# ---- block 1 ----
**Block 1: port wiring**

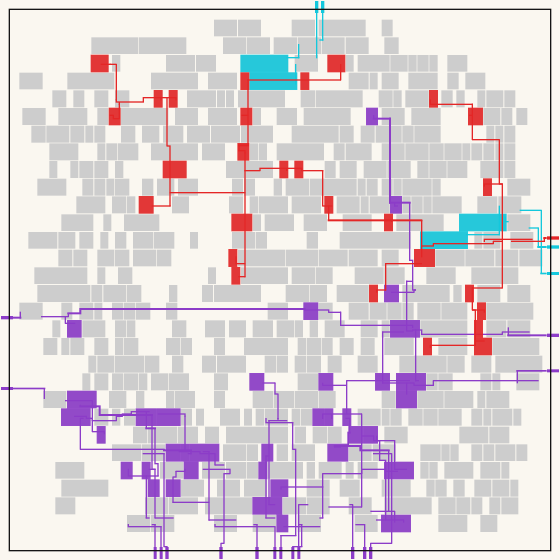
**Block 1: routed metal per tile**

Bar = 20 um. 17 x 17 tiles, from dark purple (low) to yellow (high), scaled to the fullest tile. Values are wire area over tile area, all layers added.
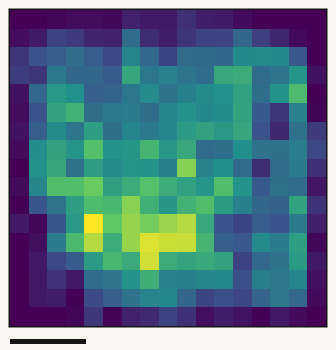
**Block 1: drive-strength map**

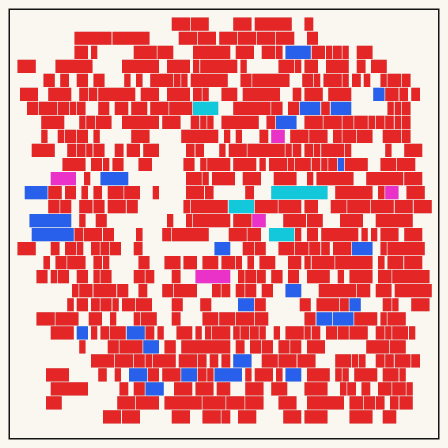
**src/rtl/switch_rr_scheduler_if.sv**
```systemverilog
// Request/grant bundle between the per-port input stages and the output scheduler.
interface switch_rr_scheduler_if #(
    parameter int unsigned NUM_PORTS = 4,
    parameter int unsigned SEL_W     = (NUM_PORTS > 1) ? $clog2(NUM_PORTS) : 1
);
    logic [NUM_PORTS-1:0]           port_reqs;
    logic [NUM_PORTS*NUM_PORTS-1:0] port_dst;
    logic [NUM_PORTS-1:0]           grant_bus;
    logic [NUM_PORTS*SEL_W-1:0]     mux_sel_bus;
    logic [NUM_PORTS-1:0]           active;
    logic [NUM_PORTS-1:0]           err_illegal;

    modport master (
        output port_reqs, port_dst,
        input  grant_bus, mux_sel_bus, active, err_illegal
    );

    modport slave (
        input  port_reqs, port_dst,
        output grant_bus, mux_sel_bus, active, err_illegal
    );
endinterface

```
**src/rtl/switch_rr_scheduler.sv**
```systemverilog
// Per-output round-robin allocator: grants one input per output for HOLD_CYCLES,
// and drops head packets whose destination is not exactly one-hot.
module switch_rr_scheduler #(
    parameter int unsigned NUM_PORTS   = 4,
    parameter int unsigned HOLD_CYCLES = 1
) (
    input logic                  clk,
    input logic                  rst,
    switch_rr_scheduler_if.slave sw
);
    localparam int unsigned SEL_W = (NUM_PORTS > 1) ? $clog2(NUM_PORTS) : 1;
    localparam int unsigned CNT_W = (HOLD_CYCLES > 1) ? $clog2(HOLD_CYCLES) : 1;

    typedef enum logic {S_IDLE, S_XFER} state_e;

    state_e               state_q [NUM_PORTS];
    state_e               state_d [NUM_PORTS];
    logic [SEL_W-1:0]     ptr_q   [NUM_PORTS];
    logic [SEL_W-1:0]     ptr_d   [NUM_PORTS];
    logic [SEL_W-1:0]     sel_q   [NUM_PORTS];
    logic [SEL_W-1:0]     sel_d   [NUM_PORTS];
    logic [CNT_W-1:0]     cnt_q   [NUM_PORTS];
    logic [CNT_W-1:0]     cnt_d   [NUM_PORTS];
    logic [NUM_PORTS-1:0] grant_q, grant_d;
    logic [NUM_PORTS-1:0] err_q, err_d;
    logic [NUM_PORTS-1:0] active_q, active_d;
    logic [NUM_PORTS-1:0] busy_in;
    logic [NUM_PORTS-1:0] legal;
    logic                 found;
    int unsigned          idx;

    // An input is busy while it feeds an output or while its drop is in flight.
    always_comb begin
        busy_in = err_q;
        legal   = '0;
        for (int unsigned i = 0; i < NUM_PORTS; i++) begin
            legal[i] = $onehot(sw.port_dst[i*NUM_PORTS +: NUM_PORTS]);
        end
        for (int unsigned o = 0; o < NUM_PORTS; o++) begin
            if (state_q[o] == S_XFER) begin
                busy_in[sel_q[o]] = 1'b1;
            end
        end
    end

    always_comb begin
        grant_d  = '0;
        err_d    = '0;
        active_d = '0;
        found    = 1'b0;
        idx      = 0;
        for (int unsigned o = 0; o < NUM_PORTS; o++) begin
            state_d[o] = state_q[o];
            ptr_d[o]   = ptr_q[o];
            sel_d[o]   = sel_q[o];
            cnt_d[o]   = cnt_q[o];
        end

        for (int unsigned i = 0; i < NUM_PORTS; i++) begin
            if (sw.port_reqs[i] && !legal[i] && !busy_in[i]) begin
                grant_d[i] = 1'b1;
                err_d[i]   = 1'b1;
            end
        end

        for (int unsigned o = 0; o < NUM_PORTS; o++) begin
            case (state_q[o])
                S_IDLE: begin
                    found = 1'b0;
                    // Cyclic scan starting at this output's pointer.
                    for (int unsigned k = 0; k < NUM_PORTS; k++) begin
                        idx = (32'(ptr_q[o]) + k) % NUM_PORTS;
                        if (!found && sw.port_reqs[idx] && legal[idx] && !busy_in[idx]
                            && sw.port_dst[idx*NUM_PORTS + o]) begin
                            found        = 1'b1;
                            sel_d[o]     = SEL_W'(idx);
                            grant_d[idx] = 1'b1;
                        end
                    end
                    if (found) begin
                        state_d[o]  = S_XFER;
                        active_d[o] = 1'b1;
                        cnt_d[o]    = CNT_W'(HOLD_CYCLES - 1);
                    end
                end
                S_XFER: begin
                    if (cnt_q[o] != '0) begin
                        cnt_d[o]    = cnt_q[o] - CNT_W'(1);
                        active_d[o] = 1'b1;
                    end else begin
                        state_d[o] = S_IDLE;
                        ptr_d[o]   = SEL_W'((32'(sel_q[o]) + 1) % NUM_PORTS);
                    end
                end
                default: state_d[o] = S_IDLE;
            endcase
        end
    end

    always_ff @(posedge clk) begin
        if (rst) begin
            for (int unsigned o = 0; o < NUM_PORTS; o++) begin
                state_q[o] <= S_IDLE;
                ptr_q[o]   <= '0;
                sel_q[o]   <= '0;
                cnt_q[o]   <= '0;
            end
            grant_q  <= '0;
            err_q    <= '0;
            active_q <= '0;
        end else begin
            for (int unsigned o = 0; o < NUM_PORTS; o++) begin
                state_q[o] <= state_d[o];
                ptr_q[o]   <= ptr_d[o];
                sel_q[o]   <= sel_d[o];
                cnt_q[o]   <= cnt_d[o];
            end
            grant_q  <= grant_d;
            err_q    <= err_d;
            active_q <= active_d;
        end
    end

    assign sw.grant_bus   = grant_q;
    assign sw.err_illegal = err_q;
    assign sw.active      = active_q;

    for (genvar o = 0; o < NUM_PORTS; o++) begin : g_sel
        assign sw.mux_sel_bus[o*SEL_W +: SEL_W] = sel_q[o];
    end
endmodule

```
**src/flat_wrapper.sv**
```systemverilog
// flat-port wrapper written by rule: the top's interface ports become plain ports
module switch_rr_scheduler_flat 
#(
    parameter int unsigned NUM_PORTS   = 4,
    parameter int unsigned HOLD_CYCLES = 1
)
  (clk, rst, sw_port_reqs, sw_port_dst, sw_grant_bus, sw_mux_sel_bus, sw_active, sw_err_illegal);
  switch_rr_scheduler_if #(.NUM_PORTS(NUM_PORTS)) sw_i ();
  input logic clk;
  input logic rst;
  input wire logic [$bits(sw_i.port_reqs)-1:0] sw_port_reqs;
  input wire logic [$bits(sw_i.port_dst)-1:0] sw_port_dst;
  output wire logic [$bits(sw_i.grant_bus)-1:0] sw_grant_bus;
  output wire logic [$bits(sw_i.mux_sel_bus)-1:0] sw_mux_sel_bus;
  output wire logic [$bits(sw_i.active)-1:0] sw_active;
  output wire logic [$bits(sw_i.err_illegal)-1:0] sw_err_illegal;
  assign sw_i.port_reqs = sw_port_reqs;
  assign sw_i.port_dst = sw_port_dst;
  assign sw_grant_bus = sw_i.grant_bus;
  assign sw_mux_sel_bus = sw_i.mux_sel_bus;
  assign sw_active = sw_i.active;
  assign sw_err_illegal = sw_i.err_illegal;
  switch_rr_scheduler #(.NUM_PORTS(NUM_PORTS), .HOLD_CYCLES(HOLD_CYCLES)) u_core (.clk(clk), .rst(rst), .sw(sw_i));
endmodule
```
**config.mk**
```make
export PLATFORM = sky130hd
export DESIGN_NAME = switch_rr_scheduler_flat
export DESIGN_NICKNAME = d
export VERILOG_FILES = /design/src/rtl/switch_rr_scheduler_if.sv /design/src/rtl/switch_rr_scheduler.sv /design/src/flat_wrapper.sv
export SDC_FILE = /design/constraint.sdc
export NUM_CORES = 1
export LEC_CHECK = 0
export CAP_MARGIN = 40
export CORE_UTILIZATION = 55
export CTS_CLUSTER_DIAMETER = 120
export DETAILED_ROUTE_END_ITERATION = 10
export PLACE_DENSITY = 0.91
export SYNTH_ARGS = -nofsm -noshare
export SYNTH_HDL_FRONTEND = slang
export SYNTH_SLANG_ARGS = --single-unit
```
**constraint.sdc**
```tcl
create_clock -name clk -period 12.5 [get_ports clk]
set_input_delay 1.875 -clock clk [delete_from_list [all_inputs] [get_ports clk]]
set_output_delay 1.875 -clock clk [all_outputs]
set_load 0.01 [all_outputs]
```
==> deck_impl_summary.md <==
Flow Results at a Glance

Status
  – Outcome: complete, no violations

Worst setup path
  – Critical Path Start: sw_port_dst[13]
  – Arrival time worst endpoint: 6.21 ns
  – Reg2reg setup slack: 8.52 ns
  – Required time worst endpoint: about 13 ns
  – WS Path Type: in2reg
  – Max stage delay cell, worst path: nor4_1

Layout
  – Number of clock buffers in the layout: 3
  – Non-CTS buffers: 44
  – Top flop regs: u_core.ptr_q: 8 flops, u_core.sel_q: 8 flops
  – Finished Core Util: about two thirds
  – Final #Nets: 557
  – Seq area share: roughly 14%
  – Most frequent logic cell in the layout: ha_1
  – Multi-input gates: about 380
  – Share of layout cells above drive strength 1: 7.20%
  – Clock-cell share of area: approximately 1.7%
  – Top Layout Cells: 44 x ha_1, 41 x clkdlybuf4s50_1, 36 x nand2_1
  – Fillers: 549

Clocking
  – CTS root buffer: clkbuf_8
  – Clk ins delay skew pair: 0.28 ns
  – Post-CTS sizing: 0
  – Post-CTS Setup Inserts: 0

Yosys
  – Post-synth ARST share: 0%
  – Area fraction in xor and xnor cells: 0.485%
  – Biggest area cells: dfxtp_1 16%, ha_1 15%, nand3_1 4.6%, nand2_1 3.7%, mux2i_1 3.6%
  – Ys flop type: dfxtp_1
  – Number of cells in the yosys synthesis report: 456

Routing
  – Met1 wire length: 4570 um
  – Remaining DRCs: 0

Power
  – NetSw: approximately 0.00018 W
  – Worst ir drop on vdd: 0.0788 mV
  – Total power: 0.000422 W
  – Comb power frac: 53.4%
  – Top Consumer: combinational logic

Timing
  – Post-Route Setup TNS: 0 ns
  – Final Cycle Share: 48.4%
  – FMAX: 0.165 GHz
  – Worst slew margin: 24.3%

Global routing
  – Vias in the first global route: 3613
  – Met2 global-route usage: approximately 54%
  – Initial antenna violation count: 0
  – Grt met1 use: 40.1%
  – Total gr overflow: 0
Notes on 'port wiring' of block 1 above:
- sw_grant_bus: cyan (direction output; edge 2 right, 2 top; end cells 4; buffers 4; wire 48.3 um)
- rst: red (direction input; edge right; end cells 28; buffers 2; wire 256 um)
- sw_port_dst: purple (direction input; edge 12 bottom, 2 right, 2 left; end cells 37; buffers 16; wire 662 um)
port bufs: 41
io pins: 42

Notes on 'routed metal per tile' of block 1 above:
- mean over tiles: 0.27
- fullest tile: 0.76
- densest ninth of the die: centre
final WL: 11100 um
GRT Resource Usage Total: 31.9%
DR vias: 3888
routed length per instance: 19.7 um

Notes on 'drive-strength map' of block 1 above:
- _3 and _4 cells: magenta (cells 5; share 1.0%)
- _6 and larger: cyan (cells 4; share 0.82%)
- _0 and _1 cells: red (cells 451; share 93%)
- _2 cells: blue (cells 26; share 5.3%)


# ---- block 2 ----
**Block 2: port wiring**

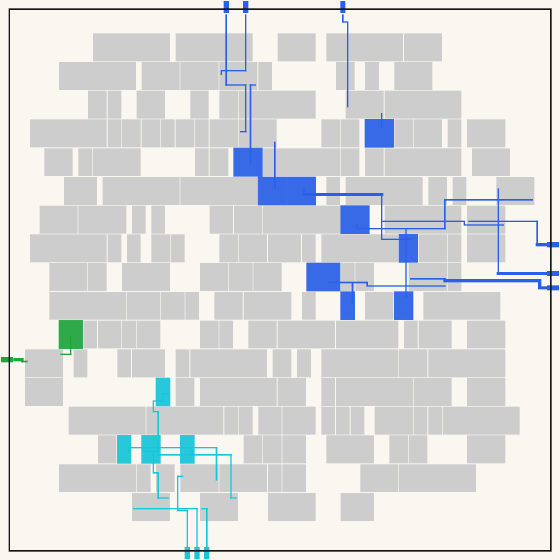
**src/rtl/divider_pkg.sv**
```systemverilog
// Shared types and helpers for the sequential divider.
package divider_pkg;

  typedef enum logic [1:0] {
    IDLE = 2'd0,
    BUSY = 2'd1,
    DONE = 2'd2
  } div_state_t;

  localparam int DEF_NUM_W = 6;
  localparam int DEF_DEN_W = 3;

  // Ceiling log2, never below 1 so a counter always has at least one bit.
  function automatic int clog2(input int value);
    int res;
    res = 0;
    for (int i = 0; i < 31; i++) begin
      if ((1 << i) < value) res = i + 1;
    end
    return (res < 1) ? 1 : res;
  endfunction

endpackage

```
**src/rtl/div_restoring_step.sv**
```systemverilog
// One restoring shift-subtract step: shift in a dividend bit, subtract divisor if it fits.
module div_restoring_step #(
  parameter int DEN_W = 3
) (
  input  logic [DEN_W-1:0] r,
  input  logic             n_bit,
  input  logic [DEN_W-1:0] denom,
  output logic [DEN_W-1:0] r_next,
  output logic             q_bit
);

  logic [DEN_W:0] r_ext;

  // The difference is always < denom when taken, so DEN_W-bit modular subtraction is exact.
  always_comb begin
    r_ext  = {r, n_bit};
    q_bit  = (r_ext >= {1'b0, denom});
    r_next = q_bit ? (r_ext[DEN_W-1:0] - denom) : r_ext[DEN_W-1:0];
  end

endmodule

```
**src/rtl/seq_divider.sv**
```systemverilog
// Sequential unsigned restoring divider, one quotient bit per clock, valid/ready on both sides.
//   state | meaning
//   IDLE  | waiting for an operation, in_ready=1
//   BUSY  | one shift-subtract step per clock
//   DONE  | result presented, out_valid=1 until out_ready
module seq_divider
  import divider_pkg::*;
#(
  parameter int NUM_W = DEF_NUM_W,
  parameter int DEN_W = DEF_DEN_W
) (
  input  logic             clk,
  input  logic             rst,
  input  logic             in_valid,
  output logic             in_ready,
  input  logic [NUM_W-1:0] numer,
  input  logic [DEN_W-1:0] denom,
  output logic             out_valid,
  input  logic             out_ready,
  output logic [NUM_W-1:0] quotient,
  output logic [DEN_W-1:0] remain,
  output logic             div_by_zero
);

  localparam int CNT_W = clog2(NUM_W);

  if (DEN_W > NUM_W || NUM_W < 2 || DEN_W < 1) begin : g_bad_params
    $error("seq_divider: need NUM_W >= 2, DEN_W >= 1 and DEN_W <= NUM_W");
  end

  div_state_t       state_q, state_d;
  // Dividend shifts out of the MSB while quotient bits shift into the freed LSBs.
  logic [NUM_W-1:0] nq_q;
  logic [DEN_W-1:0] r_q;
  logic [DEN_W-1:0] d_q;
  logic [CNT_W-1:0] cnt_q;
  logic [DEN_W-1:0] r_next;
  logic             q_bit;
  logic             accept;
  logic             last_step;

  div_restoring_step #(.DEN_W(DEN_W)) u_step (
    .r      (r_q),
    .n_bit  (nq_q[NUM_W-1]),
    .denom  (d_q),
    .r_next (r_next),
    .q_bit  (q_bit)
  );

  assign accept    = in_valid && in_ready;
  assign last_step = (state_q == BUSY) && (cnt_q == '0);

  always_ff @(posedge clk) begin
    if (rst) state_q <= IDLE;
    else     state_q <= state_d;
  end

  always_comb begin
    state_d   = state_q;
    in_ready  = 1'b0;
    out_valid = 1'b0;
    case (state_q)
      IDLE: begin
        in_ready = 1'b1;
        if (in_valid) state_d = (denom == '0) ? DONE : BUSY;
      end
      BUSY: begin
        if (last_step) state_d = DONE;
      end
      DONE: begin
        out_valid = 1'b1;
        if (out_ready) state_d = IDLE;
      end
      default: state_d = IDLE;
    endcase
  end

  always_ff @(posedge clk) begin
    if (rst) begin
      nq_q        <= '0;
      r_q         <= '0;
      d_q         <= '0;
      cnt_q       <= '0;
      quotient    <= '0;
      remain      <= '0;
      div_by_zero <= 1'b0;
    end else begin
      if (accept) begin
        nq_q  <= numer;
        d_q   <= denom;
        r_q   <= '0;
        cnt_q <= CNT_W'(NUM_W - 1);
        if (denom == '0) begin
          quotient    <= '1;
          remain      <= numer[DEN_W-1:0];
          div_by_zero <= 1'b1;
        end
      end else if (state_q == BUSY) begin
        nq_q  <= {nq_q[NUM_W-2:0], q_bit};
        r_q   <= r_next;
        cnt_q <= cnt_q - 1'b1;
        if (cnt_q == '0) begin
          quotient    <= {nq_q[NUM_W-2:0], q_bit};
          remain      <= r_next;
          div_by_zero <= 1'b0;
        end
      end
    end
  end

endmodule

```
**config.mk**
```make
export PLATFORM = sky130hd
export DESIGN_NAME = seq_divider
export DESIGN_NICKNAME = d
export VERILOG_FILES = /design/src/rtl/divider_pkg.sv /design/src/rtl/div_restoring_step.sv /design/src/rtl/seq_divider.sv
export SDC_FILE = /design/constraint.sdc
export NUM_CORES = 1
export LEC_CHECK = 0
export CAP_MARGIN = 0
export CORE_UTILIZATION = 52
export CTS_BUF_LIST = sky130_fd_sc_hd__clkbuf_4 sky130_fd_sc_hd__clkbuf_8
export CTS_CLUSTER_SIZE = 10
export DETAILED_ROUTE_END_ITERATION = 8
export PLACE_DENSITY = 0.81
export SLEW_MARGIN = 0
export SYNTH_ARGS = -nofsm -noshare
export SYNTH_HDL_FRONTEND = slang
export SYNTH_SLANG_ARGS = --single-unit
```
**constraint.sdc**
```tcl
create_clock -name clk -period 2.5 [get_ports clk]
set_clock_uncertainty 0.05 [all_clocks]
set_input_delay 0.5 -clock clk [delete_from_list [all_inputs] [get_ports clk]]
set_output_delay 0.5 -clock clk [all_outputs]
set_load 0.01 [all_outputs]
```
==> deck_impl_summary.md <==
Flow Results at a Glance

Flow run
  – Count of tool warnings: 27
  – Max-cap violations: 0

Power
  – Flop pwr share: 49.9%
  – Worst ir drop on vdd: around 0.43 mV
  – Seq pwr: 0.000508 W

Yosys
  – Post-Synth AOI/OAI Area: 17.1%
  – Synthesized area per cell: 8.54 sq um
  – Synth Warn #: 0
  – Adder share: 6.58%
  – Post-synth seq share: 43.1%

Floorplanning
  – Die area: 2610 sq um
  – Tap Cells: 28
  – Core Area: between 2000 and 2500 sq um

Worst setup path
  – CP startpoint kind: flip-flop
  – Worst Path Buf+Inv: 1
  – Arrival time worst endpoint: 2.30 ns
  – CP Capture Type: flip-flop

Timing
  – Final Cycle Share: 85.0%
  – Final Hold Vio Count: 0
  – Worst Max-Slew Pin Slew: 0.459 ns

Status
  – Outcome: complete, no violations

Placed design
  – Post-Place Cells: between 150 and 200

Clocking
  – CTS Hold Bufs: 0
  – CTS Buffer Depth: 2
  – TritonCTS Buffers: 3
  – CTS root buffer: clkbuf_4

Layout
  – Fin cells: 202
  – # diodes: 0
  – Sequential cell count: 27
  – Area Overhead vs Synth: 25.0%
  – Clock-cell share of area: 1.75%

Global routing
  – GRT Resource Usage Total: about a quarter
  – Initial antenna violation count: 0

Routing
  – DR vias: 1150
About 'port wiring' of block 2:
- denom: cyan (direction input; edge bottom; end cells 4; buffers 3; wire 59.5 um)
- out_ready: green (direction input; edge left; end cells 1; buffers 1; wire 3.90 um)
- numer: blue (direction input; edge 3 right, 3 top; end cells 9; buffers 6; wire 146 um)
port bufs: 24
io pins: 25


# ---- block 3 ----
**Block 3: cells coloured by class**

Bar = 10 um.
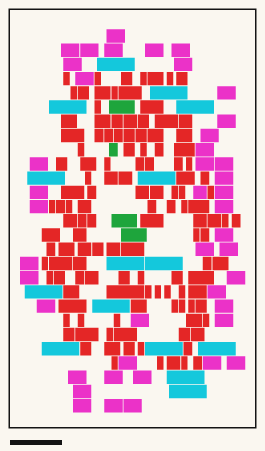
**Block 3: track usage over the die**

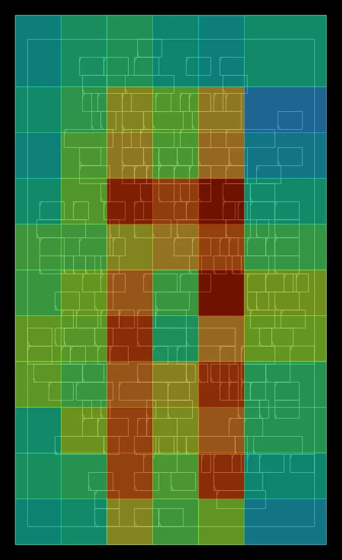
**Block 3: routed metal per tile**

Bar = 10 um. 9 x 16 tiles, from dark purple (low) to yellow (high), scaled to the fullest tile. Values are wire area over tile area, all layers added.
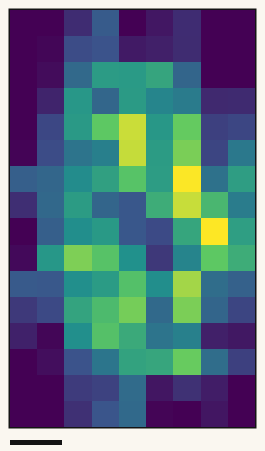
<file path="src/rtl/flag_branch_unit.sv">
`default_nettype none
// ============================================================================
// Module   : flag_branch_unit
// Purpose  : Program-counter sequencer. Fetches from start to halt and
//            resolves conditional relative branches against the LT/OV flags.
//            A branch that coincides with a flag write waits one cycle so it
//            sees the updated flags.
// Options  : BRANCH_COUNT_EN - adds a saturating taken-branch counter
//            (br_count output).
// Revision : 1.0 - initial release
// ============================================================================
module flag_branch_unit #(
  parameter int PC_W  = 10,
  parameter int OFF_W = 8
) (
  input  logic             clk,
  input  logic             reset,
  input  logic             start,
  input  logic [PC_W-1:0]  start_addr,
  input  logic             stall,
  input  logic             halt,
  input  logic             br_lt,
  input  logic             br_ov,
  input  logic             br_uncond,
  input  logic [OFF_W-1:0] br_off,
  input  logic             lt_in,
  input  logic             ov_in,
  input  logic             flag_w,
  output logic [PC_W-1:0]  pc,
  output logic             instr_valid,
  output logic             taken,
  output logic             busy,
`ifdef BRANCH_COUNT_EN
  output logic [15:0]      br_count,
`endif
  output logic             done
);

  typedef enum logic [2:0] {
    S_IDLE  = 3'd0,
    S_RUN   = 3'd1,
    S_INTLK = 3'd2,
    S_FLUSH = 3'd3,
    S_DONE  = 3'd4
  } state_t;

  state_t            r_state;
  state_t            w_state_nxt;
  logic [PC_W-1:0]   r_pc;
  logic [PC_W-1:0]   w_pc_nxt;
  logic              r_busy;
  logic              r_done;
  logic              w_instr_valid;
  logic              w_taken;
  logic              w_any_br;
  logic              w_cond;
  logic [PC_W-1:0]   w_off_ext;

  // Branch decode: any select raises a branch; selected conditions are ORed.
  assign w_any_br  = br_uncond | br_lt | br_ov;
  assign w_cond    = br_uncond | (br_lt & lt_in) | (br_ov & ov_in);
  // Sign-extend the relative offset to the pc width; the add wraps mod 2^PC_W.
  assign w_off_ext = PC_W'($signed(br_off));

  // Next-state, next-pc and the two decoded (unregistered) outputs.
  always_comb begin
    w_state_nxt   = r_state;
    w_pc_nxt      = r_pc;
    w_instr_valid = 1'b0;
    w_taken       = 1'b0;
    case (r_state)
      S_IDLE: begin
        if (start) begin
          w_state_nxt = S_RUN;
          w_pc_nxt    = start_addr;
        end
      end
      S_RUN: begin
        // stall freezes everything, including the branch decision
        if (!stall) begin
          if (halt) begin
            w_instr_valid = 1'b1;
            w_state_nxt   = S_DONE;
          end else if (w_any_br && flag_w) begin
            // flags are in flight: re-evaluate the branch next cycle
            w_state_nxt = S_INTLK;
          end else if (w_cond) begin
            w_instr_valid = 1'b1;
            w_taken       = 1'b1;
            w_pc_nxt      = r_pc + w_off_ext;
            w_state_nxt   = S_FLUSH;
          end else begin
            w_instr_valid = 1'b1;
            w_pc_nxt      = r_pc + PC_W'(1);
          end
        end
      end
      S_INTLK: begin
        if (!stall) begin
          w_state_nxt = S_RUN;
        end
      end
      S_FLUSH: begin
        if (!stall) begin
          w_state_nxt = S_RUN;
        end
      end
      S_DONE: begin
        if (start) begin
          w_state_nxt = S_RUN;
          w_pc_nxt    = start_addr;
        end
      end
      default: begin
        w_state_nxt = S_IDLE;
      end
    endcase
    // reset dominates: no execute or taken indication while it is asserted
    if (reset) begin
      w_instr_valid = 1'b0;
      w_taken       = 1'b0;
    end
  end

  // State, pc and registered status outputs.
  always_ff @(posedge clk) begin
    if (reset) begin
      r_state <= S_IDLE;
      r_pc    <= '0;
      r_busy  <= 1'b0;
      r_done  <= 1'b0;
    end else begin
      r_state <= w_state_nxt;
      r_pc    <= w_pc_nxt;
      r_busy  <= (w_state_nxt == S_RUN) || (w_state_nxt == S_INTLK) ||
                 (w_state_nxt == S_FLUSH);
      r_done  <= (w_state_nxt == S_DONE);
    end
  end

`ifdef BRANCH_COUNT_EN
  logic [15:0] r_br_count;

  // Saturating count of taken branches, cleared when a new run is accepted.
  always_ff @(posedge clk) begin
    if (reset) begin
      r_br_count <= '0;
    end else if (start && ((r_state == S_IDLE) || (r_state == S_DONE))) begin
      r_br_count <= '0;
    end else if (w_taken && (r_br_count != 16'hFFFF)) begin
      r_br_count <= r_br_count + 16'd1;
    end
  end

  assign br_count = r_br_count;
`endif

  assign pc          = r_pc;
  assign busy        = r_busy;
  assign done        = r_done;
  assign instr_valid = w_instr_valid;
  assign taken       = w_taken;

endmodule
`default_nettype wire

</file>
<file path="config.mk">
export PLATFORM = sky130hd
export DESIGN_NAME = flag_branch_unit
export DESIGN_NICKNAME = d
export VERILOG_FILES = /design/src/rtl/flag_branch_unit.sv
export SDC_FILE = /design/constraint.sdc
export NUM_CORES = 1
export LEC_CHECK = 0
export CAP_MARGIN = 30
export CORE_ASPECT_RATIO = 1.75
export CORE_MARGIN = 1.5
export CORE_UTILIZATION = 35
export DETAILED_ROUTE_END_ITERATION = 8
export PLACE_DENSITY = 0.65
export SYNTH_ARGS = -nofsm -noshare
export SYNTH_HDL_FRONTEND = slang
export SYNTH_SLANG_ARGS = --single-unit
</file>
<file path="constraint.sdc">
create_clock -name clk -period 5.8 [get_ports clk]
set_input_delay 1.16 -clock clk [delete_from_list [all_inputs] [get_ports clk]]
set_output_delay 1.16 -clock clk [all_outputs]
set_load 0.01 [all_outputs]
</file>
==> deck_impl_summary.md <==
Flow Results at a Glance

Layout
  – Most frequent logic cell in the layout: clkdlybuf4s50_1
  – Fillers: 330
  – Share of layout cells above drive strength 1: a little under 7%

Yosys
  – Synthesized area: around 1200 sq um
  – Mapped Cells: 147
  – Area fraction in xor and xnor cells: approximately 3.7%
  – Ys flop type: dfxtp_1
  – Post-Synth AOI/OAI Area: 24.7%

Status
  – Outcome: complete, no violations

Power
  – Internal power: 0.000230 W
  – Total power: 0.000342 W

Timing
  – Unrepaired setup endpoints after global routing: false
  – Minimum clock period: 4.46 ns

Hold path
  – Worst hold path depth: 2

Worst setup path
  – Top cell by count, worst path: clkdlybuf4s50_1
  – WS Path Type: in2out

Clocking
  – CTS root buffer: clkbuf_8
Notes on 'cells coloured by class' of block 3 above:
- combinational and other logic: red (cells 126)
- other buffers and delay cells: magenta (cells 43)
- flops: cyan (cells 15)
- clock drivers and dummy loads: green (cells 4)

Notes on 'track usage over the die' of block 3 above:
met3 GRT Util: 2.94%
Finished Core Util: 52.3%

Notes on 'routed metal per tile' of block 3 above:
- densest ninth of the die: middle right
- fullest tile: 0.39
- mean over tiles: 0.13
- tiles over half the peak: 31%
- nearly empty tiles: 18%


# ---- block 4 ----
**Block 4: drive-strength map**

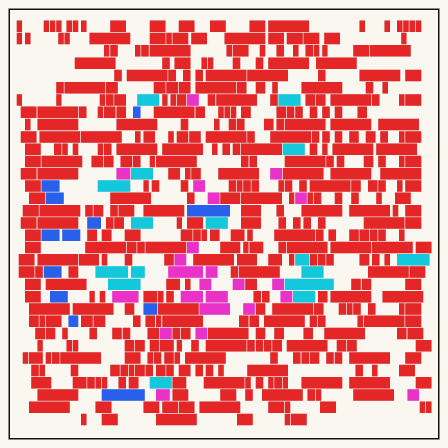
**Block 4: cells coloured by class**

Bar = 20 um.
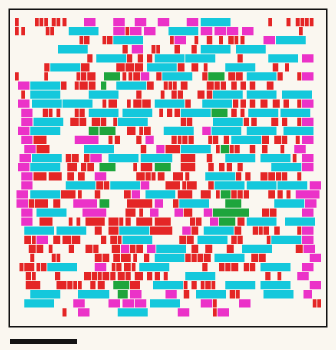
### src/rtl/arm_mem_pkg.sv
// rtl/arm_mem_pkg.sv - shared types and constants for the instruction memory loader
// Purpose: loader FSM state type, bytes per word and the memory image fill word.
// Ports: none (package).
package arm_mem_pkg;

  typedef enum logic [2:0] {
    IDLE,
    RECV,
    WRITE,
    DONE,
    ERR
  } loader_state_t;

  localparam int WORD_BYTES = 4;

  // Fill word used for unused locations of the memory image.
  localparam logic [31:0] NOP_WORD = 32'hE000_0000;

endpackage

### src/rtl/instr_mem_loader_if.sv
// rtl/instr_mem_loader_if.sv - byte stream input and word write port of the loader
// Purpose: groups the incoming byte-stream handshake and the instruction memory write port.
// Signals:
//   in_valid/in_data/in_last : byte stream from the image source
//   in_ready                 : loader accepts a byte this cycle
//   wr_en/wr_addr/wr_data    : one-cycle word write towards instruction memory
// Modports: master = image source / memory side, slave = loader.
interface instr_mem_loader_if;

  logic        in_valid;
  logic [7:0]  in_data;
  logic        in_last;
  logic        in_ready;
  logic        wr_en;
  logic [31:0] wr_addr;
  logic [31:0] wr_data;

  modport master (
    output in_valid,
    output in_data,
    output in_last,
    input  in_ready,
    input  wr_en,
    input  wr_addr,
    input  wr_data
  );

  modport slave (
    input  in_valid,
    input  in_data,
    input  in_last,
    output in_ready,
    output wr_en,
    output wr_addr,
    output wr_data
  );

endinterface

### src/rtl/word_packer.sv
// rtl/word_packer.sv - packs accepted bytes into a big-endian 32-bit word
// Purpose: byte-index counter plus insert register; byte k lands in bits [31-8k -: 8].
// Ports:
//   clk, rst_n : clock, asynchronous active-low reset
//   clr        : restart packing at byte 0 with an empty word
//   load       : a byte is accepted this cycle
//   byte_in    : the accepted byte
//   word_full  : the byte being loaded completes the word
//   word_next  : packing register with byte_in inserted at the current index
module word_packer
  import arm_mem_pkg::*;
(
  input  logic        clk,
  input  logic        rst_n,
  input  logic        clr,
  input  logic        load,
  input  logic [7:0]  byte_in,
  output logic        word_full,
  output logic [31:0] word_next
);

  localparam int IDX_W = $clog2(WORD_BYTES);

  logic [IDX_W-1:0] idx_q;
  logic [31:0]      word_q;

  // word_next already contains the incoming byte so the completed word can be
  // registered for the write on the same edge as the last byte is accepted.
  always_comb begin
    word_next = word_q;
    word_next[8*(WORD_BYTES-1-int'(idx_q)) +: 8] = byte_in;
  end

  assign word_full = load && (idx_q == IDX_W'(WORD_BYTES-1));

  always_ff @(posedge clk or negedge rst_n) begin
    if (!rst_n) begin
      idx_q  <= '0;
      word_q <= '0;
    end else if (clr) begin
      idx_q  <= '0;
      word_q <= '0;
    end else if (load) begin
      word_q <= word_next;
      idx_q  <= word_full ? '0 : idx_q + IDX_W'(1);
    end
  end

endmodule

### src/rtl/instr_mem_loader.sv
// rtl/instr_mem_loader.sv - streams a program image into instruction memory
// Purpose: accepts a byte stream, packs big-endian words, writes them from BASE_ADDR upward
//   and holds the CPU until the whole image is written.
// Ports:
//   clk, rst_n  : clock, asynchronous active-low reset
//   start       : begin a new load (honoured in IDLE, DONE, ERR)
//   bus         : byte stream in / word write out (instr_mem_loader_if.slave)
//   cpu_hold    : 0 only once the image is complete
//   done, error : load complete / load aborted levels
//   word_count  : words written in the current load
module instr_mem_loader
  import arm_mem_pkg::*;
#(
  parameter int MEM_BYTES = 256,
  parameter int BASE_ADDR = 0,
  parameter int CNT_W     = 7
) (
  input  logic                clk,
  input  logic                rst_n,
  input  logic                start,
  instr_mem_loader_if.slave   bus,
  output logic                cpu_hold,
  output logic                done,
  output logic                error,
  output logic [CNT_W-1:0]    word_count
);

  localparam logic [31:0] BASE_W = BASE_ADDR[31:0];
  localparam logic [31:0] MEM_W  = MEM_BYTES[31:0];

  loader_state_t state_q;
  logic          in_ready_q;
  logic          wr_en_q;
  logic [31:0]   wr_addr_q;
  logic [31:0]   wr_data_q;
  logic          last_q;

  logic          xfer;
  logic          start_ok;
  logic          word_full;
  logic [31:0]   word_next;
  logic [31:0]   cur_addr;

  assign bus.in_ready = in_ready_q;
  assign bus.wr_en    = wr_en_q;
  assign bus.wr_addr  = wr_addr_q;
  assign bus.wr_data  = wr_data_q;

  assign xfer     = bus.in_valid && in_ready_q;
  assign start_ok = start && (state_q == IDLE || state_q == DONE || state_q == ERR);
  assign cur_addr = BASE_W + (32'(word_count) << 2);

  word_packer u_packer (
    .clk       (clk),
    .rst_n     (rst_n),
    .clr       (start_ok),
    .load      (xfer),
    .byte_in   (bus.in_data),
    .word_full (word_full),
    .word_next (word_next)
  );

  // in_ready is registered alongside the state, so it is high exactly in RECV.
  always_ff @(posedge clk or negedge rst_n) begin
    if (!rst_n) begin
      state_q    <= IDLE;
      in_ready_q <= 1'b0;
      wr_en_q    <= 1'b0;
      wr_addr_q  <= BASE_W;
      wr_data_q  <= '0;
      last_q     <= 1'b0;
      cpu_hold   <= 1'b1;
      done       <= 1'b0;
      error      <= 1'b0;
      word_count <= '0;
    end else begin
      wr_en_q <= 1'b0;
      case (state_q)
        IDLE, DONE, ERR: begin
          if (start_ok) begin
            state_q    <= RECV;
            in_ready_q <= 1'b1;
            cpu_hold   <= 1'b1;
            done       <= 1'b0;
            error      <= 1'b0;
            word_count <= '0;
            last_q     <= 1'b0;
          end
        end
        RECV: begin
          if (xfer) begin
            if (word_full) begin
              in_ready_q <= 1'b0;
              if (cur_addr >= MEM_W) begin
                // Word would fall outside the memory: abort without writing.
                state_q <= ERR;
                error   <= 1'b1;
              end else begin
                state_q   <= WRITE;
                wr_en_q   <= 1'b1;
                wr_addr_q <= cur_addr;
                wr_data_q <= word_next;
                last_q    <= bus.in_last;
              end
            end else if (bus.in_last) begin
              // Image ended mid-word; the partial word is dropped.
              state_q    <= ERR;
              in_ready_q <= 1'b0;
              error      <= 1'b1;
            end
          end
        end
        WRITE: begin
          word_count <= word_count + CNT_W'(1);
          if (last_q) begin
            state_q  <= DONE;
            done     <= 1'b1;
            cpu_hold <= 1'b0;
          end else begin
            state_q    <= RECV;
            in_ready_q <= 1'b1;
          end
        end
        default: begin
          state_q    <= IDLE;
          in_ready_q <= 1'b0;
        end
      endcase
    end
  end

endmodule

### src/flat_wrapper.sv
// flat-port wrapper written by rule: the top's interface ports become plain ports
module instr_mem_loader_flat import arm_mem_pkg::*;
#(
  parameter int MEM_BYTES = 256,
  parameter int BASE_ADDR = 0,
  parameter int CNT_W     = 7
)
  (clk, rst_n, start, cpu_hold, done, error, word_count, bus_in_valid, bus_in_data, bus_in_last, bus_in_ready, bus_wr_en, bus_wr_addr, bus_wr_data);
  instr_mem_loader_if bus_i ();
  input  logic clk;
  input  logic rst_n;
  input  logic start;
  output logic cpu_hold;
  output logic done;
  output logic error;
  output logic [CNT_W-1:0] word_count;
  input wire logic [$bits(bus_i.in_valid)-1:0] bus_in_valid;
  input wire logic [$bits(bus_i.in_data)-1:0] bus_in_data;
  input wire logic [$bits(bus_i.in_last)-1:0] bus_in_last;
  output wire logic [$bits(bus_i.in_ready)-1:0] bus_in_ready;
  output wire logic [$bits(bus_i.wr_en)-1:0] bus_wr_en;
  output wire logic [$bits(bus_i.wr_addr)-1:0] bus_wr_addr;
  output wire logic [$bits(bus_i.wr_data)-1:0] bus_wr_data;
  assign bus_i.in_valid = bus_in_valid;
  assign bus_i.in_data = bus_in_data;
  assign bus_i.in_last = bus_in_last;
  assign bus_in_ready = bus_i.in_ready;
  assign bus_wr_en = bus_i.wr_en;
  assign bus_wr_addr = bus_i.wr_addr;
  assign bus_wr_data = bus_i.wr_data;
  instr_mem_loader #(.MEM_BYTES(MEM_BYTES), .BASE_ADDR(BASE_ADDR), .CNT_W(CNT_W)) u_core (.clk(clk), .rst_n(rst_n), .start(start), .bus(bus_i), .cpu_hold(cpu_hold), .done(done), .error(error), .word_count(word_count));
endmodule
### config.mk
export PLATFORM = sky130hd
export DESIGN_NAME = instr_mem_loader_flat
export DESIGN_NICKNAME = d
export VERILOG_FILES = /design/src/rtl/arm_mem_pkg.sv /design/src/rtl/instr_mem_loader_if.sv /design/src/rtl/word_packer.sv /design/src/rtl/instr_mem_loader.sv /design/src/flat_wrapper.sv
export SDC_FILE = /design/constraint.sdc
export NUM_CORES = 1
export LEC_CHECK = 0
export CAP_MARGIN = 0
export CORE_UTILIZATION = 50
export CTS_CLUSTER_DIAMETER = 50
export DETAILED_ROUTE_END_ITERATION = 10
export GPL_ROUTABILITY_DRIVEN = 0
export PLACE_DENSITY_LB_ADDON = 0.12
export REMOVE_ABC_BUFFERS = 1
export SLEW_MARGIN = 20
export SYNTH_ARGS = -nofsm -noshare
export SYNTH_HDL_FRONTEND = slang
export SYNTH_SLANG_ARGS = --single-unit
### constraint.sdc
create_clock -name clk -period 2 [get_ports clk]
set_input_delay 0.3 -clock clk [delete_from_list [all_inputs] [get_ports clk]]
set_output_delay 0.3 -clock clk [all_outputs]
set_load 0.005 [all_outputs]
==> deck_impl_summary.md <==
Flow Results at a Glance

Status
  – Outcome: complete, no violations

Timing
  – Final Cycle Share: 91.7%
  – Unrepaired setup endpoints after global routing: false
  – Worst Max-Slew Pin Slew: 0.608 ns
  – Clock Skew: roughly 0.013 ns

Worst setup path
  – Crit path to: u_core.bus.wr_addr[3]$_DFFE_PN0P_
  – CP startpoint kind: flip-flop
  – Stages on worst setup path: 5

Yosys
  – Post-synth ARST share: 100%
  – Mux frac, synth: 1.57%
  – Dominant cell area share: between 50% and 60%
  – Mapped Cells: 441

Power
  – Leak: 2.28 nW
  – Top Consumer: registers

Floorplanning
  – Fp util: 52.1%
  – Die Wd: 94.7 um

Layout
  – Fillers: 740
  – Most frequent logic cell in the layout: dfrtp_1
  – Number of clock buffers in the layout: 9
  – Invs w/o clock: 7

Clocking
  – Sink Count: 89
  – Post-CTS Setup Inserts: 0
  – Clk ins delay skew pair: between 0.3 and 0.4 ns

Placed design
  – Port bufs: about 63

Routing
  – Final WL: around 9000 um
  – Antenna-violating nets left: 0
  – Met1 wire length: between 4000 and 5000 um

Global routing
  – Total gr overflow: 0
  – Most Crowded Layer GR: met2
## Picture notes: 'drive-strength map' of block 4
- _3 and _4 cells: magenta (cells 23; share 4.5%)
- _0 and _1 cells: red (cells 461; share 90%)
- _2 cells: blue (cells 12; share 2.3%)
- _6 and larger: cyan (cells 16; share 3.1%)
slack of the critical path: 0.166 ns
Non-CTS buffers: 82

## Picture notes: 'cells coloured by class' of block 4
- combinational and other logic: red (cells 325)
- other buffers and delay cells: magenta (cells 82)
- clock drivers and dummy loads: green (cells 16)
- flops: cyan (cells 89)
Core Area: 8260 sq um
Finished Core Util: 63.0%
Seq area share: 42.9%
Row Count: 33
fin area: 5200 sq um


# ---- block 5 ----
File: config.mk
export PLATFORM = sky130hd
export DESIGN_NAME = uart_tx_param
export DESIGN_NICKNAME = d
export VERILOG_FILES = /design/src/rtl/uart_tx_param.sv
export SDC_FILE = /design/constraint.sdc
export NUM_CORES = 1
export LEC_CHECK = 0
export CORE_MARGIN = 1
export CORE_UTILIZATION = 45
export DETAILED_ROUTE_END_ITERATION = 7
export PLACE_DENSITY = 0.66
export SLEW_MARGIN = 20
export SYNTH_ARGS = -nofsm -noshare
export SYNTH_HDL_FRONTEND = slang
export SYNTH_SLANG_ARGS = --single-unit
File: constraint.sdc
create_clock -name clk -period 8 [get_ports clk]
set_input_delay 0.8 -clock clk [delete_from_list [all_inputs] [get_ports clk]]
set_output_delay 0.8 -clock clk [all_outputs]
set_load 0.005 [all_outputs]
File: src/rtl/uart_tx_param.sv
// Parametrised UART transmitter: configurable data width, parity and stop bits,
// internal baud divider and a valid/ready load handshake.
module uart_tx_param #(
    parameter int DATA_BITS = 8,
    parameter int PRESC_W   = 16
) (
    input  logic                 clk,
    input  logic                 reset,
    input  logic [PRESC_W-1:0]   prescaler,
    input  logic [1:0]           parity_mode,
    input  logic                 two_stop,
    input  logic [DATA_BITS-1:0] tx_data,
    input  logic                 tx_valid,
    output logic                 tx_ready,
    output logic                 tx_pin,
    output logic                 busy,
    output logic                 tx_done,
    output logic [2:0]           state_dbg
);

    typedef enum logic [2:0] {
        IDLE   = 3'd0,
        START  = 3'd1,
        DATA   = 3'd2,
        PARITY = 3'd3,
        STOP   = 3'd4
    } state_t;

    state_t               state;
    state_t               state_next;

    logic [PRESC_W-1:0]   baud_cnt;
    logic [PRESC_W-1:0]   presc_q;
    logic [DATA_BITS-1:0] shift_q;
    logic [3:0]           bit_idx;
    logic                 stop_idx;
    logic                 two_stop_q;
    logic                 parity_en_q;
    logic                 parity_q;
    logic                 pin_q;
    logic                 busy_q;
    logic                 done_q;

    logic                 accept;
    logic                 bit_end;
    logic                 stop_last;
    logic                 pin_next;

    // Handshake: a word moves when tx_valid and tx_ready are both high at a
    // rising edge. tx_ready is also high during the final cycle of the last
    // stop bit so a waiting word can follow with no idle gap.
    always_comb begin
        state_next = state;
        stop_last  = 1'b0;
        pin_next   = 1'b1;
        bit_end    = (baud_cnt == presc_q - PRESC_W'(1));

        case (state)
            IDLE: begin
                pin_next = 1'b1;
            end
            START: begin
                pin_next = 1'b0;
                if (bit_end) state_next = DATA;
            end
            DATA: begin
                pin_next = shift_q[0];
                if (bit_end && (bit_idx == 4'(DATA_BITS - 1)))
                    state_next = parity_en_q ? PARITY : STOP;
            end
            PARITY: begin
                pin_next = parity_q;
                if (bit_end) state_next = STOP;
            end
            STOP: begin
                pin_next = 1'b1;
                if (bit_end && (stop_idx == two_stop_q)) begin
                    stop_last  = 1'b1;
                    state_next = IDLE;
                end
            end
            default: begin
                state_next = IDLE;
            end
        endcase

        tx_ready = (state == IDLE) || stop_last;
        accept   = tx_valid && tx_ready;
        if (accept) state_next = START;
    end

    always_ff @(posedge clk or negedge reset) begin
        if (!reset) state <= IDLE;
        else        state <= state_next;
    end

    always_ff @(posedge clk or negedge reset) begin
        if (!reset) begin
            baud_cnt    <= '0;
            presc_q     <= '0;
            shift_q     <= '0;
            bit_idx     <= '0;
            stop_idx    <= 1'b0;
            two_stop_q  <= 1'b0;
            parity_en_q <= 1'b0;
            parity_q    <= 1'b0;
        end else if (accept) begin
            baud_cnt    <= '0;
            presc_q     <= (prescaler == '0) ? PRESC_W'(1) : prescaler;
            shift_q     <= tx_data;
            bit_idx     <= '0;
            stop_idx    <= 1'b0;
            two_stop_q  <= two_stop;
            parity_en_q <= (parity_mode == 2'b01) || (parity_mode == 2'b10);
            parity_q    <= (^tx_data) ^ (parity_mode == 2'b10);
        end else if (state != IDLE) begin
            if (bit_end) begin
                baud_cnt <= '0;
                if (state == DATA) begin
                    shift_q <= shift_q >> 1;
                    bit_idx <= bit_idx + 4'd1;
                end
                if (state == STOP) stop_idx <= 1'b1;
            end else begin
                baud_cnt <= baud_cnt + PRESC_W'(1);
            end
        end
    end

    // Line-side outputs trail the state by one clock so the start bit appears
    // one edge after acceptance and tx_pin always comes straight from a flop.
    always_ff @(posedge clk or negedge reset) begin
        if (!reset) begin
            pin_q  <= 1'b1;
            busy_q <= 1'b0;
            done_q <= 1'b0;
        end else begin
            pin_q  <= pin_next;
            busy_q <= (state != IDLE);
            done_q <= stop_last;
        end
    end

    assign tx_pin    = pin_q;
    assign busy      = busy_q;
    assign tx_done   = done_q;
    assign state_dbg = state;

endmodule

**Block 5: cells coloured by class**

Bar = 20 um.
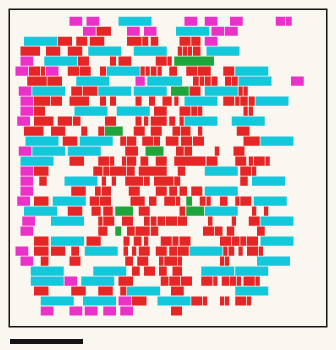
- other buffers and delay cells: magenta (cells 38)
- combinational and other logic: red (cells 239)
- clock drivers and dummy loads: green (cells 8)
- flops: cyan (cells 54)

**Block 5: routed metal per tile**

Bar = 20 um. 17 x 17 tiles, from dark purple (low) to yellow (high), scaled to the fullest tile. Values are wire area over tile area, all layers added.
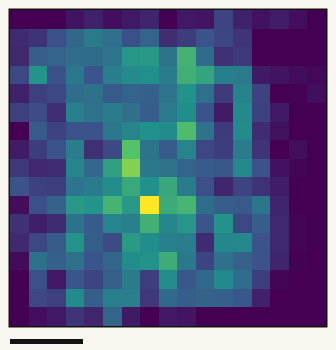
- densest ninth of the die: centre
- emptiest ninth of the die: upper right
- tiles over half the peak: 9.3%
- mean over tiles: 0.13

==> deck_impl_summary.md <==
Flow Results at a Glance

Worst setup path
  – Worst Path Buf+Inv: 2
  – Critical Path Start: presc_q[0]$_DFFE_PN0N_

Hold path
  – Hold Path End: stop_idx$_DFFE_PN0P_
  – Min-delay src: stop_idx$_DFFE_PN0P_

Routing
  – WL met3: 164 um

Layout
  – Non-CTS buffers: 38
  – Multi-input gates: 233
  – Sequential cell count: 54
  – Seq area share: around 36%
  – Logic cell area: 1740 sq um
  – Final #Nets: 372
  – Most frequent logic cell in the layout: dfrtp_1
  – Fin area: 3720 sq um
  – Comb/total area: 46.9%
  – # diodes: 0

Yosys
  – Adder share: 1.58%
  – Post-synth ARST share: 100%
  – Synth logic family: simple AND/OR/NAND/NOR gates
  – Synthesized area per cell: approximately 10 sq um
  – Yosys top cell by instances: dfrtp_1

Clocking
  – Clock transition at the registers of the reported paths: ~0.10 ns
  – TritonCTS clock tree: built
  – Clk ins delay skew pair: between 0.3 and 0.4 ns
  – Post-CTS Setup Inserts: 0

Flow run
  – Count of tool warnings: 26

Status
  – Outcome: complete, no violations

Global routing
  – Initial antenna violation count: 0
  – Global-route wire length before repair: 10900 um
  – Met3 GRT Util: 2.98%

Timing
  – Post-Route Setup TNS: 0 ns

Floorplanning
  – Die area: 7400 sq um

# ---- block 6 ----
===== src/rtl/sc_io_responder_if.sv =====
`default_nettype none
// ============================================================================
//  Module      : sc_io_responder_if
//  Description : Single-cycle CPU data-bus bundle between the load/store
//                initiator (master) and the memory-mapped I/O responder
//                (slave).
//  Revision    : 1.0 - initial release
// ============================================================================
interface sc_io_responder_if;
  logic        we;       // store strobe
  logic [31:0] addr;     // byte address
  logic [31:0] datain;   // store data
  logic        io_sel;   // address falls in the I/O window
  logic [31:0] dataout;  // combinational read data

  modport master (output we, addr, datain, input  io_sel, dataout);
  modport slave  (input  we, addr, datain, output io_sel, dataout);
endinterface
`default_nettype wire


===== src/rtl/sc_io_responder.sv =====
`default_nettype none
// ============================================================================
//  Module      : sc_io_responder
//  Description : Memory-mapped I/O responder for the single-cycle CPU bus.
//                Three output registers, two synchronised input ports with
//                write-1-to-clear change flags, and a reloading down-counter.
//                Optional input debouncer enabled by defining IO_DEBOUNCE_EN.
//  Revision    : 1.0 - initial release
// ============================================================================
module sc_io_responder #(
  parameter int IO_BIT          = 7,
  parameter int SYNC_STAGES     = 2,
  parameter int TIMER_W         = 32,
  parameter int DEBOUNCE_CYCLES = 16
) (
  input  logic                     clock,
  input  logic                     resetn,
  sc_io_responder_if.slave         bus,
  input  logic [31:0]              in_port0,
  input  logic [31:0]              in_port1,
  output logic [31:0]              out_port0,
  output logic [31:0]              out_port1,
  output logic [31:0]              out_port2
);

  localparam logic [3:0] ADR_OUT0   = 4'h0;
  localparam logic [3:0] ADR_OUT1   = 4'h1;
  localparam logic [3:0] ADR_OUT2   = 4'h2;
  localparam logic [3:0] ADR_IN0    = 4'h3;
  localparam logic [3:0] ADR_IN1    = 4'h4;
  localparam logic [3:0] ADR_STATUS = 4'h5;
  localparam logic [3:0] ADR_TLOAD  = 4'h6;
  localparam logic [3:0] ADR_TCOUNT = 4'h7;

  // Reject configurations the datapath cannot represent.
  if (SYNC_STAGES < 2 || TIMER_W < 1 || TIMER_W > 32 ||
      DEBOUNCE_CYCLES < 1 || IO_BIT > 31) begin : g_param_check
    $error("sc_io_responder: parameter out of range");
  end

  logic              io_sel;
  logic              wr_en;
  logic [3:0]        reg_idx;
  logic [31:0]       rd_data;
  logic [31:0]       pin      [2];
  logic [31:0]       sync_q   [2][SYNC_STAGES];
  logic [31:0]       in_val   [2];
  logic [1:0]        chg_set;
  logic [2:0]        status_q, status_d;
  logic [2:0]        w1c_mask;
  logic [TIMER_W-1:0] tload_q, tload_d;
  logic [TIMER_W-1:0] tcount_q, tcount_d;
  logic              tmr_exp;
  logic [31:0]       tload_ext, tcount_ext;
  logic              unused_addr_bits;

  assign io_sel      = bus.addr[IO_BIT];
  assign bus.io_sel  = io_sel;
  assign wr_en       = bus.we & io_sel;
  assign reg_idx     = bus.addr[5:2];
  assign pin[0]      = in_port0;
  assign pin[1]      = in_port1;
  // Only the window bit and the word index are decoded.
  assign unused_addr_bits = ^bus.addr;

  // Two-flop (or deeper) synchroniser chain per input port.
  always_ff @(posedge clock or negedge resetn) begin
    if (!resetn) begin
      for (int c = 0; c < 2; c++)
        for (int s = 0; s < SYNC_STAGES; s++)
          sync_q[c][s] <= '0;
    end else begin
      for (int c = 0; c < 2; c++) begin
        sync_q[c][0] <= pin[c];
        for (int s = 1; s < SYNC_STAGES; s++)
          sync_q[c][s] <= sync_q[c][s-1];
      end
    end
  end

`ifdef IO_DEBOUNCE_EN
  localparam int               CNT_W   = $clog2(DEBOUNCE_CYCLES + 1);
  localparam logic [CNT_W-1:0] CNT_MAX = CNT_W'(DEBOUNCE_CYCLES);
`endif

  for (genvar c = 0; c < 2; c++) begin : g_chan
`ifdef IO_DEBOUNCE_EN
    logic [31:0]      cand_q;
    logic [31:0]      deb_q;
    logic [CNT_W-1:0] cnt_q;

    // Accept the candidate once it has been sampled unchanged long enough.
    always_ff @(posedge clock or negedge resetn) begin
      if (!resetn) begin
        cand_q <= '0;
        deb_q  <= '0;
        cnt_q  <= '0;
      end else begin
        if (cnt_q == CNT_MAX && cand_q != deb_q)
          deb_q <= cand_q;
        if (sync_q[c][SYNC_STAGES-1] != cand_q) begin
          cand_q <= sync_q[c][SYNC_STAGES-1];
          cnt_q  <= CNT_W'(1);
        end else if (cnt_q != CNT_MAX) begin
          cnt_q  <= cnt_q + CNT_W'(1);
        end
      end
    end

    assign in_val[c]  = deb_q;
    assign chg_set[c] = (cnt_q == CNT_MAX) && (cand_q != deb_q);
`else
    // Flag fires on the same edge the final stage takes a new value.
    assign in_val[c]  = sync_q[c][SYNC_STAGES-1];
    assign chg_set[c] = sync_q[c][SYNC_STAGES-2] != sync_q[c][SYNC_STAGES-1];
`endif
  end

  assign tmr_exp = (tload_q != '0) && (tcount_q == TIMER_W'(1));

  // Timer next state: a TLOAD write overrides the count; expiry still flags.
  always_comb begin
    tload_d  = tload_q;
    tcount_d = tcount_q;
    if (wr_en && reg_idx == ADR_TLOAD) begin
      tload_d  = bus.datain[TIMER_W-1:0];
      tcount_d = bus.datain[TIMER_W-1:0];
    end else if (tload_q != '0) begin
      if (tmr_exp)
        tcount_d = tload_q;
      else if (tcount_q != '0)
        tcount_d = tcount_q - TIMER_W'(1);
    end
  end

  // Status next state: set conditions beat a simultaneous write-1-to-clear.
  always_comb begin
    w1c_mask = (wr_en && reg_idx == ADR_STATUS) ? bus.datain[2:0] : 3'b000;
    status_d = (status_q & ~w1c_mask) | {tmr_exp, chg_set};
  end

  // Register update for outputs, timer and status.
  always_ff @(posedge clock or negedge resetn) begin
    if (!resetn) begin
      out_port0 <= '0;
      out_port1 <= '0;
      out_port2 <= '0;
      tload_q   <= '0;
      tcount_q  <= '0;
      status_q  <= '0;
    end else begin
      if (wr_en && reg_idx == ADR_OUT0) out_port0 <= bus.datain;
      if (wr_en && reg_idx == ADR_OUT1) out_port1 <= bus.datain;
      if (wr_en && reg_idx == ADR_OUT2) out_port2 <= bus.datain;
      tload_q  <= tload_d;
      tcount_q <= tcount_d;
      status_q <= status_d;
    end
  end

  // Zero-extend timer registers to the bus width.
  always_comb begin
    tload_ext                 = '0;
    tcount_ext                = '0;
    tload_ext[TIMER_W-1:0]    = tload_q;
    tcount_ext[TIMER_W-1:0]   = tcount_q;
  end

  // Zero-wait-state read mux; unmapped words and non-I/O addresses read 0.
  always_comb begin
    rd_data = '0;
    case (reg_idx)
      ADR_OUT0:   rd_data = out_port0;
      ADR_OUT1:   rd_data = out_port1;
      ADR_OUT2:   rd_data = out_port2;
      ADR_IN0:    rd_data = in_val[0];
      ADR_IN1:    rd_data = in_val[1];
      ADR_STATUS: rd_data = {29'b0, status_q};
      ADR_TLOAD:  rd_data = tload_ext;
      ADR_TCOUNT: rd_data = tcount_ext;
      default:    rd_data = '0;
    endcase
    bus.dataout = io_sel ? rd_data : 32'h0;
  end

endmodule
`default_nettype wire


===== src/flat_wrapper.sv =====
// flat-port wrapper written by rule: the top's interface ports become plain ports
module sc_io_responder_flat 
#(
  parameter int IO_BIT          = 7,
  parameter int SYNC_STAGES     = 2,
  parameter int TIMER_W         = 32,
  parameter int DEBOUNCE_CYCLES = 16
)
  (clock, resetn, in_port0, in_port1, out_port0, out_port1, out_port2, bus_we, bus_addr, bus_datain, bus_io_sel, bus_dataout);
  sc_io_responder_if bus_i ();
  input  logic clock;
  input  logic resetn;
  input  logic [31:0] in_port0;
  input  logic [31:0] in_port1;
  output logic [31:0] out_port0;
  output logic [31:0] out_port1;
  output logic [31:0] out_port2;
  input wire logic [$bits(bus_i.we)-1:0] bus_we;
  input wire logic [$bits(bus_i.addr)-1:0] bus_addr;
  input wire logic [$bits(bus_i.datain)-1:0] bus_datain;
  output wire logic [$bits(bus_i.io_sel)-1:0] bus_io_sel;
  output wire logic [$bits(bus_i.dataout)-1:0] bus_dataout;
  assign bus_i.we = bus_we;
  assign bus_i.addr = bus_addr;
  assign bus_i.datain = bus_datain;
  assign bus_io_sel = bus_i.io_sel;
  assign bus_dataout = bus_i.dataout;
  sc_io_responder #(.IO_BIT(IO_BIT), .SYNC_STAGES(SYNC_STAGES), .TIMER_W(TIMER_W), .DEBOUNCE_CYCLES(DEBOUNCE_CYCLES)) u_core (.clock(clock), .resetn(resetn), .bus(bus_i), .in_port0(in_port0), .in_port1(in_port1), .out_port0(out_port0), .out_port1(out_port1), .out_port2(out_port2));
endmodule

===== config.mk =====
export PLATFORM = sky130hd
export DESIGN_NAME = sc_io_responder_flat
export DESIGN_NICKNAME = d
export VERILOG_FILES = /design/src/rtl/sc_io_responder_if.sv /design/src/rtl/sc_io_responder.sv /design/src/flat_wrapper.sv
export SDC_FILE = /design/constraint.sdc
export NUM_CORES = 1
export LEC_CHECK = 0
export ABC_AREA = 0
export CAP_MARGIN = 40
export CORE_UTILIZATION = 51
export DETAILED_ROUTE_END_ITERATION = 12
export PLACE_DENSITY = 0.86
export SYNTH_ARGS = -nofsm -noshare
export SYNTH_HDL_FRONTEND = slang
export SYNTH_SLANG_ARGS = --single-unit
export TNS_END_PERCENT = 1

===== constraint.sdc =====
create_clock -name clock -period 3.56 [get_ports clock]
set_input_delay 0.712 -clock clock [delete_from_list [all_inputs] [get_ports clock]]
set_output_delay 0.712 -clock clock [all_outputs]
set_load 0.05 [all_outputs]

**Block 6: port wiring**

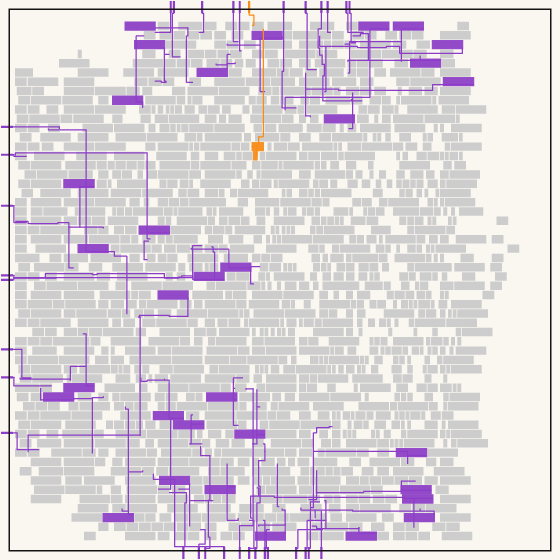
- out_port2: purple (direction output; edge 13 bottom, 11 top, 8 left; end cells 32; buffers 32; wire 1980 um)
- bus_we: orange (direction input; edge top; end cells 2; buffers 1; wire 46.7 um)

**Block 6: drive-strength map**

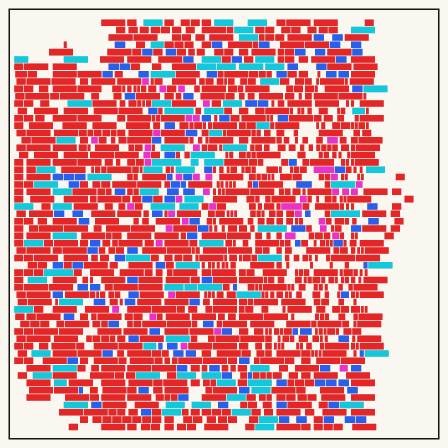
- _3 and _4 cells: magenta (cells 43; share 3.3%)
- _2 cells: blue (cells 131; share 9.9%)
- _6 and larger: cyan (cells 87; share 6.6%)
- _0 and _1 cells: red (cells 1058; share 80%)
Non-CTS buffers: 282
fin area: 16900 sq um
slack of the critical path: 0.0546 ns
Area Overhead vs Synth: 35.5%

==> deck_impl_summary.md <==
Flow Results at a Glance

Worst setup path
  – Crit path to: bus_dataout[30]
  – Worst-path fanout max: 18
  – Max incr delay on CP: 0.51 ns
  – Arrival time worst endpoint: about 2.8 ns
  – WS Path Type: in2out
  – CP startpoint kind: input pin

Yosys
  – Synthesized area per cell: between 10 and 15 sq um
  – Yosys top cell by instances: dfrtp_1
  – Largest area contributor in the synthesized netlist: dfrtp_1
  – Syn Nets: between 1000 and 1500
  – Post-Synth AOI/OAI Area: 13.5%
  – Synth Warn #: 0
  – Biggest area cells: dfrtp_1 58%, mux2_2 9.1%, xnor2_1 4.6%, a22oi_1 4.0%, nand2_1 3.3%
  – Mapped Cells: between 1000 and 1500
  – Adder share: 0.201%

Routing
  – Remaining DRCs: 0
  – Antenna-violating nets left: 0
  – WL met2: 20000 um
  – Met1 wire length: 15800 um

Timing
  – Worst slew margin: 36.5%
  – Slew Limit Fails: 0

Power
  – Comb pwr: ~0.0025 W
  – Worst ir drop on vdd: 0.405 mV
  – Comb power frac: 24.4%
  – Switching Fraction: 33.7%
  – Internal power: 0.00676 W
  – Clk power: 0.00330 W

Layout
  – Fillers: 1533
  – Multi-input gates: 683
  – Top Layout Cells: 291 x dfrtp_1, 198 x clkdlybuf4s50_1, 111 x nand2_1
  – Finished Core Util: a little under three quarters
  – Final #Nets: 1431

Global routing
  – Most Crowded Layer GR: met2
  – Initial antenna violation count: 0
  – Total gr overflow: 0
  – Largest net degree at the start of global routing: between 80 and 90

Flow run
  – Count of tool warnings: 55

Status
  – Outcome: complete, no violations

Placed design
  – Post-Place Cells: 1586

Clocking
  – H-tree levels: 1
  – Post-CTS sizing: 1
  – Clk ins delay skew pair: 0.56 ns

Floorplanning
  – Fp util: a little over half

# ---- block 7 ----
File: src/rtl/mcy_enc_pkg.sv
// Shared opcodes, class/state enums, LFSR mask and the combinational
// LFSR-to-instruction encoder used by the MCY decoder stimulus block.
package mcy_enc_pkg;

  localparam logic [6:0] OPC_LUI    = 7'h37;
  localparam logic [6:0] OPC_AUIPC  = 7'h17;
  localparam logic [6:0] OPC_JAL    = 7'h6F;
  localparam logic [6:0] OPC_JALR   = 7'h67;
  localparam logic [6:0] OPC_BRANCH = 7'h63;
  localparam logic [6:0] OPC_LOAD   = 7'h03;
  localparam logic [6:0] OPC_STORE  = 7'h23;
  localparam logic [6:0] OPC_OP_IMM = 7'h13;
  localparam logic [6:0] OPC_OP     = 7'h33;
  localparam logic [6:0] OPC_FENCE  = 7'h0F;
  localparam logic [6:0] OPC_SYSTEM = 7'h73;

  localparam logic [31:0] LFSR_MASK = 32'h8020_0003;

  typedef enum logic [3:0] {
    CLS_LUI    = 4'd0,
    CLS_AUIPC  = 4'd1,
    CLS_JAL    = 4'd2,
    CLS_JALR   = 4'd3,
    CLS_BRANCH = 4'd4,
    CLS_LOAD   = 4'd5,
    CLS_STORE  = 4'd6,
    CLS_OP_IMM = 4'd7,
    CLS_OP     = 4'd8,
    CLS_MULDIV = 4'd9,
    CLS_FENCE  = 4'd10,
    CLS_SYSTEM = 4'd11
  } instr_class_e;

  typedef enum logic [1:0] {
    ST_IDLE = 2'd0,
    ST_EMIT = 2'd1,
    ST_DONE = 2'd2
  } state_e;

  typedef struct packed {
    logic [31:0]  word;
    instr_class_e cls;
  } enc_t;

  function automatic logic [31:0] lfsr_next(input logic [31:0] l);
    return {1'b0, l[31:1]} ^ (l[0] ? LFSR_MASK : 32'h0);
  endfunction

  function automatic enc_t encode(input logic [31:0] l, input logic en_rvm);
    enc_t        e;
    logic [2:0]  f3;
    logic [2:0]  f3_ld;
    logic [2:0]  f3_st;
    logic [6:0]  f7_imm;
    logic [6:0]  f7_op;
    logic [31:0] op_word;
    f3      = l[14:12];
    f3_ld   = f3[2] ? {2'b10, f3[0]} : ((f3 == 3'd3) ? 3'd2 : f3);
    f3_st   = (f3[1:0] == 2'd3) ? 3'd2 : {1'b0, f3[1:0]};
    f7_imm  = (f3 == 3'd1) ? 7'h00 :
              (f3 == 3'd5) ? {1'b0, l[30], 5'b0} : l[31:25];
    f7_op   = ((f3 == 3'd0) || (f3 == 3'd5)) ? {1'b0, l[30], 5'b0} : 7'h00;
    op_word = {f7_op, l[24:15], f3, l[11:7], OPC_OP};
    e.word  = {l[31:7], OPC_LUI};
    e.cls   = CLS_LUI;
    case (l[3:0])
      4'd0: begin e.word = {l[31:7], OPC_LUI};   e.cls = CLS_LUI;   end
      4'd1: begin e.word = {l[31:7], OPC_AUIPC}; e.cls = CLS_AUIPC; end
      4'd2: begin e.word = {l[31:7], OPC_JAL};   e.cls = CLS_JAL;   end
      4'd3: begin e.word = {l[31:15], 3'b000, l[11:7], OPC_JALR}; e.cls = CLS_JALR; end
      // f3 2/3 are reserved branch encodings; setting bit 14 turns them into BLTU/BGEU.
      4'd4: begin
        e.word = {l[31:15], f3[2] | f3[1], f3[1:0], l[11:7], OPC_BRANCH};
        e.cls  = CLS_BRANCH;
      end
      4'd5: begin e.word = {l[31:15], f3_ld, l[11:7], OPC_LOAD};  e.cls = CLS_LOAD;  end
      4'd6: begin e.word = {l[31:15], f3_st, l[11:7], OPC_STORE}; e.cls = CLS_STORE; end
      4'd8: begin e.word = op_word; e.cls = CLS_OP; end
      4'd9: begin
        e.word = en_rvm ? {7'h01, l[24:15], f3, l[11:7], OPC_OP} : op_word;
        e.cls  = CLS_MULDIV;
      end
      4'd10: begin e.word = 32'h0FF0_000F; e.cls = CLS_FENCE; end
      4'd11: begin
        e.cls = CLS_SYSTEM;
        case (l[5:4])
          2'd0:    e.word = 32'h0000_0073;
          2'd1:    e.word = 32'h0010_0073;
          2'd2:    e.word = {12'h340, l[19:15], 3'b001, l[11:7], OPC_SYSTEM};
          default: e.word = {12'h340, l[19:15], 3'b010, l[11:7], OPC_SYSTEM};
        endcase
      end
      // Class 7 and the otherwise unused codes 12-15 all fold into OP-IMM.
      default: begin
        e.word = {f7_imm, l[24:15], f3, l[11:7], OPC_OP_IMM};
        e.cls  = CLS_OP_IMM;
      end
    endcase
    return e;
  endfunction

endpackage

File: src/rtl/mcy_lfsr32.sv
// 32-bit right-shift Galois LFSR with synchronous load and single-step advance.
module mcy_lfsr32
  import mcy_enc_pkg::*;
#(
  parameter logic [31:0] SEED = 32'h1D87_2B41
) (
  input  logic        clk,
  input  logic        rst,
  input  logic        load_i,
  input  logic [31:0] seed_i,
  input  logic        step_i,
  output logic [31:0] state_o
);

  logic [31:0] lfsr_q;
  logic [31:0] lfsr_d;

  always_comb begin
    lfsr_d = lfsr_q;
    if (load_i) begin
      lfsr_d = seed_i;
    end else if (step_i) begin
      lfsr_d = lfsr_next(lfsr_q);
    end
  end

  always_ff @(posedge clk) begin
    if (rst) begin
      lfsr_q <= SEED;
    end else begin
      lfsr_q <= lfsr_d;
    end
  end

  assign state_o = lfsr_q;

endmodule

File: src/rtl/mcy_decoder_stim_encoder.sv
// LFSR-driven RV32I/M instruction producer with a registered valid/ready output
// stage; emits NUM_INSTR legal encodings per run and then reports done.
module mcy_decoder_stim_encoder
  import mcy_enc_pkg::*;
#(
  parameter int unsigned NUM_INSTR = 256,
  parameter logic [31:0] LFSR_SEED = 32'h1D87_2B41,
  parameter bit          EN_RVM    = 1'b1
) (
  input  logic        clk,
  input  logic        rst,
  input  logic        start_i,
  input  logic [31:0] seed_i,
  output logic        instr_valid_o,
  input  logic        instr_ready_i,
  output logic [31:0] instr_rdata_o,
  output logic [3:0]  instr_class_o,
  output logic [15:0] count_o,
  output logic        done_o
);

  // Handshake: a word transfers on a rising edge where instr_valid_o and
  // instr_ready_i are both high; while valid is high and ready is low the
  // word, class and count are held unchanged.

  localparam logic [15:0] LAST_COUNT = 16'(NUM_INSTR - 1);

  state_e      state_q, state_d;
  logic        valid_q, valid_d;
  logic        done_q, done_d;
  logic [31:0] rdata_q, rdata_d;
  logic [3:0]  class_q, class_d;
  logic [15:0] count_q, count_d;

  logic        lfsr_load;
  logic        lfsr_step;
  logic [31:0] lfsr_state;
  logic [31:0] seed_eff;
  logic [31:0] lfsr_upcoming;
  enc_t        enc;

  assign seed_eff = (seed_i == 32'h0) ? LFSR_SEED : seed_i;

  mcy_lfsr32 #(
    .SEED (LFSR_SEED)
  ) u_lfsr (
    .clk     (clk),
    .rst     (rst),
    .load_i  (lfsr_load),
    .seed_i  (seed_eff),
    .step_i  (lfsr_step),
    .state_o (lfsr_state)
  );

  // Output registers capture the encoding of the value the LFSR is about to hold.
  assign lfsr_upcoming = lfsr_load ? seed_eff : lfsr_next(lfsr_state);
  assign enc           = encode(lfsr_upcoming, EN_RVM);

  always_comb begin
    state_d   = state_q;
    valid_d   = valid_q;
    done_d    = done_q;
    rdata_d   = rdata_q;
    class_d   = class_q;
    count_d   = count_q;
    lfsr_load = 1'b0;
    lfsr_step = 1'b0;
    case (state_q)
      ST_EMIT: begin
        if (instr_ready_i) begin
          lfsr_step = 1'b1;
          count_d   = count_q + 16'd1;
          rdata_d   = enc.word;
          class_d   = enc.cls;
          if (count_q == LAST_COUNT) begin
            state_d = ST_DONE;
            valid_d = 1'b0;
            done_d  = 1'b1;
          end
        end
      end
      default: begin
        if (start_i) begin
          lfsr_load = 1'b1;
          state_d   = ST_EMIT;
          valid_d   = 1'b1;
          done_d    = 1'b0;
          count_d   = 16'd0;
          rdata_d   = enc.word;
          class_d   = enc.cls;
        end
      end
    endcase
  end

  always_ff @(posedge clk) begin
    if (rst) begin
      state_q <= ST_IDLE;
      valid_q <= 1'b0;
      done_q  <= 1'b0;
      rdata_q <= 32'h0;
      class_q <= 4'h0;
      count_q <= 16'h0;
    end else begin
      state_q <= state_d;
      valid_q <= valid_d;
      done_q  <= done_d;
      rdata_q <= rdata_d;
      class_q <= class_d;
      count_q <= count_d;
    end
  end

  assign instr_valid_o = valid_q;
  assign instr_rdata_o = rdata_q;
  assign instr_class_o = class_q;
  assign count_o       = count_q;
  assign done_o        = done_q;

endmodule

File: config.mk
export PLATFORM = sky130hd
export DESIGN_NAME = mcy_decoder_stim_encoder
export DESIGN_NICKNAME = d
export VERILOG_FILES = /design/src/rtl/mcy_enc_pkg.sv /design/src/rtl/mcy_lfsr32.sv /design/src/rtl/mcy_decoder_stim_encoder.sv
export SDC_FILE = /design/constraint.sdc
export NUM_CORES = 1
export LEC_CHECK = 0
export CORE_MARGIN = 1.5
export CORE_UTILIZATION = 47
export DETAILED_ROUTE_END_ITERATION = 8
export DONT_BUFFER_PORTS = 1
export PLACE_DENSITY = 0.65
export SLEW_MARGIN = 15
export SYNTH_ARGS = -nofsm -noshare
export SYNTH_HDL_FRONTEND = slang
export SYNTH_SLANG_ARGS = --single-unit
File: constraint.sdc
create_clock -name clk -period 3.8 [get_ports clk]
set_input_delay 0.76 -clock clk [delete_from_list [all_inputs] [get_ports clk]]
set_output_delay 0.76 -clock clk [all_outputs]
set_load 0.02 [all_outputs]
==> deck_impl_summary.md <==
Flow Results at a Glance

Status
  – Outcome: complete, no violations

Placed design
  – Post-Place Cells: roughly 600
  – Dpl cell area: 4230 sq um

Global routing
  – Most Crowded Layer GR: met2

Yosys
  – Post-synth ARST share: 0%
  – Yosys cell types: approximately 61
  – Mapped Cells: 520
  – Ys flop type: dfxtp_1
  – Biggest area cells: dfxtp_1 41%, nand2_1 7.2%, nor2_1 5.7%, a21oi_1 4.7%, o21ai_0 3.0%

Timing
  – FMAX: 0.349 GHz

Power
  – Top Consumer: registers
  – Comb power frac: 17.6%
  – Seq pwr: 0.00109 W

Routing
  – Final WL: 12200 um
  – Remaining DRCs: 0
  – Violation tally from detailed-route iteration zero: 197

Floorplanning
  – Core Area: between 8000 and 9000 sq um
  – Fp util: 48.1%
  – Row Count: 34

Worst setup path
  – CP Cell Sequence: nand2b_1, nand2_2, o221a_2, a21boi_0, nand2_1, a31oi_1
  – CP Capture Type: flip-flop
  – Reg2reg setup slack: between 0.9 and 1 ns
  – Reg2reg start: state_q[0]$_SDFFE_PP0P_

Layout
  – Non-CTS buffers: 8
  – # diodes: 0
  – Register area: ~1700 sq um
  – Multi-input gates: approximately 400
  – Final #Nets: 542

Clocking
  – CTS root buffer: clkbuf_8
**Block 7: port wiring**

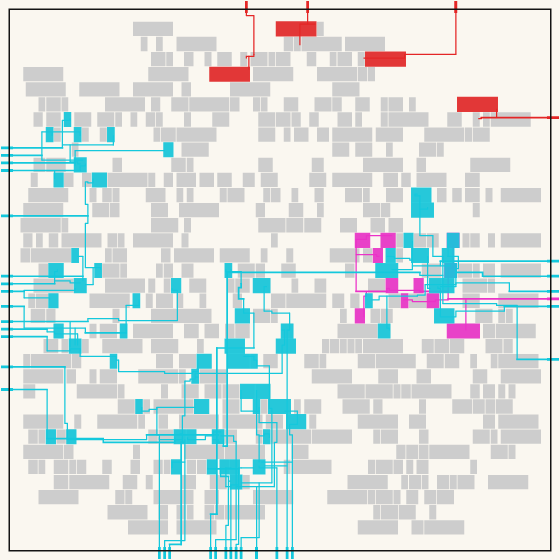
- seed_i: cyan (direction input; edge 14 left, 13 bottom, 5 right; end cells 62; buffers 0; wire 1210 um)
- instr_class_o: red (direction output; edge 3 top, 1 right; end cells 4; buffers 0; wire 61.4 um)
- start_i: magenta (direction input; edge right; end cells 11; buffers 0; wire 86.8 um)
port bufs: 0
io pins: 90

**Block 7: drive-strength map**

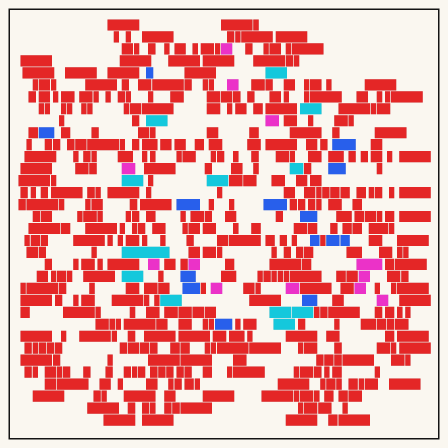
- _6 and larger: cyan (cells 12; share 2.4%)
- _2 cells: blue (cells 14; share 2.7%)
- _0 and _1 cells: red (cells 472; share 93%)
- _3 and _4 cells: magenta (cells 12; share 2.4%)

**Block 7: track usage over the die**

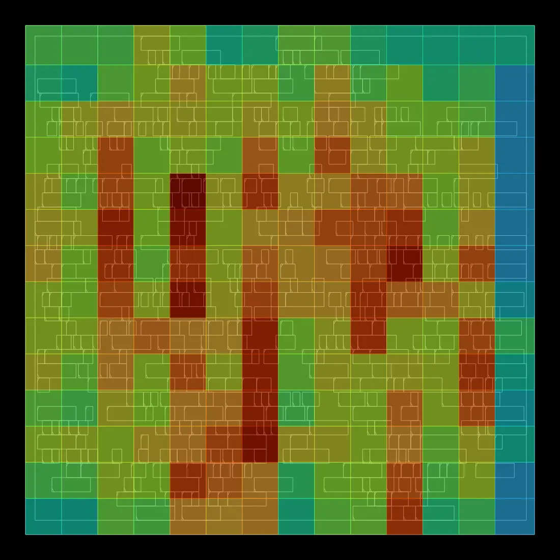
grt met1 use: 34.3%
GRT Resource Usage Total: 25.6%
routed length per instance: 19.7 um
Finished Core Util: 51.2%


# ---- block 8 ----
--- src/rtl/router_pkg.sv ---
// router_pkg: port ids, flit field extraction and XY dimension-order route for mesh_xy_router
package router_pkg;
  localparam int N_PORTS = 5;
  localparam int FLIT_MAX = 256;
  typedef enum logic [2:0] {P_LOCAL, P_EAST, P_WEST, P_NORTH, P_SOUTH} port_e;
  typedef logic [FLIT_MAX-1:0] flit_max_t;
  // Flits are zero-extended to FLIT_MAX so one helper serves every parameterisation
  function automatic int fld(flit_max_t f, int lsb, int w);
    return int'(f >> lsb) & ((1 << w) - 1);
  endfunction
  function automatic int flit_dst_x(flit_max_t f, int pw, int xw, int yw);
    return fld(f, pw + 2 + yw, xw);
  endfunction
  function automatic int flit_dst_y(flit_max_t f, int pw, int yw);
    return fld(f, pw + 2, yw);
  endfunction
  function automatic int flit_kind(flit_max_t f, int pw);
    return fld(f, pw, 2);
  endfunction
  function automatic port_e xy_route(int dst_x, int dst_y, int src_x, int src_y);
    return dst_x > src_x ? P_EAST : dst_x < src_x ? P_WEST :
           dst_y > src_y ? P_NORTH : dst_y < src_y ? P_SOUTH : P_LOCAL;
  endfunction
endpackage

--- src/rtl/router_fifo.sv ---
// router_fifo: synchronous FIFO with combinational head, used per router input
module router_fifo #(
  parameter int W = 38,
  parameter int DEPTH = 4
) (
  input  logic         clk,
  input  logic         rst,
  input  logic         push_i,
  input  logic         pop_i,
  input  logic [W-1:0] din_i,
  output logic [W-1:0] head_o,
  output logic         full_o,
  output logic         empty_o
);
  localparam int AW = $clog2(DEPTH);
  logic [W-1:0] mem_q [DEPTH];
  logic [AW-1:0] wp_q, rp_q;
  logic [AW:0] cnt_q;
  logic do_push, do_pop;
  assign full_o = cnt_q == (AW+1)'(DEPTH);
  assign empty_o = cnt_q == '0;
  assign do_push = push_i && !full_o;
  assign do_pop = pop_i && !empty_o;
  assign head_o = mem_q[rp_q];
  always_ff @(posedge clk) begin
    if (rst) begin
      wp_q <= '0;
      rp_q <= '0;
      cnt_q <= '0;
    end else begin
      wp_q <= wp_q + AW'(do_push);
      rp_q <= rp_q + AW'(do_pop);
      cnt_q <= cnt_q + (AW+1)'(do_push) - (AW+1)'(do_pop);
    end
  end
  always_ff @(posedge clk)
    if (do_push) mem_q[wp_q] <= din_i;
endmodule

--- src/rtl/mesh_xy_router.sv ---
// mesh_xy_router: 5-port buffered XY mesh router node with per-output round-robin and registered outputs
module mesh_xy_router
  import router_pkg::*;
#(
  parameter int PAYLOAD = 32,
  parameter int X_W = 2,
  parameter int Y_W = 2,
  parameter int MAX_X = 4,
  parameter int MAX_Y = 4,
  parameter int SRC_X = 0,
  parameter int SRC_Y = 0,
  parameter int DEPTH = 4,
  parameter int W = X_W + Y_W + 2 + PAYLOAD
) (
  input  logic                 clk,
  input  logic                 rst,
  input  logic [N_PORTS-1:0]   req_i,
  output logic [N_PORTS-1:0]   ack_i,
  input  logic [N_PORTS*W-1:0] data_i,
  output logic [N_PORTS-1:0]   req_o,
  input  logic [N_PORTS-1:0]   ack_o,
  output logic [N_PORTS*W-1:0] data_o,
  output logic [15:0]          drop_cnt
);
  logic [N_PORTS-1:0] full, empty, push, pop, drop;
  logic [W-1:0] head [N_PORTS];
  port_e rt [N_PORTS];
  int dx [N_PORTS], dy [N_PORTS];
  logic [N_PORTS-1:0][N_PORTS-1:0] gnt_m;
  logic [15:0] drop_q, drop_d;
  logic [2:0] ndrop;
  logic [16:0] dsum;
  assign ack_i = ~full & {N_PORTS{~rst}};
  assign push = req_i & ack_i;
  assign drop_cnt = drop_q;
  for (genvar p = 0; p < N_PORTS; p++) begin : g_in
    router_fifo #(.W(W), .DEPTH(DEPTH)) u_fifo (
      .clk(clk), .rst(rst), .push_i(push[p]), .pop_i(pop[p]),
      .din_i(data_i[p*W +: W]), .head_o(head[p]), .full_o(full[p]), .empty_o(empty[p])
    );
  end
  always_comb begin
    for (int p = 0; p < N_PORTS; p++) begin
      dx[p] = flit_dst_x(flit_max_t'(head[p]), PAYLOAD, X_W, Y_W);
      dy[p] = flit_dst_y(flit_max_t'(head[p]), PAYLOAD, Y_W);
      drop[p] = !empty[p] && (dx[p] >= MAX_X || dy[p] >= MAX_Y);
      rt[p] = xy_route(dx[p], dy[p], SRC_X, SRC_Y);
    end
  end
  // Out-of-range heads are discarded without arbitration; granted heads pop on load
  always_comb begin
    pop = drop;
    ndrop = '0;
    for (int p = 0; p < N_PORTS; p++) ndrop = ndrop + 3'(drop[p]);
    for (int o = 0; o < N_PORTS; o++) pop = pop | gnt_m[o];
    dsum = {1'b0, drop_q} + 17'(ndrop);
    drop_d = dsum[16] ? 16'hFFFF : dsum[15:0];
  end
  always_ff @(posedge clk) drop_q <= rst ? '0 : drop_d;
  for (genvar o = 0; o < N_PORTS; o++) begin : g_out
    logic [N_PORTS-1:0] cand;
    logic [2:0] rr_q, rr_d, gidx;
    logic any, ld, req_q;
    logic [W-1:0] data_q;
    // Descending scan so the candidate nearest rr_q is assigned last and wins
    always_comb begin
      for (int p = 0; p < N_PORTS; p++) cand[p] = !empty[p] && !drop[p] && rt[p] == port_e'(o);
      any = 1'b0;
      gidx = rr_q;
      for (int k = N_PORTS - 1; k >= 0; k--)
        if (cand[(int'(rr_q) + k) % N_PORTS]) begin
          any = 1'b1;
          gidx = 3'((int'(rr_q) + k) % N_PORTS);
        end
      ld = !req_q || ack_o[o];
      rr_d = ld && any ? (gidx == 3'(N_PORTS - 1) ? 3'd0 : gidx + 3'd1) : rr_q;
    end
    assign gnt_m[o] = ld && any ? {{(N_PORTS-1){1'b0}}, 1'b1} << gidx : '0;
    always_ff @(posedge clk) begin
      if (rst) begin
        req_q <= 1'b0;
        data_q <= '0;
        rr_q <= '0;
      end else begin
        req_q <= ld ? any : req_q;
        data_q <= ld && any ? head[gidx] : data_q;
        rr_q <= rr_d;
      end
    end
    assign req_o[o] = req_q;
    assign data_o[o*W +: W] = data_q;
  end
endmodule

--- config.mk ---
export PLATFORM = sky130hd
export DESIGN_NAME = mesh_xy_router
export DESIGN_NICKNAME = d
export VERILOG_FILES = /design/src/rtl/router_pkg.sv /design/src/rtl/router_fifo.sv /design/src/rtl/mesh_xy_router.sv
export SDC_FILE = /design/constraint.sdc
export NUM_CORES = 1
export LEC_CHECK = 0
export CORE_UTILIZATION = 40
export DETAILED_ROUTE_END_ITERATION = 6
export SLEW_MARGIN = 20
export SYNTH_ARGS = -nofsm -noshare
export SYNTH_HDL_FRONTEND = slang
export SYNTH_SLANG_ARGS = --single-unit
--- constraint.sdc ---
create_clock -name clk -period 14.9 [get_ports clk]
set_input_delay 2.98 -clock clk [delete_from_list [all_inputs] [get_ports clk]]
set_output_delay 2.98 -clock clk [all_outputs]
set_load 0.005 [all_outputs]
**Block 8: port wiring**

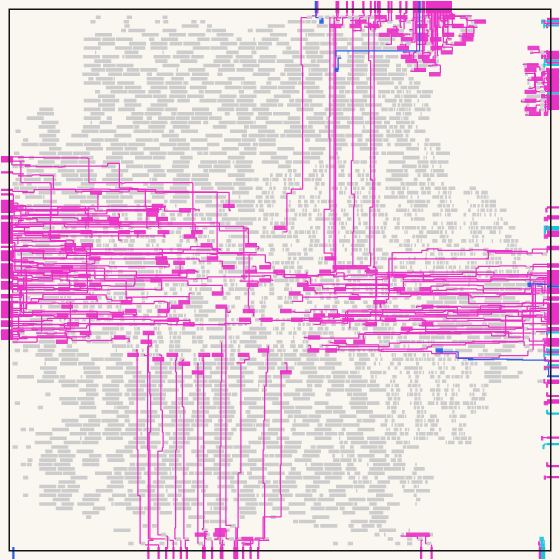
- ack_o: blue (direction input; edge 2 right, 2 top, 1 bottom; end cells 5; buffers 4; wire 206 um)
- data_o: magenta (direction output; edge 74 right, 59 left, 37 top, 20 bottom; end cells 190; buffers 152; wire 14800 um)
- drop_cnt: cyan (direction output; edge 13 right, 3 bottom; end cells 16; buffers 0; wire 45.7 um)

**Block 8: track usage over the die**

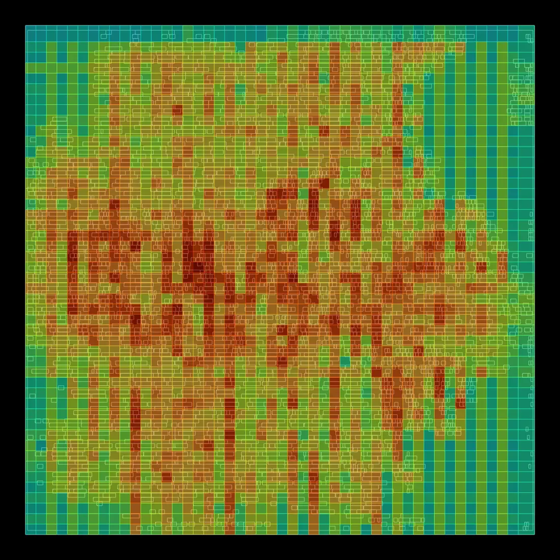
met2 global-route usage: 39.5%
grt met1 use: 30.2%

**Block 8: cells coloured by class**

Bar = 100 um.
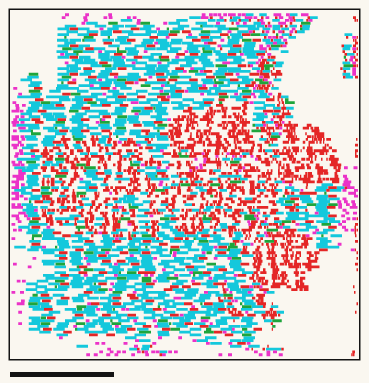
- other buffers and delay cells: magenta (cells 418)
- clock drivers and dummy loads: green (cells 186)
- combinational and other logic: red (cells 1903)
- flops: cyan (cells 960)

==> deck_impl_summary.md <==
Flow Results at a Glance

Clocking
  – TritonCTS clock tree: built
  – Clk ins delay skew pair: 0.69 ns
  – Sink Count: 960

Power
  – Top Consumer: combinational logic
  – Seq pwr: 0.00337 W
  – Comb pwr: roughly 0.0053 W
  – NetSw: 0.00453 W
  – Clk power: 0.00249 W

Worst setup path
  – Stages on worst setup path: 28

Layout
  – Register area: between 20000 and 30000 sq um
  – Sequential cell count: 960
  – Max reg flops: 760
  – Top flop regs: g_in.u_fifo.mem_q: 760 flops, g_out.data_q: 152 flops, g_in.u_fifo.cnt_q: 15 flops
  – Invs w/o clock: 68
  – Comb/total area: 31.1%
  – Finished Core Util: 48.1%
  – Layout non-clock buf frac: between 7 and 8%
  – Area Overhead vs Synth: 18.7%

Placed design
  – Final HPWL DP: around 92000 um
  – Post-Place Cells: 4757
  – Setup WS pre-CTS: about 6.4 ns

Yosys
  – Area fraction in xor and xnor cells: 0.889%
  – Synthesized area per cell: 14.5 sq um
  – Post-Synth AOI/OAI Area: approximately 11%
  – Largest area contributor in the synthesized netlist: edfxtp_1
  – Post-synth seq share: 60.5%

Hold path
  – HP Class: reg2reg
  – Min-delay src: g_out[0].data_q[37]$_SDFFE_PP0N_
  – Hold Path End: g_out[0].data_q[37]$_SDFFE_PP0N_

Floorplanning
  – Die Wd: 335 um
  – Die area: 112000 sq um
  – Io pins: ~420

Routing
  – WL met3: ~11000 um
  – Remaining DRCs: 0
  – WL met2: about 66000 um

Global routing
  – Total gr overflow: 0
  – Vias in the first global route: 27700
  – Met3 GRT Util: 4.66%
  – GRT Resource Usage Total: 23.6%

Timing
  – Worst Max-Slew Pin Slew: 1.18 ns
  – Final Hold Vio Count: 0
  – Hold Slack: 0.457 ns

Status
  – Outcome: complete, no violations

# ---- block 9 ----
**Block 9: routed metal per tile**

Bar = 10 um. 10 x 10 tiles, from dark purple (low) to yellow (high), scaled to the fullest tile. Values are wire area over tile area, all layers added.
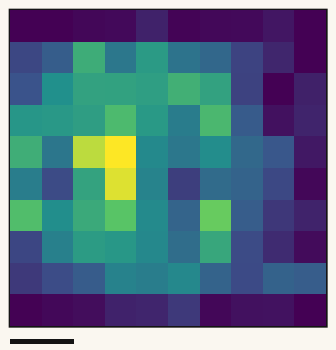
**Block 9: cells coloured by class**

Bar = 10 um.
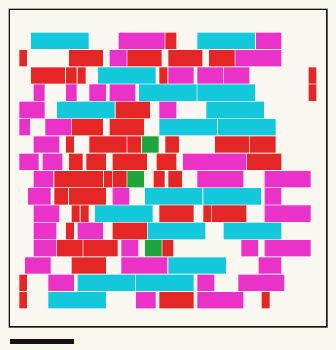
--- src/rtl/regdst_pipe_sel.sv ---
// regdst_pipe_sel: write-register destination selector with a DEPTH-stage
// destination pipeline feeding the register-file write port.
//
// Ports
//   clk_i, rst_ni              clock (rising edge), async active-low reset
//   in_valid_i, reg_write_i    decode-stage valid and register-write control
//   reg_dst_i                  00=rt 01=rd 10=LINK_REG 11=no destination
//   rt_i, rd_i                 instruction register fields
//   stall_i                    hold every stage
//   flush_i                    kill the entry written into stage 0
//   rs_q_i, rt_q_i             source addresses queried for hazards
//   wb_addr_o, wb_en_o         registered write-back address / enable
//   hit_rs_o, hit_rt_o         query matches a live in-flight destination
//   hit_rs_stage_o, hit_rt_stage_o  youngest matching stage index
//
// Build option
//   REGDST_HAZARD_EN  compiles in the hazard compare; when undefined the hit
//                     outputs are tied to zero and no compare logic exists.

module regdst_pipe_sel #(
  parameter int unsigned AW       = 5,
  parameter int unsigned DEPTH    = 3,
  parameter int unsigned LINK_REG = 31
) (
  input  logic          clk_i,
  input  logic          rst_ni,
  input  logic          in_valid_i,
  input  logic          reg_write_i,
  input  logic [1:0]    reg_dst_i,
  input  logic [AW-1:0] rt_i,
  input  logic [AW-1:0] rd_i,
  input  logic          stall_i,
  input  logic          flush_i,
  input  logic [AW-1:0] rs_q_i,
  input  logic [AW-1:0] rt_q_i,
  output logic [AW-1:0] wb_addr_o,
  output logic          wb_en_o,
  output logic          hit_rs_o,
  output logic          hit_rt_o,
  output logic [1:0]    hit_rs_stage_o,
  output logic [1:0]    hit_rt_stage_o
);

  localparam int unsigned SW = 2;

  logic [DEPTH-1:0][AW-1:0] addr_q, addr_d;
  logic [DEPTH-1:0]         live_q, live_d;
  logic [AW-1:0]            sel_c;
  logic                     sel_live_c;

  // Destination select in decode.
  always_comb begin
    sel_c = '0;
    case (reg_dst_i)
      2'b00:   sel_c = rt_i;
      2'b01:   sel_c = rd_i;
      2'b10:   sel_c = AW'(LINK_REG);
      default: sel_c = '0;
    endcase
  end

  // Writes to register 0 are architecturally discarded, so never live.
  assign sel_live_c = in_valid_i & reg_write_i & (reg_dst_i != 2'b11) & (sel_c != '0);

  // Stage advance; flush kills stage 0 even while the rest is stalled.
  always_comb begin
    addr_d = addr_q;
    live_d = live_q;
    if (!stall_i) begin
      addr_d[0] = sel_c;
      live_d[0] = sel_live_c;
      for (int unsigned i = 1; i < DEPTH; i++) begin
        addr_d[i] = addr_q[i-1];
        live_d[i] = live_q[i-1];
      end
    end
    if (flush_i) begin
      live_d[0] = 1'b0;
    end
  end

  // Stage registers.
  always_ff @(posedge clk_i or negedge rst_ni) begin
    if (!rst_ni) begin
      addr_q <= '0;
      live_q <= '0;
    end else begin
      addr_q <= addr_d;
      live_q <= live_d;
    end
  end

  // The last stage register is the write-back port.
  assign wb_addr_o = addr_q[DEPTH-1];
  assign wb_en_o   = live_q[DEPTH-1];

`ifdef REGDST_HAZARD_EN
  // Scan oldest to youngest so the youngest producer overwrites the result.
  // The WB stage is excluded: the register file writes in the first half.
  always_comb begin
    hit_rs_o       = 1'b0;
    hit_rt_o       = 1'b0;
    hit_rs_stage_o = '0;
    hit_rt_stage_o = '0;
    for (int i = int'(DEPTH) - 2; i >= 0; i--) begin
      if (live_q[i] && (addr_q[i] == rs_q_i) && (rs_q_i != '0)) begin
        hit_rs_o       = 1'b1;
        hit_rs_stage_o = SW'(i);
      end
      if (live_q[i] && (addr_q[i] == rt_q_i) && (rt_q_i != '0)) begin
        hit_rt_o       = 1'b1;
        hit_rt_stage_o = SW'(i);
      end
    end
  end
`else
  logic unused_query_c;
  assign unused_query_c = ^{rs_q_i, rt_q_i};

  assign hit_rs_o       = 1'b0;
  assign hit_rt_o       = 1'b0;
  assign hit_rs_stage_o = SW'(0);
  assign hit_rt_stage_o = SW'(0);
`endif

endmodule
--- config.mk ---
export PLATFORM = sky130hd
export DESIGN_NAME = regdst_pipe_sel
export DESIGN_NICKNAME = d
export VERILOG_FILES = /design/src/rtl/regdst_pipe_sel.sv
export SDC_FILE = /design/constraint.sdc
export NUM_CORES = 1
export LEC_CHECK = 0
export CORE_MARGIN = 1
export CORE_UTILIZATION = 38
export CTS_BUF_LIST = sky130_fd_sc_hd__clkbuf_2 sky130_fd_sc_hd__clkbuf_4 sky130_fd_sc_hd__clkbuf_8
export CTS_CLUSTER_DIAMETER = 80
export DETAILED_ROUTE_END_ITERATION = 10
export PLACE_DENSITY_LB_ADDON = 0.12
export REMOVE_ABC_BUFFERS = 1
export SETUP_SLACK_MARGIN = 0.15
export SYNTH_ARGS = -nofsm -noshare
export SYNTH_HDL_FRONTEND = slang
export SYNTH_SLANG_ARGS = --single-unit
--- constraint.sdc ---
create_clock -name clk_i -period 0.8 [get_ports clk_i]
set_input_delay 0.2 -clock clk_i [delete_from_list [all_inputs] [get_ports clk_i]]
set_output_delay 0.2 -clock clk_i [all_outputs]
set_load 0.1 [all_outputs]
==> deck_impl_summary.md <==
Flow Results at a Glance

Layout
  – Multi-input gates: 48
  – Max reg flops: 10
  – Fin cells: 137
  – Fillers: roughly 160
  – # diodes: 0
  – Layout non-clock buf frac: 33.9%
  – Top Layout Cells: 18 x dfrtp_1, 11 x buf_6, 10 x mux2_4
  – Sequential cell count: 18
  – Clock-cell share of area: 1.55%
  – Invs w/o clock: 0

Worst setup path
  – Max stage delay cell, worst path: dfrtp_1
  – Reg2reg setup slack: -0.12 ns
  – Worst Path Buf+Inv: 1

Hold path
  – HP Class: in2reg

Global routing
  – Total gr overflow: 0
  – Met3 GRT Util: under 10%
  – Global-route wire length before repair: between 3000 and 4000 um

Timing
  – Slack of the critical path: -0.290 ns
  – Final Cycle Share: 136%
  – Post-Route Setup TNS: -2.11 ns
  – Final setup vio count: 10

Status
  – Failing checks: setup timing
  – Outcome: complete, but fails checks

Floorplanning
  – Fp util: 42.4%
  – Io pins: around 40
  – Tap Cells: 27

Yosys
  – Synth Warn #: 0
  – Number of cells in the yosys synthesis report: between 70 and 80
  – Synthesized flop and latch total: 18
  – Basic Gates by Area: 11.4%

Power
  – Clock power share: 14.9%

Clocking
  – Post-CTS sizing: 63

Flow run
  – Max-cap violations: 0

Routing
  – First drt pass iteration count: 4
## Picture notes: 'routed metal per tile' of block 9
- nearly empty tiles: 11%
- fullest tile: 0.40
- emptiest ninth of the die: upper right
- densest ninth of the die: middle left
- mean over tiles: 0.13
- tiles over half the peak: 25%
DR vias: 677
GRT Resource Usage Total: 18.5%
routed length per instance: 14.6 um
final WL: 2000 um

## Picture notes: 'cells coloured by class' of block 9
- other buffers and delay cells: magenta (cells 41)
- clock drivers: green (cells 3)
- flops: cyan (cells 18)
- combinational and other logic: red (cells 48)
Core Area: 2040 sq um
Seq area share: 31.0%
Row Count: 16
Finished Core Util: 71.2%


# ---- block 10 ----
`src/rtl/seven_seg_pkg.sv`:
```
// Shared constants, types and helpers for the four-digit seven-segment scanner.
// Segment patterns are active-low, ordered {g,f,e,d,c,b,a}.
package seven_seg_pkg;

    typedef logic [1:0] slot_t;

    localparam logic [6:0] SEG_0     = 7'b1000000;
    localparam logic [6:0] SEG_1     = 7'b1111001;
    localparam logic [6:0] SEG_2     = 7'b0100100;
    localparam logic [6:0] SEG_3     = 7'b0110000;
    localparam logic [6:0] SEG_4     = 7'b0011001;
    localparam logic [6:0] SEG_5     = 7'b0010010;
    localparam logic [6:0] SEG_6     = 7'b0000010;
    localparam logic [6:0] SEG_7     = 7'b1111000;
    localparam logic [6:0] SEG_8     = 7'b0000000;
    localparam logic [6:0] SEG_9     = 7'b0010000;
    localparam logic [6:0] SEG_DASH  = 7'b0111111;
    localparam logic [6:0] SEG_BLANK = 7'b1111111;

    localparam logic [3:0] AN_ALL_OFF = 4'b1111;

    // Slot k is physically an[k]; the leftmost slot holds the hours-tens digit (loc 0).
    function automatic logic [1:0] slot_to_loc(input slot_t slot);
        return 2'd3 - slot;
    endfunction

endpackage

```
`src/rtl/seven_seg_decode.sv`:
```
// Combinational BCD to active-low segment pattern; non-BCD codes show a dash.
module seven_seg_decode
    import seven_seg_pkg::*;
(
    input  logic [3:0] bcd,
    output logic [6:0] pattern
);

    always_comb begin
        pattern = SEG_DASH;
        case (bcd)
            4'd0:    pattern = SEG_0;
            4'd1:    pattern = SEG_1;
            4'd2:    pattern = SEG_2;
            4'd3:    pattern = SEG_3;
            4'd4:    pattern = SEG_4;
            4'd5:    pattern = SEG_5;
            4'd6:    pattern = SEG_6;
            4'd7:    pattern = SEG_7;
            4'd8:    pattern = SEG_8;
            4'd9:    pattern = SEG_9;
            default: pattern = SEG_DASH;
        endcase
    end

endmodule

```
`src/rtl/seven_seg_scan.sv`:
```
// Time-multiplexed 4-digit common-anode display driver with frame snapshot,
// edit-digit blink and run-mode colon. Optional: LEADING_ZERO_BLANK_EN.
module seven_seg_scan
    import seven_seg_pkg::*;
#(
    parameter int unsigned REFRESH_DIV = 49999,
    parameter int unsigned BLINK_DIV   = 24999999
) (
    input  logic       clk,
    input  logic       rst,
    input  logic [3:0] hourUpper,
    input  logic [3:0] hourLower,
    input  logic [3:0] minuteUpper,
    input  logic [3:0] minuteLower,
    input  logic       setupMode,
    input  logic [1:0] loc,
    output logic [3:0] an,
    output logic [6:0] seg,
    output logic       dp
);

    localparam int unsigned RW = (REFRESH_DIV > 1) ? $clog2(REFRESH_DIV) : 1;
    localparam int unsigned BW = (BLINK_DIV > 1) ? $clog2(BLINK_DIV) : 1;
    localparam logic [RW-1:0] REFRESH_LAST = RW'(REFRESH_DIV - 1);
    localparam logic [BW-1:0] BLINK_LAST   = BW'(BLINK_DIV - 1);

    logic [RW-1:0]     refresh_q, refresh_d;
    slot_t             slot_q, slot_d;
    logic [BW-1:0]     blink_q, blink_d;
    logic              phase_q, phase_d;
    logic [3:0][3:0]   shadow_q, shadow_d;
    logic              setup_q;
    logic [1:0]        loc_q;
    logic [3:0]        an_d;
    logic [6:0]        seg_d;
    logic              dp_d;

    logic              refresh_wrap;
    logic              frame_wrap;
    logic              blink_wrap;
    logic              restart;
    logic [1:0]        cur_loc;
    logic [3:0]        cur_digit;
    logic [6:0]        cur_pattern;
    logic              edit_blank;
    logic              lead_blank;

    assign refresh_wrap = (refresh_q == REFRESH_LAST);
    assign frame_wrap   = refresh_wrap && (slot_q == 2'd3);
    assign blink_wrap   = (blink_q == BLINK_LAST);
    assign restart      = (setupMode && !setup_q) || (loc != loc_q);

    always_comb begin
        refresh_d = refresh_wrap ? '0 : refresh_q + RW'(1);
        slot_d    = refresh_wrap ? slot_q + 2'd1 : slot_q;
    end

    // Shadow indexed by loc so the edit selector compares directly against it.
    always_comb begin
        shadow_d = shadow_q;
        if (frame_wrap) begin
            shadow_d[0] = hourUpper;
            shadow_d[1] = hourLower;
            shadow_d[2] = minuteUpper;
            shadow_d[3] = minuteLower;
        end
    end

    // A restart outranks a coincident wrap so the new edit digit appears at once.
    always_comb begin
        blink_d = blink_q + BW'(1);
        phase_d = phase_q;
        if (restart) begin
            blink_d = '0;
            phase_d = 1'b1;
        end else if (blink_wrap) begin
            blink_d = '0;
            phase_d = ~phase_q;
        end
    end

    assign cur_loc   = slot_to_loc(slot_q);
    assign cur_digit = shadow_q[cur_loc];

    seven_seg_decode u_decode (
        .bcd     (cur_digit),
        .pattern (cur_pattern)
    );

    assign edit_blank = setup_q && !phase_q && (loc_q == cur_loc);

`ifdef LEADING_ZERO_BLANK_EN
    assign lead_blank = !setup_q && (slot_q == 2'd3) && (shadow_q[0] == 4'd0);
`else
    assign lead_blank = 1'b0;
`endif

    always_comb begin
        an_d  = (refresh_q == '0) ? AN_ALL_OFF : ~(4'b0001 << slot_q);
        seg_d = edit_blank ? SEG_BLANK : cur_pattern;
        dp_d  = !(!setup_q && phase_q && (slot_q == 2'd2));
        if (lead_blank) begin
            an_d  = AN_ALL_OFF;
            seg_d = SEG_BLANK;
        end
    end

    always_ff @(posedge clk) begin
        if (rst) begin
            refresh_q <= '0;
            slot_q    <= 2'd0;
            blink_q   <= '0;
            phase_q   <= 1'b1;
            shadow_q  <= '0;
            setup_q   <= 1'b0;
            loc_q     <= 2'd0;
            an        <= AN_ALL_OFF;
            seg       <= SEG_BLANK;
            dp        <= 1'b1;
        end else begin
            refresh_q <= refresh_d;
            slot_q    <= slot_d;
            blink_q   <= blink_d;
            phase_q   <= phase_d;
            shadow_q  <= shadow_d;
            setup_q   <= setupMode;
            loc_q     <= loc;
            an        <= an_d;
            seg       <= seg_d;
            dp        <= dp_d;
        end
    end

endmodule

```
`config.mk`:
```
export PLATFORM = sky130hd
export DESIGN_NAME = seven_seg_scan
export DESIGN_NICKNAME = d
export VERILOG_FILES = /design/src/rtl/seven_seg_pkg.sv /design/src/rtl/seven_seg_decode.sv /design/src/rtl/seven_seg_scan.sv
export SDC_FILE = /design/constraint.sdc
export NUM_CORES = 1
export LEC_CHECK = 0
export ABC_AREA = 0
export CAP_MARGIN = 15
export CORE_ASPECT_RATIO = 1.4
export CORE_MARGIN = 5
export CORE_UTILIZATION = 57
export CTS_CLUSTER_DIAMETER = 100
export DETAILED_ROUTE_END_ITERATION = 10
export GPL_ROUTABILITY_DRIVEN = 0
export GPL_TIMING_DRIVEN = 0
export PLACE_DENSITY = 0.79
export SYNTH_ARGS = -nofsm -noshare
export SYNTH_HDL_FRONTEND = slang
export SYNTH_HIERARCHICAL = 1
export SYNTH_SLANG_ARGS = --single-unit
export TNS_END_PERCENT = 100
```
`constraint.sdc`:
```
create_clock -name clk -period 3 [get_ports clk]
set_clock_uncertainty 0.1 [all_clocks]
set_input_delay 0.6 -clock clk [delete_from_list [all_inputs] [get_ports clk]]
set_output_delay 0.6 -clock clk [all_outputs]
set_load 0.02 [all_outputs]
```
**Block 10: track usage over the die**

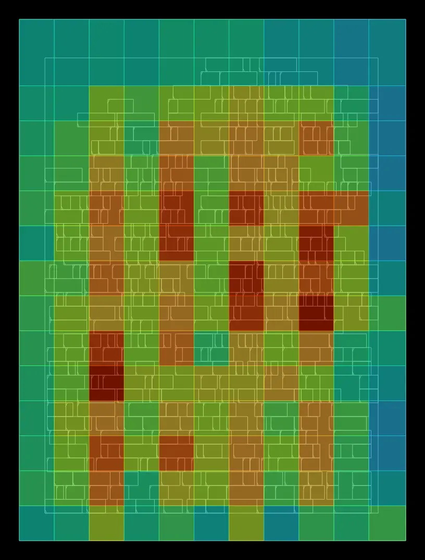
Most Crowded Layer GR: met2
Finished Core Util: 68.9%

==> deck_impl_summary.md <==
Flow Results at a Glance

Status
  – Outcome: complete, no violations

Timing
  – FMAX: 0.381 GHz
  – Worst Max-Slew Pin Slew: roughly 0.84 ns
  – Worst slew margin: a little over two fifths
  – Final Hold Vio Count: 0
  – Minimum clock period: 2.63 ns
  – Unrepaired setup endpoints after global routing: false

Clocking
  – Clk ins delay skew pair: 0.35 ns
  – CTS Hold Bufs: 0

Routing
  – DR vias: between 2000 and 3000
  – Antenna-violating nets left: 0
  – WL met2: 3470 um

Yosys
  – Number of cells in the yosys synthesis report: about 380
  – Largest area contributor in the synthesized netlist: dfxtp_1
  – Mapped Cells: 380
  – Dominant cell area share: 42.8%
  – Post-Synth AOI/OAI Area: 6.24%
  – Mux frac, synth: between 8 and 9%
  – Post-synth ARST share: 0%
  – Syn Nets: 415
  – Synth Warn #: 6

Hold path
  – Hold Path End: dp$_SDFF_PP1_

Global routing
  – Total gr overflow: 0
  – Initial antenna violation count: 0
  – Grt met1 use: 21.1%

Worst setup path
  – Worst Path Buf+Inv: 2
  – Reg2reg setup slack: 0.56 ns
  – CP Cell Sequence: clkdlybuf4s50_1, xor2_1, a2111oi_0, o31ai_1, clkbuf_1, a21oi_1
  – Max stage delay cell, worst path: a2111oi_0
  – R2r endpoint: blink_q[4]$_SDFF_PP0_
  – R2R cell count: 5

Layout
  – Max reg flops: 25
  – # diodes: 0
  – Final #Nets: 457
  – Fillers: between 400 and 500
  – Sequential cell count: 75
  – Comb/total area: 45.4%

Placed design
  – Port bufs: 31

Power
  – Clk power: 0.000662 W
  – Total power: approximately 0.0018 W
  – Clock power share: between 30% and 40%

Flow run
  – Max-cap violations: 0

Floorplanning
  – Row Count: 33

# ---- block 11 ----
**Block 11: track usage over the die**

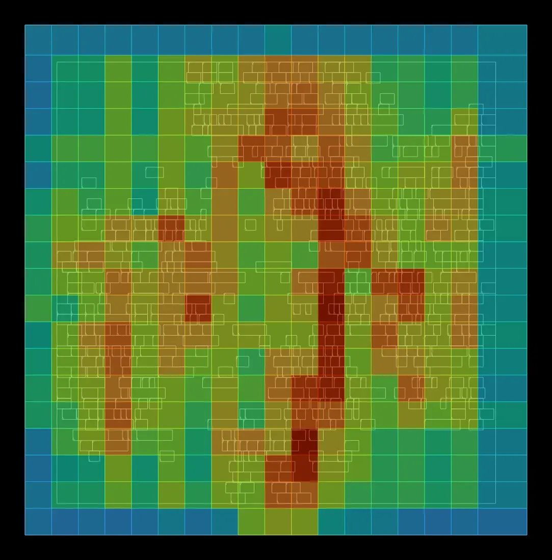
**Block 11: cells coloured by class**

Bar = 50 um.
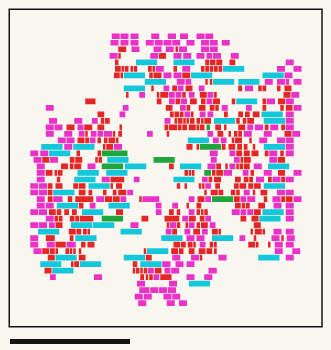
===== src/rtl/branch_flush_sequencer.sv =====
// Branch/JALR recovery sequencer: captures the redirect PC, hands it to fetch
// over valid/ready, flushes the wrong-path latches, then masks detection while the pipe drains.
module branch_flush_sequencer #(
  parameter int XLEN         = 32,
  parameter int DRAIN_CYCLES = 2,
  parameter int CNT_W        = 16
) (
  input  logic             clk,
  input  logic             rst_n,
  input  logic             alu_valid,
  input  logic             alu_is_branch,
  input  logic             alu_is_jalr,
  input  logic             predicted_taken,
  input  logic             branch_taken,
  input  logic [XLEN-1:0]  alu_pc,
  input  logic [XLEN-1:0]  branch_target,
  input  logic [XLEN-1:0]  jalr_target,
  input  logic             stall_in,
  input  logic             redirect_ready,
  output logic             redirect_valid,
  output logic [XLEN-1:0]  redirect_pc,
  output logic             decoded_x,
  output logic             reg_access_x,
  output logic             alu_x,
  output logic             fetch_hold,
  output logic             busy,
  output logic [CNT_W-1:0] mispredict_count
);

  localparam logic [1:0] S_IDLE     = 2'd0;
  localparam logic [1:0] S_REDIRECT = 2'd1;
  localparam logic [1:0] S_DRAIN    = 2'd2;

  localparam int DRN_W = (DRAIN_CYCLES > 1) ? $clog2(DRAIN_CYCLES) : 1;
  localparam logic [DRN_W-1:0] DRAIN_LOAD =
    (DRAIN_CYCLES > 0) ? DRN_W'(DRAIN_CYCLES - 1) : '0;

  logic [1:0]       state_q, state_d;
  logic [XLEN-1:0]  pc_q, pc_d;
  logic [CNT_W-1:0] cnt_q, cnt_d;
  logic [DRN_W-1:0] drain_q, drain_d;

  logic             trigger;
  logic [XLEN-1:0]  target;

  assign trigger = alu_valid & ~stall_in &
                   (alu_is_jalr | (alu_is_branch & (predicted_taken ^ branch_taken)));

  // JALR wins over the branch flags; the not-taken path wraps modulo 2^XLEN.
  always_comb begin
    if (alu_is_jalr)       target = jalr_target & ~XLEN'(1);
    else if (branch_taken) target = branch_target;
    else                   target = alu_pc + XLEN'(4);
  end

  always_comb begin
    // NOTE: every next-state variable gets its hold value first so no path leaves it unassigned (no latch).
    state_d = state_q;
    pc_d    = pc_q;
    cnt_d   = cnt_q;
    drain_d = drain_q;
    case (state_q)
      S_IDLE: begin
        if (trigger) begin
          state_d = S_REDIRECT;
          pc_d    = target;
          if (cnt_q != '1) cnt_d = cnt_q + CNT_W'(1);
        end
      end
      S_REDIRECT: begin
        if (redirect_ready) begin
          pc_d = '0;
          if (DRAIN_CYCLES == 0) begin
            state_d = S_IDLE;
          end else begin
            state_d = S_DRAIN;
            drain_d = DRAIN_LOAD;
          end
        end
      end
      S_DRAIN: begin
        if (drain_q == '0) state_d = S_IDLE;
        else               drain_d = drain_q - DRN_W'(1);
      end
      default: begin
        state_d = S_IDLE;
        pc_d    = '0;
        drain_d = '0;
      end
    endcase
  end

  // NOTE: state registers use non-blocking assignments so every flop samples pre-edge values.
  always_ff @(posedge clk or negedge rst_n) begin
    if (!rst_n) begin
      state_q <= S_IDLE;
      pc_q    <= '0;
      cnt_q   <= '0;
      drain_q <= '0;
    end else begin
      state_q <= state_d;
      pc_q    <= pc_d;
      cnt_q   <= cnt_d;
      drain_q <= drain_d;
    end
  end

  // Outputs decode only registered state, so no input reaches an output combinationally.
  assign redirect_valid   = (state_q == S_REDIRECT);
  assign decoded_x        = (state_q == S_REDIRECT);
  assign reg_access_x     = (state_q == S_REDIRECT);
  assign alu_x            = (state_q == S_REDIRECT);
  assign fetch_hold       = (state_q == S_REDIRECT);
  assign busy             = (state_q != S_IDLE);
  assign redirect_pc      = pc_q;
  assign mispredict_count = cnt_q;

endmodule


===== config.mk =====
export PLATFORM = sky130hd
export DESIGN_NAME = branch_flush_sequencer
export DESIGN_NICKNAME = d
export VERILOG_FILES = /design/src/rtl/branch_flush_sequencer.sv
export SDC_FILE = /design/constraint.sdc
export NUM_CORES = 1
export LEC_CHECK = 0
export ABC_CLOCK_PERIOD_IN_PS = 2100
export CAP_MARGIN = 20
export CELL_PAD_IN_SITES_DETAIL_PLACEMENT = 0
export CELL_PAD_IN_SITES_GLOBAL_PLACEMENT = 1
export CORE_AREA = 8 8 122 124
export CTS_BUF_LIST = sky130_fd_sc_hd__clkbuf_16
export CTS_CLUSTER_SIZE = 28
export DETAILED_ROUTE_END_ITERATION = 7
export DIE_AREA = 0 0 130 132
export PLACE_DENSITY = 0.86
export REMOVE_ABC_BUFFERS = 1
export SETUP_SLACK_MARGIN = 0.2
export SYNTH_ARGS = -nofsm -noshare
export SYNTH_HDL_FRONTEND = slang
export SYNTH_SLANG_ARGS = --single-unit
export TNS_END_PERCENT = 1

===== constraint.sdc =====
create_clock -name clk -period 2.1 [get_ports clk]
set_input_delay 0.21 -clock clk [delete_from_list [all_inputs] [get_ports clk]]
set_output_delay 0.21 -clock clk [all_outputs]
set_load 0.01 [all_outputs]

==> deck_impl_summary.md <==
Flow Results at a Glance

Status
  – Outcome: complete, no violations

Timing
  – Final Cycle Share: 95.1%
  – Unrepaired setup endpoints after global routing: true

Layout
  – Largest cell class by area: buffers
  – # diodes: 0
  – Fin cells: 767
  – Layout non-clock buf frac: 37.4%
  – Max reg flops: 32

Placed design
  – Post-Place Cells: 754
  – Port bufs: 157

Clocking
  – H-tree levels: 2
  – Clock transition at the registers of the reported paths: 0.07 ns
  – Clk ins delay skew pair: 0.29 ns

Routing
  – WL met3: 1340 um
  – Antenna-violating nets left: 0
  – Violation tally from detailed-route iteration zero: 242

Power
  – Clk power: between 0.0009 and 0.001 W
  – Worst ir drop on vdd: 0.430 mV
  – Comb pwr: 0.00168 W
  – Comb power frac: 41.2%

Yosys
  – Number of cells in the yosys synthesis report: 376
  – Post-synth seq share: 38.9%
  – Adder share: 0.762%
  – Largest area contributor in the synthesized netlist: dfrtp_1
  – Post-synth ARST share: 100%
  – Mux frac, synth: 1.56%

Worst setup path
  – Arrival time worst endpoint: 2.18 ns
  – CP top delay family: simple AND/OR/NAND/NOR gates
  – Critical Path Start: state_q[1]$_DFFE_PN0P_
  – Reg2reg start: state_q[1]$_DFFE_PN0P_
  – R2r endpoint: mispredict_count[3]$_DFFE_PN0P_

Floorplanning
  – DIE HEIGHT: about 130 um

Flow run
  – Count of tool warnings: 28

Global routing
  – Global-route wire length before repair: 21400 um
  – Initial antenna violation count: 0

Hold path
  – HP Class: in2async
## Picture notes: 'track usage over the die' of block 11
grt met1 use: 18.7%
met3 GRT Util: 4.81%

## Picture notes: 'cells coloured by class' of block 11
- combinational and other logic: red (cells 302)
- other buffers and delay cells: magenta (cells 230)
- clock drivers and dummy loads: green (cells 8)
- flops: cyan (cells 51)
Row Count: 42
Finished Core Util: 44.1%
Core Area: 13000 sq um
fin area: 5720 sq um
Seq area share: 22.3%


# ---- block 12 ----
### src/rtl/core_bypass_ctrl_pkg.sv
// Shared definitions for the core bypass/hazard tracker: bypass select
// encodings, the per-stage slot record, the load-use FSM states and the
// debug view of the tracker state.
package core_bypass_ctrl_pkg;

    localparam logic [1:0] STAGED_BP_NONE     = 2'd0;
    localparam logic [1:0] STAGED_BP_MEMORY   = 2'd1;
    localparam logic [1:0] STAGED_BP_WRITE    = 2'd2;
    localparam logic [1:0] STAGED_BP_WRITE_BK = 2'd3;

    // One in-flight instruction as seen by the bypass network.
    typedef struct packed {
        logic       valid;
        logic [4:0] rd;
        logic       rd_we;
        logic       is_load;
    } stage_slot_t;

    localparam stage_slot_t SLOT_BUBBLE = '0;

    typedef enum logic {
        RUN     = 1'b0,
        LU_WAIT = 1'b1
    } lu_state_t;

    // Full tracker state, exported so checkers can bind to it directly.
    typedef struct packed {
        lu_state_t   state;
        stage_slot_t exec_slot;
        stage_slot_t mem_slot;
        stage_slot_t write_slot;
        stage_slot_t wb_slot;
    } dbg_t;

    // A slot produces a source when it will really write that register;
    // x0 is never a producer because writes to it are discarded.
    function automatic logic slot_match(input stage_slot_t s, input logic [4:0] idx);
        return s.valid && s.rd_we && (s.rd != 5'd0) && (s.rd == idx);
    endfunction

endpackage

### src/rtl/core_bypass_ctrl_sel.sv
// Bypass source select for one source operand: the nearest in-flight
// producer wins (exec, then memory, then write).
module core_bypass_sel
    import core_bypass_ctrl_pkg::*;
(
    input  stage_slot_t exec_slot,
    input  stage_slot_t mem_slot,
    input  stage_slot_t write_slot,
    input  logic [4:0]  src,
    output logic [1:0]  sel
);

    // Priority pick of the youngest matching producer.
    always_comb begin
        sel = STAGED_BP_NONE;
        if (slot_match(exec_slot, src)) begin
            sel = STAGED_BP_MEMORY;
        end else if (slot_match(mem_slot, src)) begin
            sel = STAGED_BP_WRITE;
        end else if (slot_match(write_slot, src)) begin
            sel = STAGED_BP_WRITE_BK;
        end
    end

endmodule

### src/rtl/core_bypass_ctrl.sv
// Bypass and load-use hazard controller. Tracks the four stages behind
// decode, registers the operand bypass selects for the instruction entering
// exec, and inserts one bubble when a load's result is consumed immediately.
module core_bypass_ctrl
    import core_bypass_ctrl_pkg::*;
(
    input  logic       i_clk,
    input  logic       i_reset,
    input  logic       i_dec_valid,
    input  logic [4:0] i_dec_rs1,
    input  logic [4:0] i_dec_rs2,
    input  logic [4:0] i_dec_rd,
    input  logic       i_dec_rd_we,
    input  logic       i_dec_is_load,
    input  logic       i_hold,
    input  logic       i_flush,
    output logic [1:0] o_bp_rs1,
    output logic [1:0] o_bp_rs2,
    output logic       o_stall_dec,
    output logic       o_bubble_exec,
    output dbg_t       o_dbg
);

    stage_slot_t exec_q, mem_q, write_q, wb_q;
    stage_slot_t dec_slot;
    lu_state_t   state_q, state_d;
    logic [1:0]  sel_rs1, sel_rs2;
    logic        load_use;
    logic        exec_gets_bubble;

    core_bypass_sel u_sel_rs1 (
        .exec_slot  (exec_q),
        .mem_slot   (mem_q),
        .write_slot (write_q),
        .src        (i_dec_rs1),
        .sel        (sel_rs1)
    );

    core_bypass_sel u_sel_rs2 (
        .exec_slot  (exec_q),
        .mem_slot   (mem_q),
        .write_slot (write_q),
        .src        (i_dec_rs2),
        .sel        (sel_rs2)
    );

    // Hazard detection and the slot the decode instruction would occupy.
    // In LU_WAIT the load has already moved to memory, so no second stall.
    always_comb begin
        load_use = 1'b0;
        if ((state_q == RUN) && i_dec_valid && exec_q.is_load) begin
            load_use = slot_match(exec_q, i_dec_rs1) || slot_match(exec_q, i_dec_rs2);
        end
        o_stall_dec = 1'b0;
        if (!i_reset) begin
            o_stall_dec = i_hold || (load_use && !i_flush);
        end
        // Flush kills decode; a load-use stall holds it back one cycle.
        exec_gets_bubble = load_use || i_flush || !i_dec_valid;
        dec_slot         = '{valid: 1'b1, rd: i_dec_rd, rd_we: i_dec_rd_we,
                             is_load: i_dec_is_load};
        o_bubble_exec    = !exec_q.valid;
    end

    // Load-use FSM next state; a flush always returns to RUN.
    always_comb begin
        state_d = state_q;
        if (!i_hold) begin
            if (i_flush) begin
                state_d = RUN;
            end else begin
                case (state_q)
                    RUN:     if (load_use) state_d = LU_WAIT;
                    LU_WAIT: state_d = RUN;
                    default: state_d = RUN;
                endcase
            end
        end
    end

    // FSM state register.
    always_ff @(posedge i_clk or posedge i_reset) begin
        if (i_reset) begin
            state_q <= RUN;
        end else begin
            state_q <= state_d;
        end
    end

    // Stage slot shift and registered bypass selects; frozen while held.
    always_ff @(posedge i_clk or posedge i_reset) begin
        if (i_reset) begin
            exec_q   <= SLOT_BUBBLE;
            mem_q    <= SLOT_BUBBLE;
            write_q  <= SLOT_BUBBLE;
            wb_q     <= SLOT_BUBBLE;
            o_bp_rs1 <= STAGED_BP_NONE;
            o_bp_rs2 <= STAGED_BP_NONE;
        end else if (!i_hold) begin
            wb_q    <= write_q;
            write_q <= mem_q;
            mem_q   <= i_flush ? SLOT_BUBBLE : exec_q;
            if (exec_gets_bubble) begin
                exec_q   <= SLOT_BUBBLE;
                o_bp_rs1 <= STAGED_BP_NONE;
                o_bp_rs2 <= STAGED_BP_NONE;
            end else begin
                exec_q   <= dec_slot;
                o_bp_rs1 <= sel_rs1;
                o_bp_rs2 <= sel_rs2;
            end
        end
    end

    // Debug view of the whole tracker.
    always_comb begin
        o_dbg = '{state: state_q, exec_slot: exec_q, mem_slot: mem_q,
                  write_slot: write_q, wb_slot: wb_q};
    end

endmodule

### config.mk
export PLATFORM = sky130hd
export DESIGN_NAME = core_bypass_ctrl
export DESIGN_NICKNAME = d
export VERILOG_FILES = /design/src/rtl/core_bypass_ctrl_pkg.sv /design/src/rtl/core_bypass_ctrl_sel.sv /design/src/rtl/core_bypass_ctrl.sv
export SDC_FILE = /design/constraint.sdc
export NUM_CORES = 1
export LEC_CHECK = 0
export ABC_AREA = 1
export CORE_MARGIN = 2
export CORE_UTILIZATION = 45
export DETAILED_ROUTE_END_ITERATION = 12
export PLACE_DENSITY_LB_ADDON = 0.3
export SYNTH_ARGS = -nofsm -noshare
export SYNTH_HDL_FRONTEND = slang
export SYNTH_SLANG_ARGS = --single-unit
### constraint.sdc
create_clock -name i_clk -period 2.8 [get_ports i_clk]
set_input_delay 0.28 -clock i_clk [delete_from_list [all_inputs] [get_ports i_clk]]
set_output_delay 0.28 -clock i_clk [all_outputs]
set_load 0.02 [all_outputs]
==> deck_impl_summary.md <==
Flow Results at a Glance

Yosys
  – Syn Nets: 309
  – Mapped Cells: 287
  – Post-synth seq share: 43.0%
  – Dominant cell area share: 43.0%

Power
  – Worst ir drop on vdd: 0.287 mV
  – PD cells: 462 nW/um^2

Status
  – Outcome: complete, no violations

Layout
  – # diodes: 0
  – Area Overhead vs Synth: 34.8%
  – Sequential cell count: 37
  – Final #Nets: around 370
  – Layout non-clock buf frac: between 20% and 30%

Floorplanning
  – Tap Cells: 54

Routing
  – WL met2: 2540 um

Clocking
  – CTS root buffer: clkbuf_8

Worst setup path
  – Required time worst endpoint: ~2.5 ns
**Block 12: track usage over the die**

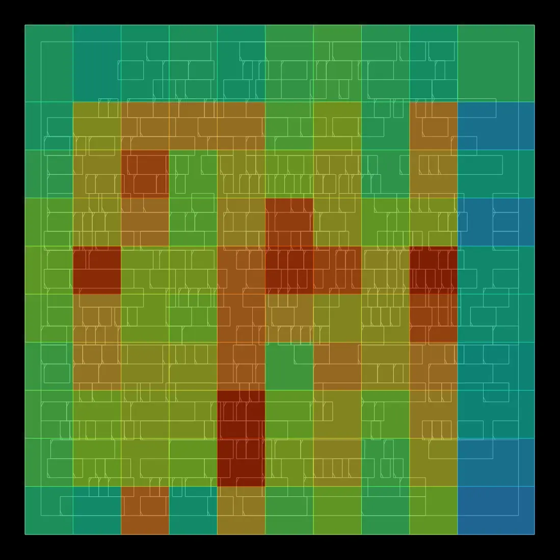
Most Crowded Layer GR: met2
Finished Core Util: 62.2%

**Block 12: routed metal per tile**

Bar = 20 um. 15 x 15 tiles, from dark purple (low) to yellow (high), scaled to the fullest tile. Values are wire area over tile area, all layers added.
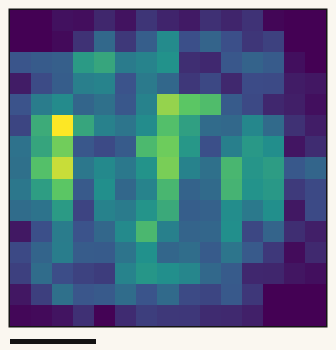
- fullest tile: 0.54
- mean over tiles: 0.16
- nearly empty tiles: 8.0%
- tiles over half the peak: 16%
DR vias: 1983
routed length per instance: 13.5 um
GRT Resource Usage Total: 21.6%
final WL: 5460 um


# ---- block 13 ----
**Block 13: drive-strength map**

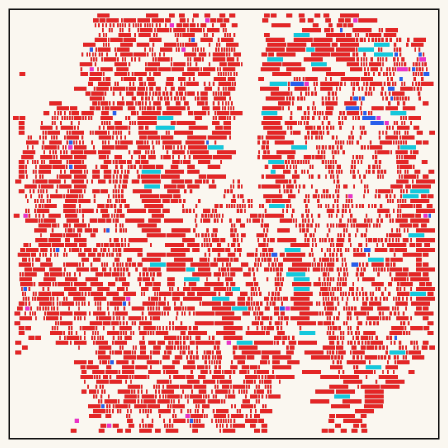
**Block 13: track usage over the die**

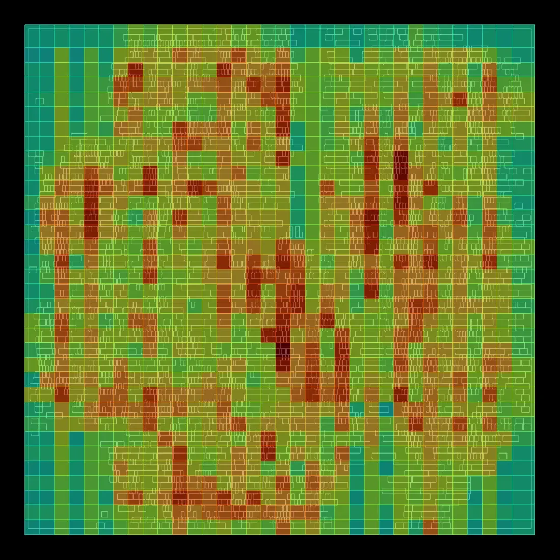
**Block 13: routed metal per tile**

Bar = 50 um. 24 x 24 tiles, from dark purple (low) to yellow (high), scaled to the fullest tile. Values are wire area over tile area, all layers added.
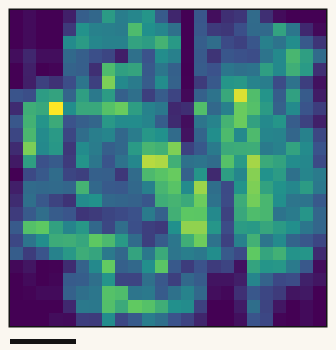
`config.mk`:
```
export PLATFORM = sky130hd
export DESIGN_NAME = fixed_mac_pe_flat
export DESIGN_NICKNAME = d
export VERILOG_FILES = /design/src/rtl/fixed_mac_pe_if.sv /design/src/rtl/fixed_mac_pe.sv /design/src/flat_wrapper.sv
export SDC_FILE = /design/constraint.sdc
export NUM_CORES = 1
export LEC_CHECK = 0
export ABC_AREA = 1
export CAP_MARGIN = 40
export CORE_UTILIZATION = 47
export DETAILED_ROUTE_END_ITERATION = 12
export PLACE_DENSITY = 0.65
export SKIP_LAST_GASP = 1
export SLEW_MARGIN = 30
export SYNTH_ARGS = -nofsm -noshare
export SYNTH_HDL_FRONTEND = slang
export SYNTH_SLANG_ARGS = --single-unit
```
`constraint.sdc`:
```
create_clock -name clk -period 7.5 [get_ports clk]
set_clock_uncertainty 0.1 [all_clocks]
set_input_delay 1.5 -clock clk [delete_from_list [all_inputs] [get_ports clk]]
set_output_delay 1.5 -clock clk [all_outputs]
set_load 0.05 [all_outputs]
```
`src/rtl/fixed_mac_pe_if.sv`:
```
// Beat and result bundle for one fixed_mac_pe array cell.
// The master drives beats into the PE; the slave side is the PE itself.
interface fixed_mac_pe_if #(
   parameter int unsigned DATA_W    = 8,
   parameter int unsigned LANES     = 4,
   parameter int unsigned PSUM_W    = 32,
   parameter int unsigned ACC_LEN_W = 8
);
   logic                    in_valid;
   logic [LANES*DATA_W-1:0] in;
   logic [LANES*DATA_W-1:0] weight;
   logic                    s_in;
   logic                    s_weight;
   logic [PSUM_W-1:0]       psum_in;
   logic                    mode;
   logic [ACC_LEN_W-1:0]    acc_len;
   logic                    out_valid;
   logic [PSUM_W-1:0]       psum_fwd;
   logic                    busy;

   modport master (
      output in_valid, in, weight, s_in, s_weight, psum_in, mode, acc_len,
      input  out_valid, psum_fwd, busy
   );

   modport slave (
      input  in_valid, in, weight, s_in, s_weight, psum_in, mode, acc_len,
      output out_valid, psum_fwd, busy
   );
endinterface

```
`src/rtl/fixed_mac_pe.sv`:
```
// Pipelined multi-lane fixed-bit MAC PE with forward and output-stationary accumulate modes.
// Define FIXED_MAC_SAT_EN to saturate every S2 addition instead of wrapping.
module fixed_mac_pe #(
   parameter int unsigned DATA_W    = 8,
   parameter int unsigned LANES     = 4,
   parameter int unsigned PSUM_W    = 32,
   parameter int unsigned ACC_LEN_W = 8
) (
   input logic           clk,
   input logic           rst,
   fixed_mac_pe_if.slave bus
);
   localparam int unsigned OP_W   = DATA_W + 1;
   localparam int unsigned PROD_W = 2 * DATA_W + 2;
   localparam int unsigned SUM_W  = PROD_W + $clog2(LANES) + 1;
   localparam int unsigned EXT_W  = (SUM_W > PSUM_W) ? SUM_W : PSUM_W;

   typedef enum logic {StIdle, StAcc} state_e;

   function automatic logic [PSUM_W-1:0] psum_add(input logic [PSUM_W-1:0] a,
                                                  input logic [PSUM_W-1:0] b);
      logic [PSUM_W:0] s;
      s = {a[PSUM_W-1], a} + {b[PSUM_W-1], b};
`ifdef FIXED_MAC_SAT_EN
      if (s[PSUM_W] != s[PSUM_W-1]) begin
         psum_add = s[PSUM_W] ? {1'b1, {(PSUM_W-1){1'b0}}} : {1'b0, {(PSUM_W-1){1'b1}}};
      end else begin
         psum_add = s[PSUM_W-1:0];
      end
`else
      psum_add = s[PSUM_W-1:0];
`endif
   endfunction

   // Lane multipliers: each operand widened by one bit so signed and unsigned share one path
   logic signed [PROD_W-1:0] w_prod [LANES];

   for (genvar k = 0; k < LANES; k++) begin : g_lane
      logic [DATA_W-1:0]      w_a_raw;
      logic [DATA_W-1:0]      w_b_raw;
      logic signed [OP_W-1:0] w_a;
      logic signed [OP_W-1:0] w_b;

      assign w_a_raw   = bus.in[k*DATA_W +: DATA_W];
      assign w_b_raw   = bus.weight[k*DATA_W +: DATA_W];
      assign w_a       = {bus.s_in & w_a_raw[DATA_W-1], w_a_raw};
      assign w_b       = {bus.s_weight & w_b_raw[DATA_W-1], w_b_raw};
      assign w_prod[k] = w_a * w_b;
   end

   logic [ACC_LEN_W-1:0] w_len_eff;
   assign w_len_eff = (bus.acc_len == '0) ? ACC_LEN_W'(1) : bus.acc_len;

   // Stage 1
   logic                     r_s1_valid;
   logic signed [PROD_W-1:0] r_s1_prod [LANES];
   logic [PSUM_W-1:0]        r_s1_psum;
   logic                     r_s1_mode;
   logic [ACC_LEN_W-1:0]     r_s1_len;

   always_ff @(posedge clk) begin
      if (rst) begin
         r_s1_valid <= 1'b0;
      end else begin
         r_s1_valid <= bus.in_valid;
      end
   end

   always_ff @(posedge clk) begin
      if (bus.in_valid) begin
         r_s1_prod <= w_prod;
         r_s1_psum <= bus.psum_in;
         r_s1_mode <= bus.mode;
         r_s1_len  <= w_len_eff;
      end
   end

   logic signed [EXT_W-1:0] w_sum_ext;
   logic [PSUM_W-1:0]       w_s1_sum;

   always_comb begin
      w_sum_ext = '0;
      for (int k = 0; k < LANES; k++) begin
         w_sum_ext = w_sum_ext + EXT_W'(r_s1_prod[k]);
      end
   end

   assign w_s1_sum = w_sum_ext[PSUM_W-1:0];

   // Group FSM: classifies each S1 beat as bias-load / accumulate / emit for S2
   state_e               r_state;
   state_e               w_state_d;
   logic [ACC_LEN_W-1:0] r_cnt;
   logic [ACC_LEN_W-1:0] w_cnt_d;
   logic [ACC_LEN_W-1:0] w_cnt_inc;
   logic [ACC_LEN_W-1:0] r_len;
   logic [ACC_LEN_W-1:0] w_len_d;
   logic                 w_load;
   logic                 w_upd;
   logic                 w_emit;

   always_ff @(posedge clk) begin
      if (rst) begin
         r_state <= StIdle;
         r_cnt   <= '0;
         r_len   <= '0;
      end else begin
         r_state <= w_state_d;
         r_cnt   <= w_cnt_d;
         r_len   <= w_len_d;
      end
   end

   assign w_cnt_inc = r_cnt + ACC_LEN_W'(1);

   always_comb begin
      w_state_d = r_state;
      w_cnt_d   = r_cnt;
      w_len_d   = r_len;
      w_load    = 1'b0;
      w_upd     = 1'b0;
      w_emit    = 1'b0;
      if (r_s1_valid) begin
         case (r_state)
            StIdle: begin
               w_load = 1'b1;
               if (!r_s1_mode) begin
                  w_emit = 1'b1;
               end else begin
                  w_upd = 1'b1;
                  if (r_s1_len == ACC_LEN_W'(1)) begin
                     w_emit = 1'b1;
                  end else begin
                     w_state_d = StAcc;
                     w_cnt_d   = ACC_LEN_W'(1);
                     w_len_d   = r_s1_len;
                  end
               end
            end
            StAcc: begin
               w_upd   = 1'b1;
               w_cnt_d = w_cnt_inc;
               if (w_cnt_inc == r_len) begin
                  w_emit    = 1'b1;
                  w_state_d = StIdle;
                  w_cnt_d   = '0;
               end
            end
            default: w_state_d = StIdle;
         endcase
      end
   end

   // Stage 2
   logic [PSUM_W-1:0] r_s2_sum;
   logic [PSUM_W-1:0] r_s2_psum;
   logic              r_s2_load;
   logic              r_s2_upd;
   logic              r_s2_emit;

   always_ff @(posedge clk) begin
      if (rst) begin
         r_s2_load <= 1'b0;
         r_s2_upd  <= 1'b0;
         r_s2_emit <= 1'b0;
      end else begin
         r_s2_load <= w_load;
         r_s2_upd  <= w_upd;
         r_s2_emit <= w_emit;
      end
   end

   always_ff @(posedge clk) begin
      if (r_s1_valid) begin
         r_s2_sum  <= w_s1_sum;
         r_s2_psum <= r_s1_psum;
      end
   end

   logic [PSUM_W-1:0] r_acc;
   logic [PSUM_W-1:0] r_psum_fwd;
   logic              r_out_valid;
   logic [PSUM_W-1:0] w_base;
   logic [PSUM_W-1:0] w_res;

   // psum_in seeds the result only on forward beats and group openers
   assign w_base = r_s2_load ? r_s2_psum : r_acc;
   assign w_res  = psum_add(w_base, r_s2_sum);

   always_ff @(posedge clk) begin
      if (rst) begin
         r_acc       <= '0;
         r_psum_fwd  <= '0;
         r_out_valid <= 1'b0;
      end else begin
         r_out_valid <= r_s2_emit;
         if (r_s2_upd) begin
            r_acc <= w_res;
         end
         if (r_s2_emit) begin
            r_psum_fwd <= w_res;
         end
      end
   end

   assign bus.out_valid = r_out_valid;
   assign bus.psum_fwd  = r_psum_fwd;
   assign bus.busy      = (r_state == StAcc);
endmodule

```
`src/flat_wrapper.sv`:
```
// flat-port wrapper written by rule: the top's interface ports become plain ports
module fixed_mac_pe_flat 
#(
   parameter int unsigned DATA_W    = 8,
   parameter int unsigned LANES     = 4,
   parameter int unsigned PSUM_W    = 32,
   parameter int unsigned ACC_LEN_W = 8
)
  (clk, rst, bus_in_valid, bus_in, bus_weight, bus_s_in, bus_s_weight, bus_psum_in, bus_mode, bus_acc_len, bus_out_valid, bus_psum_fwd, bus_busy);
  fixed_mac_pe_if #(.DATA_W(DATA_W), .LANES(LANES), .PSUM_W(PSUM_W), .ACC_LEN_W(ACC_LEN_W)) bus_i ();
  input logic clk;
  input logic rst;
  input wire logic [$bits(bus_i.in_valid)-1:0] bus_in_valid;
  input wire logic [$bits(bus_i.in)-1:0] bus_in;
  input wire logic [$bits(bus_i.weight)-1:0] bus_weight;
  input wire logic [$bits(bus_i.s_in)-1:0] bus_s_in;
  input wire logic [$bits(bus_i.s_weight)-1:0] bus_s_weight;
  input wire logic [$bits(bus_i.psum_in)-1:0] bus_psum_in;
  input wire logic [$bits(bus_i.mode)-1:0] bus_mode;
  input wire logic [$bits(bus_i.acc_len)-1:0] bus_acc_len;
  output wire logic [$bits(bus_i.out_valid)-1:0] bus_out_valid;
  output wire logic [$bits(bus_i.psum_fwd)-1:0] bus_psum_fwd;
  output wire logic [$bits(bus_i.busy)-1:0] bus_busy;
  assign bus_i.in_valid = bus_in_valid;
  assign bus_i.in = bus_in;
  assign bus_i.weight = bus_weight;
  assign bus_i.s_in = bus_s_in;
  assign bus_i.s_weight = bus_s_weight;
  assign bus_i.psum_in = bus_psum_in;
  assign bus_i.mode = bus_mode;
  assign bus_i.acc_len = bus_acc_len;
  assign bus_out_valid = bus_i.out_valid;
  assign bus_psum_fwd = bus_i.psum_fwd;
  assign bus_busy = bus_i.busy;
  fixed_mac_pe #(.DATA_W(DATA_W), .LANES(LANES), .PSUM_W(PSUM_W), .ACC_LEN_W(ACC_LEN_W)) u_core (.clk(clk), .rst(rst), .bus(bus_i));
endmodule
```
==> deck_impl_summary.md <==
Flow Results at a Glance

Layout
  – Most frequent logic cell in the layout: nand2_1
  – Comb/total area: a little over half
  – Fillers: 5158
  – Largest Register: u_core.r_s1_prod
  – Multi-input gates: 2069

Worst setup path
  – Worst Path Buf+Inv: 7
  – R2r endpoint: u_core.r_s2_sum[30]$_DFFE_PP_
  – CP Capture Type: flip-flop
  – R2R cell count: 20
  – Stages on worst setup path: 22
  – Reg2reg setup slack: roughly 2.8 ns
  – Required time worst endpoint: between 7 and 8 ns

Power
  – Clk power: ~0.0015 W
  – Clock power share: 10.4%
  – Worst ir drop on vdd: 0.540 mV
  – Flop pwr share: about a fifth

Timing
  – Minimum clock period: about 6.5 ns

Status
  – Outcome: complete, no violations

Hold path
  – Min-delay src: u_core.r_s1_psum[28]$_DFFE_PP_

Yosys
  – Biggest area cells: fa_1 23%, edfxtp_1 20%, nand2_1 11%, ha_1 11%, inv_1 10%
  – Synth Warn #: 0
  – Area fraction in xor and xnor cells: 3.67%
  – Ys flop type: edfxtp_1
  – Synthesized area per cell: 8.27 sq um

Clocking
  – Sink Count: ~260
  – Post-CTS Setup Inserts: 0
  – Clock transition at the registers of the reported paths: about 0.060 ns

Routing
  – DR vias: approximately 20000
  – Highest routed layer: met4

Placed design
  – Port bufs: 143

Global routing
  – Global-route wire length before repair: around 97000 um
## Picture notes: 'drive-strength map' of block 13
- _0 and _1 cells: red (cells 3185; share 97%)
- _6 and larger: cyan (cells 40; share 1.2%)
- _2 cells: blue (cells 34; share 1.0%)
- _3 and _4 cells: magenta (cells 21; share 0.64%)
fin area: 29400 sq um
Non-CTS buffers: 162
slack of the critical path: 1.02 ns
Area Overhead vs Synth: 11.9%

## Picture notes: 'track usage over the die' of block 13
Most Crowded Layer GR: met2
met2 global-route usage: 38.2%
GRT Resource Usage Total: 21.1%
grt met1 use: 26.3%

## Picture notes: 'routed metal per tile' of block 13
- nearly empty tiles: 8.2%
- mean over tiles: 0.16
- fullest tile: 0.46
- tiles over half the peak: 26%


# ---- block 14 ----
**Block 14: cells coloured by class**

Bar = 50 um.
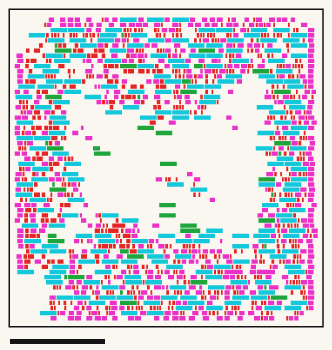
**Block 14: routed metal per tile**

Bar = 50 um. 33 x 33 tiles, from dark purple (low) to yellow (high), scaled to the fullest tile. Values are wire area over tile area, all layers added.
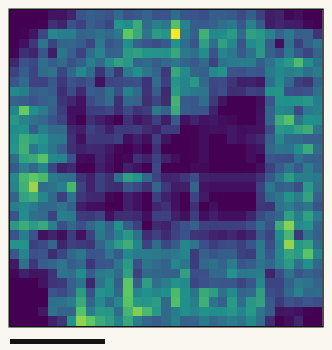
## src/rtl/friscv_cache_line_loader.sv

```systemverilog
// Instruction-cache line loader: turns a single-beat line-fill request into an AXI4 read
// and writes the returned block into the cache. Optional macro CACHE_RID_CHECK_EN drops R beats with a foreign ID.
module friscv_cache_line_loader #(
  parameter string NAME       = "line_loader",
  parameter int    AXI_ADDR_W = 32,
  parameter int    AXI_ID_W   = 8,
  parameter int    AXI_DATA_W = 128
) (
  input  logic                  aclk,
  input  logic                  aresetn,
  input  logic                  srst,
  input  logic                  memctrl_arvalid,
  output logic                  memctrl_arready,
  input  logic [AXI_ADDR_W-1:0] memctrl_araddr,
  input  logic [2:0]            memctrl_arprot,
  input  logic [AXI_ID_W-1:0]   memctrl_arid,
  output logic                  mem_arvalid,
  input  logic                  mem_arready,
  output logic [AXI_ADDR_W-1:0] mem_araddr,
  output logic [7:0]            mem_arlen,
  output logic [2:0]            mem_arsize,
  output logic [1:0]            mem_arburst,
  output logic [2:0]            mem_arprot,
  output logic [AXI_ID_W-1:0]   mem_arid,
  input  logic                  mem_rvalid,
  output logic                  mem_rready,
  input  logic [AXI_ID_W-1:0]   mem_rid,
  input  logic [1:0]            mem_rresp,
  input  logic [AXI_DATA_W-1:0] mem_rdata,
  input  logic                  mem_rlast,
  output logic                  cache_writing,
  output logic                  cache_wen,
  output logic [AXI_ADDR_W-1:0] cache_waddr,
  output logic [AXI_DATA_W-1:0] cache_wdata,
  output logic                  rd_error,
  output logic [2:0]            debug_state
);

  localparam int ADDR_LSB_W = $clog2(AXI_DATA_W / 8);
  localparam logic [AXI_ADDR_W-1:0] ADDR_MASK = {AXI_ADDR_W{1'b1}} << ADDR_LSB_W;
  // The tracer file suffix has no hardware meaning.
  localparam string tracer_unused_name = NAME;

  typedef enum logic [2:0] {
    IDLE   = 3'd0,
    REQ    = 3'd1,
    RESP   = 3'd2,
    WRITE  = 3'd3,
    SETTLE = 3'd4
  } state_t;

  state_t r_state;
  logic   w_rid_ok;

  // Single beat of a block-sized transfer: fixed burst shape.
  assign mem_arlen   = 8'd0;
  assign mem_arsize  = 3'(ADDR_LSB_W);
  assign mem_arburst = 2'b01;
  assign debug_state = r_state;

`ifdef CACHE_RID_CHECK_EN
  assign w_rid_ok = (mem_rid == mem_arid);
  wire w_unused = &{1'b0, mem_rlast};
`else
  assign w_rid_ok = 1'b1;
  wire w_unused = &{1'b0, mem_rlast, mem_rid};
`endif

  // Handshakes: a transfer happens on the rising edge where valid and ready are both high;
  // a valid, once raised, holds its payload stable until that edge.
  always_ff @(posedge aclk or negedge aresetn) begin
    if (!aresetn) begin
      r_state         <= IDLE;
      memctrl_arready <= 1'b0;
      mem_arvalid     <= 1'b0;
      mem_araddr      <= '0;
      mem_arprot      <= '0;
      mem_arid        <= '0;
      mem_rready      <= 1'b0;
      cache_writing   <= 1'b0;
      cache_wen       <= 1'b0;
      cache_waddr     <= '0;
      cache_wdata     <= '0;
      rd_error        <= 1'b0;
    end else if (srst) begin
      r_state         <= IDLE;
      memctrl_arready <= 1'b0;
      mem_arvalid     <= 1'b0;
      mem_araddr      <= '0;
      mem_arprot      <= '0;
      mem_arid        <= '0;
      mem_rready      <= 1'b0;
      cache_writing   <= 1'b0;
      cache_wen       <= 1'b0;
      cache_waddr     <= '0;
      cache_wdata     <= '0;
      rd_error        <= 1'b0;
    end else begin
      rd_error <= 1'b0;
      case (r_state)
        IDLE: begin
          memctrl_arready <= 1'b1;
          if (memctrl_arvalid && memctrl_arready) begin
            memctrl_arready <= 1'b0;
            mem_arvalid     <= 1'b1;
            mem_araddr      <= memctrl_araddr & ADDR_MASK;
            mem_arprot      <= memctrl_arprot;
            mem_arid        <= memctrl_arid;
            r_state         <= REQ;
          end
        end
        REQ: begin
          if (mem_arready) begin
            mem_arvalid <= 1'b0;
            mem_rready  <= 1'b1;
            r_state     <= RESP;
          end
        end
        RESP: begin
          if (mem_rvalid) begin
            if (!w_rid_ok) begin
              rd_error <= 1'b1;
            end else begin
              // An error response still fills the line so the prefetcher never stalls.
              cache_wdata   <= mem_rdata;
              cache_waddr   <= mem_araddr;
              mem_rready    <= 1'b0;
              cache_wen     <= 1'b1;
              cache_writing <= 1'b1;
              rd_error      <= (mem_rresp != 2'b00);
              r_state       <= WRITE;
            end
          end
        end
        WRITE: begin
          cache_wen <= 1'b0;
          r_state   <= SETTLE;
        end
        SETTLE: begin
          cache_writing   <= 1'b0;
          memctrl_arready <= 1'b1;
          r_state         <= IDLE;
        end
        default: begin
          r_state <= IDLE;
        end
      endcase
    end
  end

endmodule

```

## config.mk

```make
export PLATFORM = sky130hd
export DESIGN_NAME = friscv_cache_line_loader
export DESIGN_NICKNAME = d
export VERILOG_FILES = /design/src/rtl/friscv_cache_line_loader.sv
export SDC_FILE = /design/constraint.sdc
export NUM_CORES = 1
export LEC_CHECK = 0
export ABC_AREA = 0
export CAP_MARGIN = 15
export CORE_AREA = 2 2 163 165
export CTS_CLUSTER_DIAMETER = 120
export DETAILED_ROUTE_END_ITERATION = 8
export DIE_AREA = 0 0 165 167
export GPL_TIMING_DRIVEN = 0
export PLACE_DENSITY = 0.75
export SLEW_MARGIN = 20
export SYNTH_ARGS = -nofsm -noshare
export SYNTH_HDL_FRONTEND = slang
export SYNTH_SLANG_ARGS = --single-unit
```

## constraint.sdc

```tcl
create_clock -name aclk -period 1.9 [get_ports aclk]
set_input_delay 0.285 -clock aclk [delete_from_list [all_inputs] [get_ports aclk]]
set_output_delay 0.285 -clock aclk [all_outputs]
set_load 0.05 [all_outputs]
```

==> deck_impl_summary.md <==
Flow Results at a Glance

Layout
  – Largest Register: cache_wdata
  – Logic cell area: 3110 sq um
  – Max reg flops: 128
  – Register area: 5100 sq um
  – Fillers: 2393

Power
  – Seq pwr: 0.00455 W
  – Worst ir drop on vdd: 0.509 mV
  – NetSw: roughly 0.003 W
  – Leak: 6.64 nW
  – Top Consumer: registers

Yosys
  – Yosys cell types: 23
  – Synthesized area per cell: between 9 and 10 sq um
  – Basic Gates by Area: between 20% and 30%
  – Number of cells in the yosys synthesis report: 911
  – Number of enable flip-flop cells: 0
  – Yosys chip area: between 8000 and 9000 sq um
  – Yosys top cell by instances: nand2_1
  – Post-synth seq share: 58.6%

Global routing
  – Grt met1 use: 25.2%
  – Met2 global-route usage: 34.2%
  – Met3 GRT Util: 4.26%
  – Vias in the first global route: 7826

Clocking
  – Sink Count: approximately 200
  – TritonCTS clock tree: built
  – CTS Buffer Depth: 3

Timing
  – Worst slew margin: 54.8%
  – FMAX: 0.560 GHz
  – Slack of the critical path: 0.115 ns
  – Final Cycle Share: between 90% and 100%
  – Hold Slack: 0.311 ns
  – Unrepaired setup endpoints after global routing: false

Worst setup path
  – CP Cell Sequence: dlygate4sd2_1
  – WS Path Type: reg2out
  – CP startpoint kind: flip-flop
  – Worst-path fanout max: 3

Flow run
  – Count of tool warnings: 39

Status
  – Outcome: complete, no violations

Routing
  – WL met3: slightly above 2000 um

Hold path
  – Hold Path End: cache_wdata[58]$_DFFE_PN0P_
## Picture notes: 'cells coloured by class' of block 14
- clock drivers and dummy loads: green (cells 43)
- other buffers and delay cells: magenta (cells 469)
- flops: cyan (cells 204)
- combinational and other logic: red (cells 637)

## Picture notes: 'routed metal per tile' of block 14
- tiles over half the peak: 13%
- nearly empty tiles: 9.7%
- mean over tiles: 0.17
- fullest tile: 0.60
GRT Resource Usage Total: 20.0%
final WL: 28200 um
routed length per instance: 16.7 um
DR vias: 7688


# ---- block 15 ----
**Block 15: routed metal per tile**

Bar = 20 um. 21 x 32 tiles, from dark purple (low) to yellow (high), scaled to the fullest tile. Values are wire area over tile area, all layers added.
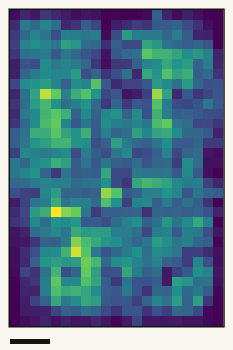
$ cat config.mk
export PLATFORM = sky130hd
export DESIGN_NAME = player_executor
export DESIGN_NICKNAME = d
export VERILOG_FILES = /design/src/rtl/player_executor_pkg.sv /design/src/rtl/player_executor_sat_clamp.sv /design/src/rtl/player_executor.sv
export SDC_FILE = /design/constraint.sdc
export NUM_CORES = 1
export LEC_CHECK = 0
export CAP_MARGIN = 20
export CORE_ASPECT_RATIO = 1.5
export CORE_MARGIN = 2
export CORE_UTILIZATION = 63
export CTS_CLUSTER_SIZE = 30
export DETAILED_ROUTE_END_ITERATION = 10
export MAX_ROUTING_LAYER = met4
export PLACE_DENSITY_LB_ADDON = 0.15
export SYNTH_ARGS = -nofsm -noshare
export SYNTH_HDL_FRONTEND = slang
export SYNTH_HIERARCHICAL = 1
export SYNTH_SLANG_ARGS = --single-unit
export TNS_END_PERCENT = 10
$ cat constraint.sdc
create_clock -name clk -period 4.7 [get_ports clk]
set_input_delay 1.41 -clock clk [delete_from_list [all_inputs] [get_ports clk]]
set_output_delay 1.41 -clock clk [all_outputs]
set_load 0.02 [all_outputs]
$ cat src/rtl/player_executor_pkg.sv
// Shared encodings for the player executor and the game FSM that feeds it.
// Opcodes, move directions and executor states.
package player_executor_pkg;

    typedef enum logic [3:0] {
        OP_NOP = 4'd0,
        OP_HPY = 4'd1,
        OP_DPY = 4'd2,
        OP_IDG = 4'd3,
        OP_SDG = 4'd4,
        OP_MOV = 4'd5,
        OP_SHP = 4'd6
    } opcode_e;

    typedef enum logic [3:0] {
        DIR_UP    = 4'd0,
        DIR_RIGHT = 4'd1,
        DIR_DOWN  = 4'd2,
        DIR_LEFT  = 4'd3
    } dir_e;

    typedef enum logic [1:0] {
        ST_IDLE  = 2'd0,
        ST_DODGE = 2'd1,
        ST_DEAD  = 2'd2
    } state_e;

endpackage

$ cat src/rtl/player_executor_sat_clamp.sv
// Saturating add/subtract of a delta, clamped to [lo, hi].
// Shared by the X, Y and HP datapaths.
module sat_clamp #(
    parameter int W = 10
) (
    input  logic [W-1:0] i_val,
    input  logic [W-1:0] i_delta,
    input  logic         i_sub,
    input  logic [W-1:0] i_lo,
    input  logic [W-1:0] i_hi,
    output logic [W-1:0] o_res
);

    logic [W:0] w_sum;
    logic [W:0] w_floor;

    // One extra bit keeps the comparisons free of wrap-around
    always_comb begin
        w_sum   = {1'b0, i_val} + {1'b0, i_delta};
        w_floor = {1'b0, i_lo} + {1'b0, i_delta};
        if (i_sub) begin
            o_res = ({1'b0, i_val} < w_floor) ? i_lo : (i_val - i_delta);
        end else begin
            o_res = (w_sum > {1'b0, i_hi}) ? i_hi : w_sum[W-1:0];
        end
    end

endmodule

$ cat src/rtl/player_executor.sv
// Player executor: decodes game instructions into position, HP and
// dodge/death/invulnerability status for the player sprite.
module player_executor
    import player_executor_pkg::*;
#(
    parameter int BOX_LEFT   = 220,
    parameter int BOX_RIGHT  = 420,
    parameter int BOX_TOP    = 260,
    parameter int BOX_BOTTOM = 420,
    parameter int STEP       = 2,
    parameter int MOVE_DIV   = 250000,
    parameter int IFRAME     = 25000000,
    parameter int HP_MAX     = 100
) (
    input  logic        clk,
    input  logic        rst,
    input  logic [15:0] playerInstruction,
    input  logic        instrValid,
    output logic        instrReady,
    output logic [9:0]  playerX,
    output logic [9:0]  playerY,
    output logic [7:0]  playerHP,
    output logic        isDeath,
    output logic        isDodging,
    output logic        isInvuln
);

    localparam int MW = $clog2(MOVE_DIV + 1);
    localparam int IW = $clog2(IFRAME + 1);
    localparam logic [9:0] LP_LEFT   = 10'(BOX_LEFT);
    localparam logic [9:0] LP_RIGHT  = 10'(BOX_RIGHT);
    localparam logic [9:0] LP_TOP    = 10'(BOX_TOP);
    localparam logic [9:0] LP_BOTTOM = 10'(BOX_BOTTOM);
    localparam logic [9:0] LP_CX     = 10'((BOX_LEFT + BOX_RIGHT) / 2);
    localparam logic [9:0] LP_CY     = 10'((BOX_TOP + BOX_BOTTOM) / 2);
    localparam logic [9:0] LP_STEP   = 10'(STEP);
    localparam logic [7:0] LP_HPMAX  = 8'(HP_MAX);
    localparam logic [MW-1:0] LP_MOVE = MW'(MOVE_DIV - 1);
    localparam logic [IW-1:0] LP_IFR  = IW'(IFRAME);

    logic [3:0]    w_op;
    logic [3:0]    w_dir;
    logic [7:0]    w_opnd;
    logic          w_acc;

    state_e        r_state;
    state_e        w_state_nx;
    logic [9:0]    r_x;
    logic [9:0]    r_y;
    logic [9:0]    w_x_nx;
    logic [9:0]    w_y_nx;
    logic [9:0]    w_x_mov;
    logic [9:0]    w_y_mov;
    logic [7:0]    r_hp;
    logic [7:0]    w_hp_nx;
    logic [7:0]    w_hp_val;
    logic [7:0]    w_hp_calc;
    logic [MW-1:0] r_move;
    logic [MW-1:0] w_move_nx;
    logic [IW-1:0] r_ifr;
    logic [IW-1:0] w_ifr_nx;
    logic          r_ready;
    logic          r_dead;
    logic          r_dodge;
    logic          r_inv;

    assign w_op   = playerInstruction[15:12];
    assign w_dir  = playerInstruction[11:8];
    assign w_opnd = playerInstruction[7:0];
    assign w_acc  = instrValid & r_ready;

    // SHP computes min(operand, HP_MAX) as 0 + operand saturated
    assign w_hp_val = (w_op == OP_SHP) ? 8'd0 : r_hp;

    sat_clamp #(.W(10)) u_clamp_x (
        .i_val   (r_x),
        .i_delta (LP_STEP),
        .i_sub   (w_dir == DIR_LEFT),
        .i_lo    (LP_LEFT),
        .i_hi    (LP_RIGHT),
        .o_res   (w_x_mov)
    );

    sat_clamp #(.W(10)) u_clamp_y (
        .i_val   (r_y),
        .i_delta (LP_STEP),
        .i_sub   (w_dir == DIR_UP),
        .i_lo    (LP_TOP),
        .i_hi    (LP_BOTTOM),
        .o_res   (w_y_mov)
    );

    sat_clamp #(.W(8)) u_clamp_hp (
        .i_val   (w_hp_val),
        .i_delta (w_opnd),
        .i_sub   (w_op == OP_DPY),
        .i_lo    (8'd0),
        .i_hi    (LP_HPMAX),
        .o_res   (w_hp_calc)
    );

    always_comb begin
        w_state_nx = r_state;
        w_x_nx     = r_x;
        w_y_nx     = r_y;
        w_hp_nx    = r_hp;
        w_move_nx  = (r_move != '0) ? (r_move - MW'(1)) : r_move;
        w_ifr_nx   = (r_ifr != '0) ? (r_ifr - IW'(1)) : r_ifr;
        if (w_acc) begin
            case (w_op)
                OP_HPY: begin
                    if (r_state != ST_DEAD) w_hp_nx = w_hp_calc;
                end
                OP_DPY: begin
                    if (r_state == ST_DODGE && r_ifr == '0) begin
                        w_hp_nx  = w_hp_calc;
                        w_ifr_nx = LP_IFR;
                        if (w_hp_calc == '0) w_state_nx = ST_DEAD;
                    end
                end
                OP_IDG: begin
                    if (r_state != ST_DEAD) begin
                        w_x_nx     = LP_CX;
                        w_y_nx     = LP_CY;
                        w_move_nx  = '0;
                        w_ifr_nx   = '0;
                        w_state_nx = ST_DODGE;
                    end
                end
                OP_SDG: begin
                    if (r_state == ST_DODGE) w_state_nx = ST_IDLE;
                end
                OP_MOV: begin
                    if (r_state == ST_DODGE && r_move == '0 && w_dir < 4'd4) begin
                        w_move_nx = LP_MOVE;
                        if (w_dir == DIR_UP || w_dir == DIR_DOWN) begin
                            w_y_nx = w_y_mov;
                        end else begin
                            w_x_nx = w_x_mov;
                        end
                    end
                end
                OP_SHP: begin
                    w_hp_nx = w_hp_calc;
                    if (r_state == ST_DEAD && w_opnd != 8'd0) begin
                        w_state_nx = ST_IDLE;
                    end else if (r_state == ST_DODGE && w_opnd == 8'd0) begin
                        w_state_nx = ST_DEAD;
                    end
                end
                default: ;
            endcase
        end
    end

    always_ff @(posedge clk or posedge rst) begin
        if (rst) begin
            r_state <= ST_IDLE;
            r_x     <= LP_CX;
            r_y     <= LP_CY;
            r_hp    <= LP_HPMAX;
            r_move  <= '0;
            r_ifr   <= '0;
            r_ready <= 1'b0;
            r_dead  <= 1'b0;
            r_dodge <= 1'b0;
            r_inv   <= 1'b0;
        end else begin
            r_state <= w_state_nx;
            r_x     <= w_x_nx;
            r_y     <= w_y_nx;
            r_hp    <= w_hp_nx;
            r_move  <= w_move_nx;
            r_ifr   <= w_ifr_nx;
            r_ready <= 1'b1;
            r_dead  <= (w_state_nx == ST_DEAD);
            r_dodge <= (w_state_nx == ST_DODGE);
            r_inv   <= (w_ifr_nx != '0);
        end
    end

    assign instrReady = r_ready;
    assign playerX    = r_x;
    assign playerY    = r_y;
    assign playerHP   = r_hp;
    assign isDeath    = r_dead;
    assign isDodging  = r_dodge;
    assign isInvuln   = r_inv;

endmodule

==> deck_impl_summary.md <==
Flow Results at a Glance

Routing
  – WL met3: 850 um
  – First drt pass iteration count: 6
  – WL met2: approximately 13000 um

Yosys
  – Top cells by count: 136 x ha_1, 106 x inv_1, 79 x nor2_1, 75 x nand2_1, 70 x mux2i_1

Power
  – Seq pwr: 0.00116 W

Status
  – Failing checks: setup timing
  – Outcome: complete, but fails checks

Timing
  – Slack of the critical path: -0.693 ns
  – Final setup vio count: 4
  – Final Cycle Share: 115%
  – Final Hold Vio Count: 0
  – Hold Slack: 0.507 ns

Layout
  – Clock-cell share of area: 2.54%
  – Comb/total area: roughly two thirds

Worst setup path
  – CP top delay family: AND-OR/OR-AND gates
  – CP startpoint kind: input pin
  – Worst Path Buf+Inv: 2

Global routing
  – Vias in the first global route: 9311

Clocking
  – CTS Hold Bufs: 0

Hold path
  – HP Class: reg2reg
  – Worst hold path depth: 2
Notes on 'routed metal per tile' of block 15 above:
- mean over tiles: 0.23
- tiles over half the peak: 19%
- nearly empty tiles: 3.6%
- fullest tile: 0.69
- densest ninth of the die: middle left


# ---- block 16 ----
`src/rtl/combo_sweep_ctrl.sv`:
```
`timescale 1ns/1ps
// combo_sweep_ctrl: self-test sequencer for the combo datapath.
// Walks {a,b,c,d} through 0..15, captures o_i into a truth table, checks it.
module combo_sweep_ctrl #(
    parameter int          SETTLE   = 1,
    parameter logic [15:0] EXPECTED = 16'h0999
) (
    input  logic        clk,
    input  logic        rstn,
    input  logic        start,
    input  logic        abort,
    output logic        a,
    output logic        b,
    output logic        c,
    output logic        d,
    input  logic        o_i,
    output logic        busy,
    output logic        done,
    output logic [15:0] result,
    output logic        pass
);

    localparam int SW = (SETTLE > 0) ? $clog2(SETTLE + 1) : 1;
    localparam logic [SW-1:0] SETTLE_LAST = SW'(SETTLE);

    typedef enum logic [1:0] {
        S_IDLE,
        S_RUN,
        S_FIN
    } state_t;

    state_t         state_q, state_d;
    logic [3:0]     idx_q, idx_d;
    logic [SW-1:0]  settle_q, settle_d;
    logic [15:0]    result_q, result_d;
    logic           pass_q, pass_d;
    logic           busy_q, busy_d;
    logic           done_q, done_d;
    logic [15:0]    sample_res;

    // Next-state: idle/run/finish sequencing, settle counting and capture
    always_comb begin
        state_d    = state_q;
        idx_d      = idx_q;
        settle_d   = settle_q;
        result_d   = result_q;
        pass_d     = pass_q;
        busy_d     = busy_q;
        done_d     = 1'b0;
        sample_res = result_q;
        sample_res[idx_q] = o_i;
        unique case (state_q)
            S_IDLE: begin
                if (start && !abort) begin
                    state_d  = S_RUN;
                    idx_d    = 4'd0;
                    settle_d = '0;
                    result_d = 16'h0000;
                    busy_d   = 1'b1;
                end
            end
            S_RUN: begin
                if (abort) begin
                    // Partial capture is kept for debug; no done pulse.
                    state_d  = S_IDLE;
                    idx_d    = 4'd0;
                    settle_d = '0;
                    busy_d   = 1'b0;
                end else if (settle_q != SETTLE_LAST) begin
                    settle_d = settle_q + 1'b1;
                end else begin
                    result_d = sample_res;
                    settle_d = '0;
                    if (idx_q == 4'hF) begin
                        state_d = S_FIN;
                        idx_d   = 4'd0;
                        busy_d  = 1'b0;
                        done_d  = 1'b1;
                        pass_d  = (sample_res == EXPECTED);
                    end else begin
                        idx_d = idx_q + 4'd1;
                    end
                end
            end
            S_FIN: begin
                state_d = S_IDLE;
            end
            default: begin
                state_d = S_IDLE;
            end
        endcase
    end

    // State and registered outputs
    always_ff @(posedge clk or negedge rstn) begin
        if (!rstn) begin
            state_q  <= S_IDLE;
            idx_q    <= 4'd0;
            settle_q <= '0;
            result_q <= 16'h0000;
            pass_q   <= 1'b0;
            busy_q   <= 1'b0;
            done_q   <= 1'b0;
        end else begin
            state_q  <= state_d;
            idx_q    <= idx_d;
            settle_q <= settle_d;
            result_q <= result_d;
            pass_q   <= pass_d;
            busy_q   <= busy_d;
            done_q   <= done_d;
        end
    end

    assign {a, b, c, d} = idx_q;
    assign busy         = busy_q;
    assign done         = done_q;
    assign result       = result_q;
    assign pass         = pass_q;

endmodule

```
`config.mk`:
```
export PLATFORM = sky130hd
export DESIGN_NAME = combo_sweep_ctrl
export DESIGN_NICKNAME = d
export VERILOG_FILES = /design/src/rtl/combo_sweep_ctrl.sv
export SDC_FILE = /design/constraint.sdc
export NUM_CORES = 1
export LEC_CHECK = 0
export CORE_AREA = 3 3 63 65
export DETAILED_ROUTE_END_ITERATION = 8
export DIE_AREA = 0 0 66 68
export PLACE_DENSITY = 0.68
export RECOVER_POWER = 100
export SLEW_MARGIN = 10
export SYNTH_ARGS = -nofsm -noshare
export SYNTH_HDL_FRONTEND = slang
export SYNTH_SLANG_ARGS = --single-unit
```
`constraint.sdc`:
```
create_clock -name clk -period 5.3 [get_ports clk]
set_input_delay 1.06 -clock clk [delete_from_list [all_inputs] [get_ports clk]]
set_output_delay 1.06 -clock clk [all_outputs]
set_load 0.005 [all_outputs]
```
**Block 16: port wiring**

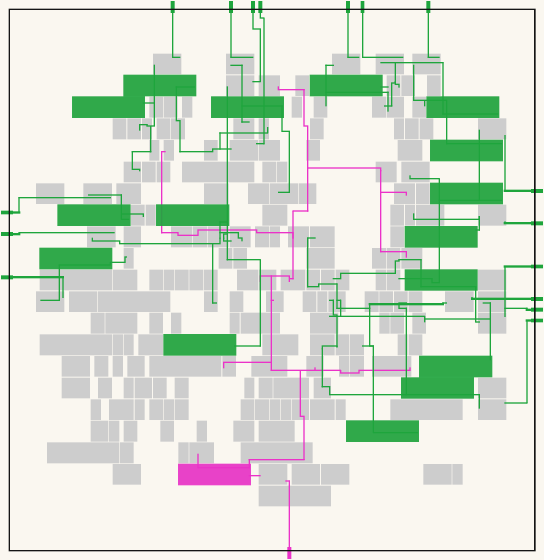
- b: magenta (direction output; edge bottom; end cells 1; buffers 1; wire 167 um)
- result: green (direction output; edge 7 top, 6 right, 3 left; end cells 16; buffers 16; wire 609 um)

**Block 16: track usage over the die**

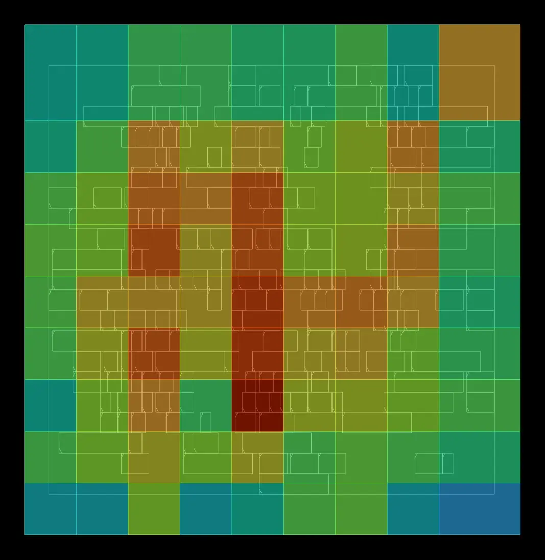
met3 GRT Util: 2.30%
routed length per instance: 16.2 um
grt met1 use: 26.2%
met2 global-route usage: 33.7%

==> deck_impl_summary.md <==
Flow Results at a Glance

Status
  – Outcome: complete, no violations

Timing
  – Final setup vio count: 0
  – Final Cycle Share: about 55%
  – Worst slew margin: 6.67%
  – Clock Skew: 0.0200 ns
  – Unrepaired setup endpoints after global routing: false

Placed design
  – Dpl cell area: between 1500 and 2000 sq um
  – Routability congestion estimate: 0.901
  – Final HPWL DP: 2750 um

Layout
  – Fin cells: 251
  – Most frequent logic cell in the layout: o21ai_0
  – Invs w/o clock: 5
  – Final #Nets: 215
  – Non-CTS buffers: 28
  – Multi-input gates: 142
  – Layout non-clock buf frac: roughly 15%
  – Clock-cell share of area: 1.94%

Worst setup path
  – Worst Path Buf+Inv: 1
  – Crit path to: pass$_DFFE_PN0P_
  – Critical Path Start: abort
  – CP top delay family: simple AND/OR/NAND/NOR gates
  – Required time worst endpoint: 5.56 ns
  – Arrival time worst endpoint: 3.15 ns
  – Top cell by count, worst path: nor2_1

Floorplanning
  – Row Count: 21

Yosys
  – Mux frac, synth: 2.64%
  – Top cells by count: 40 x o21ai_0, 26 x dfrtp_1, 21 x a21oi_1, 16 x nand2_1, 13 x nor2_1
  – Synthesized area: 1560 sq um

Routing
  – WL met2: 1860 um
  – Via density: 5.87
  – Remaining DRCs: 0
  – Violation tally from detailed-route iteration zero: 145
  – Antenna-violating nets left: 0

Global routing
  – GRT Resource Usage Total: 19.7%
  – Largest net degree at the start of global routing: 27
  – Global-route wire length before repair: 6760 um

Clocking
  – Post-CTS sizing: 0
  – H-tree levels: 1
  – Clock transition at the registers of the reported paths: 0.16 ns

Power
  – Flop pwr share: a little under three fifths
  – Leak: 0.834 nW
  – Switching Fraction: around 28%
  – Seq pwr: between 0.0002 and 0.00025 W

Flow run
  – Max-cap violations: 0
**Block 16: drive-strength map**

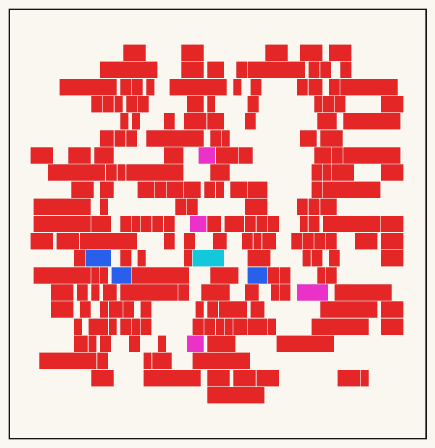
- _3 and _4 cells: magenta (cells 4; share 2.0%)
- _0 and _1 cells: red (cells 197; share 96%)
- _6 and larger: cyan (cells 1; share 0.49%)
- _2 cells: blue (cells 3; share 1.5%)


# ---- block 17 ----
**Block 17: track usage over the die**

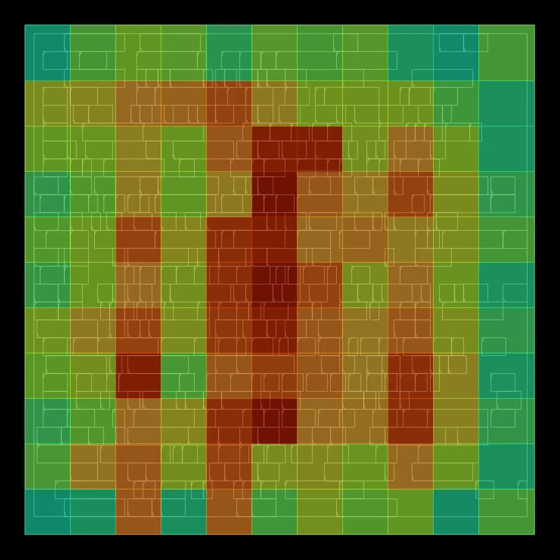
**Block 17: routed metal per tile**

Bar = 20 um. 15 x 15 tiles, from dark purple (low) to yellow (high), scaled to the fullest tile. Values are wire area over tile area, all layers added.
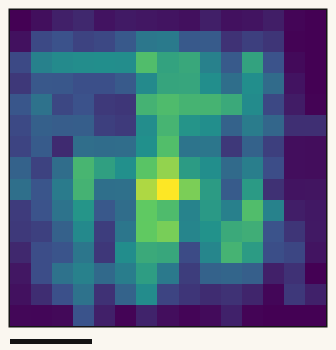
--- src/rtl/affine_blk4x4_sched_if.sv ---
// Handshake bundle between the affine ME controller (master) and the
// current-block 4x4 sub-block sequencer (slave).
interface affine_blk4x4_sched_if;
    logic              start;
    logic [8:0]        pu_w;
    logic [8:0]        pu_h;
    logic              abort;
    logic              load_req;
    logic              load_done;
    logic signed [7:0] blk_x;
    logic signed [7:0] blk_y;
    logic              blk_issue;
    logic              blk_first;
    logic              blk_last;
    logic              blk_ack;
    logic              busy;
    logic              done;
    logic              cfg_err;

    modport master (
        output start, pu_w, pu_h, abort, load_done, blk_ack,
        input  load_req, blk_x, blk_y, blk_issue, blk_first, blk_last,
               busy, done, cfg_err
    );

    modport slave (
        input  start, pu_w, pu_h, abort, load_done, blk_ack,
        output load_req, blk_x, blk_y, blk_issue, blk_first, blk_last,
               busy, done, cfg_err
    );
endinterface

--- src/rtl/affine_blk4x4_sched.sv ---
// Walks a prediction unit's 4x4 sub-blocks in raster order, issuing one at a
// time and waiting for a per-sub-block acknowledge; all outputs registered.
module affine_blk4x4_sched #(
    parameter int MAX_DIM = 128
) (
    input  logic                      clk,
    input  logic                      rst_n,
    affine_blk4x4_sched_if.slave      bus
);

    typedef enum logic [2:0] {
        S_IDLE,
        S_LOAD,
        S_ISSUE,
        S_WAIT_ACK,
        S_DONE
    } state_t;

    localparam logic [8:0] MAX_DIM_C = 9'(MAX_DIM);

    state_t     state_q;
    logic [8:0] w_q;
    logic [8:0] h_q;
    logic [7:0] x_q;
    logic [7:0] y_q;
    logic       load_req_q;
    logic       issue_q;
    logic       first_q;
    logic       last_q;
    logic       busy_q;
    logic       done_q;
    logic       cfg_err_q;

    logic       size_ok;
    logic       row_end;
    logic       at_last;
    logic [7:0] x_d;
    logic [7:0] y_d;
    logic       first_d;
    logic       last_d;

    assign size_ok = (bus.pu_w[1:0] == 2'b00) && (bus.pu_w >= 9'd8) && (bus.pu_w <= MAX_DIM_C)
                  && (bus.pu_h[1:0] == 2'b00) && (bus.pu_h >= 9'd8) && (bus.pu_h <= MAX_DIM_C);

    // Position tests are made against the latched size so mid-PU size changes are ignored.
    assign row_end = ({1'b0, x_q} == (w_q - 9'd4));
    assign at_last = row_end && ({1'b0, y_q} == (h_q - 9'd4));

    always_comb begin
        x_d = x_q + 8'd4;
        y_d = y_q;
        if (row_end) begin
            x_d = 8'd0;
            y_d = y_q + 8'd4;
        end
        first_d = (x_d == 8'd0) && (y_d == 8'd0);
        last_d  = ({1'b0, x_d} == (w_q - 9'd4)) && ({1'b0, y_d} == (h_q - 9'd4));
    end

    always_ff @(posedge clk or negedge rst_n) begin
        if (!rst_n) begin
            state_q    <= S_IDLE;
            w_q        <= '0;
            h_q        <= '0;
            x_q        <= '0;
            y_q        <= '0;
            load_req_q <= 1'b0;
            issue_q    <= 1'b0;
            first_q    <= 1'b0;
            last_q     <= 1'b0;
            busy_q     <= 1'b0;
            done_q     <= 1'b0;
            cfg_err_q  <= 1'b0;
        end else begin
            // Every pulse output defaults low; the case below raises it for exactly one cycle.
            load_req_q <= 1'b0;
            issue_q    <= 1'b0;
            first_q    <= 1'b0;
            last_q     <= 1'b0;
            done_q     <= 1'b0;
            cfg_err_q  <= 1'b0;

            if (bus.abort) begin
                state_q <= S_IDLE;
                busy_q  <= 1'b0;
            end else begin
                case (state_q)
                    S_IDLE: begin
                        if (bus.start) begin
                            if (size_ok) begin
                                w_q        <= bus.pu_w;
                                h_q        <= bus.pu_h;
                                x_q        <= '0;
                                y_q        <= '0;
                                load_req_q <= 1'b1;
                                busy_q     <= 1'b1;
                                state_q    <= S_LOAD;
                            end else begin
                                cfg_err_q <= 1'b1;
                            end
                        end
                    end
                    S_LOAD: begin
                        if (bus.load_done) begin
                            issue_q <= 1'b1;
                            first_q <= (x_q == 8'd0) && (y_q == 8'd0);
                            last_q  <= at_last;
                            state_q <= S_ISSUE;
                        end
                    end
                    S_ISSUE: begin
                        state_q <= S_WAIT_ACK;
                    end
                    S_WAIT_ACK: begin
                        if (bus.blk_ack) begin
                            if (at_last) begin
                                done_q  <= 1'b1;
                                state_q <= S_DONE;
                            end else begin
                                x_q     <= x_d;
                                y_q     <= y_d;
                                issue_q <= 1'b1;
                                first_q <= first_d;
                                last_q  <= last_d;
                                state_q <= S_ISSUE;
                            end
                        end
                    end
                    S_DONE: begin
                        busy_q  <= 1'b0;
                        state_q <= S_IDLE;
                    end
                    default: begin
                        busy_q  <= 1'b0;
                        state_q <= S_IDLE;
                    end
                endcase
            end
        end
    end

    assign bus.load_req  = load_req_q;
    assign bus.blk_x     = $signed(x_q);
    assign bus.blk_y     = $signed(y_q);
    assign bus.blk_issue = issue_q;
    assign bus.blk_first = first_q;
    assign bus.blk_last  = last_q;
    assign bus.busy      = busy_q;
    assign bus.done      = done_q;
    assign bus.cfg_err   = cfg_err_q;

endmodule

--- src/flat_wrapper.sv ---
// flat-port wrapper written by rule: the top's interface ports become plain ports
module affine_blk4x4_sched_flat 
#(
    parameter int MAX_DIM = 128
)
  (clk, rst_n, bus_start, bus_pu_w, bus_pu_h, bus_abort, bus_load_done, bus_blk_ack, bus_load_req, bus_blk_x, bus_blk_y, bus_blk_issue, bus_blk_first, bus_blk_last, bus_busy, bus_done, bus_cfg_err);
  affine_blk4x4_sched_if bus_i ();
  input  logic clk;
  input  logic rst_n;
  input wire logic [$bits(bus_i.start)-1:0] bus_start;
  input wire logic [$bits(bus_i.pu_w)-1:0] bus_pu_w;
  input wire logic [$bits(bus_i.pu_h)-1:0] bus_pu_h;
  input wire logic [$bits(bus_i.abort)-1:0] bus_abort;
  input wire logic [$bits(bus_i.load_done)-1:0] bus_load_done;
  input wire logic [$bits(bus_i.blk_ack)-1:0] bus_blk_ack;
  output wire logic [$bits(bus_i.load_req)-1:0] bus_load_req;
  output wire logic [$bits(bus_i.blk_x)-1:0] bus_blk_x;
  output wire logic [$bits(bus_i.blk_y)-1:0] bus_blk_y;
  output wire logic [$bits(bus_i.blk_issue)-1:0] bus_blk_issue;
  output wire logic [$bits(bus_i.blk_first)-1:0] bus_blk_first;
  output wire logic [$bits(bus_i.blk_last)-1:0] bus_blk_last;
  output wire logic [$bits(bus_i.busy)-1:0] bus_busy;
  output wire logic [$bits(bus_i.done)-1:0] bus_done;
  output wire logic [$bits(bus_i.cfg_err)-1:0] bus_cfg_err;
  assign bus_i.start = bus_start;
  assign bus_i.pu_w = bus_pu_w;
  assign bus_i.pu_h = bus_pu_h;
  assign bus_i.abort = bus_abort;
  assign bus_i.load_done = bus_load_done;
  assign bus_i.blk_ack = bus_blk_ack;
  assign bus_load_req = bus_i.load_req;
  assign bus_blk_x = bus_i.blk_x;
  assign bus_blk_y = bus_i.blk_y;
  assign bus_blk_issue = bus_i.blk_issue;
  assign bus_blk_first = bus_i.blk_first;
  assign bus_blk_last = bus_i.blk_last;
  assign bus_busy = bus_i.busy;
  assign bus_done = bus_i.done;
  assign bus_cfg_err = bus_i.cfg_err;
  affine_blk4x4_sched #(.MAX_DIM(MAX_DIM)) u_core (.clk(clk), .rst_n(rst_n), .bus(bus_i));
endmodule
--- config.mk ---
export PLATFORM = sky130hd
export DESIGN_NAME = affine_blk4x4_sched_flat
export DESIGN_NICKNAME = d
export VERILOG_FILES = /design/src/rtl/affine_blk4x4_sched_if.sv /design/src/rtl/affine_blk4x4_sched.sv /design/src/flat_wrapper.sv
export SDC_FILE = /design/constraint.sdc
export NUM_CORES = 1
export LEC_CHECK = 0
export CORE_UTILIZATION = 50
export CTS_BUF_LIST = sky130_fd_sc_hd__clkbuf_8
export DETAILED_ROUTE_END_ITERATION = 7
export MAX_ROUTING_LAYER = met4
export PLACE_DENSITY = 0.79
export SLEW_MARGIN = 30
export SYNTH_ARGS = -nofsm -noshare
export SYNTH_HDL_FRONTEND = slang
export SYNTH_SLANG_ARGS = --single-unit
--- constraint.sdc ---
create_clock -name clk -period 3 [get_ports clk]
set_input_delay 0.45 -clock clk [delete_from_list [all_inputs] [get_ports clk]]
set_output_delay 0.45 -clock clk [all_outputs]
set_load 0.03 [all_outputs]
==> deck_impl_summary.md <==
Flow Results at a Glance

Yosys
  – Synth logic family: simple AND/OR/NAND/NOR gates
  – Biggest area cells: dfrtp_1 37%, nor2_1 3.7%, xnor2_1 3.7%, xor2_1 3.4%, o21ai_0 3.2%
  – Top cells by count: 42 x dfrtp_1, 28 x nor2_1, 20 x inv_1, 19 x nand2_1, 18 x o21ai_0
  – Basic Gates by Area: 22.6%
  – Dominant cell area share: around 37%
  – Post-synth ARST share: 100%
  – Yosys cell types: between 60 and 70
  – Post-Synth AOI/OAI Area: between 15 and 20%

Flow run
  – Max-cap violations: 0

Timing
  – Minimum clock period: 2.91 ns
  – Unrepaired setup endpoints after global routing: true
  – Hold Slack: 0.122 ns

Clocking
  – Post-CTS Setup Inserts: 0

Routing
  – Violation tally from detailed-route iteration zero: between 200 and 250

Floorplanning
  – Row Count: 27
  – Tap Cells: a little over 70
  – Fp util: 51.7%

Power
  – NetSw: around 0.00032 W
  – PD cells: 317 nW/um^2
  – Comb power frac: 16.7%

Worst setup path
  – CP startpoint kind: flip-flop
  – Reg2reg setup slack: 0.09 ns

Layout
  – Comb/total area: 46.6%
  – Fin area: between 3000 and 4000 sq um
  – Area Overhead vs Synth: 27.3%

Status
  – Outcome: complete, no violations

Hold path
  – HP Class: in2async
About 'track usage over the die' of block 17:
Most Crowded Layer GR: met2
met2 global-route usage: 43.3%
grt met1 use: 37.5%
GRT Resource Usage Total: 27.9%
Finished Core Util: 65.9%

About 'routed metal per tile' of block 17:
- tiles over half the peak: 18%
- densest ninth of the die: centre
- mean over tiles: 0.20
- nearly empty tiles: 8.0%
- fullest tile: 0.68


# ---- block 18 ----
$ cat src/rtl/sram_axi_arbiter.sv
// Two-master (IFU read-only, LSU read/write) to one-slave AXI-lite arbiter in front of the SRAM model.
// One transaction in flight; requests are registered before reaching the slave, responses go to the owner only.
module sram_axi_arbiter #(
  parameter int ADDR_W = 32,
  parameter int DATA_W = 64,
  parameter int STRB_W = DATA_W / 8
) (
  input  logic              aclk,
  input  logic              areset,
  // IFU read
  input  logic [ADDR_W-1:0] m0_araddr,
  input  logic              m0_arvalid,
  output logic              m0_arready,
  output logic [DATA_W-1:0] m0_rdata,
  output logic [1:0]        m0_rresp,
  output logic              m0_rvalid,
  input  logic              m0_rready,
  // LSU read
  input  logic [ADDR_W-1:0] m1_araddr,
  input  logic              m1_arvalid,
  output logic              m1_arready,
  output logic [DATA_W-1:0] m1_rdata,
  output logic [1:0]        m1_rresp,
  output logic              m1_rvalid,
  input  logic              m1_rready,
  // LSU write
  input  logic [ADDR_W-1:0] m1_awaddr,
  input  logic              m1_awvalid,
  output logic              m1_awready,
  input  logic [DATA_W-1:0] m1_wdata,
  input  logic [STRB_W-1:0] m1_wstrb,
  input  logic              m1_wvalid,
  output logic              m1_wready,
  output logic [1:0]        m1_bresp,
  output logic              m1_bvalid,
  input  logic              m1_bready,
  // SRAM side
  output logic [ADDR_W-1:0] s_araddr,
  output logic              s_arvalid,
  input  logic              s_arready,
  input  logic [DATA_W-1:0] s_rdata,
  input  logic [1:0]        s_rresp,
  input  logic              s_rvalid,
  output logic              s_rready,
  output logic [ADDR_W-1:0] s_awaddr,
  output logic              s_awvalid,
  input  logic              s_awready,
  output logic [DATA_W-1:0] s_wdata,
  output logic [STRB_W-1:0] s_wstrb,
  output logic              s_wvalid,
  input  logic              s_wready,
  input  logic [1:0]        s_bresp,
  input  logic              s_bvalid,
  output logic              s_bready
);

  // Handshakes: a transfer happens on a rising edge where valid and ready are both 1;
  // valid never waits on ready, and a master's readies are only ever raised in IDLE.
  typedef enum logic [2:0] {IDLE, RD_ADDR, RD_DATA, WR_REQ, WR_RESP} state_t;

  localparam logic M0 = 1'b0;
  localparam logic M1 = 1'b1;

  state_t            state_q, state_d;
  logic              owner_q, owner_d;
  logic              last_grant_q, last_grant_d;
  logic [ADDR_W-1:0] addr_q, addr_d;
  logic [DATA_W-1:0] wdata_q, wdata_d;
  logic [STRB_W-1:0] wstrb_q, wstrb_d;
  logic              aw_done_q, aw_done_d;
  logic              w_done_q, w_done_d;

  logic m0_req, m1_wr_req, m1_req, grant_m1;
  logic aw_fin, w_fin, rready_sel;

  assign m0_req     = m0_arvalid;
  assign m1_wr_req  = m1_awvalid & m1_wvalid;
  assign m1_req     = m1_wr_req | m1_arvalid;
  // M1 wins if alone, or if M0 was the previous grant.
  assign grant_m1   = m1_req & (~m0_req | (last_grant_q == M0));

  assign aw_fin     = aw_done_q | s_awready;
  assign w_fin      = w_done_q | s_wready;
  assign rready_sel = (owner_q == M1) ? m1_rready : m0_rready;

  assign s_araddr = addr_q;
  assign s_awaddr = addr_q;
  assign s_wdata  = wdata_q;
  assign s_wstrb  = wstrb_q;

  always_ff @(posedge aclk or posedge areset) begin
    if (areset) begin
      state_q      <= IDLE;
      owner_q      <= M0;
      last_grant_q <= M1;
      addr_q       <= '0;
      wdata_q      <= '0;
      wstrb_q      <= '0;
      aw_done_q    <= 1'b0;
      w_done_q     <= 1'b0;
    end else begin
      state_q      <= state_d;
      owner_q      <= owner_d;
      last_grant_q <= last_grant_d;
      addr_q       <= addr_d;
      wdata_q      <= wdata_d;
      wstrb_q      <= wstrb_d;
      aw_done_q    <= aw_done_d;
      w_done_q     <= w_done_d;
    end
  end

  always_comb begin
    state_d      = state_q;
    owner_d      = owner_q;
    last_grant_d = last_grant_q;
    addr_d       = addr_q;
    wdata_d      = wdata_q;
    wstrb_d      = wstrb_q;
    aw_done_d    = aw_done_q;
    w_done_d     = w_done_q;
    m0_arready   = 1'b0;
    m1_arready   = 1'b0;
    m1_awready   = 1'b0;
    m1_wready    = 1'b0;
    m0_rdata     = '0;
    m0_rresp     = '0;
    m0_rvalid    = 1'b0;
    m1_rdata     = '0;
    m1_rresp     = '0;
    m1_rvalid    = 1'b0;
    m1_bresp     = '0;
    m1_bvalid    = 1'b0;
    s_arvalid    = 1'b0;
    s_rready     = 1'b0;
    s_awvalid    = 1'b0;
    s_wvalid     = 1'b0;
    s_bready     = 1'b0;

    unique case (state_q)
      IDLE: begin
        // Readies are suppressed while reset is held so nothing is granted during reset.
        if (!areset) begin
          if (grant_m1 && m1_wr_req) begin
            m1_awready   = 1'b1;
            m1_wready    = 1'b1;
            addr_d       = m1_awaddr;
            wdata_d      = m1_wdata;
            wstrb_d      = m1_wstrb;
            owner_d      = M1;
            last_grant_d = M1;
            state_d      = WR_REQ;
          end else if (grant_m1) begin
            m1_arready   = 1'b1;
            addr_d       = m1_araddr;
            owner_d      = M1;
            last_grant_d = M1;
            state_d      = RD_ADDR;
          end else if (m0_req) begin
            m0_arready   = 1'b1;
            addr_d       = m0_araddr;
            owner_d      = M0;
            last_grant_d = M0;
            state_d      = RD_ADDR;
          end
        end
      end
      RD_ADDR: begin
        s_arvalid = 1'b1;
        if (s_arready) state_d = RD_DATA;
      end
      RD_DATA: begin
        s_rready = rready_sel;
        if (owner_q == M1) begin
          m1_rvalid = s_rvalid;
          m1_rdata  = s_rdata;
          m1_rresp  = s_rresp;
        end else begin
          m0_rvalid = s_rvalid;
          m0_rdata  = s_rdata;
          m0_rresp  = s_rresp;
        end
        if (s_rvalid && rready_sel) state_d = IDLE;
      end
      WR_REQ: begin
        s_awvalid = ~aw_done_q;
        s_wvalid  = ~w_done_q;
        aw_done_d = aw_fin;
        w_done_d  = w_fin;
        if (aw_fin && w_fin) begin
          aw_done_d = 1'b0;
          w_done_d  = 1'b0;
          state_d   = WR_RESP;
        end
      end
      WR_RESP: begin
        m1_bvalid = s_bvalid;
        m1_bresp  = s_bresp;
        s_bready  = m1_bready;
        if (s_bvalid && m1_bready) state_d = IDLE;
      end
      default: state_d = IDLE;
    endcase
  end

endmodule

$ cat config.mk
export PLATFORM = sky130hd
export DESIGN_NAME = sram_axi_arbiter
export DESIGN_NICKNAME = d
export VERILOG_FILES = /design/src/rtl/sram_axi_arbiter.sv
export SDC_FILE = /design/constraint.sdc
export NUM_CORES = 1
export LEC_CHECK = 0
export CORE_AREA = 2 2 205 207
export CTS_BUF_LIST = sky130_fd_sc_hd__clkbuf_16
export DETAILED_ROUTE_END_ITERATION = 10
export DIE_AREA = 0 0 207 209
export HOLD_SLACK_MARGIN = 0.05
export SLEW_MARGIN = 20
export SYNTH_ARGS = -nofsm -noshare
export SYNTH_HDL_FRONTEND = slang
export SYNTH_SLANG_ARGS = --single-unit
$ cat constraint.sdc
create_clock -name aclk -period 4.51 [get_ports aclk]
set_input_delay 0.6765 -clock aclk [delete_from_list [all_inputs] [get_ports aclk]]
set_output_delay 0.6765 -clock aclk [all_outputs]
set_load 0.02 [all_outputs]
**Block 18: routed metal per tile**

Bar = 50 um. 21 x 21 tiles, from dark purple (low) to yellow (high), scaled to the fullest tile. Values are wire area over tile area, all layers added.
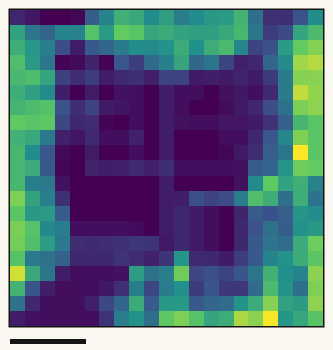
- emptiest ninth of the die: centre
- tiles over half the peak: 28%
- fullest tile: 0.35
- densest ninth of the die: lower right
final WL: 29300 um
GRT Resource Usage Total: 13.2%
DR vias: 6195
routed length per instance: 18.2 um

**Block 18: port wiring**

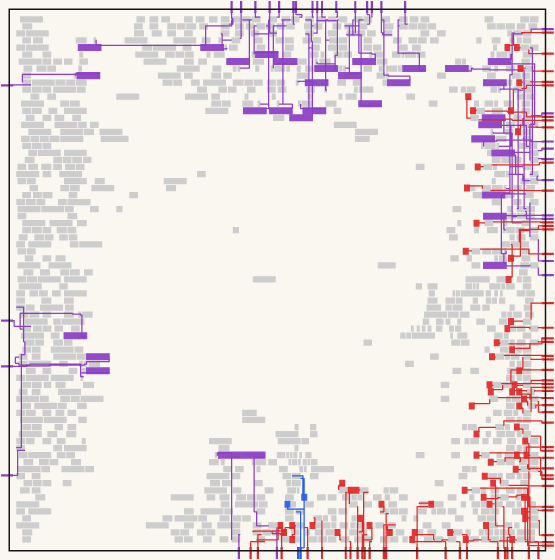
- m1_rdata: red (direction output; edge 41 right, 23 bottom; end cells 64; buffers 64; wire 1110 um)
- s_bresp: blue (direction input; edge bottom; end cells 2; buffers 2; wire 66.9 um)
- s_awaddr: purple (direction output; edge 16 top, 10 right, 4 left, 2 bottom; end cells 32; buffers 32; wire 1620 um)
port bufs: 531
io pins: 532

**Block 18: cells coloured by class**

Bar = 50 um.
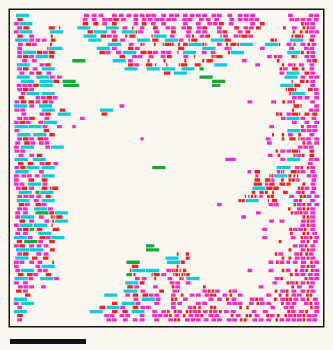
- clock drivers and dummy loads: green (cells 16)
- flops: cyan (cells 111)
- other buffers and delay cells: magenta (cells 542)
- combinational and other logic: red (cells 394)

==> deck_impl_summary.md <==
Flow Results at a Glance

Status
  – Outcome: complete, no violations

Routing
  – Remaining DRCs: 0
  – WL met3: about 2000 um
  – Violation tally from detailed-route iteration zero: around 180

Layout
  – Sequential cell count: 111
  – Register area: 2780 sq um

Global routing
  – Grt met1 use: 15.1%
  – Initial antenna violation count: 5

Placed design
  – Setup WS pre-CTS: slightly above 0.8 ns

Timing
  – Clock Skew: 0.0132 ns
  – Worst Max-Slew Pin Slew: 0.960 ns

Clocking
  – TritonCTS clock tree: built
  – Post-CTS sizing: 0

Worst setup path
  – CP startpoint kind: flip-flop
  – Critical Path Start: state_q[1]$_DFFE_PP0P_

Yosys
  – Dominant cell area share: 44.1%

Power
  – PD cells: between 500 and 600 nW/um^2

# ---- block 19 ----
==> src/rtl/light_pkg.sv <==
// Shared definitions for the light request conditioner.
//   - Light codes driven back by the downstream traffic-light controller.
//   - Per-approach request FSM state type and encodings.
//   - Positions of the four approach queue sensors within sensor_raw.
package light_pkg;

    localparam logic [2:0] STOP         = 3'b000;
    localparam logic [2:0] FORWARD_ONLY = 3'b001;
    localparam logic [2:0] LEFT_ONLY    = 3'b010;
    localparam logic [2:0] RIGHT_ONLY   = 3'b011;
    localparam logic [2:0] GO           = 3'b100;

    typedef enum logic [1:0] {
        ST_IDLE    = 2'd0,
        ST_WAITING = 2'd1,
        ST_SERVED  = 2'd2
    } appr_state_t;

    localparam int SEN_SOUTH = 4;
    localparam int SEN_EAST  = 5;
    localparam int SEN_NORTH = 6;
    localparam int SEN_WEST  = 7;

endpackage

==> src/rtl/sensor_debounce.sv <==
// Single-bit sensor debouncer.
// clean follows raw only after raw has differed from clean for
// DEBOUNCE_CYCLES consecutive samples; shorter glitches are dropped.
// Ports:
//   clk   in  system clock, rising edge
//   rst   in  asynchronous reset, active-low
//   raw   in  raw sensor bit
//   clean out debounced sensor bit
module sensor_debounce #(
    parameter int DEBOUNCE_CYCLES = 4
) (
    input  logic clk,
    input  logic rst,
    input  logic raw,
    output logic clean
);

    localparam int CNT_W = (DEBOUNCE_CYCLES > 1) ? $clog2(DEBOUNCE_CYCLES) : 1;
    localparam logic [CNT_W-1:0] LAST = CNT_W'(DEBOUNCE_CYCLES - 1);

    logic [CNT_W-1:0] count;

    always_ff @(posedge clk or negedge rst) begin
        if (!rst) begin
            count <= '0;
            clean <= 1'b0;
        end else if (raw != clean) begin
            // The first differing sample counts as sample 0, so the toggle
            // lands exactly DEBOUNCE_CYCLES edges after the change.
            if (count == LAST) begin
                clean <= raw;
                count <= '0;
            end else begin
                count <= count + CNT_W'(1);
            end
        end else begin
            count <= '0;
        end
    end

endmodule

==> src/rtl/light_request_conditioner.sv <==
// Conditions raw car-presence sensors for a traffic-light controller.
// Debounces all 8 sensors and keeps a per-approach request FSM with a
// saturating wait-age counter, using the controller's light codes as
// "served" feedback.
// Ports:
//   clk            in   system clock, rising edge
//   rst            in   asynchronous reset, active-low
//   sensor_raw     in   [7:0] raw sensors (3:0 interior, 4 S, 5 E, 6 N, 7 W)
//   light_n/s/e/w  in   [2:0] current light code per approach
//   sensor_clean   out  [7:0] debounced sensors
//   req            out  [3:0] {W,E,S,N} unserved waiting car
//   urgent         out  [3:0] {W,E,S,N} req with age >= URGENT_AGE
//   age_n/s/e/w    out  [AGE_W-1:0] wait age per approach
//   busy           out  interior occupied
//   debug_port     out  [29:0] only when LIGHT_COND_DEBUG_EN is defined
// Configuration macro: LIGHT_COND_DEBUG_EN adds debug_port.
module light_request_conditioner
    import light_pkg::*;
#(
    parameter int DEBOUNCE_CYCLES = 4,
    parameter int AGE_W           = 8,
    parameter int URGENT_AGE      = 200
) (
    input  logic             clk,
    input  logic             rst,
    input  logic [7:0]       sensor_raw,
    input  logic [2:0]       light_n,
    input  logic [2:0]       light_s,
    input  logic [2:0]       light_e,
    input  logic [2:0]       light_w,
    output logic [7:0]       sensor_clean,
    output logic [3:0]       req,
    output logic [3:0]       urgent,
    output logic [AGE_W-1:0] age_n,
    output logic [AGE_W-1:0] age_s,
    output logic [AGE_W-1:0] age_e,
    output logic [AGE_W-1:0] age_w,
    output logic             busy
`ifdef LIGHT_COND_DEBUG_EN
    ,
    output logic [29:0]      debug_port
`endif
);

    localparam logic [AGE_W-1:0] URGENT_TH = AGE_W'(URGENT_AGE);

    for (genvar i = 0; i < 8; i++) begin : g_deb
        sensor_debounce #(
            .DEBOUNCE_CYCLES(DEBOUNCE_CYCLES)
        ) u_deb (
            .clk  (clk),
            .rst  (rst),
            .raw  (sensor_raw[i]),
            .clean(sensor_clean[i])
        );
    end

    assign busy = |sensor_clean[3:0];

    // Approach order {W,E,S,N} matches the req/urgent bit order.
    logic [3:0] appr_clean;
    logic [3:0] appr_served;
    logic [3:0][AGE_W-1:0] age_all;

    assign appr_clean  = {sensor_clean[SEN_WEST], sensor_clean[SEN_EAST],
                          sensor_clean[SEN_SOUTH], sensor_clean[SEN_NORTH]};
    assign appr_served = {light_w != STOP, light_e != STOP,
                          light_s != STOP, light_n != STOP};

`ifdef LIGHT_COND_DEBUG_EN
    logic [3:0][1:0] state_all;
`endif

    for (genvar d = 0; d < 4; d++) begin : g_appr
        appr_state_t      state, next_state;
        logic [AGE_W-1:0] age_q, age_next;
        logic             req_q;

        always_comb begin
            next_state = state;
            case (state)
                ST_IDLE: begin
                    // A car arriving while its light is already on never requests.
                    if (appr_clean[d] && appr_served[d]) next_state = ST_SERVED;
                    else if (appr_clean[d])              next_state = ST_WAITING;
                end
                ST_WAITING: begin
                    if (appr_served[d])     next_state = ST_SERVED;
                    else if (!appr_clean[d]) next_state = ST_IDLE;
                end
                ST_SERVED: begin
                    if (!appr_served[d]) next_state = appr_clean[d] ? ST_WAITING : ST_IDLE;
                end
                default: next_state = ST_IDLE;
            endcase

            // Age is zero on entry to WAITING and on every exit from it.
            age_next = '0;
            if (state == ST_WAITING && next_state == ST_WAITING) begin
                age_next = (age_q == '1) ? age_q : age_q + AGE_W'(1);
            end
        end

        always_ff @(posedge clk or negedge rst) begin
            if (!rst) begin
                state <= ST_IDLE;
                age_q <= '0;
                req_q <= 1'b0;
            end else begin
                state <= next_state;
                age_q <= age_next;
                req_q <= (next_state == ST_WAITING);
            end
        end

        assign req[d]     = req_q;
        assign urgent[d]  = req_q && (age_q >= URGENT_TH);
        assign age_all[d] = age_q;
`ifdef LIGHT_COND_DEBUG_EN
        assign state_all[d] = state;
`endif
    end

    assign age_n = age_all[0];
    assign age_s = age_all[1];
    assign age_e = age_all[2];
    assign age_w = age_all[3];

`ifdef LIGHT_COND_DEBUG_EN
    // Low 8 bits of an age, zero-extended when AGE_W is narrower.
    function automatic logic [7:0] low8(input logic [AGE_W-1:0] a);
        logic [AGE_W+7:0] t;
        t = {8'b0, a};
        return t[7:0];
    endfunction

    assign debug_port = {low8(age_all[0]), low8(age_all[1]),
                         state_all[3], state_all[2], state_all[1], state_all[0],
                         6'b0};
`endif

endmodule

==> config.mk <==
export PLATFORM = sky130hd
export DESIGN_NAME = light_request_conditioner
export DESIGN_NICKNAME = d
export VERILOG_FILES = /design/src/rtl/light_pkg.sv /design/src/rtl/sensor_debounce.sv /design/src/rtl/light_request_conditioner.sv
export SDC_FILE = /design/constraint.sdc
export NUM_CORES = 1
export LEC_CHECK = 0
export ABC_CLOCK_PERIOD_IN_PS = 1700
export CORE_UTILIZATION = 40
export DETAILED_ROUTE_END_ITERATION = 12
export GPL_TIMING_DRIVEN = 1
export MAX_ROUTING_LAYER = met4
export PLACE_DENSITY = 0.75
export SYNTH_ARGS = -nofsm -noshare
export SYNTH_HDL_FRONTEND = slang
export SYNTH_SLANG_ARGS = --single-unit
==> constraint.sdc <==
create_clock -name clk -period 1.7 [get_ports clk]
set_input_delay 0.34 -clock clk [delete_from_list [all_inputs] [get_ports clk]]
set_output_delay 0.34 -clock clk [all_outputs]
set_load 0.005 [all_outputs]
**Block 19: routed metal per tile**

Bar = 20 um. 19 x 19 tiles, from dark purple (low) to yellow (high), scaled to the fullest tile. Values are wire area over tile area, all layers added.
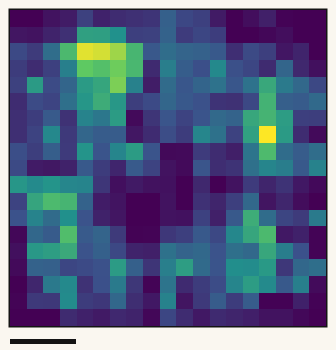
- mean over tiles: 0.13
- nearly empty tiles: 10%
- fullest tile: 0.50
- densest ninth of the die: upper left
- tiles over half the peak: 13%
- emptiest ninth of the die: centre
final WL: 7410 um
routed length per instance: 13.9 um
GRT Resource Usage Total: 17.7%

**Block 19: cells coloured by class**

Bar = 20 um.
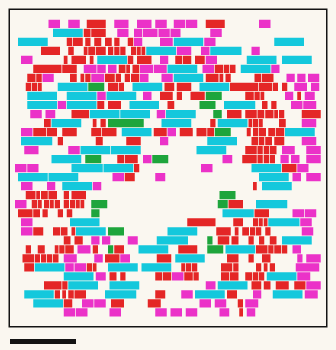
- other buffers and delay cells: magenta (cells 115)
- combinational and other logic: red (cells 231)
- flops: cyan (cells 68)
- clock drivers and dummy loads: green (cells 16)
Core Area: 8300 sq um
Seq area share: 35.5%

**Block 19: port wiring**

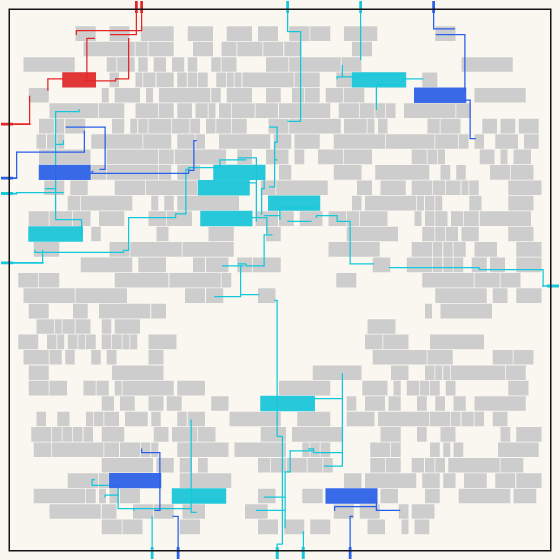
- req: blue (direction output; edge 2 bottom, 1 top, 1 left; end cells 4; buffers 5; wire 133 um)
- light_w: red (direction input; edge 2 top, 1 left; end cells 1; buffers 3; wire 60.5 um)
- sensor_clean: cyan (direction output; edge 3 bottom, 2 top, 2 left, 1 right; end cells 8; buffers 13; wire 465 um)
port bufs: 70
io pins: 71

==> deck_impl_summary.md <==
Flow Results at a Glance

Timing
  – Final Cycle Share: 101%
  – Final Hold Vio Count: 0
  – Slack of the critical path: -0.0168 ns
  – Minimum clock period: 1.72 ns
  – Final setup vio count: 1

Layout
  – Fillers: 717
  – Multi-input gates: 222
  – Fin cells: around 540
  – Clock-cell share of area: roughly 4.2%
  – Layout non-clock buf frac: between 20% and 30%

Worst setup path
  – CP startpoint kind: flip-flop
  – Max stage delay cell, worst path: or4_4
  – WS Path Type: reg2out
  – Arrival time worst endpoint: 1.38 ns
  – R2R cell count: 4
  – Crit path to: busy

Power
  – Seq pwr: 0.00218 W
  – NetSw: 0.00126 W
  – Internal power: around 0.0033 W
  – Clk power: 0.00133 W
  – Leak: around 2.3 nW

Floorplanning
  – Die Wd: about 95 um
  – Row Count: 33

Routing
  – Via density: 5.35
  – Antenna-violating nets left: 0
  – WL met3: 313 um

Yosys
  – Number of cells in the yosys synthesis report: 318
  – Yosys cell types: 40
  – Synth Warn #: 0
  – Largest area contributor in the synthesized netlist: dfrtp_1
  – Yosys top cell by instances: dfrtp_1

Clocking
  – Post-CTS Setup Inserts: 13
  – Clk ins delay skew pair: ~0.33 ns
  – CTS root buffer: clkbuf_8

Global routing
  – Most Crowded Layer GR: met2
  – Initial antenna violation count: 0
  – Largest net degree at the start of global routing: between 60 and 70

Status
  – Failing checks: setup timing
  – Outcome: complete, but fails checks

Flow run
  – Count of tool warnings: 36

# ---- block 20 ----
**config.mk**
```make
export PLATFORM = sky130hd
export DESIGN_NAME = mem_port_arbiter
export DESIGN_NICKNAME = d
export VERILOG_FILES = /design/src/rtl/mem_port_arbiter.sv
export SDC_FILE = /design/constraint.sdc
export NUM_CORES = 1
export LEC_CHECK = 0
export CAP_MARGIN = 20
export CORE_AREA = 10 10 135 137
export CTS_BUF_LIST = sky130_fd_sc_hd__clkbuf_4 sky130_fd_sc_hd__clkbuf_8
export DETAILED_ROUTE_END_ITERATION = 8
export DIE_AREA = 0 0 145 147
export GPL_TIMING_DRIVEN = 0
export PLACE_DENSITY = 0.76
export SLEW_MARGIN = 0
export SYNTH_ARGS = -nofsm -noshare
export SYNTH_HDL_FRONTEND = slang
export SYNTH_SLANG_ARGS = --single-unit
```
**constraint.sdc**
```tcl
create_clock -name clk -period 1.6 [get_ports clk]
set_input_delay 0.32 -clock clk [delete_from_list [all_inputs] [get_ports clk]]
set_output_delay 0.32 -clock clk [all_outputs]
set_load 0.02 [all_outputs]
```
**src/rtl/mem_port_arbiter.sv**
```systemverilog
// Shares one single-port memory between an instruction-fetch port and a data port.
// Data accesses win by default, fetch starvation is bounded, and a stuck access is aborted after a timeout.
module mem_port_arbiter #(
  parameter int TIMEOUT    = 15,
  parameter int STARVE_MAX = 2
) (
  input  logic        clk,
  input  logic        rst,
  input  logic        if_req,
  input  logic [31:0] if_addr,
  output logic [31:0] if_rdata,
  output logic        if_ready,
  input  logic        dm_req,
  input  logic        dm_we,
  input  logic [31:0] dm_addr,
  input  logic [31:0] dm_wdata,
  input  logic [3:0]  dm_wstrb,
  output logic [31:0] dm_rdata,
  output logic        dm_ready,
  output logic        mem_req,
  output logic        mem_we,
  output logic [31:0] mem_addr,
  output logic [31:0] mem_wdata,
  output logic [3:0]  mem_wstrb,
  input  logic        mem_ack,
  input  logic [31:0] mem_rdata,
  output logic        stall_if,
  output logic        stall_mem,
  output logic        err
);

  typedef enum logic [1:0] {
    IDLE   = 2'd0,
    GNT_IF = 2'd1,
    GNT_DM = 2'd2,
    RESP   = 2'd3
  } state_e;

  localparam int TW = $clog2(TIMEOUT + 1);
  localparam int SW = (STARVE_MAX < 1) ? 1 : $clog2(STARVE_MAX + 1);
  localparam logic [TW-1:0] TMO_LAST   = TW'(TIMEOUT - 1);
  localparam logic [TW-1:0] TMO_ONE    = TW'(1);
  localparam logic [SW-1:0] STARVE_SAT = SW'(STARVE_MAX);
  localparam logic [SW-1:0] STARVE_ONE = SW'(1);

  state_e          state_q,     state_d;
  logic [SW-1:0]   starve_q,    starve_d;
  logic [TW-1:0]   tmo_q,       tmo_d;
  logic            mem_req_q,   mem_req_d;
  logic            mem_we_q,    mem_we_d;
  logic [31:0]     mem_addr_q,  mem_addr_d;
  logic [31:0]     mem_wdata_q, mem_wdata_d;
  logic [3:0]      mem_wstrb_q, mem_wstrb_d;
  logic [31:0]     if_rdata_q,  if_rdata_d;
  logic [31:0]     dm_rdata_q,  dm_rdata_d;
  logic            if_ready_q,  if_ready_d;
  logic            dm_ready_q,  dm_ready_d;
  logic            err_q,       err_d;

  logic            fetch_forced;
  logic            grant_dm;
  logic            grant_if;

  // Fetch overrides the data port once the data port has had its run of grants.
  assign fetch_forced = if_req && (starve_q == STARVE_SAT);
  assign grant_dm     = dm_req && !fetch_forced;
  assign grant_if     = if_req && !grant_dm;

  // NOTE: every signal assigned in this block gets its default first, so no
  // path through the case statement can leave one unassigned and infer a latch.
  always_comb begin
    state_d     = state_q;
    starve_d    = starve_q;
    tmo_d       = tmo_q;
    mem_req_d   = mem_req_q;
    mem_we_d    = mem_we_q;
    mem_addr_d  = mem_addr_q;
    mem_wdata_d = mem_wdata_q;
    mem_wstrb_d = mem_wstrb_q;
    if_rdata_d  = if_rdata_q;
    dm_rdata_d  = dm_rdata_q;
    if_ready_d  = 1'b0;
    dm_ready_d  = 1'b0;
    err_d       = 1'b0;

    case (state_q)
      IDLE: begin
        tmo_d = '0;
        if (grant_dm) begin
          state_d     = GNT_DM;
          mem_req_d   = 1'b1;
          mem_we_d    = dm_we;
          mem_addr_d  = dm_addr;
          mem_wdata_d = dm_wdata;
          mem_wstrb_d = dm_wstrb;
          if (!if_req) begin
            starve_d = '0;
          end else if (starve_q != STARVE_SAT) begin
            starve_d = starve_q + STARVE_ONE;
          end
        end else if (grant_if) begin
          state_d     = GNT_IF;
          mem_req_d   = 1'b1;
          mem_we_d    = 1'b0;
          mem_addr_d  = if_addr;
          mem_wdata_d = '0;
          mem_wstrb_d = '0;
          starve_d    = '0;
        end
      end

      GNT_IF, GNT_DM: begin
        if (mem_ack) begin
          state_d   = RESP;
          mem_req_d = 1'b0;
          tmo_d     = '0;
          if (state_q == GNT_IF) begin
            if_rdata_d = mem_rdata;
            if_ready_d = 1'b1;
          end else begin
            // A store completes without disturbing the last load result.
            if (!mem_we_q) begin
              dm_rdata_d = mem_rdata;
            end
            dm_ready_d = 1'b1;
          end
        end else if (tmo_q == TMO_LAST) begin
          state_d   = RESP;
          mem_req_d = 1'b0;
          tmo_d     = '0;
          err_d     = 1'b1;
          if (state_q == GNT_IF) begin
            if_rdata_d = '0;
            if_ready_d = 1'b1;
          end else begin
            dm_rdata_d = '0;
            dm_ready_d = 1'b1;
          end
        end else begin
          tmo_d = tmo_q + TMO_ONE;
        end
      end

      RESP: begin
        state_d = IDLE;
      end

      default: begin
        state_d = IDLE;
      end
    endcase
  end

  // NOTE: state registers use non-blocking assignments so every flop samples
  // the pre-edge value of every other flop, independent of statement order.
  // NOTE: the data-path registers are reset as well, since they drive visible
  // outputs that must read zero while the arbiter is held in reset.
  always_ff @(posedge clk or negedge rst) begin
    if (!rst) begin
      state_q     <= IDLE;
      starve_q    <= '0;
      tmo_q       <= '0;
      mem_req_q   <= 1'b0;
      mem_we_q    <= 1'b0;
      mem_addr_q  <= '0;
      mem_wdata_q <= '0;
      mem_wstrb_q <= '0;
      if_rdata_q  <= '0;
      dm_rdata_q  <= '0;
      if_ready_q  <= 1'b0;
      dm_ready_q  <= 1'b0;
      err_q       <= 1'b0;
    end else begin
      state_q     <= state_d;
      starve_q    <= starve_d;
      tmo_q       <= tmo_d;
      mem_req_q   <= mem_req_d;
      mem_we_q    <= mem_we_d;
      mem_addr_q  <= mem_addr_d;
      mem_wdata_q <= mem_wdata_d;
      mem_wstrb_q <= mem_wstrb_d;
      if_rdata_q  <= if_rdata_d;
      dm_rdata_q  <= dm_rdata_d;
      if_ready_q  <= if_ready_d;
      dm_ready_q  <= dm_ready_d;
      err_q       <= err_d;
    end
  end

  assign mem_req   = mem_req_q;
  assign mem_we    = mem_we_q;
  assign mem_addr  = mem_addr_q;
  assign mem_wdata = mem_wdata_q;
  assign mem_wstrb = mem_wstrb_q;
  assign if_rdata  = if_rdata_q;
  assign dm_rdata  = dm_rdata_q;
  assign if_ready  = if_ready_q;
  assign dm_ready  = dm_ready_q;
  assign err       = err_q;

  // Stalls follow the request combinationally so the pipeline frees up in the ready cycle.
  assign stall_if  = if_req & ~if_ready_q;
  assign stall_mem = dm_req & ~dm_ready_q;

endmodule

```
**Block 20: drive-strength map**

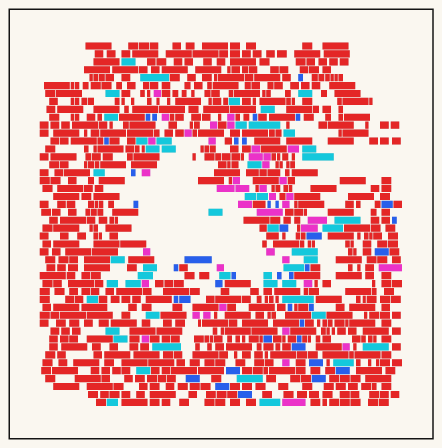
- _6 and larger: cyan (cells 49; share 5.8%)
- _2 cells: blue (cells 39; share 4.6%)
- _3 and _4 cells: magenta (cells 41; share 4.8%)
- _0 and _1 cells: red (cells 718; share 85%)
Non-CTS buffers: 346
slack of the critical path: -0.0253 ns
Area Overhead vs Synth: 65.3%
fin area: 9850 sq um

**Block 20: cells coloured by class**

Bar = 50 um.
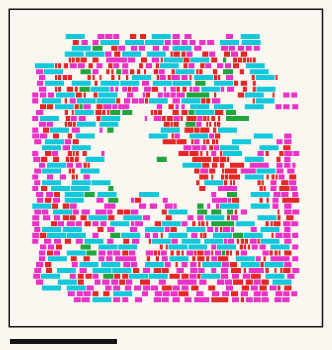
- combinational and other logic: red (cells 324)
- other buffers and delay cells: magenta (cells 346)
- flops: cyan (cells 145)
- clock drivers and dummy loads: green (cells 32)

==> deck_impl_summary.md <==
Flow Results at a Glance

Status
  – Outcome: complete, but fails checks
  – Failing checks: setup timing

Clocking
  – TritonCTS clock tree: built
  – CTS root buffer: clkbuf_8
  – TritonCTS Buffers: 17
  – CTS Buffer Depth: 2

Yosys
  – Top cells by count: 145 x dfrtp_1, 71 x a22o_1, 68 x o21ai_0, 41 x inv_1, 39 x nand2_1
  – Syn Nets: 654
  – Post-synth seq share: 60.9%
  – Adder share: ~1.3%
  – Number of enable flip-flop cells: 0
  – Dominant cell area share: between 60% and 70%
  – Synth logic family: AND-OR/OR-AND gates
  – Yosys cell types: 37
  – Largest area contributor in the synthesized netlist: dfrtp_1

Layout
  – Sequential cell count: 145
  – Register area: between 3000 and 4000 sq um
  – Logic cell area: 2070 sq um
  – Share of layout cells above drive strength 1: 15.2%
  – Invs w/o clock: 41
  – Final #Nets: 978

Global routing
  – Most Crowded Layer GR: met2
  – Met2 global-route usage: 33.5%
  – Initial antenna violation count: 2

Routing
  – WL met3: 1320 um
  – Violation tally from detailed-route iteration zero: around 250
  – DR vias: 5365

Placed design
  – Dpl cell area: 9020 sq um

Power
  – Switching Fraction: 41.6%
  – NetSw: 0.00810 W
  – Comb power frac: 52.1%

Timing
  – Slack of the critical path: -0.0253 ns
  – Hold Slack: 0.447 ns
  – Final setup vio count: 22
  – Clock Skew: 0.0125 ns

Floorplanning
  – Core Area: 15600 sq um
  – Row Count: 46
  – Io pins: 277

Flow run
  – Max-cap violations: 0

Worst setup path
  – Reg2reg start: state_q[1]$_DFFE_PN0P_
  – Worst-path fanout max: 5

# ---- block 21 ----
===== src/rtl/spi_arbiter_pkg.sv =====
// Shared definitions for the SPI arbiter: spi_if word/config field positions,
// FSM state encodings and the latched access kind.
package spi_arbiter_pkg;

    localparam int WORD_W  = 11;
    localparam int RDATA_W = 9;

    localparam int DATA_LSB      = 0;
    localparam int DATA_MSB      = 7;
    localparam int START_BIT     = 8;
    localparam int STOP_BIT      = 9;
    localparam int RX_BIT        = 10;
    localparam int CFG_MODE_LSB  = 0;
    localparam int CFG_MODE_MSB  = 1;
    localparam int CFG_LSB_BIT   = 2;
    localparam int CFG_BAUD_LSB  = 3;
    localparam int CFG_BAUD_MSB  = 10;
    localparam int RD_EMPTY_BIT  = 8;

    localparam logic [2:0] ST_IDLE  = 3'd0;
    localparam logic [2:0] ST_CFG   = 3'd1;
    localparam logic [2:0] ST_CFG_W = 3'd2;
    localparam logic [2:0] ST_GRANT = 3'd3;
    localparam logic [2:0] ST_ACC   = 3'd4;
    localparam logic [2:0] ST_ACC_W = 3'd5;

    typedef enum logic [1:0] {
        ACC_CMD = 2'd0,
        ACC_WR  = 2'd1,
        ACC_RD  = 2'd2
    } acc_kind_t;

    typedef logic [WORD_W-1:0] word_t;

endpackage


===== src/rtl/spi_arbiter_rr_picker.sv =====
// Combinational round-robin picker: first set request searching upward from ptr+1 with wrap.
module rr_picker #(
    parameter int NREQ = 2,
    parameter int GW   = 3
) (
    input  logic [NREQ-1:0] req,
    input  logic [GW-1:0]   ptr,
    output logic [NREQ-1:0] gnt_oh,
    output logic [GW-1:0]   gnt_idx,
    output logic            found
);

    always_comb begin
        gnt_oh  = '0;
        gnt_idx = '0;
        found   = 1'b0;
        for (int d = 0; d < NREQ; d++) begin
            for (int i = 0; i < NREQ; i++) begin
                if (!found && req[i] && (((int'(ptr) + 1 + d) % NREQ) == i)) begin
                    found     = 1'b1;
                    gnt_oh[i] = 1'b1;
                    gnt_idx   = GW'(i);
                end
            end
        end
    end

endmodule


===== src/rtl/spi_arbiter.sv =====
// Shares one spi_if between NREQ requesters: loads the winner's private config word on
// grant, then forwards its cmd/wr/rd strobes one at a time until it releases.
module spi_arbiter
    import spi_arbiter_pkg::*;
#(
    parameter int NREQ = 2,
    parameter int GW   = 3
) (
    input  logic                     clk,
    input  logic                     rst,
    input  logic [NREQ-1:0]          rq_req,
    input  logic [NREQ*WORD_W-1:0]   rq_din,
    input  logic [NREQ-1:0]          rq_cmd,
    input  logic [NREQ-1:0]          rq_wr,
    input  logic [NREQ-1:0]          rq_rd,
    output logic [RDATA_W-1:0]       rq_dout,
    output logic [NREQ-1:0]          rq_ack,
    output logic [NREQ-1:0]          rq_gnt,
    output logic [WORD_W-1:0]        spi_din,
    output logic                     spi_cmd,
    output logic                     spi_wr,
    output logic                     spi_rd,
    input  logic [RDATA_W-1:0]       spi_dout,
    input  logic                     spi_ack
);

    logic [2:0]      state;
    logic [GW-1:0]   ptr;
    word_t           cfg [NREQ];
    acc_kind_t       kind;
    word_t           word;

    logic [NREQ-1:0] pick_oh;
    logic [GW-1:0]   pick_idx;
    logic            pick_found;
    logic [NREQ-1:0] local_ack;
    word_t           cfg_g;
    word_t           din_g;
    logic            g_req;
    logic            g_cmd;
    logic            g_wr;
    logic            g_rd;

    rr_picker #(
        .NREQ (NREQ),
        .GW   (GW)
    ) u_picker (
        .req     (rq_req),
        .ptr     (ptr),
        .gnt_oh  (pick_oh),
        .gnt_idx (pick_idx),
        .found   (pick_found)
    );

    // rq_gnt is one-hot, so it doubles as the select for the granted requester's fields.
    always_comb begin
        cfg_g = '0;
        din_g = '0;
        for (int i = 0; i < NREQ; i++) begin
            if (rq_gnt[i]) begin
                cfg_g = cfg[i];
                din_g = rq_din[WORD_W*i +: WORD_W];
            end
        end
    end

    // A strobe in its own ack cycle is the tail of the previous access, never a new one.
    assign local_ack = rq_cmd & ~rq_gnt & ~rq_ack;
    assign g_req     = |(rq_req & rq_gnt);
    assign g_cmd     = |(rq_cmd & rq_gnt & ~rq_ack);
    assign g_wr      = |(rq_wr  & rq_gnt & ~rq_ack);
    assign g_rd      = |(rq_rd  & rq_gnt & ~rq_ack);

    always_comb begin
        spi_cmd = 1'b0;
        spi_wr  = 1'b0;
        spi_rd  = 1'b0;
        spi_din = '0;
        if (state == ST_CFG) begin
            spi_cmd = 1'b1;
            spi_din = cfg_g;
        end else if (state == ST_ACC) begin
            spi_cmd = (kind == ACC_CMD);
            spi_wr  = (kind == ACC_WR);
            spi_rd  = (kind == ACC_RD);
            spi_din = word;
        end
    end

    always_ff @(posedge clk) begin
        if (rst) begin
            state   <= ST_IDLE;
            ptr     <= GW'(NREQ - 1);
            rq_gnt  <= '0;
            rq_ack  <= '0;
            rq_dout <= '0;
            kind    <= ACC_CMD;
            word    <= '0;
            for (int i = 0; i < NREQ; i++) begin
                cfg[i] <= '0;
            end
        end else begin
            rq_ack <= local_ack | (((state == ST_ACC_W) && spi_ack) ? rq_gnt : '0);

            for (int i = 0; i < NREQ; i++) begin
                if (local_ack[i]) begin
                    cfg[i] <= rq_din[WORD_W*i +: WORD_W];
                end else if ((state == ST_ACC) && (kind == ACC_CMD) && rq_gnt[i]) begin
                    cfg[i] <= word;
                end
            end

            case (state)
                ST_IDLE: begin
                    if (pick_found) begin
                        ptr    <= pick_idx;
                        rq_gnt <= pick_oh;
                        state  <= ST_CFG;
                    end
                end
                ST_CFG: begin
                    state <= ST_CFG_W;
                end
                ST_CFG_W: begin
                    state <= spi_ack ? ST_GRANT : ST_CFG;
                end
                ST_GRANT: begin
                    if (g_cmd) begin
                        kind  <= ACC_CMD;
                        word  <= din_g;
                        state <= ST_ACC;
                    end else if (g_wr) begin
                        kind  <= ACC_WR;
                        word  <= din_g;
                        state <= ST_ACC;
                    end else if (g_rd) begin
                        kind  <= ACC_RD;
                        word  <= din_g;
                        state <= ST_ACC;
                    end else if (!g_req) begin
                        rq_gnt <= '0;
                        state  <= ST_IDLE;
                    end
                end
                ST_ACC: begin
                    state <= ST_ACC_W;
                end
                ST_ACC_W: begin
                    // No ack means spi_if refused the strobe (tx FIFO full): re-issue it.
                    if (spi_ack) begin
                        if (kind == ACC_RD) begin
                            rq_dout <= spi_dout;
                        end
                        state <= ST_GRANT;
                    end else begin
                        state <= ST_ACC;
                    end
                end
                default: begin
                    state <= ST_IDLE;
                end
            endcase
        end
    end

endmodule

===== config.mk =====
export PLATFORM = sky130hd
export DESIGN_NAME = spi_arbiter
export DESIGN_NICKNAME = d
export VERILOG_FILES = /design/src/rtl/spi_arbiter_pkg.sv /design/src/rtl/spi_arbiter_rr_picker.sv /design/src/rtl/spi_arbiter.sv
export SDC_FILE = /design/constraint.sdc
export NUM_CORES = 1
export LEC_CHECK = 0
export ABC_AREA = 1
export CORE_ASPECT_RATIO = 1.4
export CORE_MARGIN = 2
export CORE_UTILIZATION = 50
export CTS_CLUSTER_SIZE = 30
export DETAILED_ROUTE_END_ITERATION = 7
export PLACE_DENSITY = 0.8
export SLEW_MARGIN = 40
export SYNTH_ARGS = -nofsm -noshare
export SYNTH_HDL_FRONTEND = slang
export SYNTH_SLANG_ARGS = --single-unit

===== constraint.sdc =====
create_clock -name clk -period 2.07 [get_ports clk]
set_clock_uncertainty 0.1 [all_clocks]
set_input_delay 0.3105 -clock clk [delete_from_list [all_inputs] [get_ports clk]]
set_output_delay 0.3105 -clock clk [all_outputs]
set_load 0.02 [all_outputs]

**Block 21: routed metal per tile**

Bar = 20 um. 14 x 19 tiles, from dark purple (low) to yellow (high), scaled to the fullest tile. Values are wire area over tile area, all layers added.
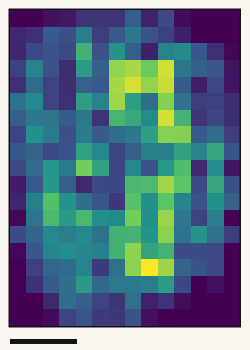
- tiles over half the peak: 23%
- mean over tiles: 0.18
- nearly empty tiles: 11%

==> deck_impl_summary.md <==
Flow Results at a Glance

Power
  – Comb pwr: roughly 0.00068 W

Status
  – Outcome: complete, no violations

Routing
  – WL met3: 371 um
  – Violation tally from detailed-route iteration zero: approximately 260
  – Final WL: 7350 um

Worst setup path
  – R2r endpoint: cfg[0][7]$_SDFFCE_PP0P_
  – Max incr delay on CP: 0.41 ns
  – Reg2reg setup slack: 0.30 ns

Hold path
  – HP Class: reg2reg
  – Worst hold path depth: 2

Clocking
  – Sink Count: 52

Layout
  – Layout non-clock buf frac: 22.6%
  – Top flop regs: cfg: 22 flops, word: 11 flops, rq_dout: 9 flops
  – Max reg flops: 22
  – Clock-cell share of area: about 2.4%

Timing
  – Post-Route Setup TNS: 0 ns
  – Unrepaired setup endpoints after global routing: false

Yosys
  – Area fraction in xor and xnor cells: 0%
  – Yosys top cell by instances: nand2_1
  – Mapped Cells: 396
  – Adder share: 0%
**Block 21: drive-strength map**

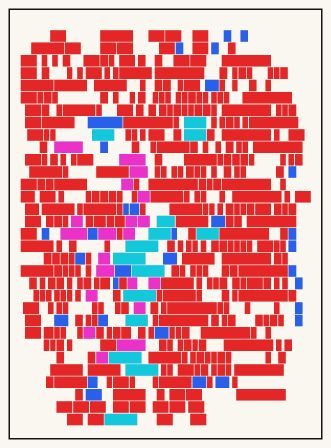
- _2 cells: blue (cells 31; share 6.6%)
- _6 and larger: cyan (cells 14; share 3.0%)
- _3 and _4 cells: magenta (cells 20; share 4.2%)
- _0 and _1 cells: red (cells 406; share 86%)
slack of the critical path: 0.149 ns
fin area: 3800 sq um
Area Overhead vs Synth: 30.9%
Non-CTS buffers: 88



==> screenshots <==
Drive-strength map.
panel A
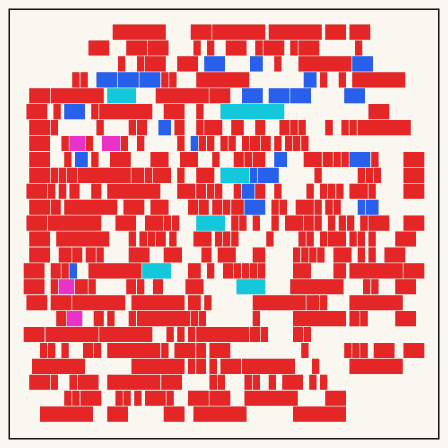
panel B
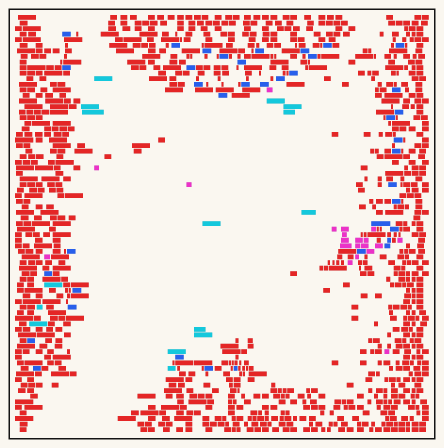
panel C
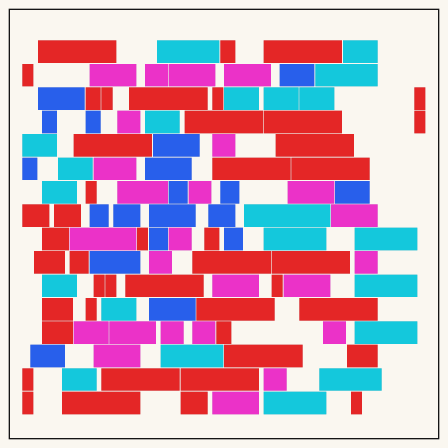
panel D
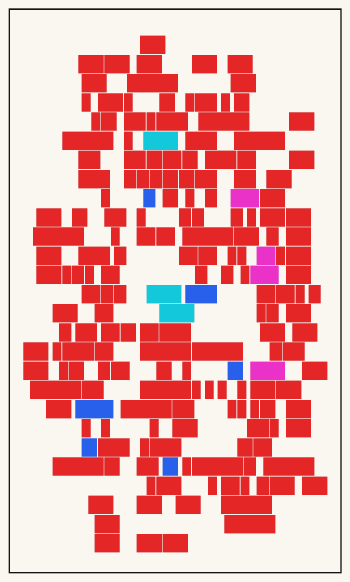
panel E
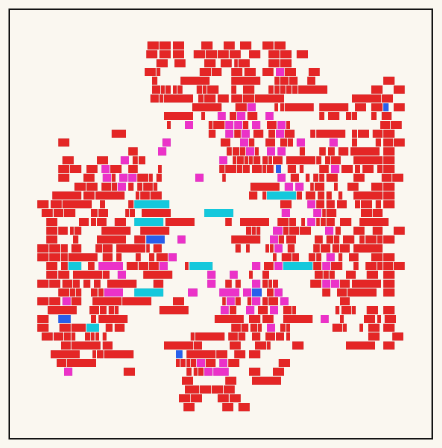
panel F
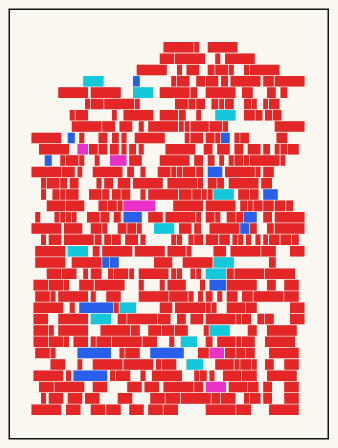
- most cells: panel B
panel D -> block 3
panel C -> block 9
panel A -> block 12
panel B -> block 18
panel E -> block 11
panel F -> block 10

Key to panel F:
- _3 and _4 cells: magenta (cells 5; share 1.2%)
- _6 and larger: cyan (cells 13; share 3.1%)
- _2 cells: blue (cells 16; share 3.8%)
- _0 and _1 cells: red (cells 392; share 92%)


==> notes/layouts.md <==
Pictures saved along the way, in no particular order.

Cells coloured by class.
Bar = 20 um.
(a)
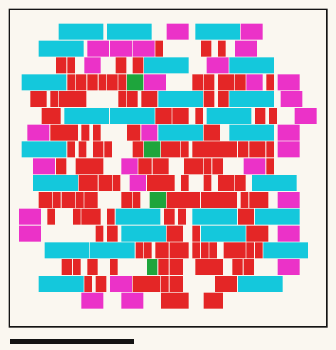
(b)
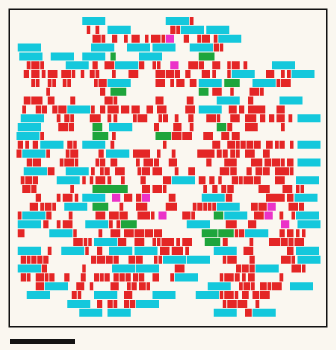
(c)
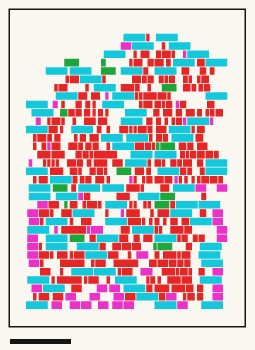
(d)
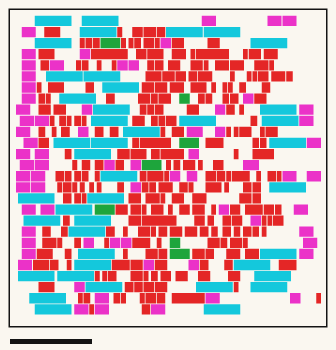
(e)
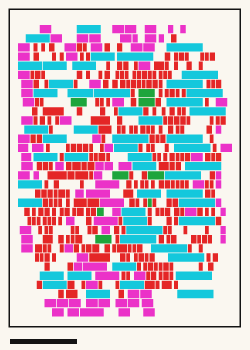
(f)
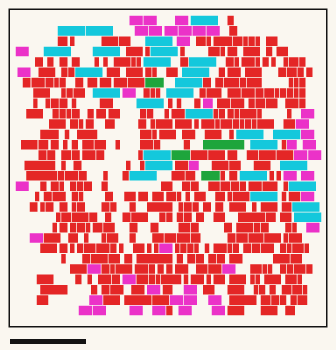
Of these, fewest cells: (a)
Of these, smallest die: (a)
(c) comes from block 10.
(a) comes from block 2.
(f) comes from block 1.
(e) comes from block 21.
(b) comes from block 7.
(d) comes from block 17.

No activity file was given, so power comes from the tool's default toggle rates.
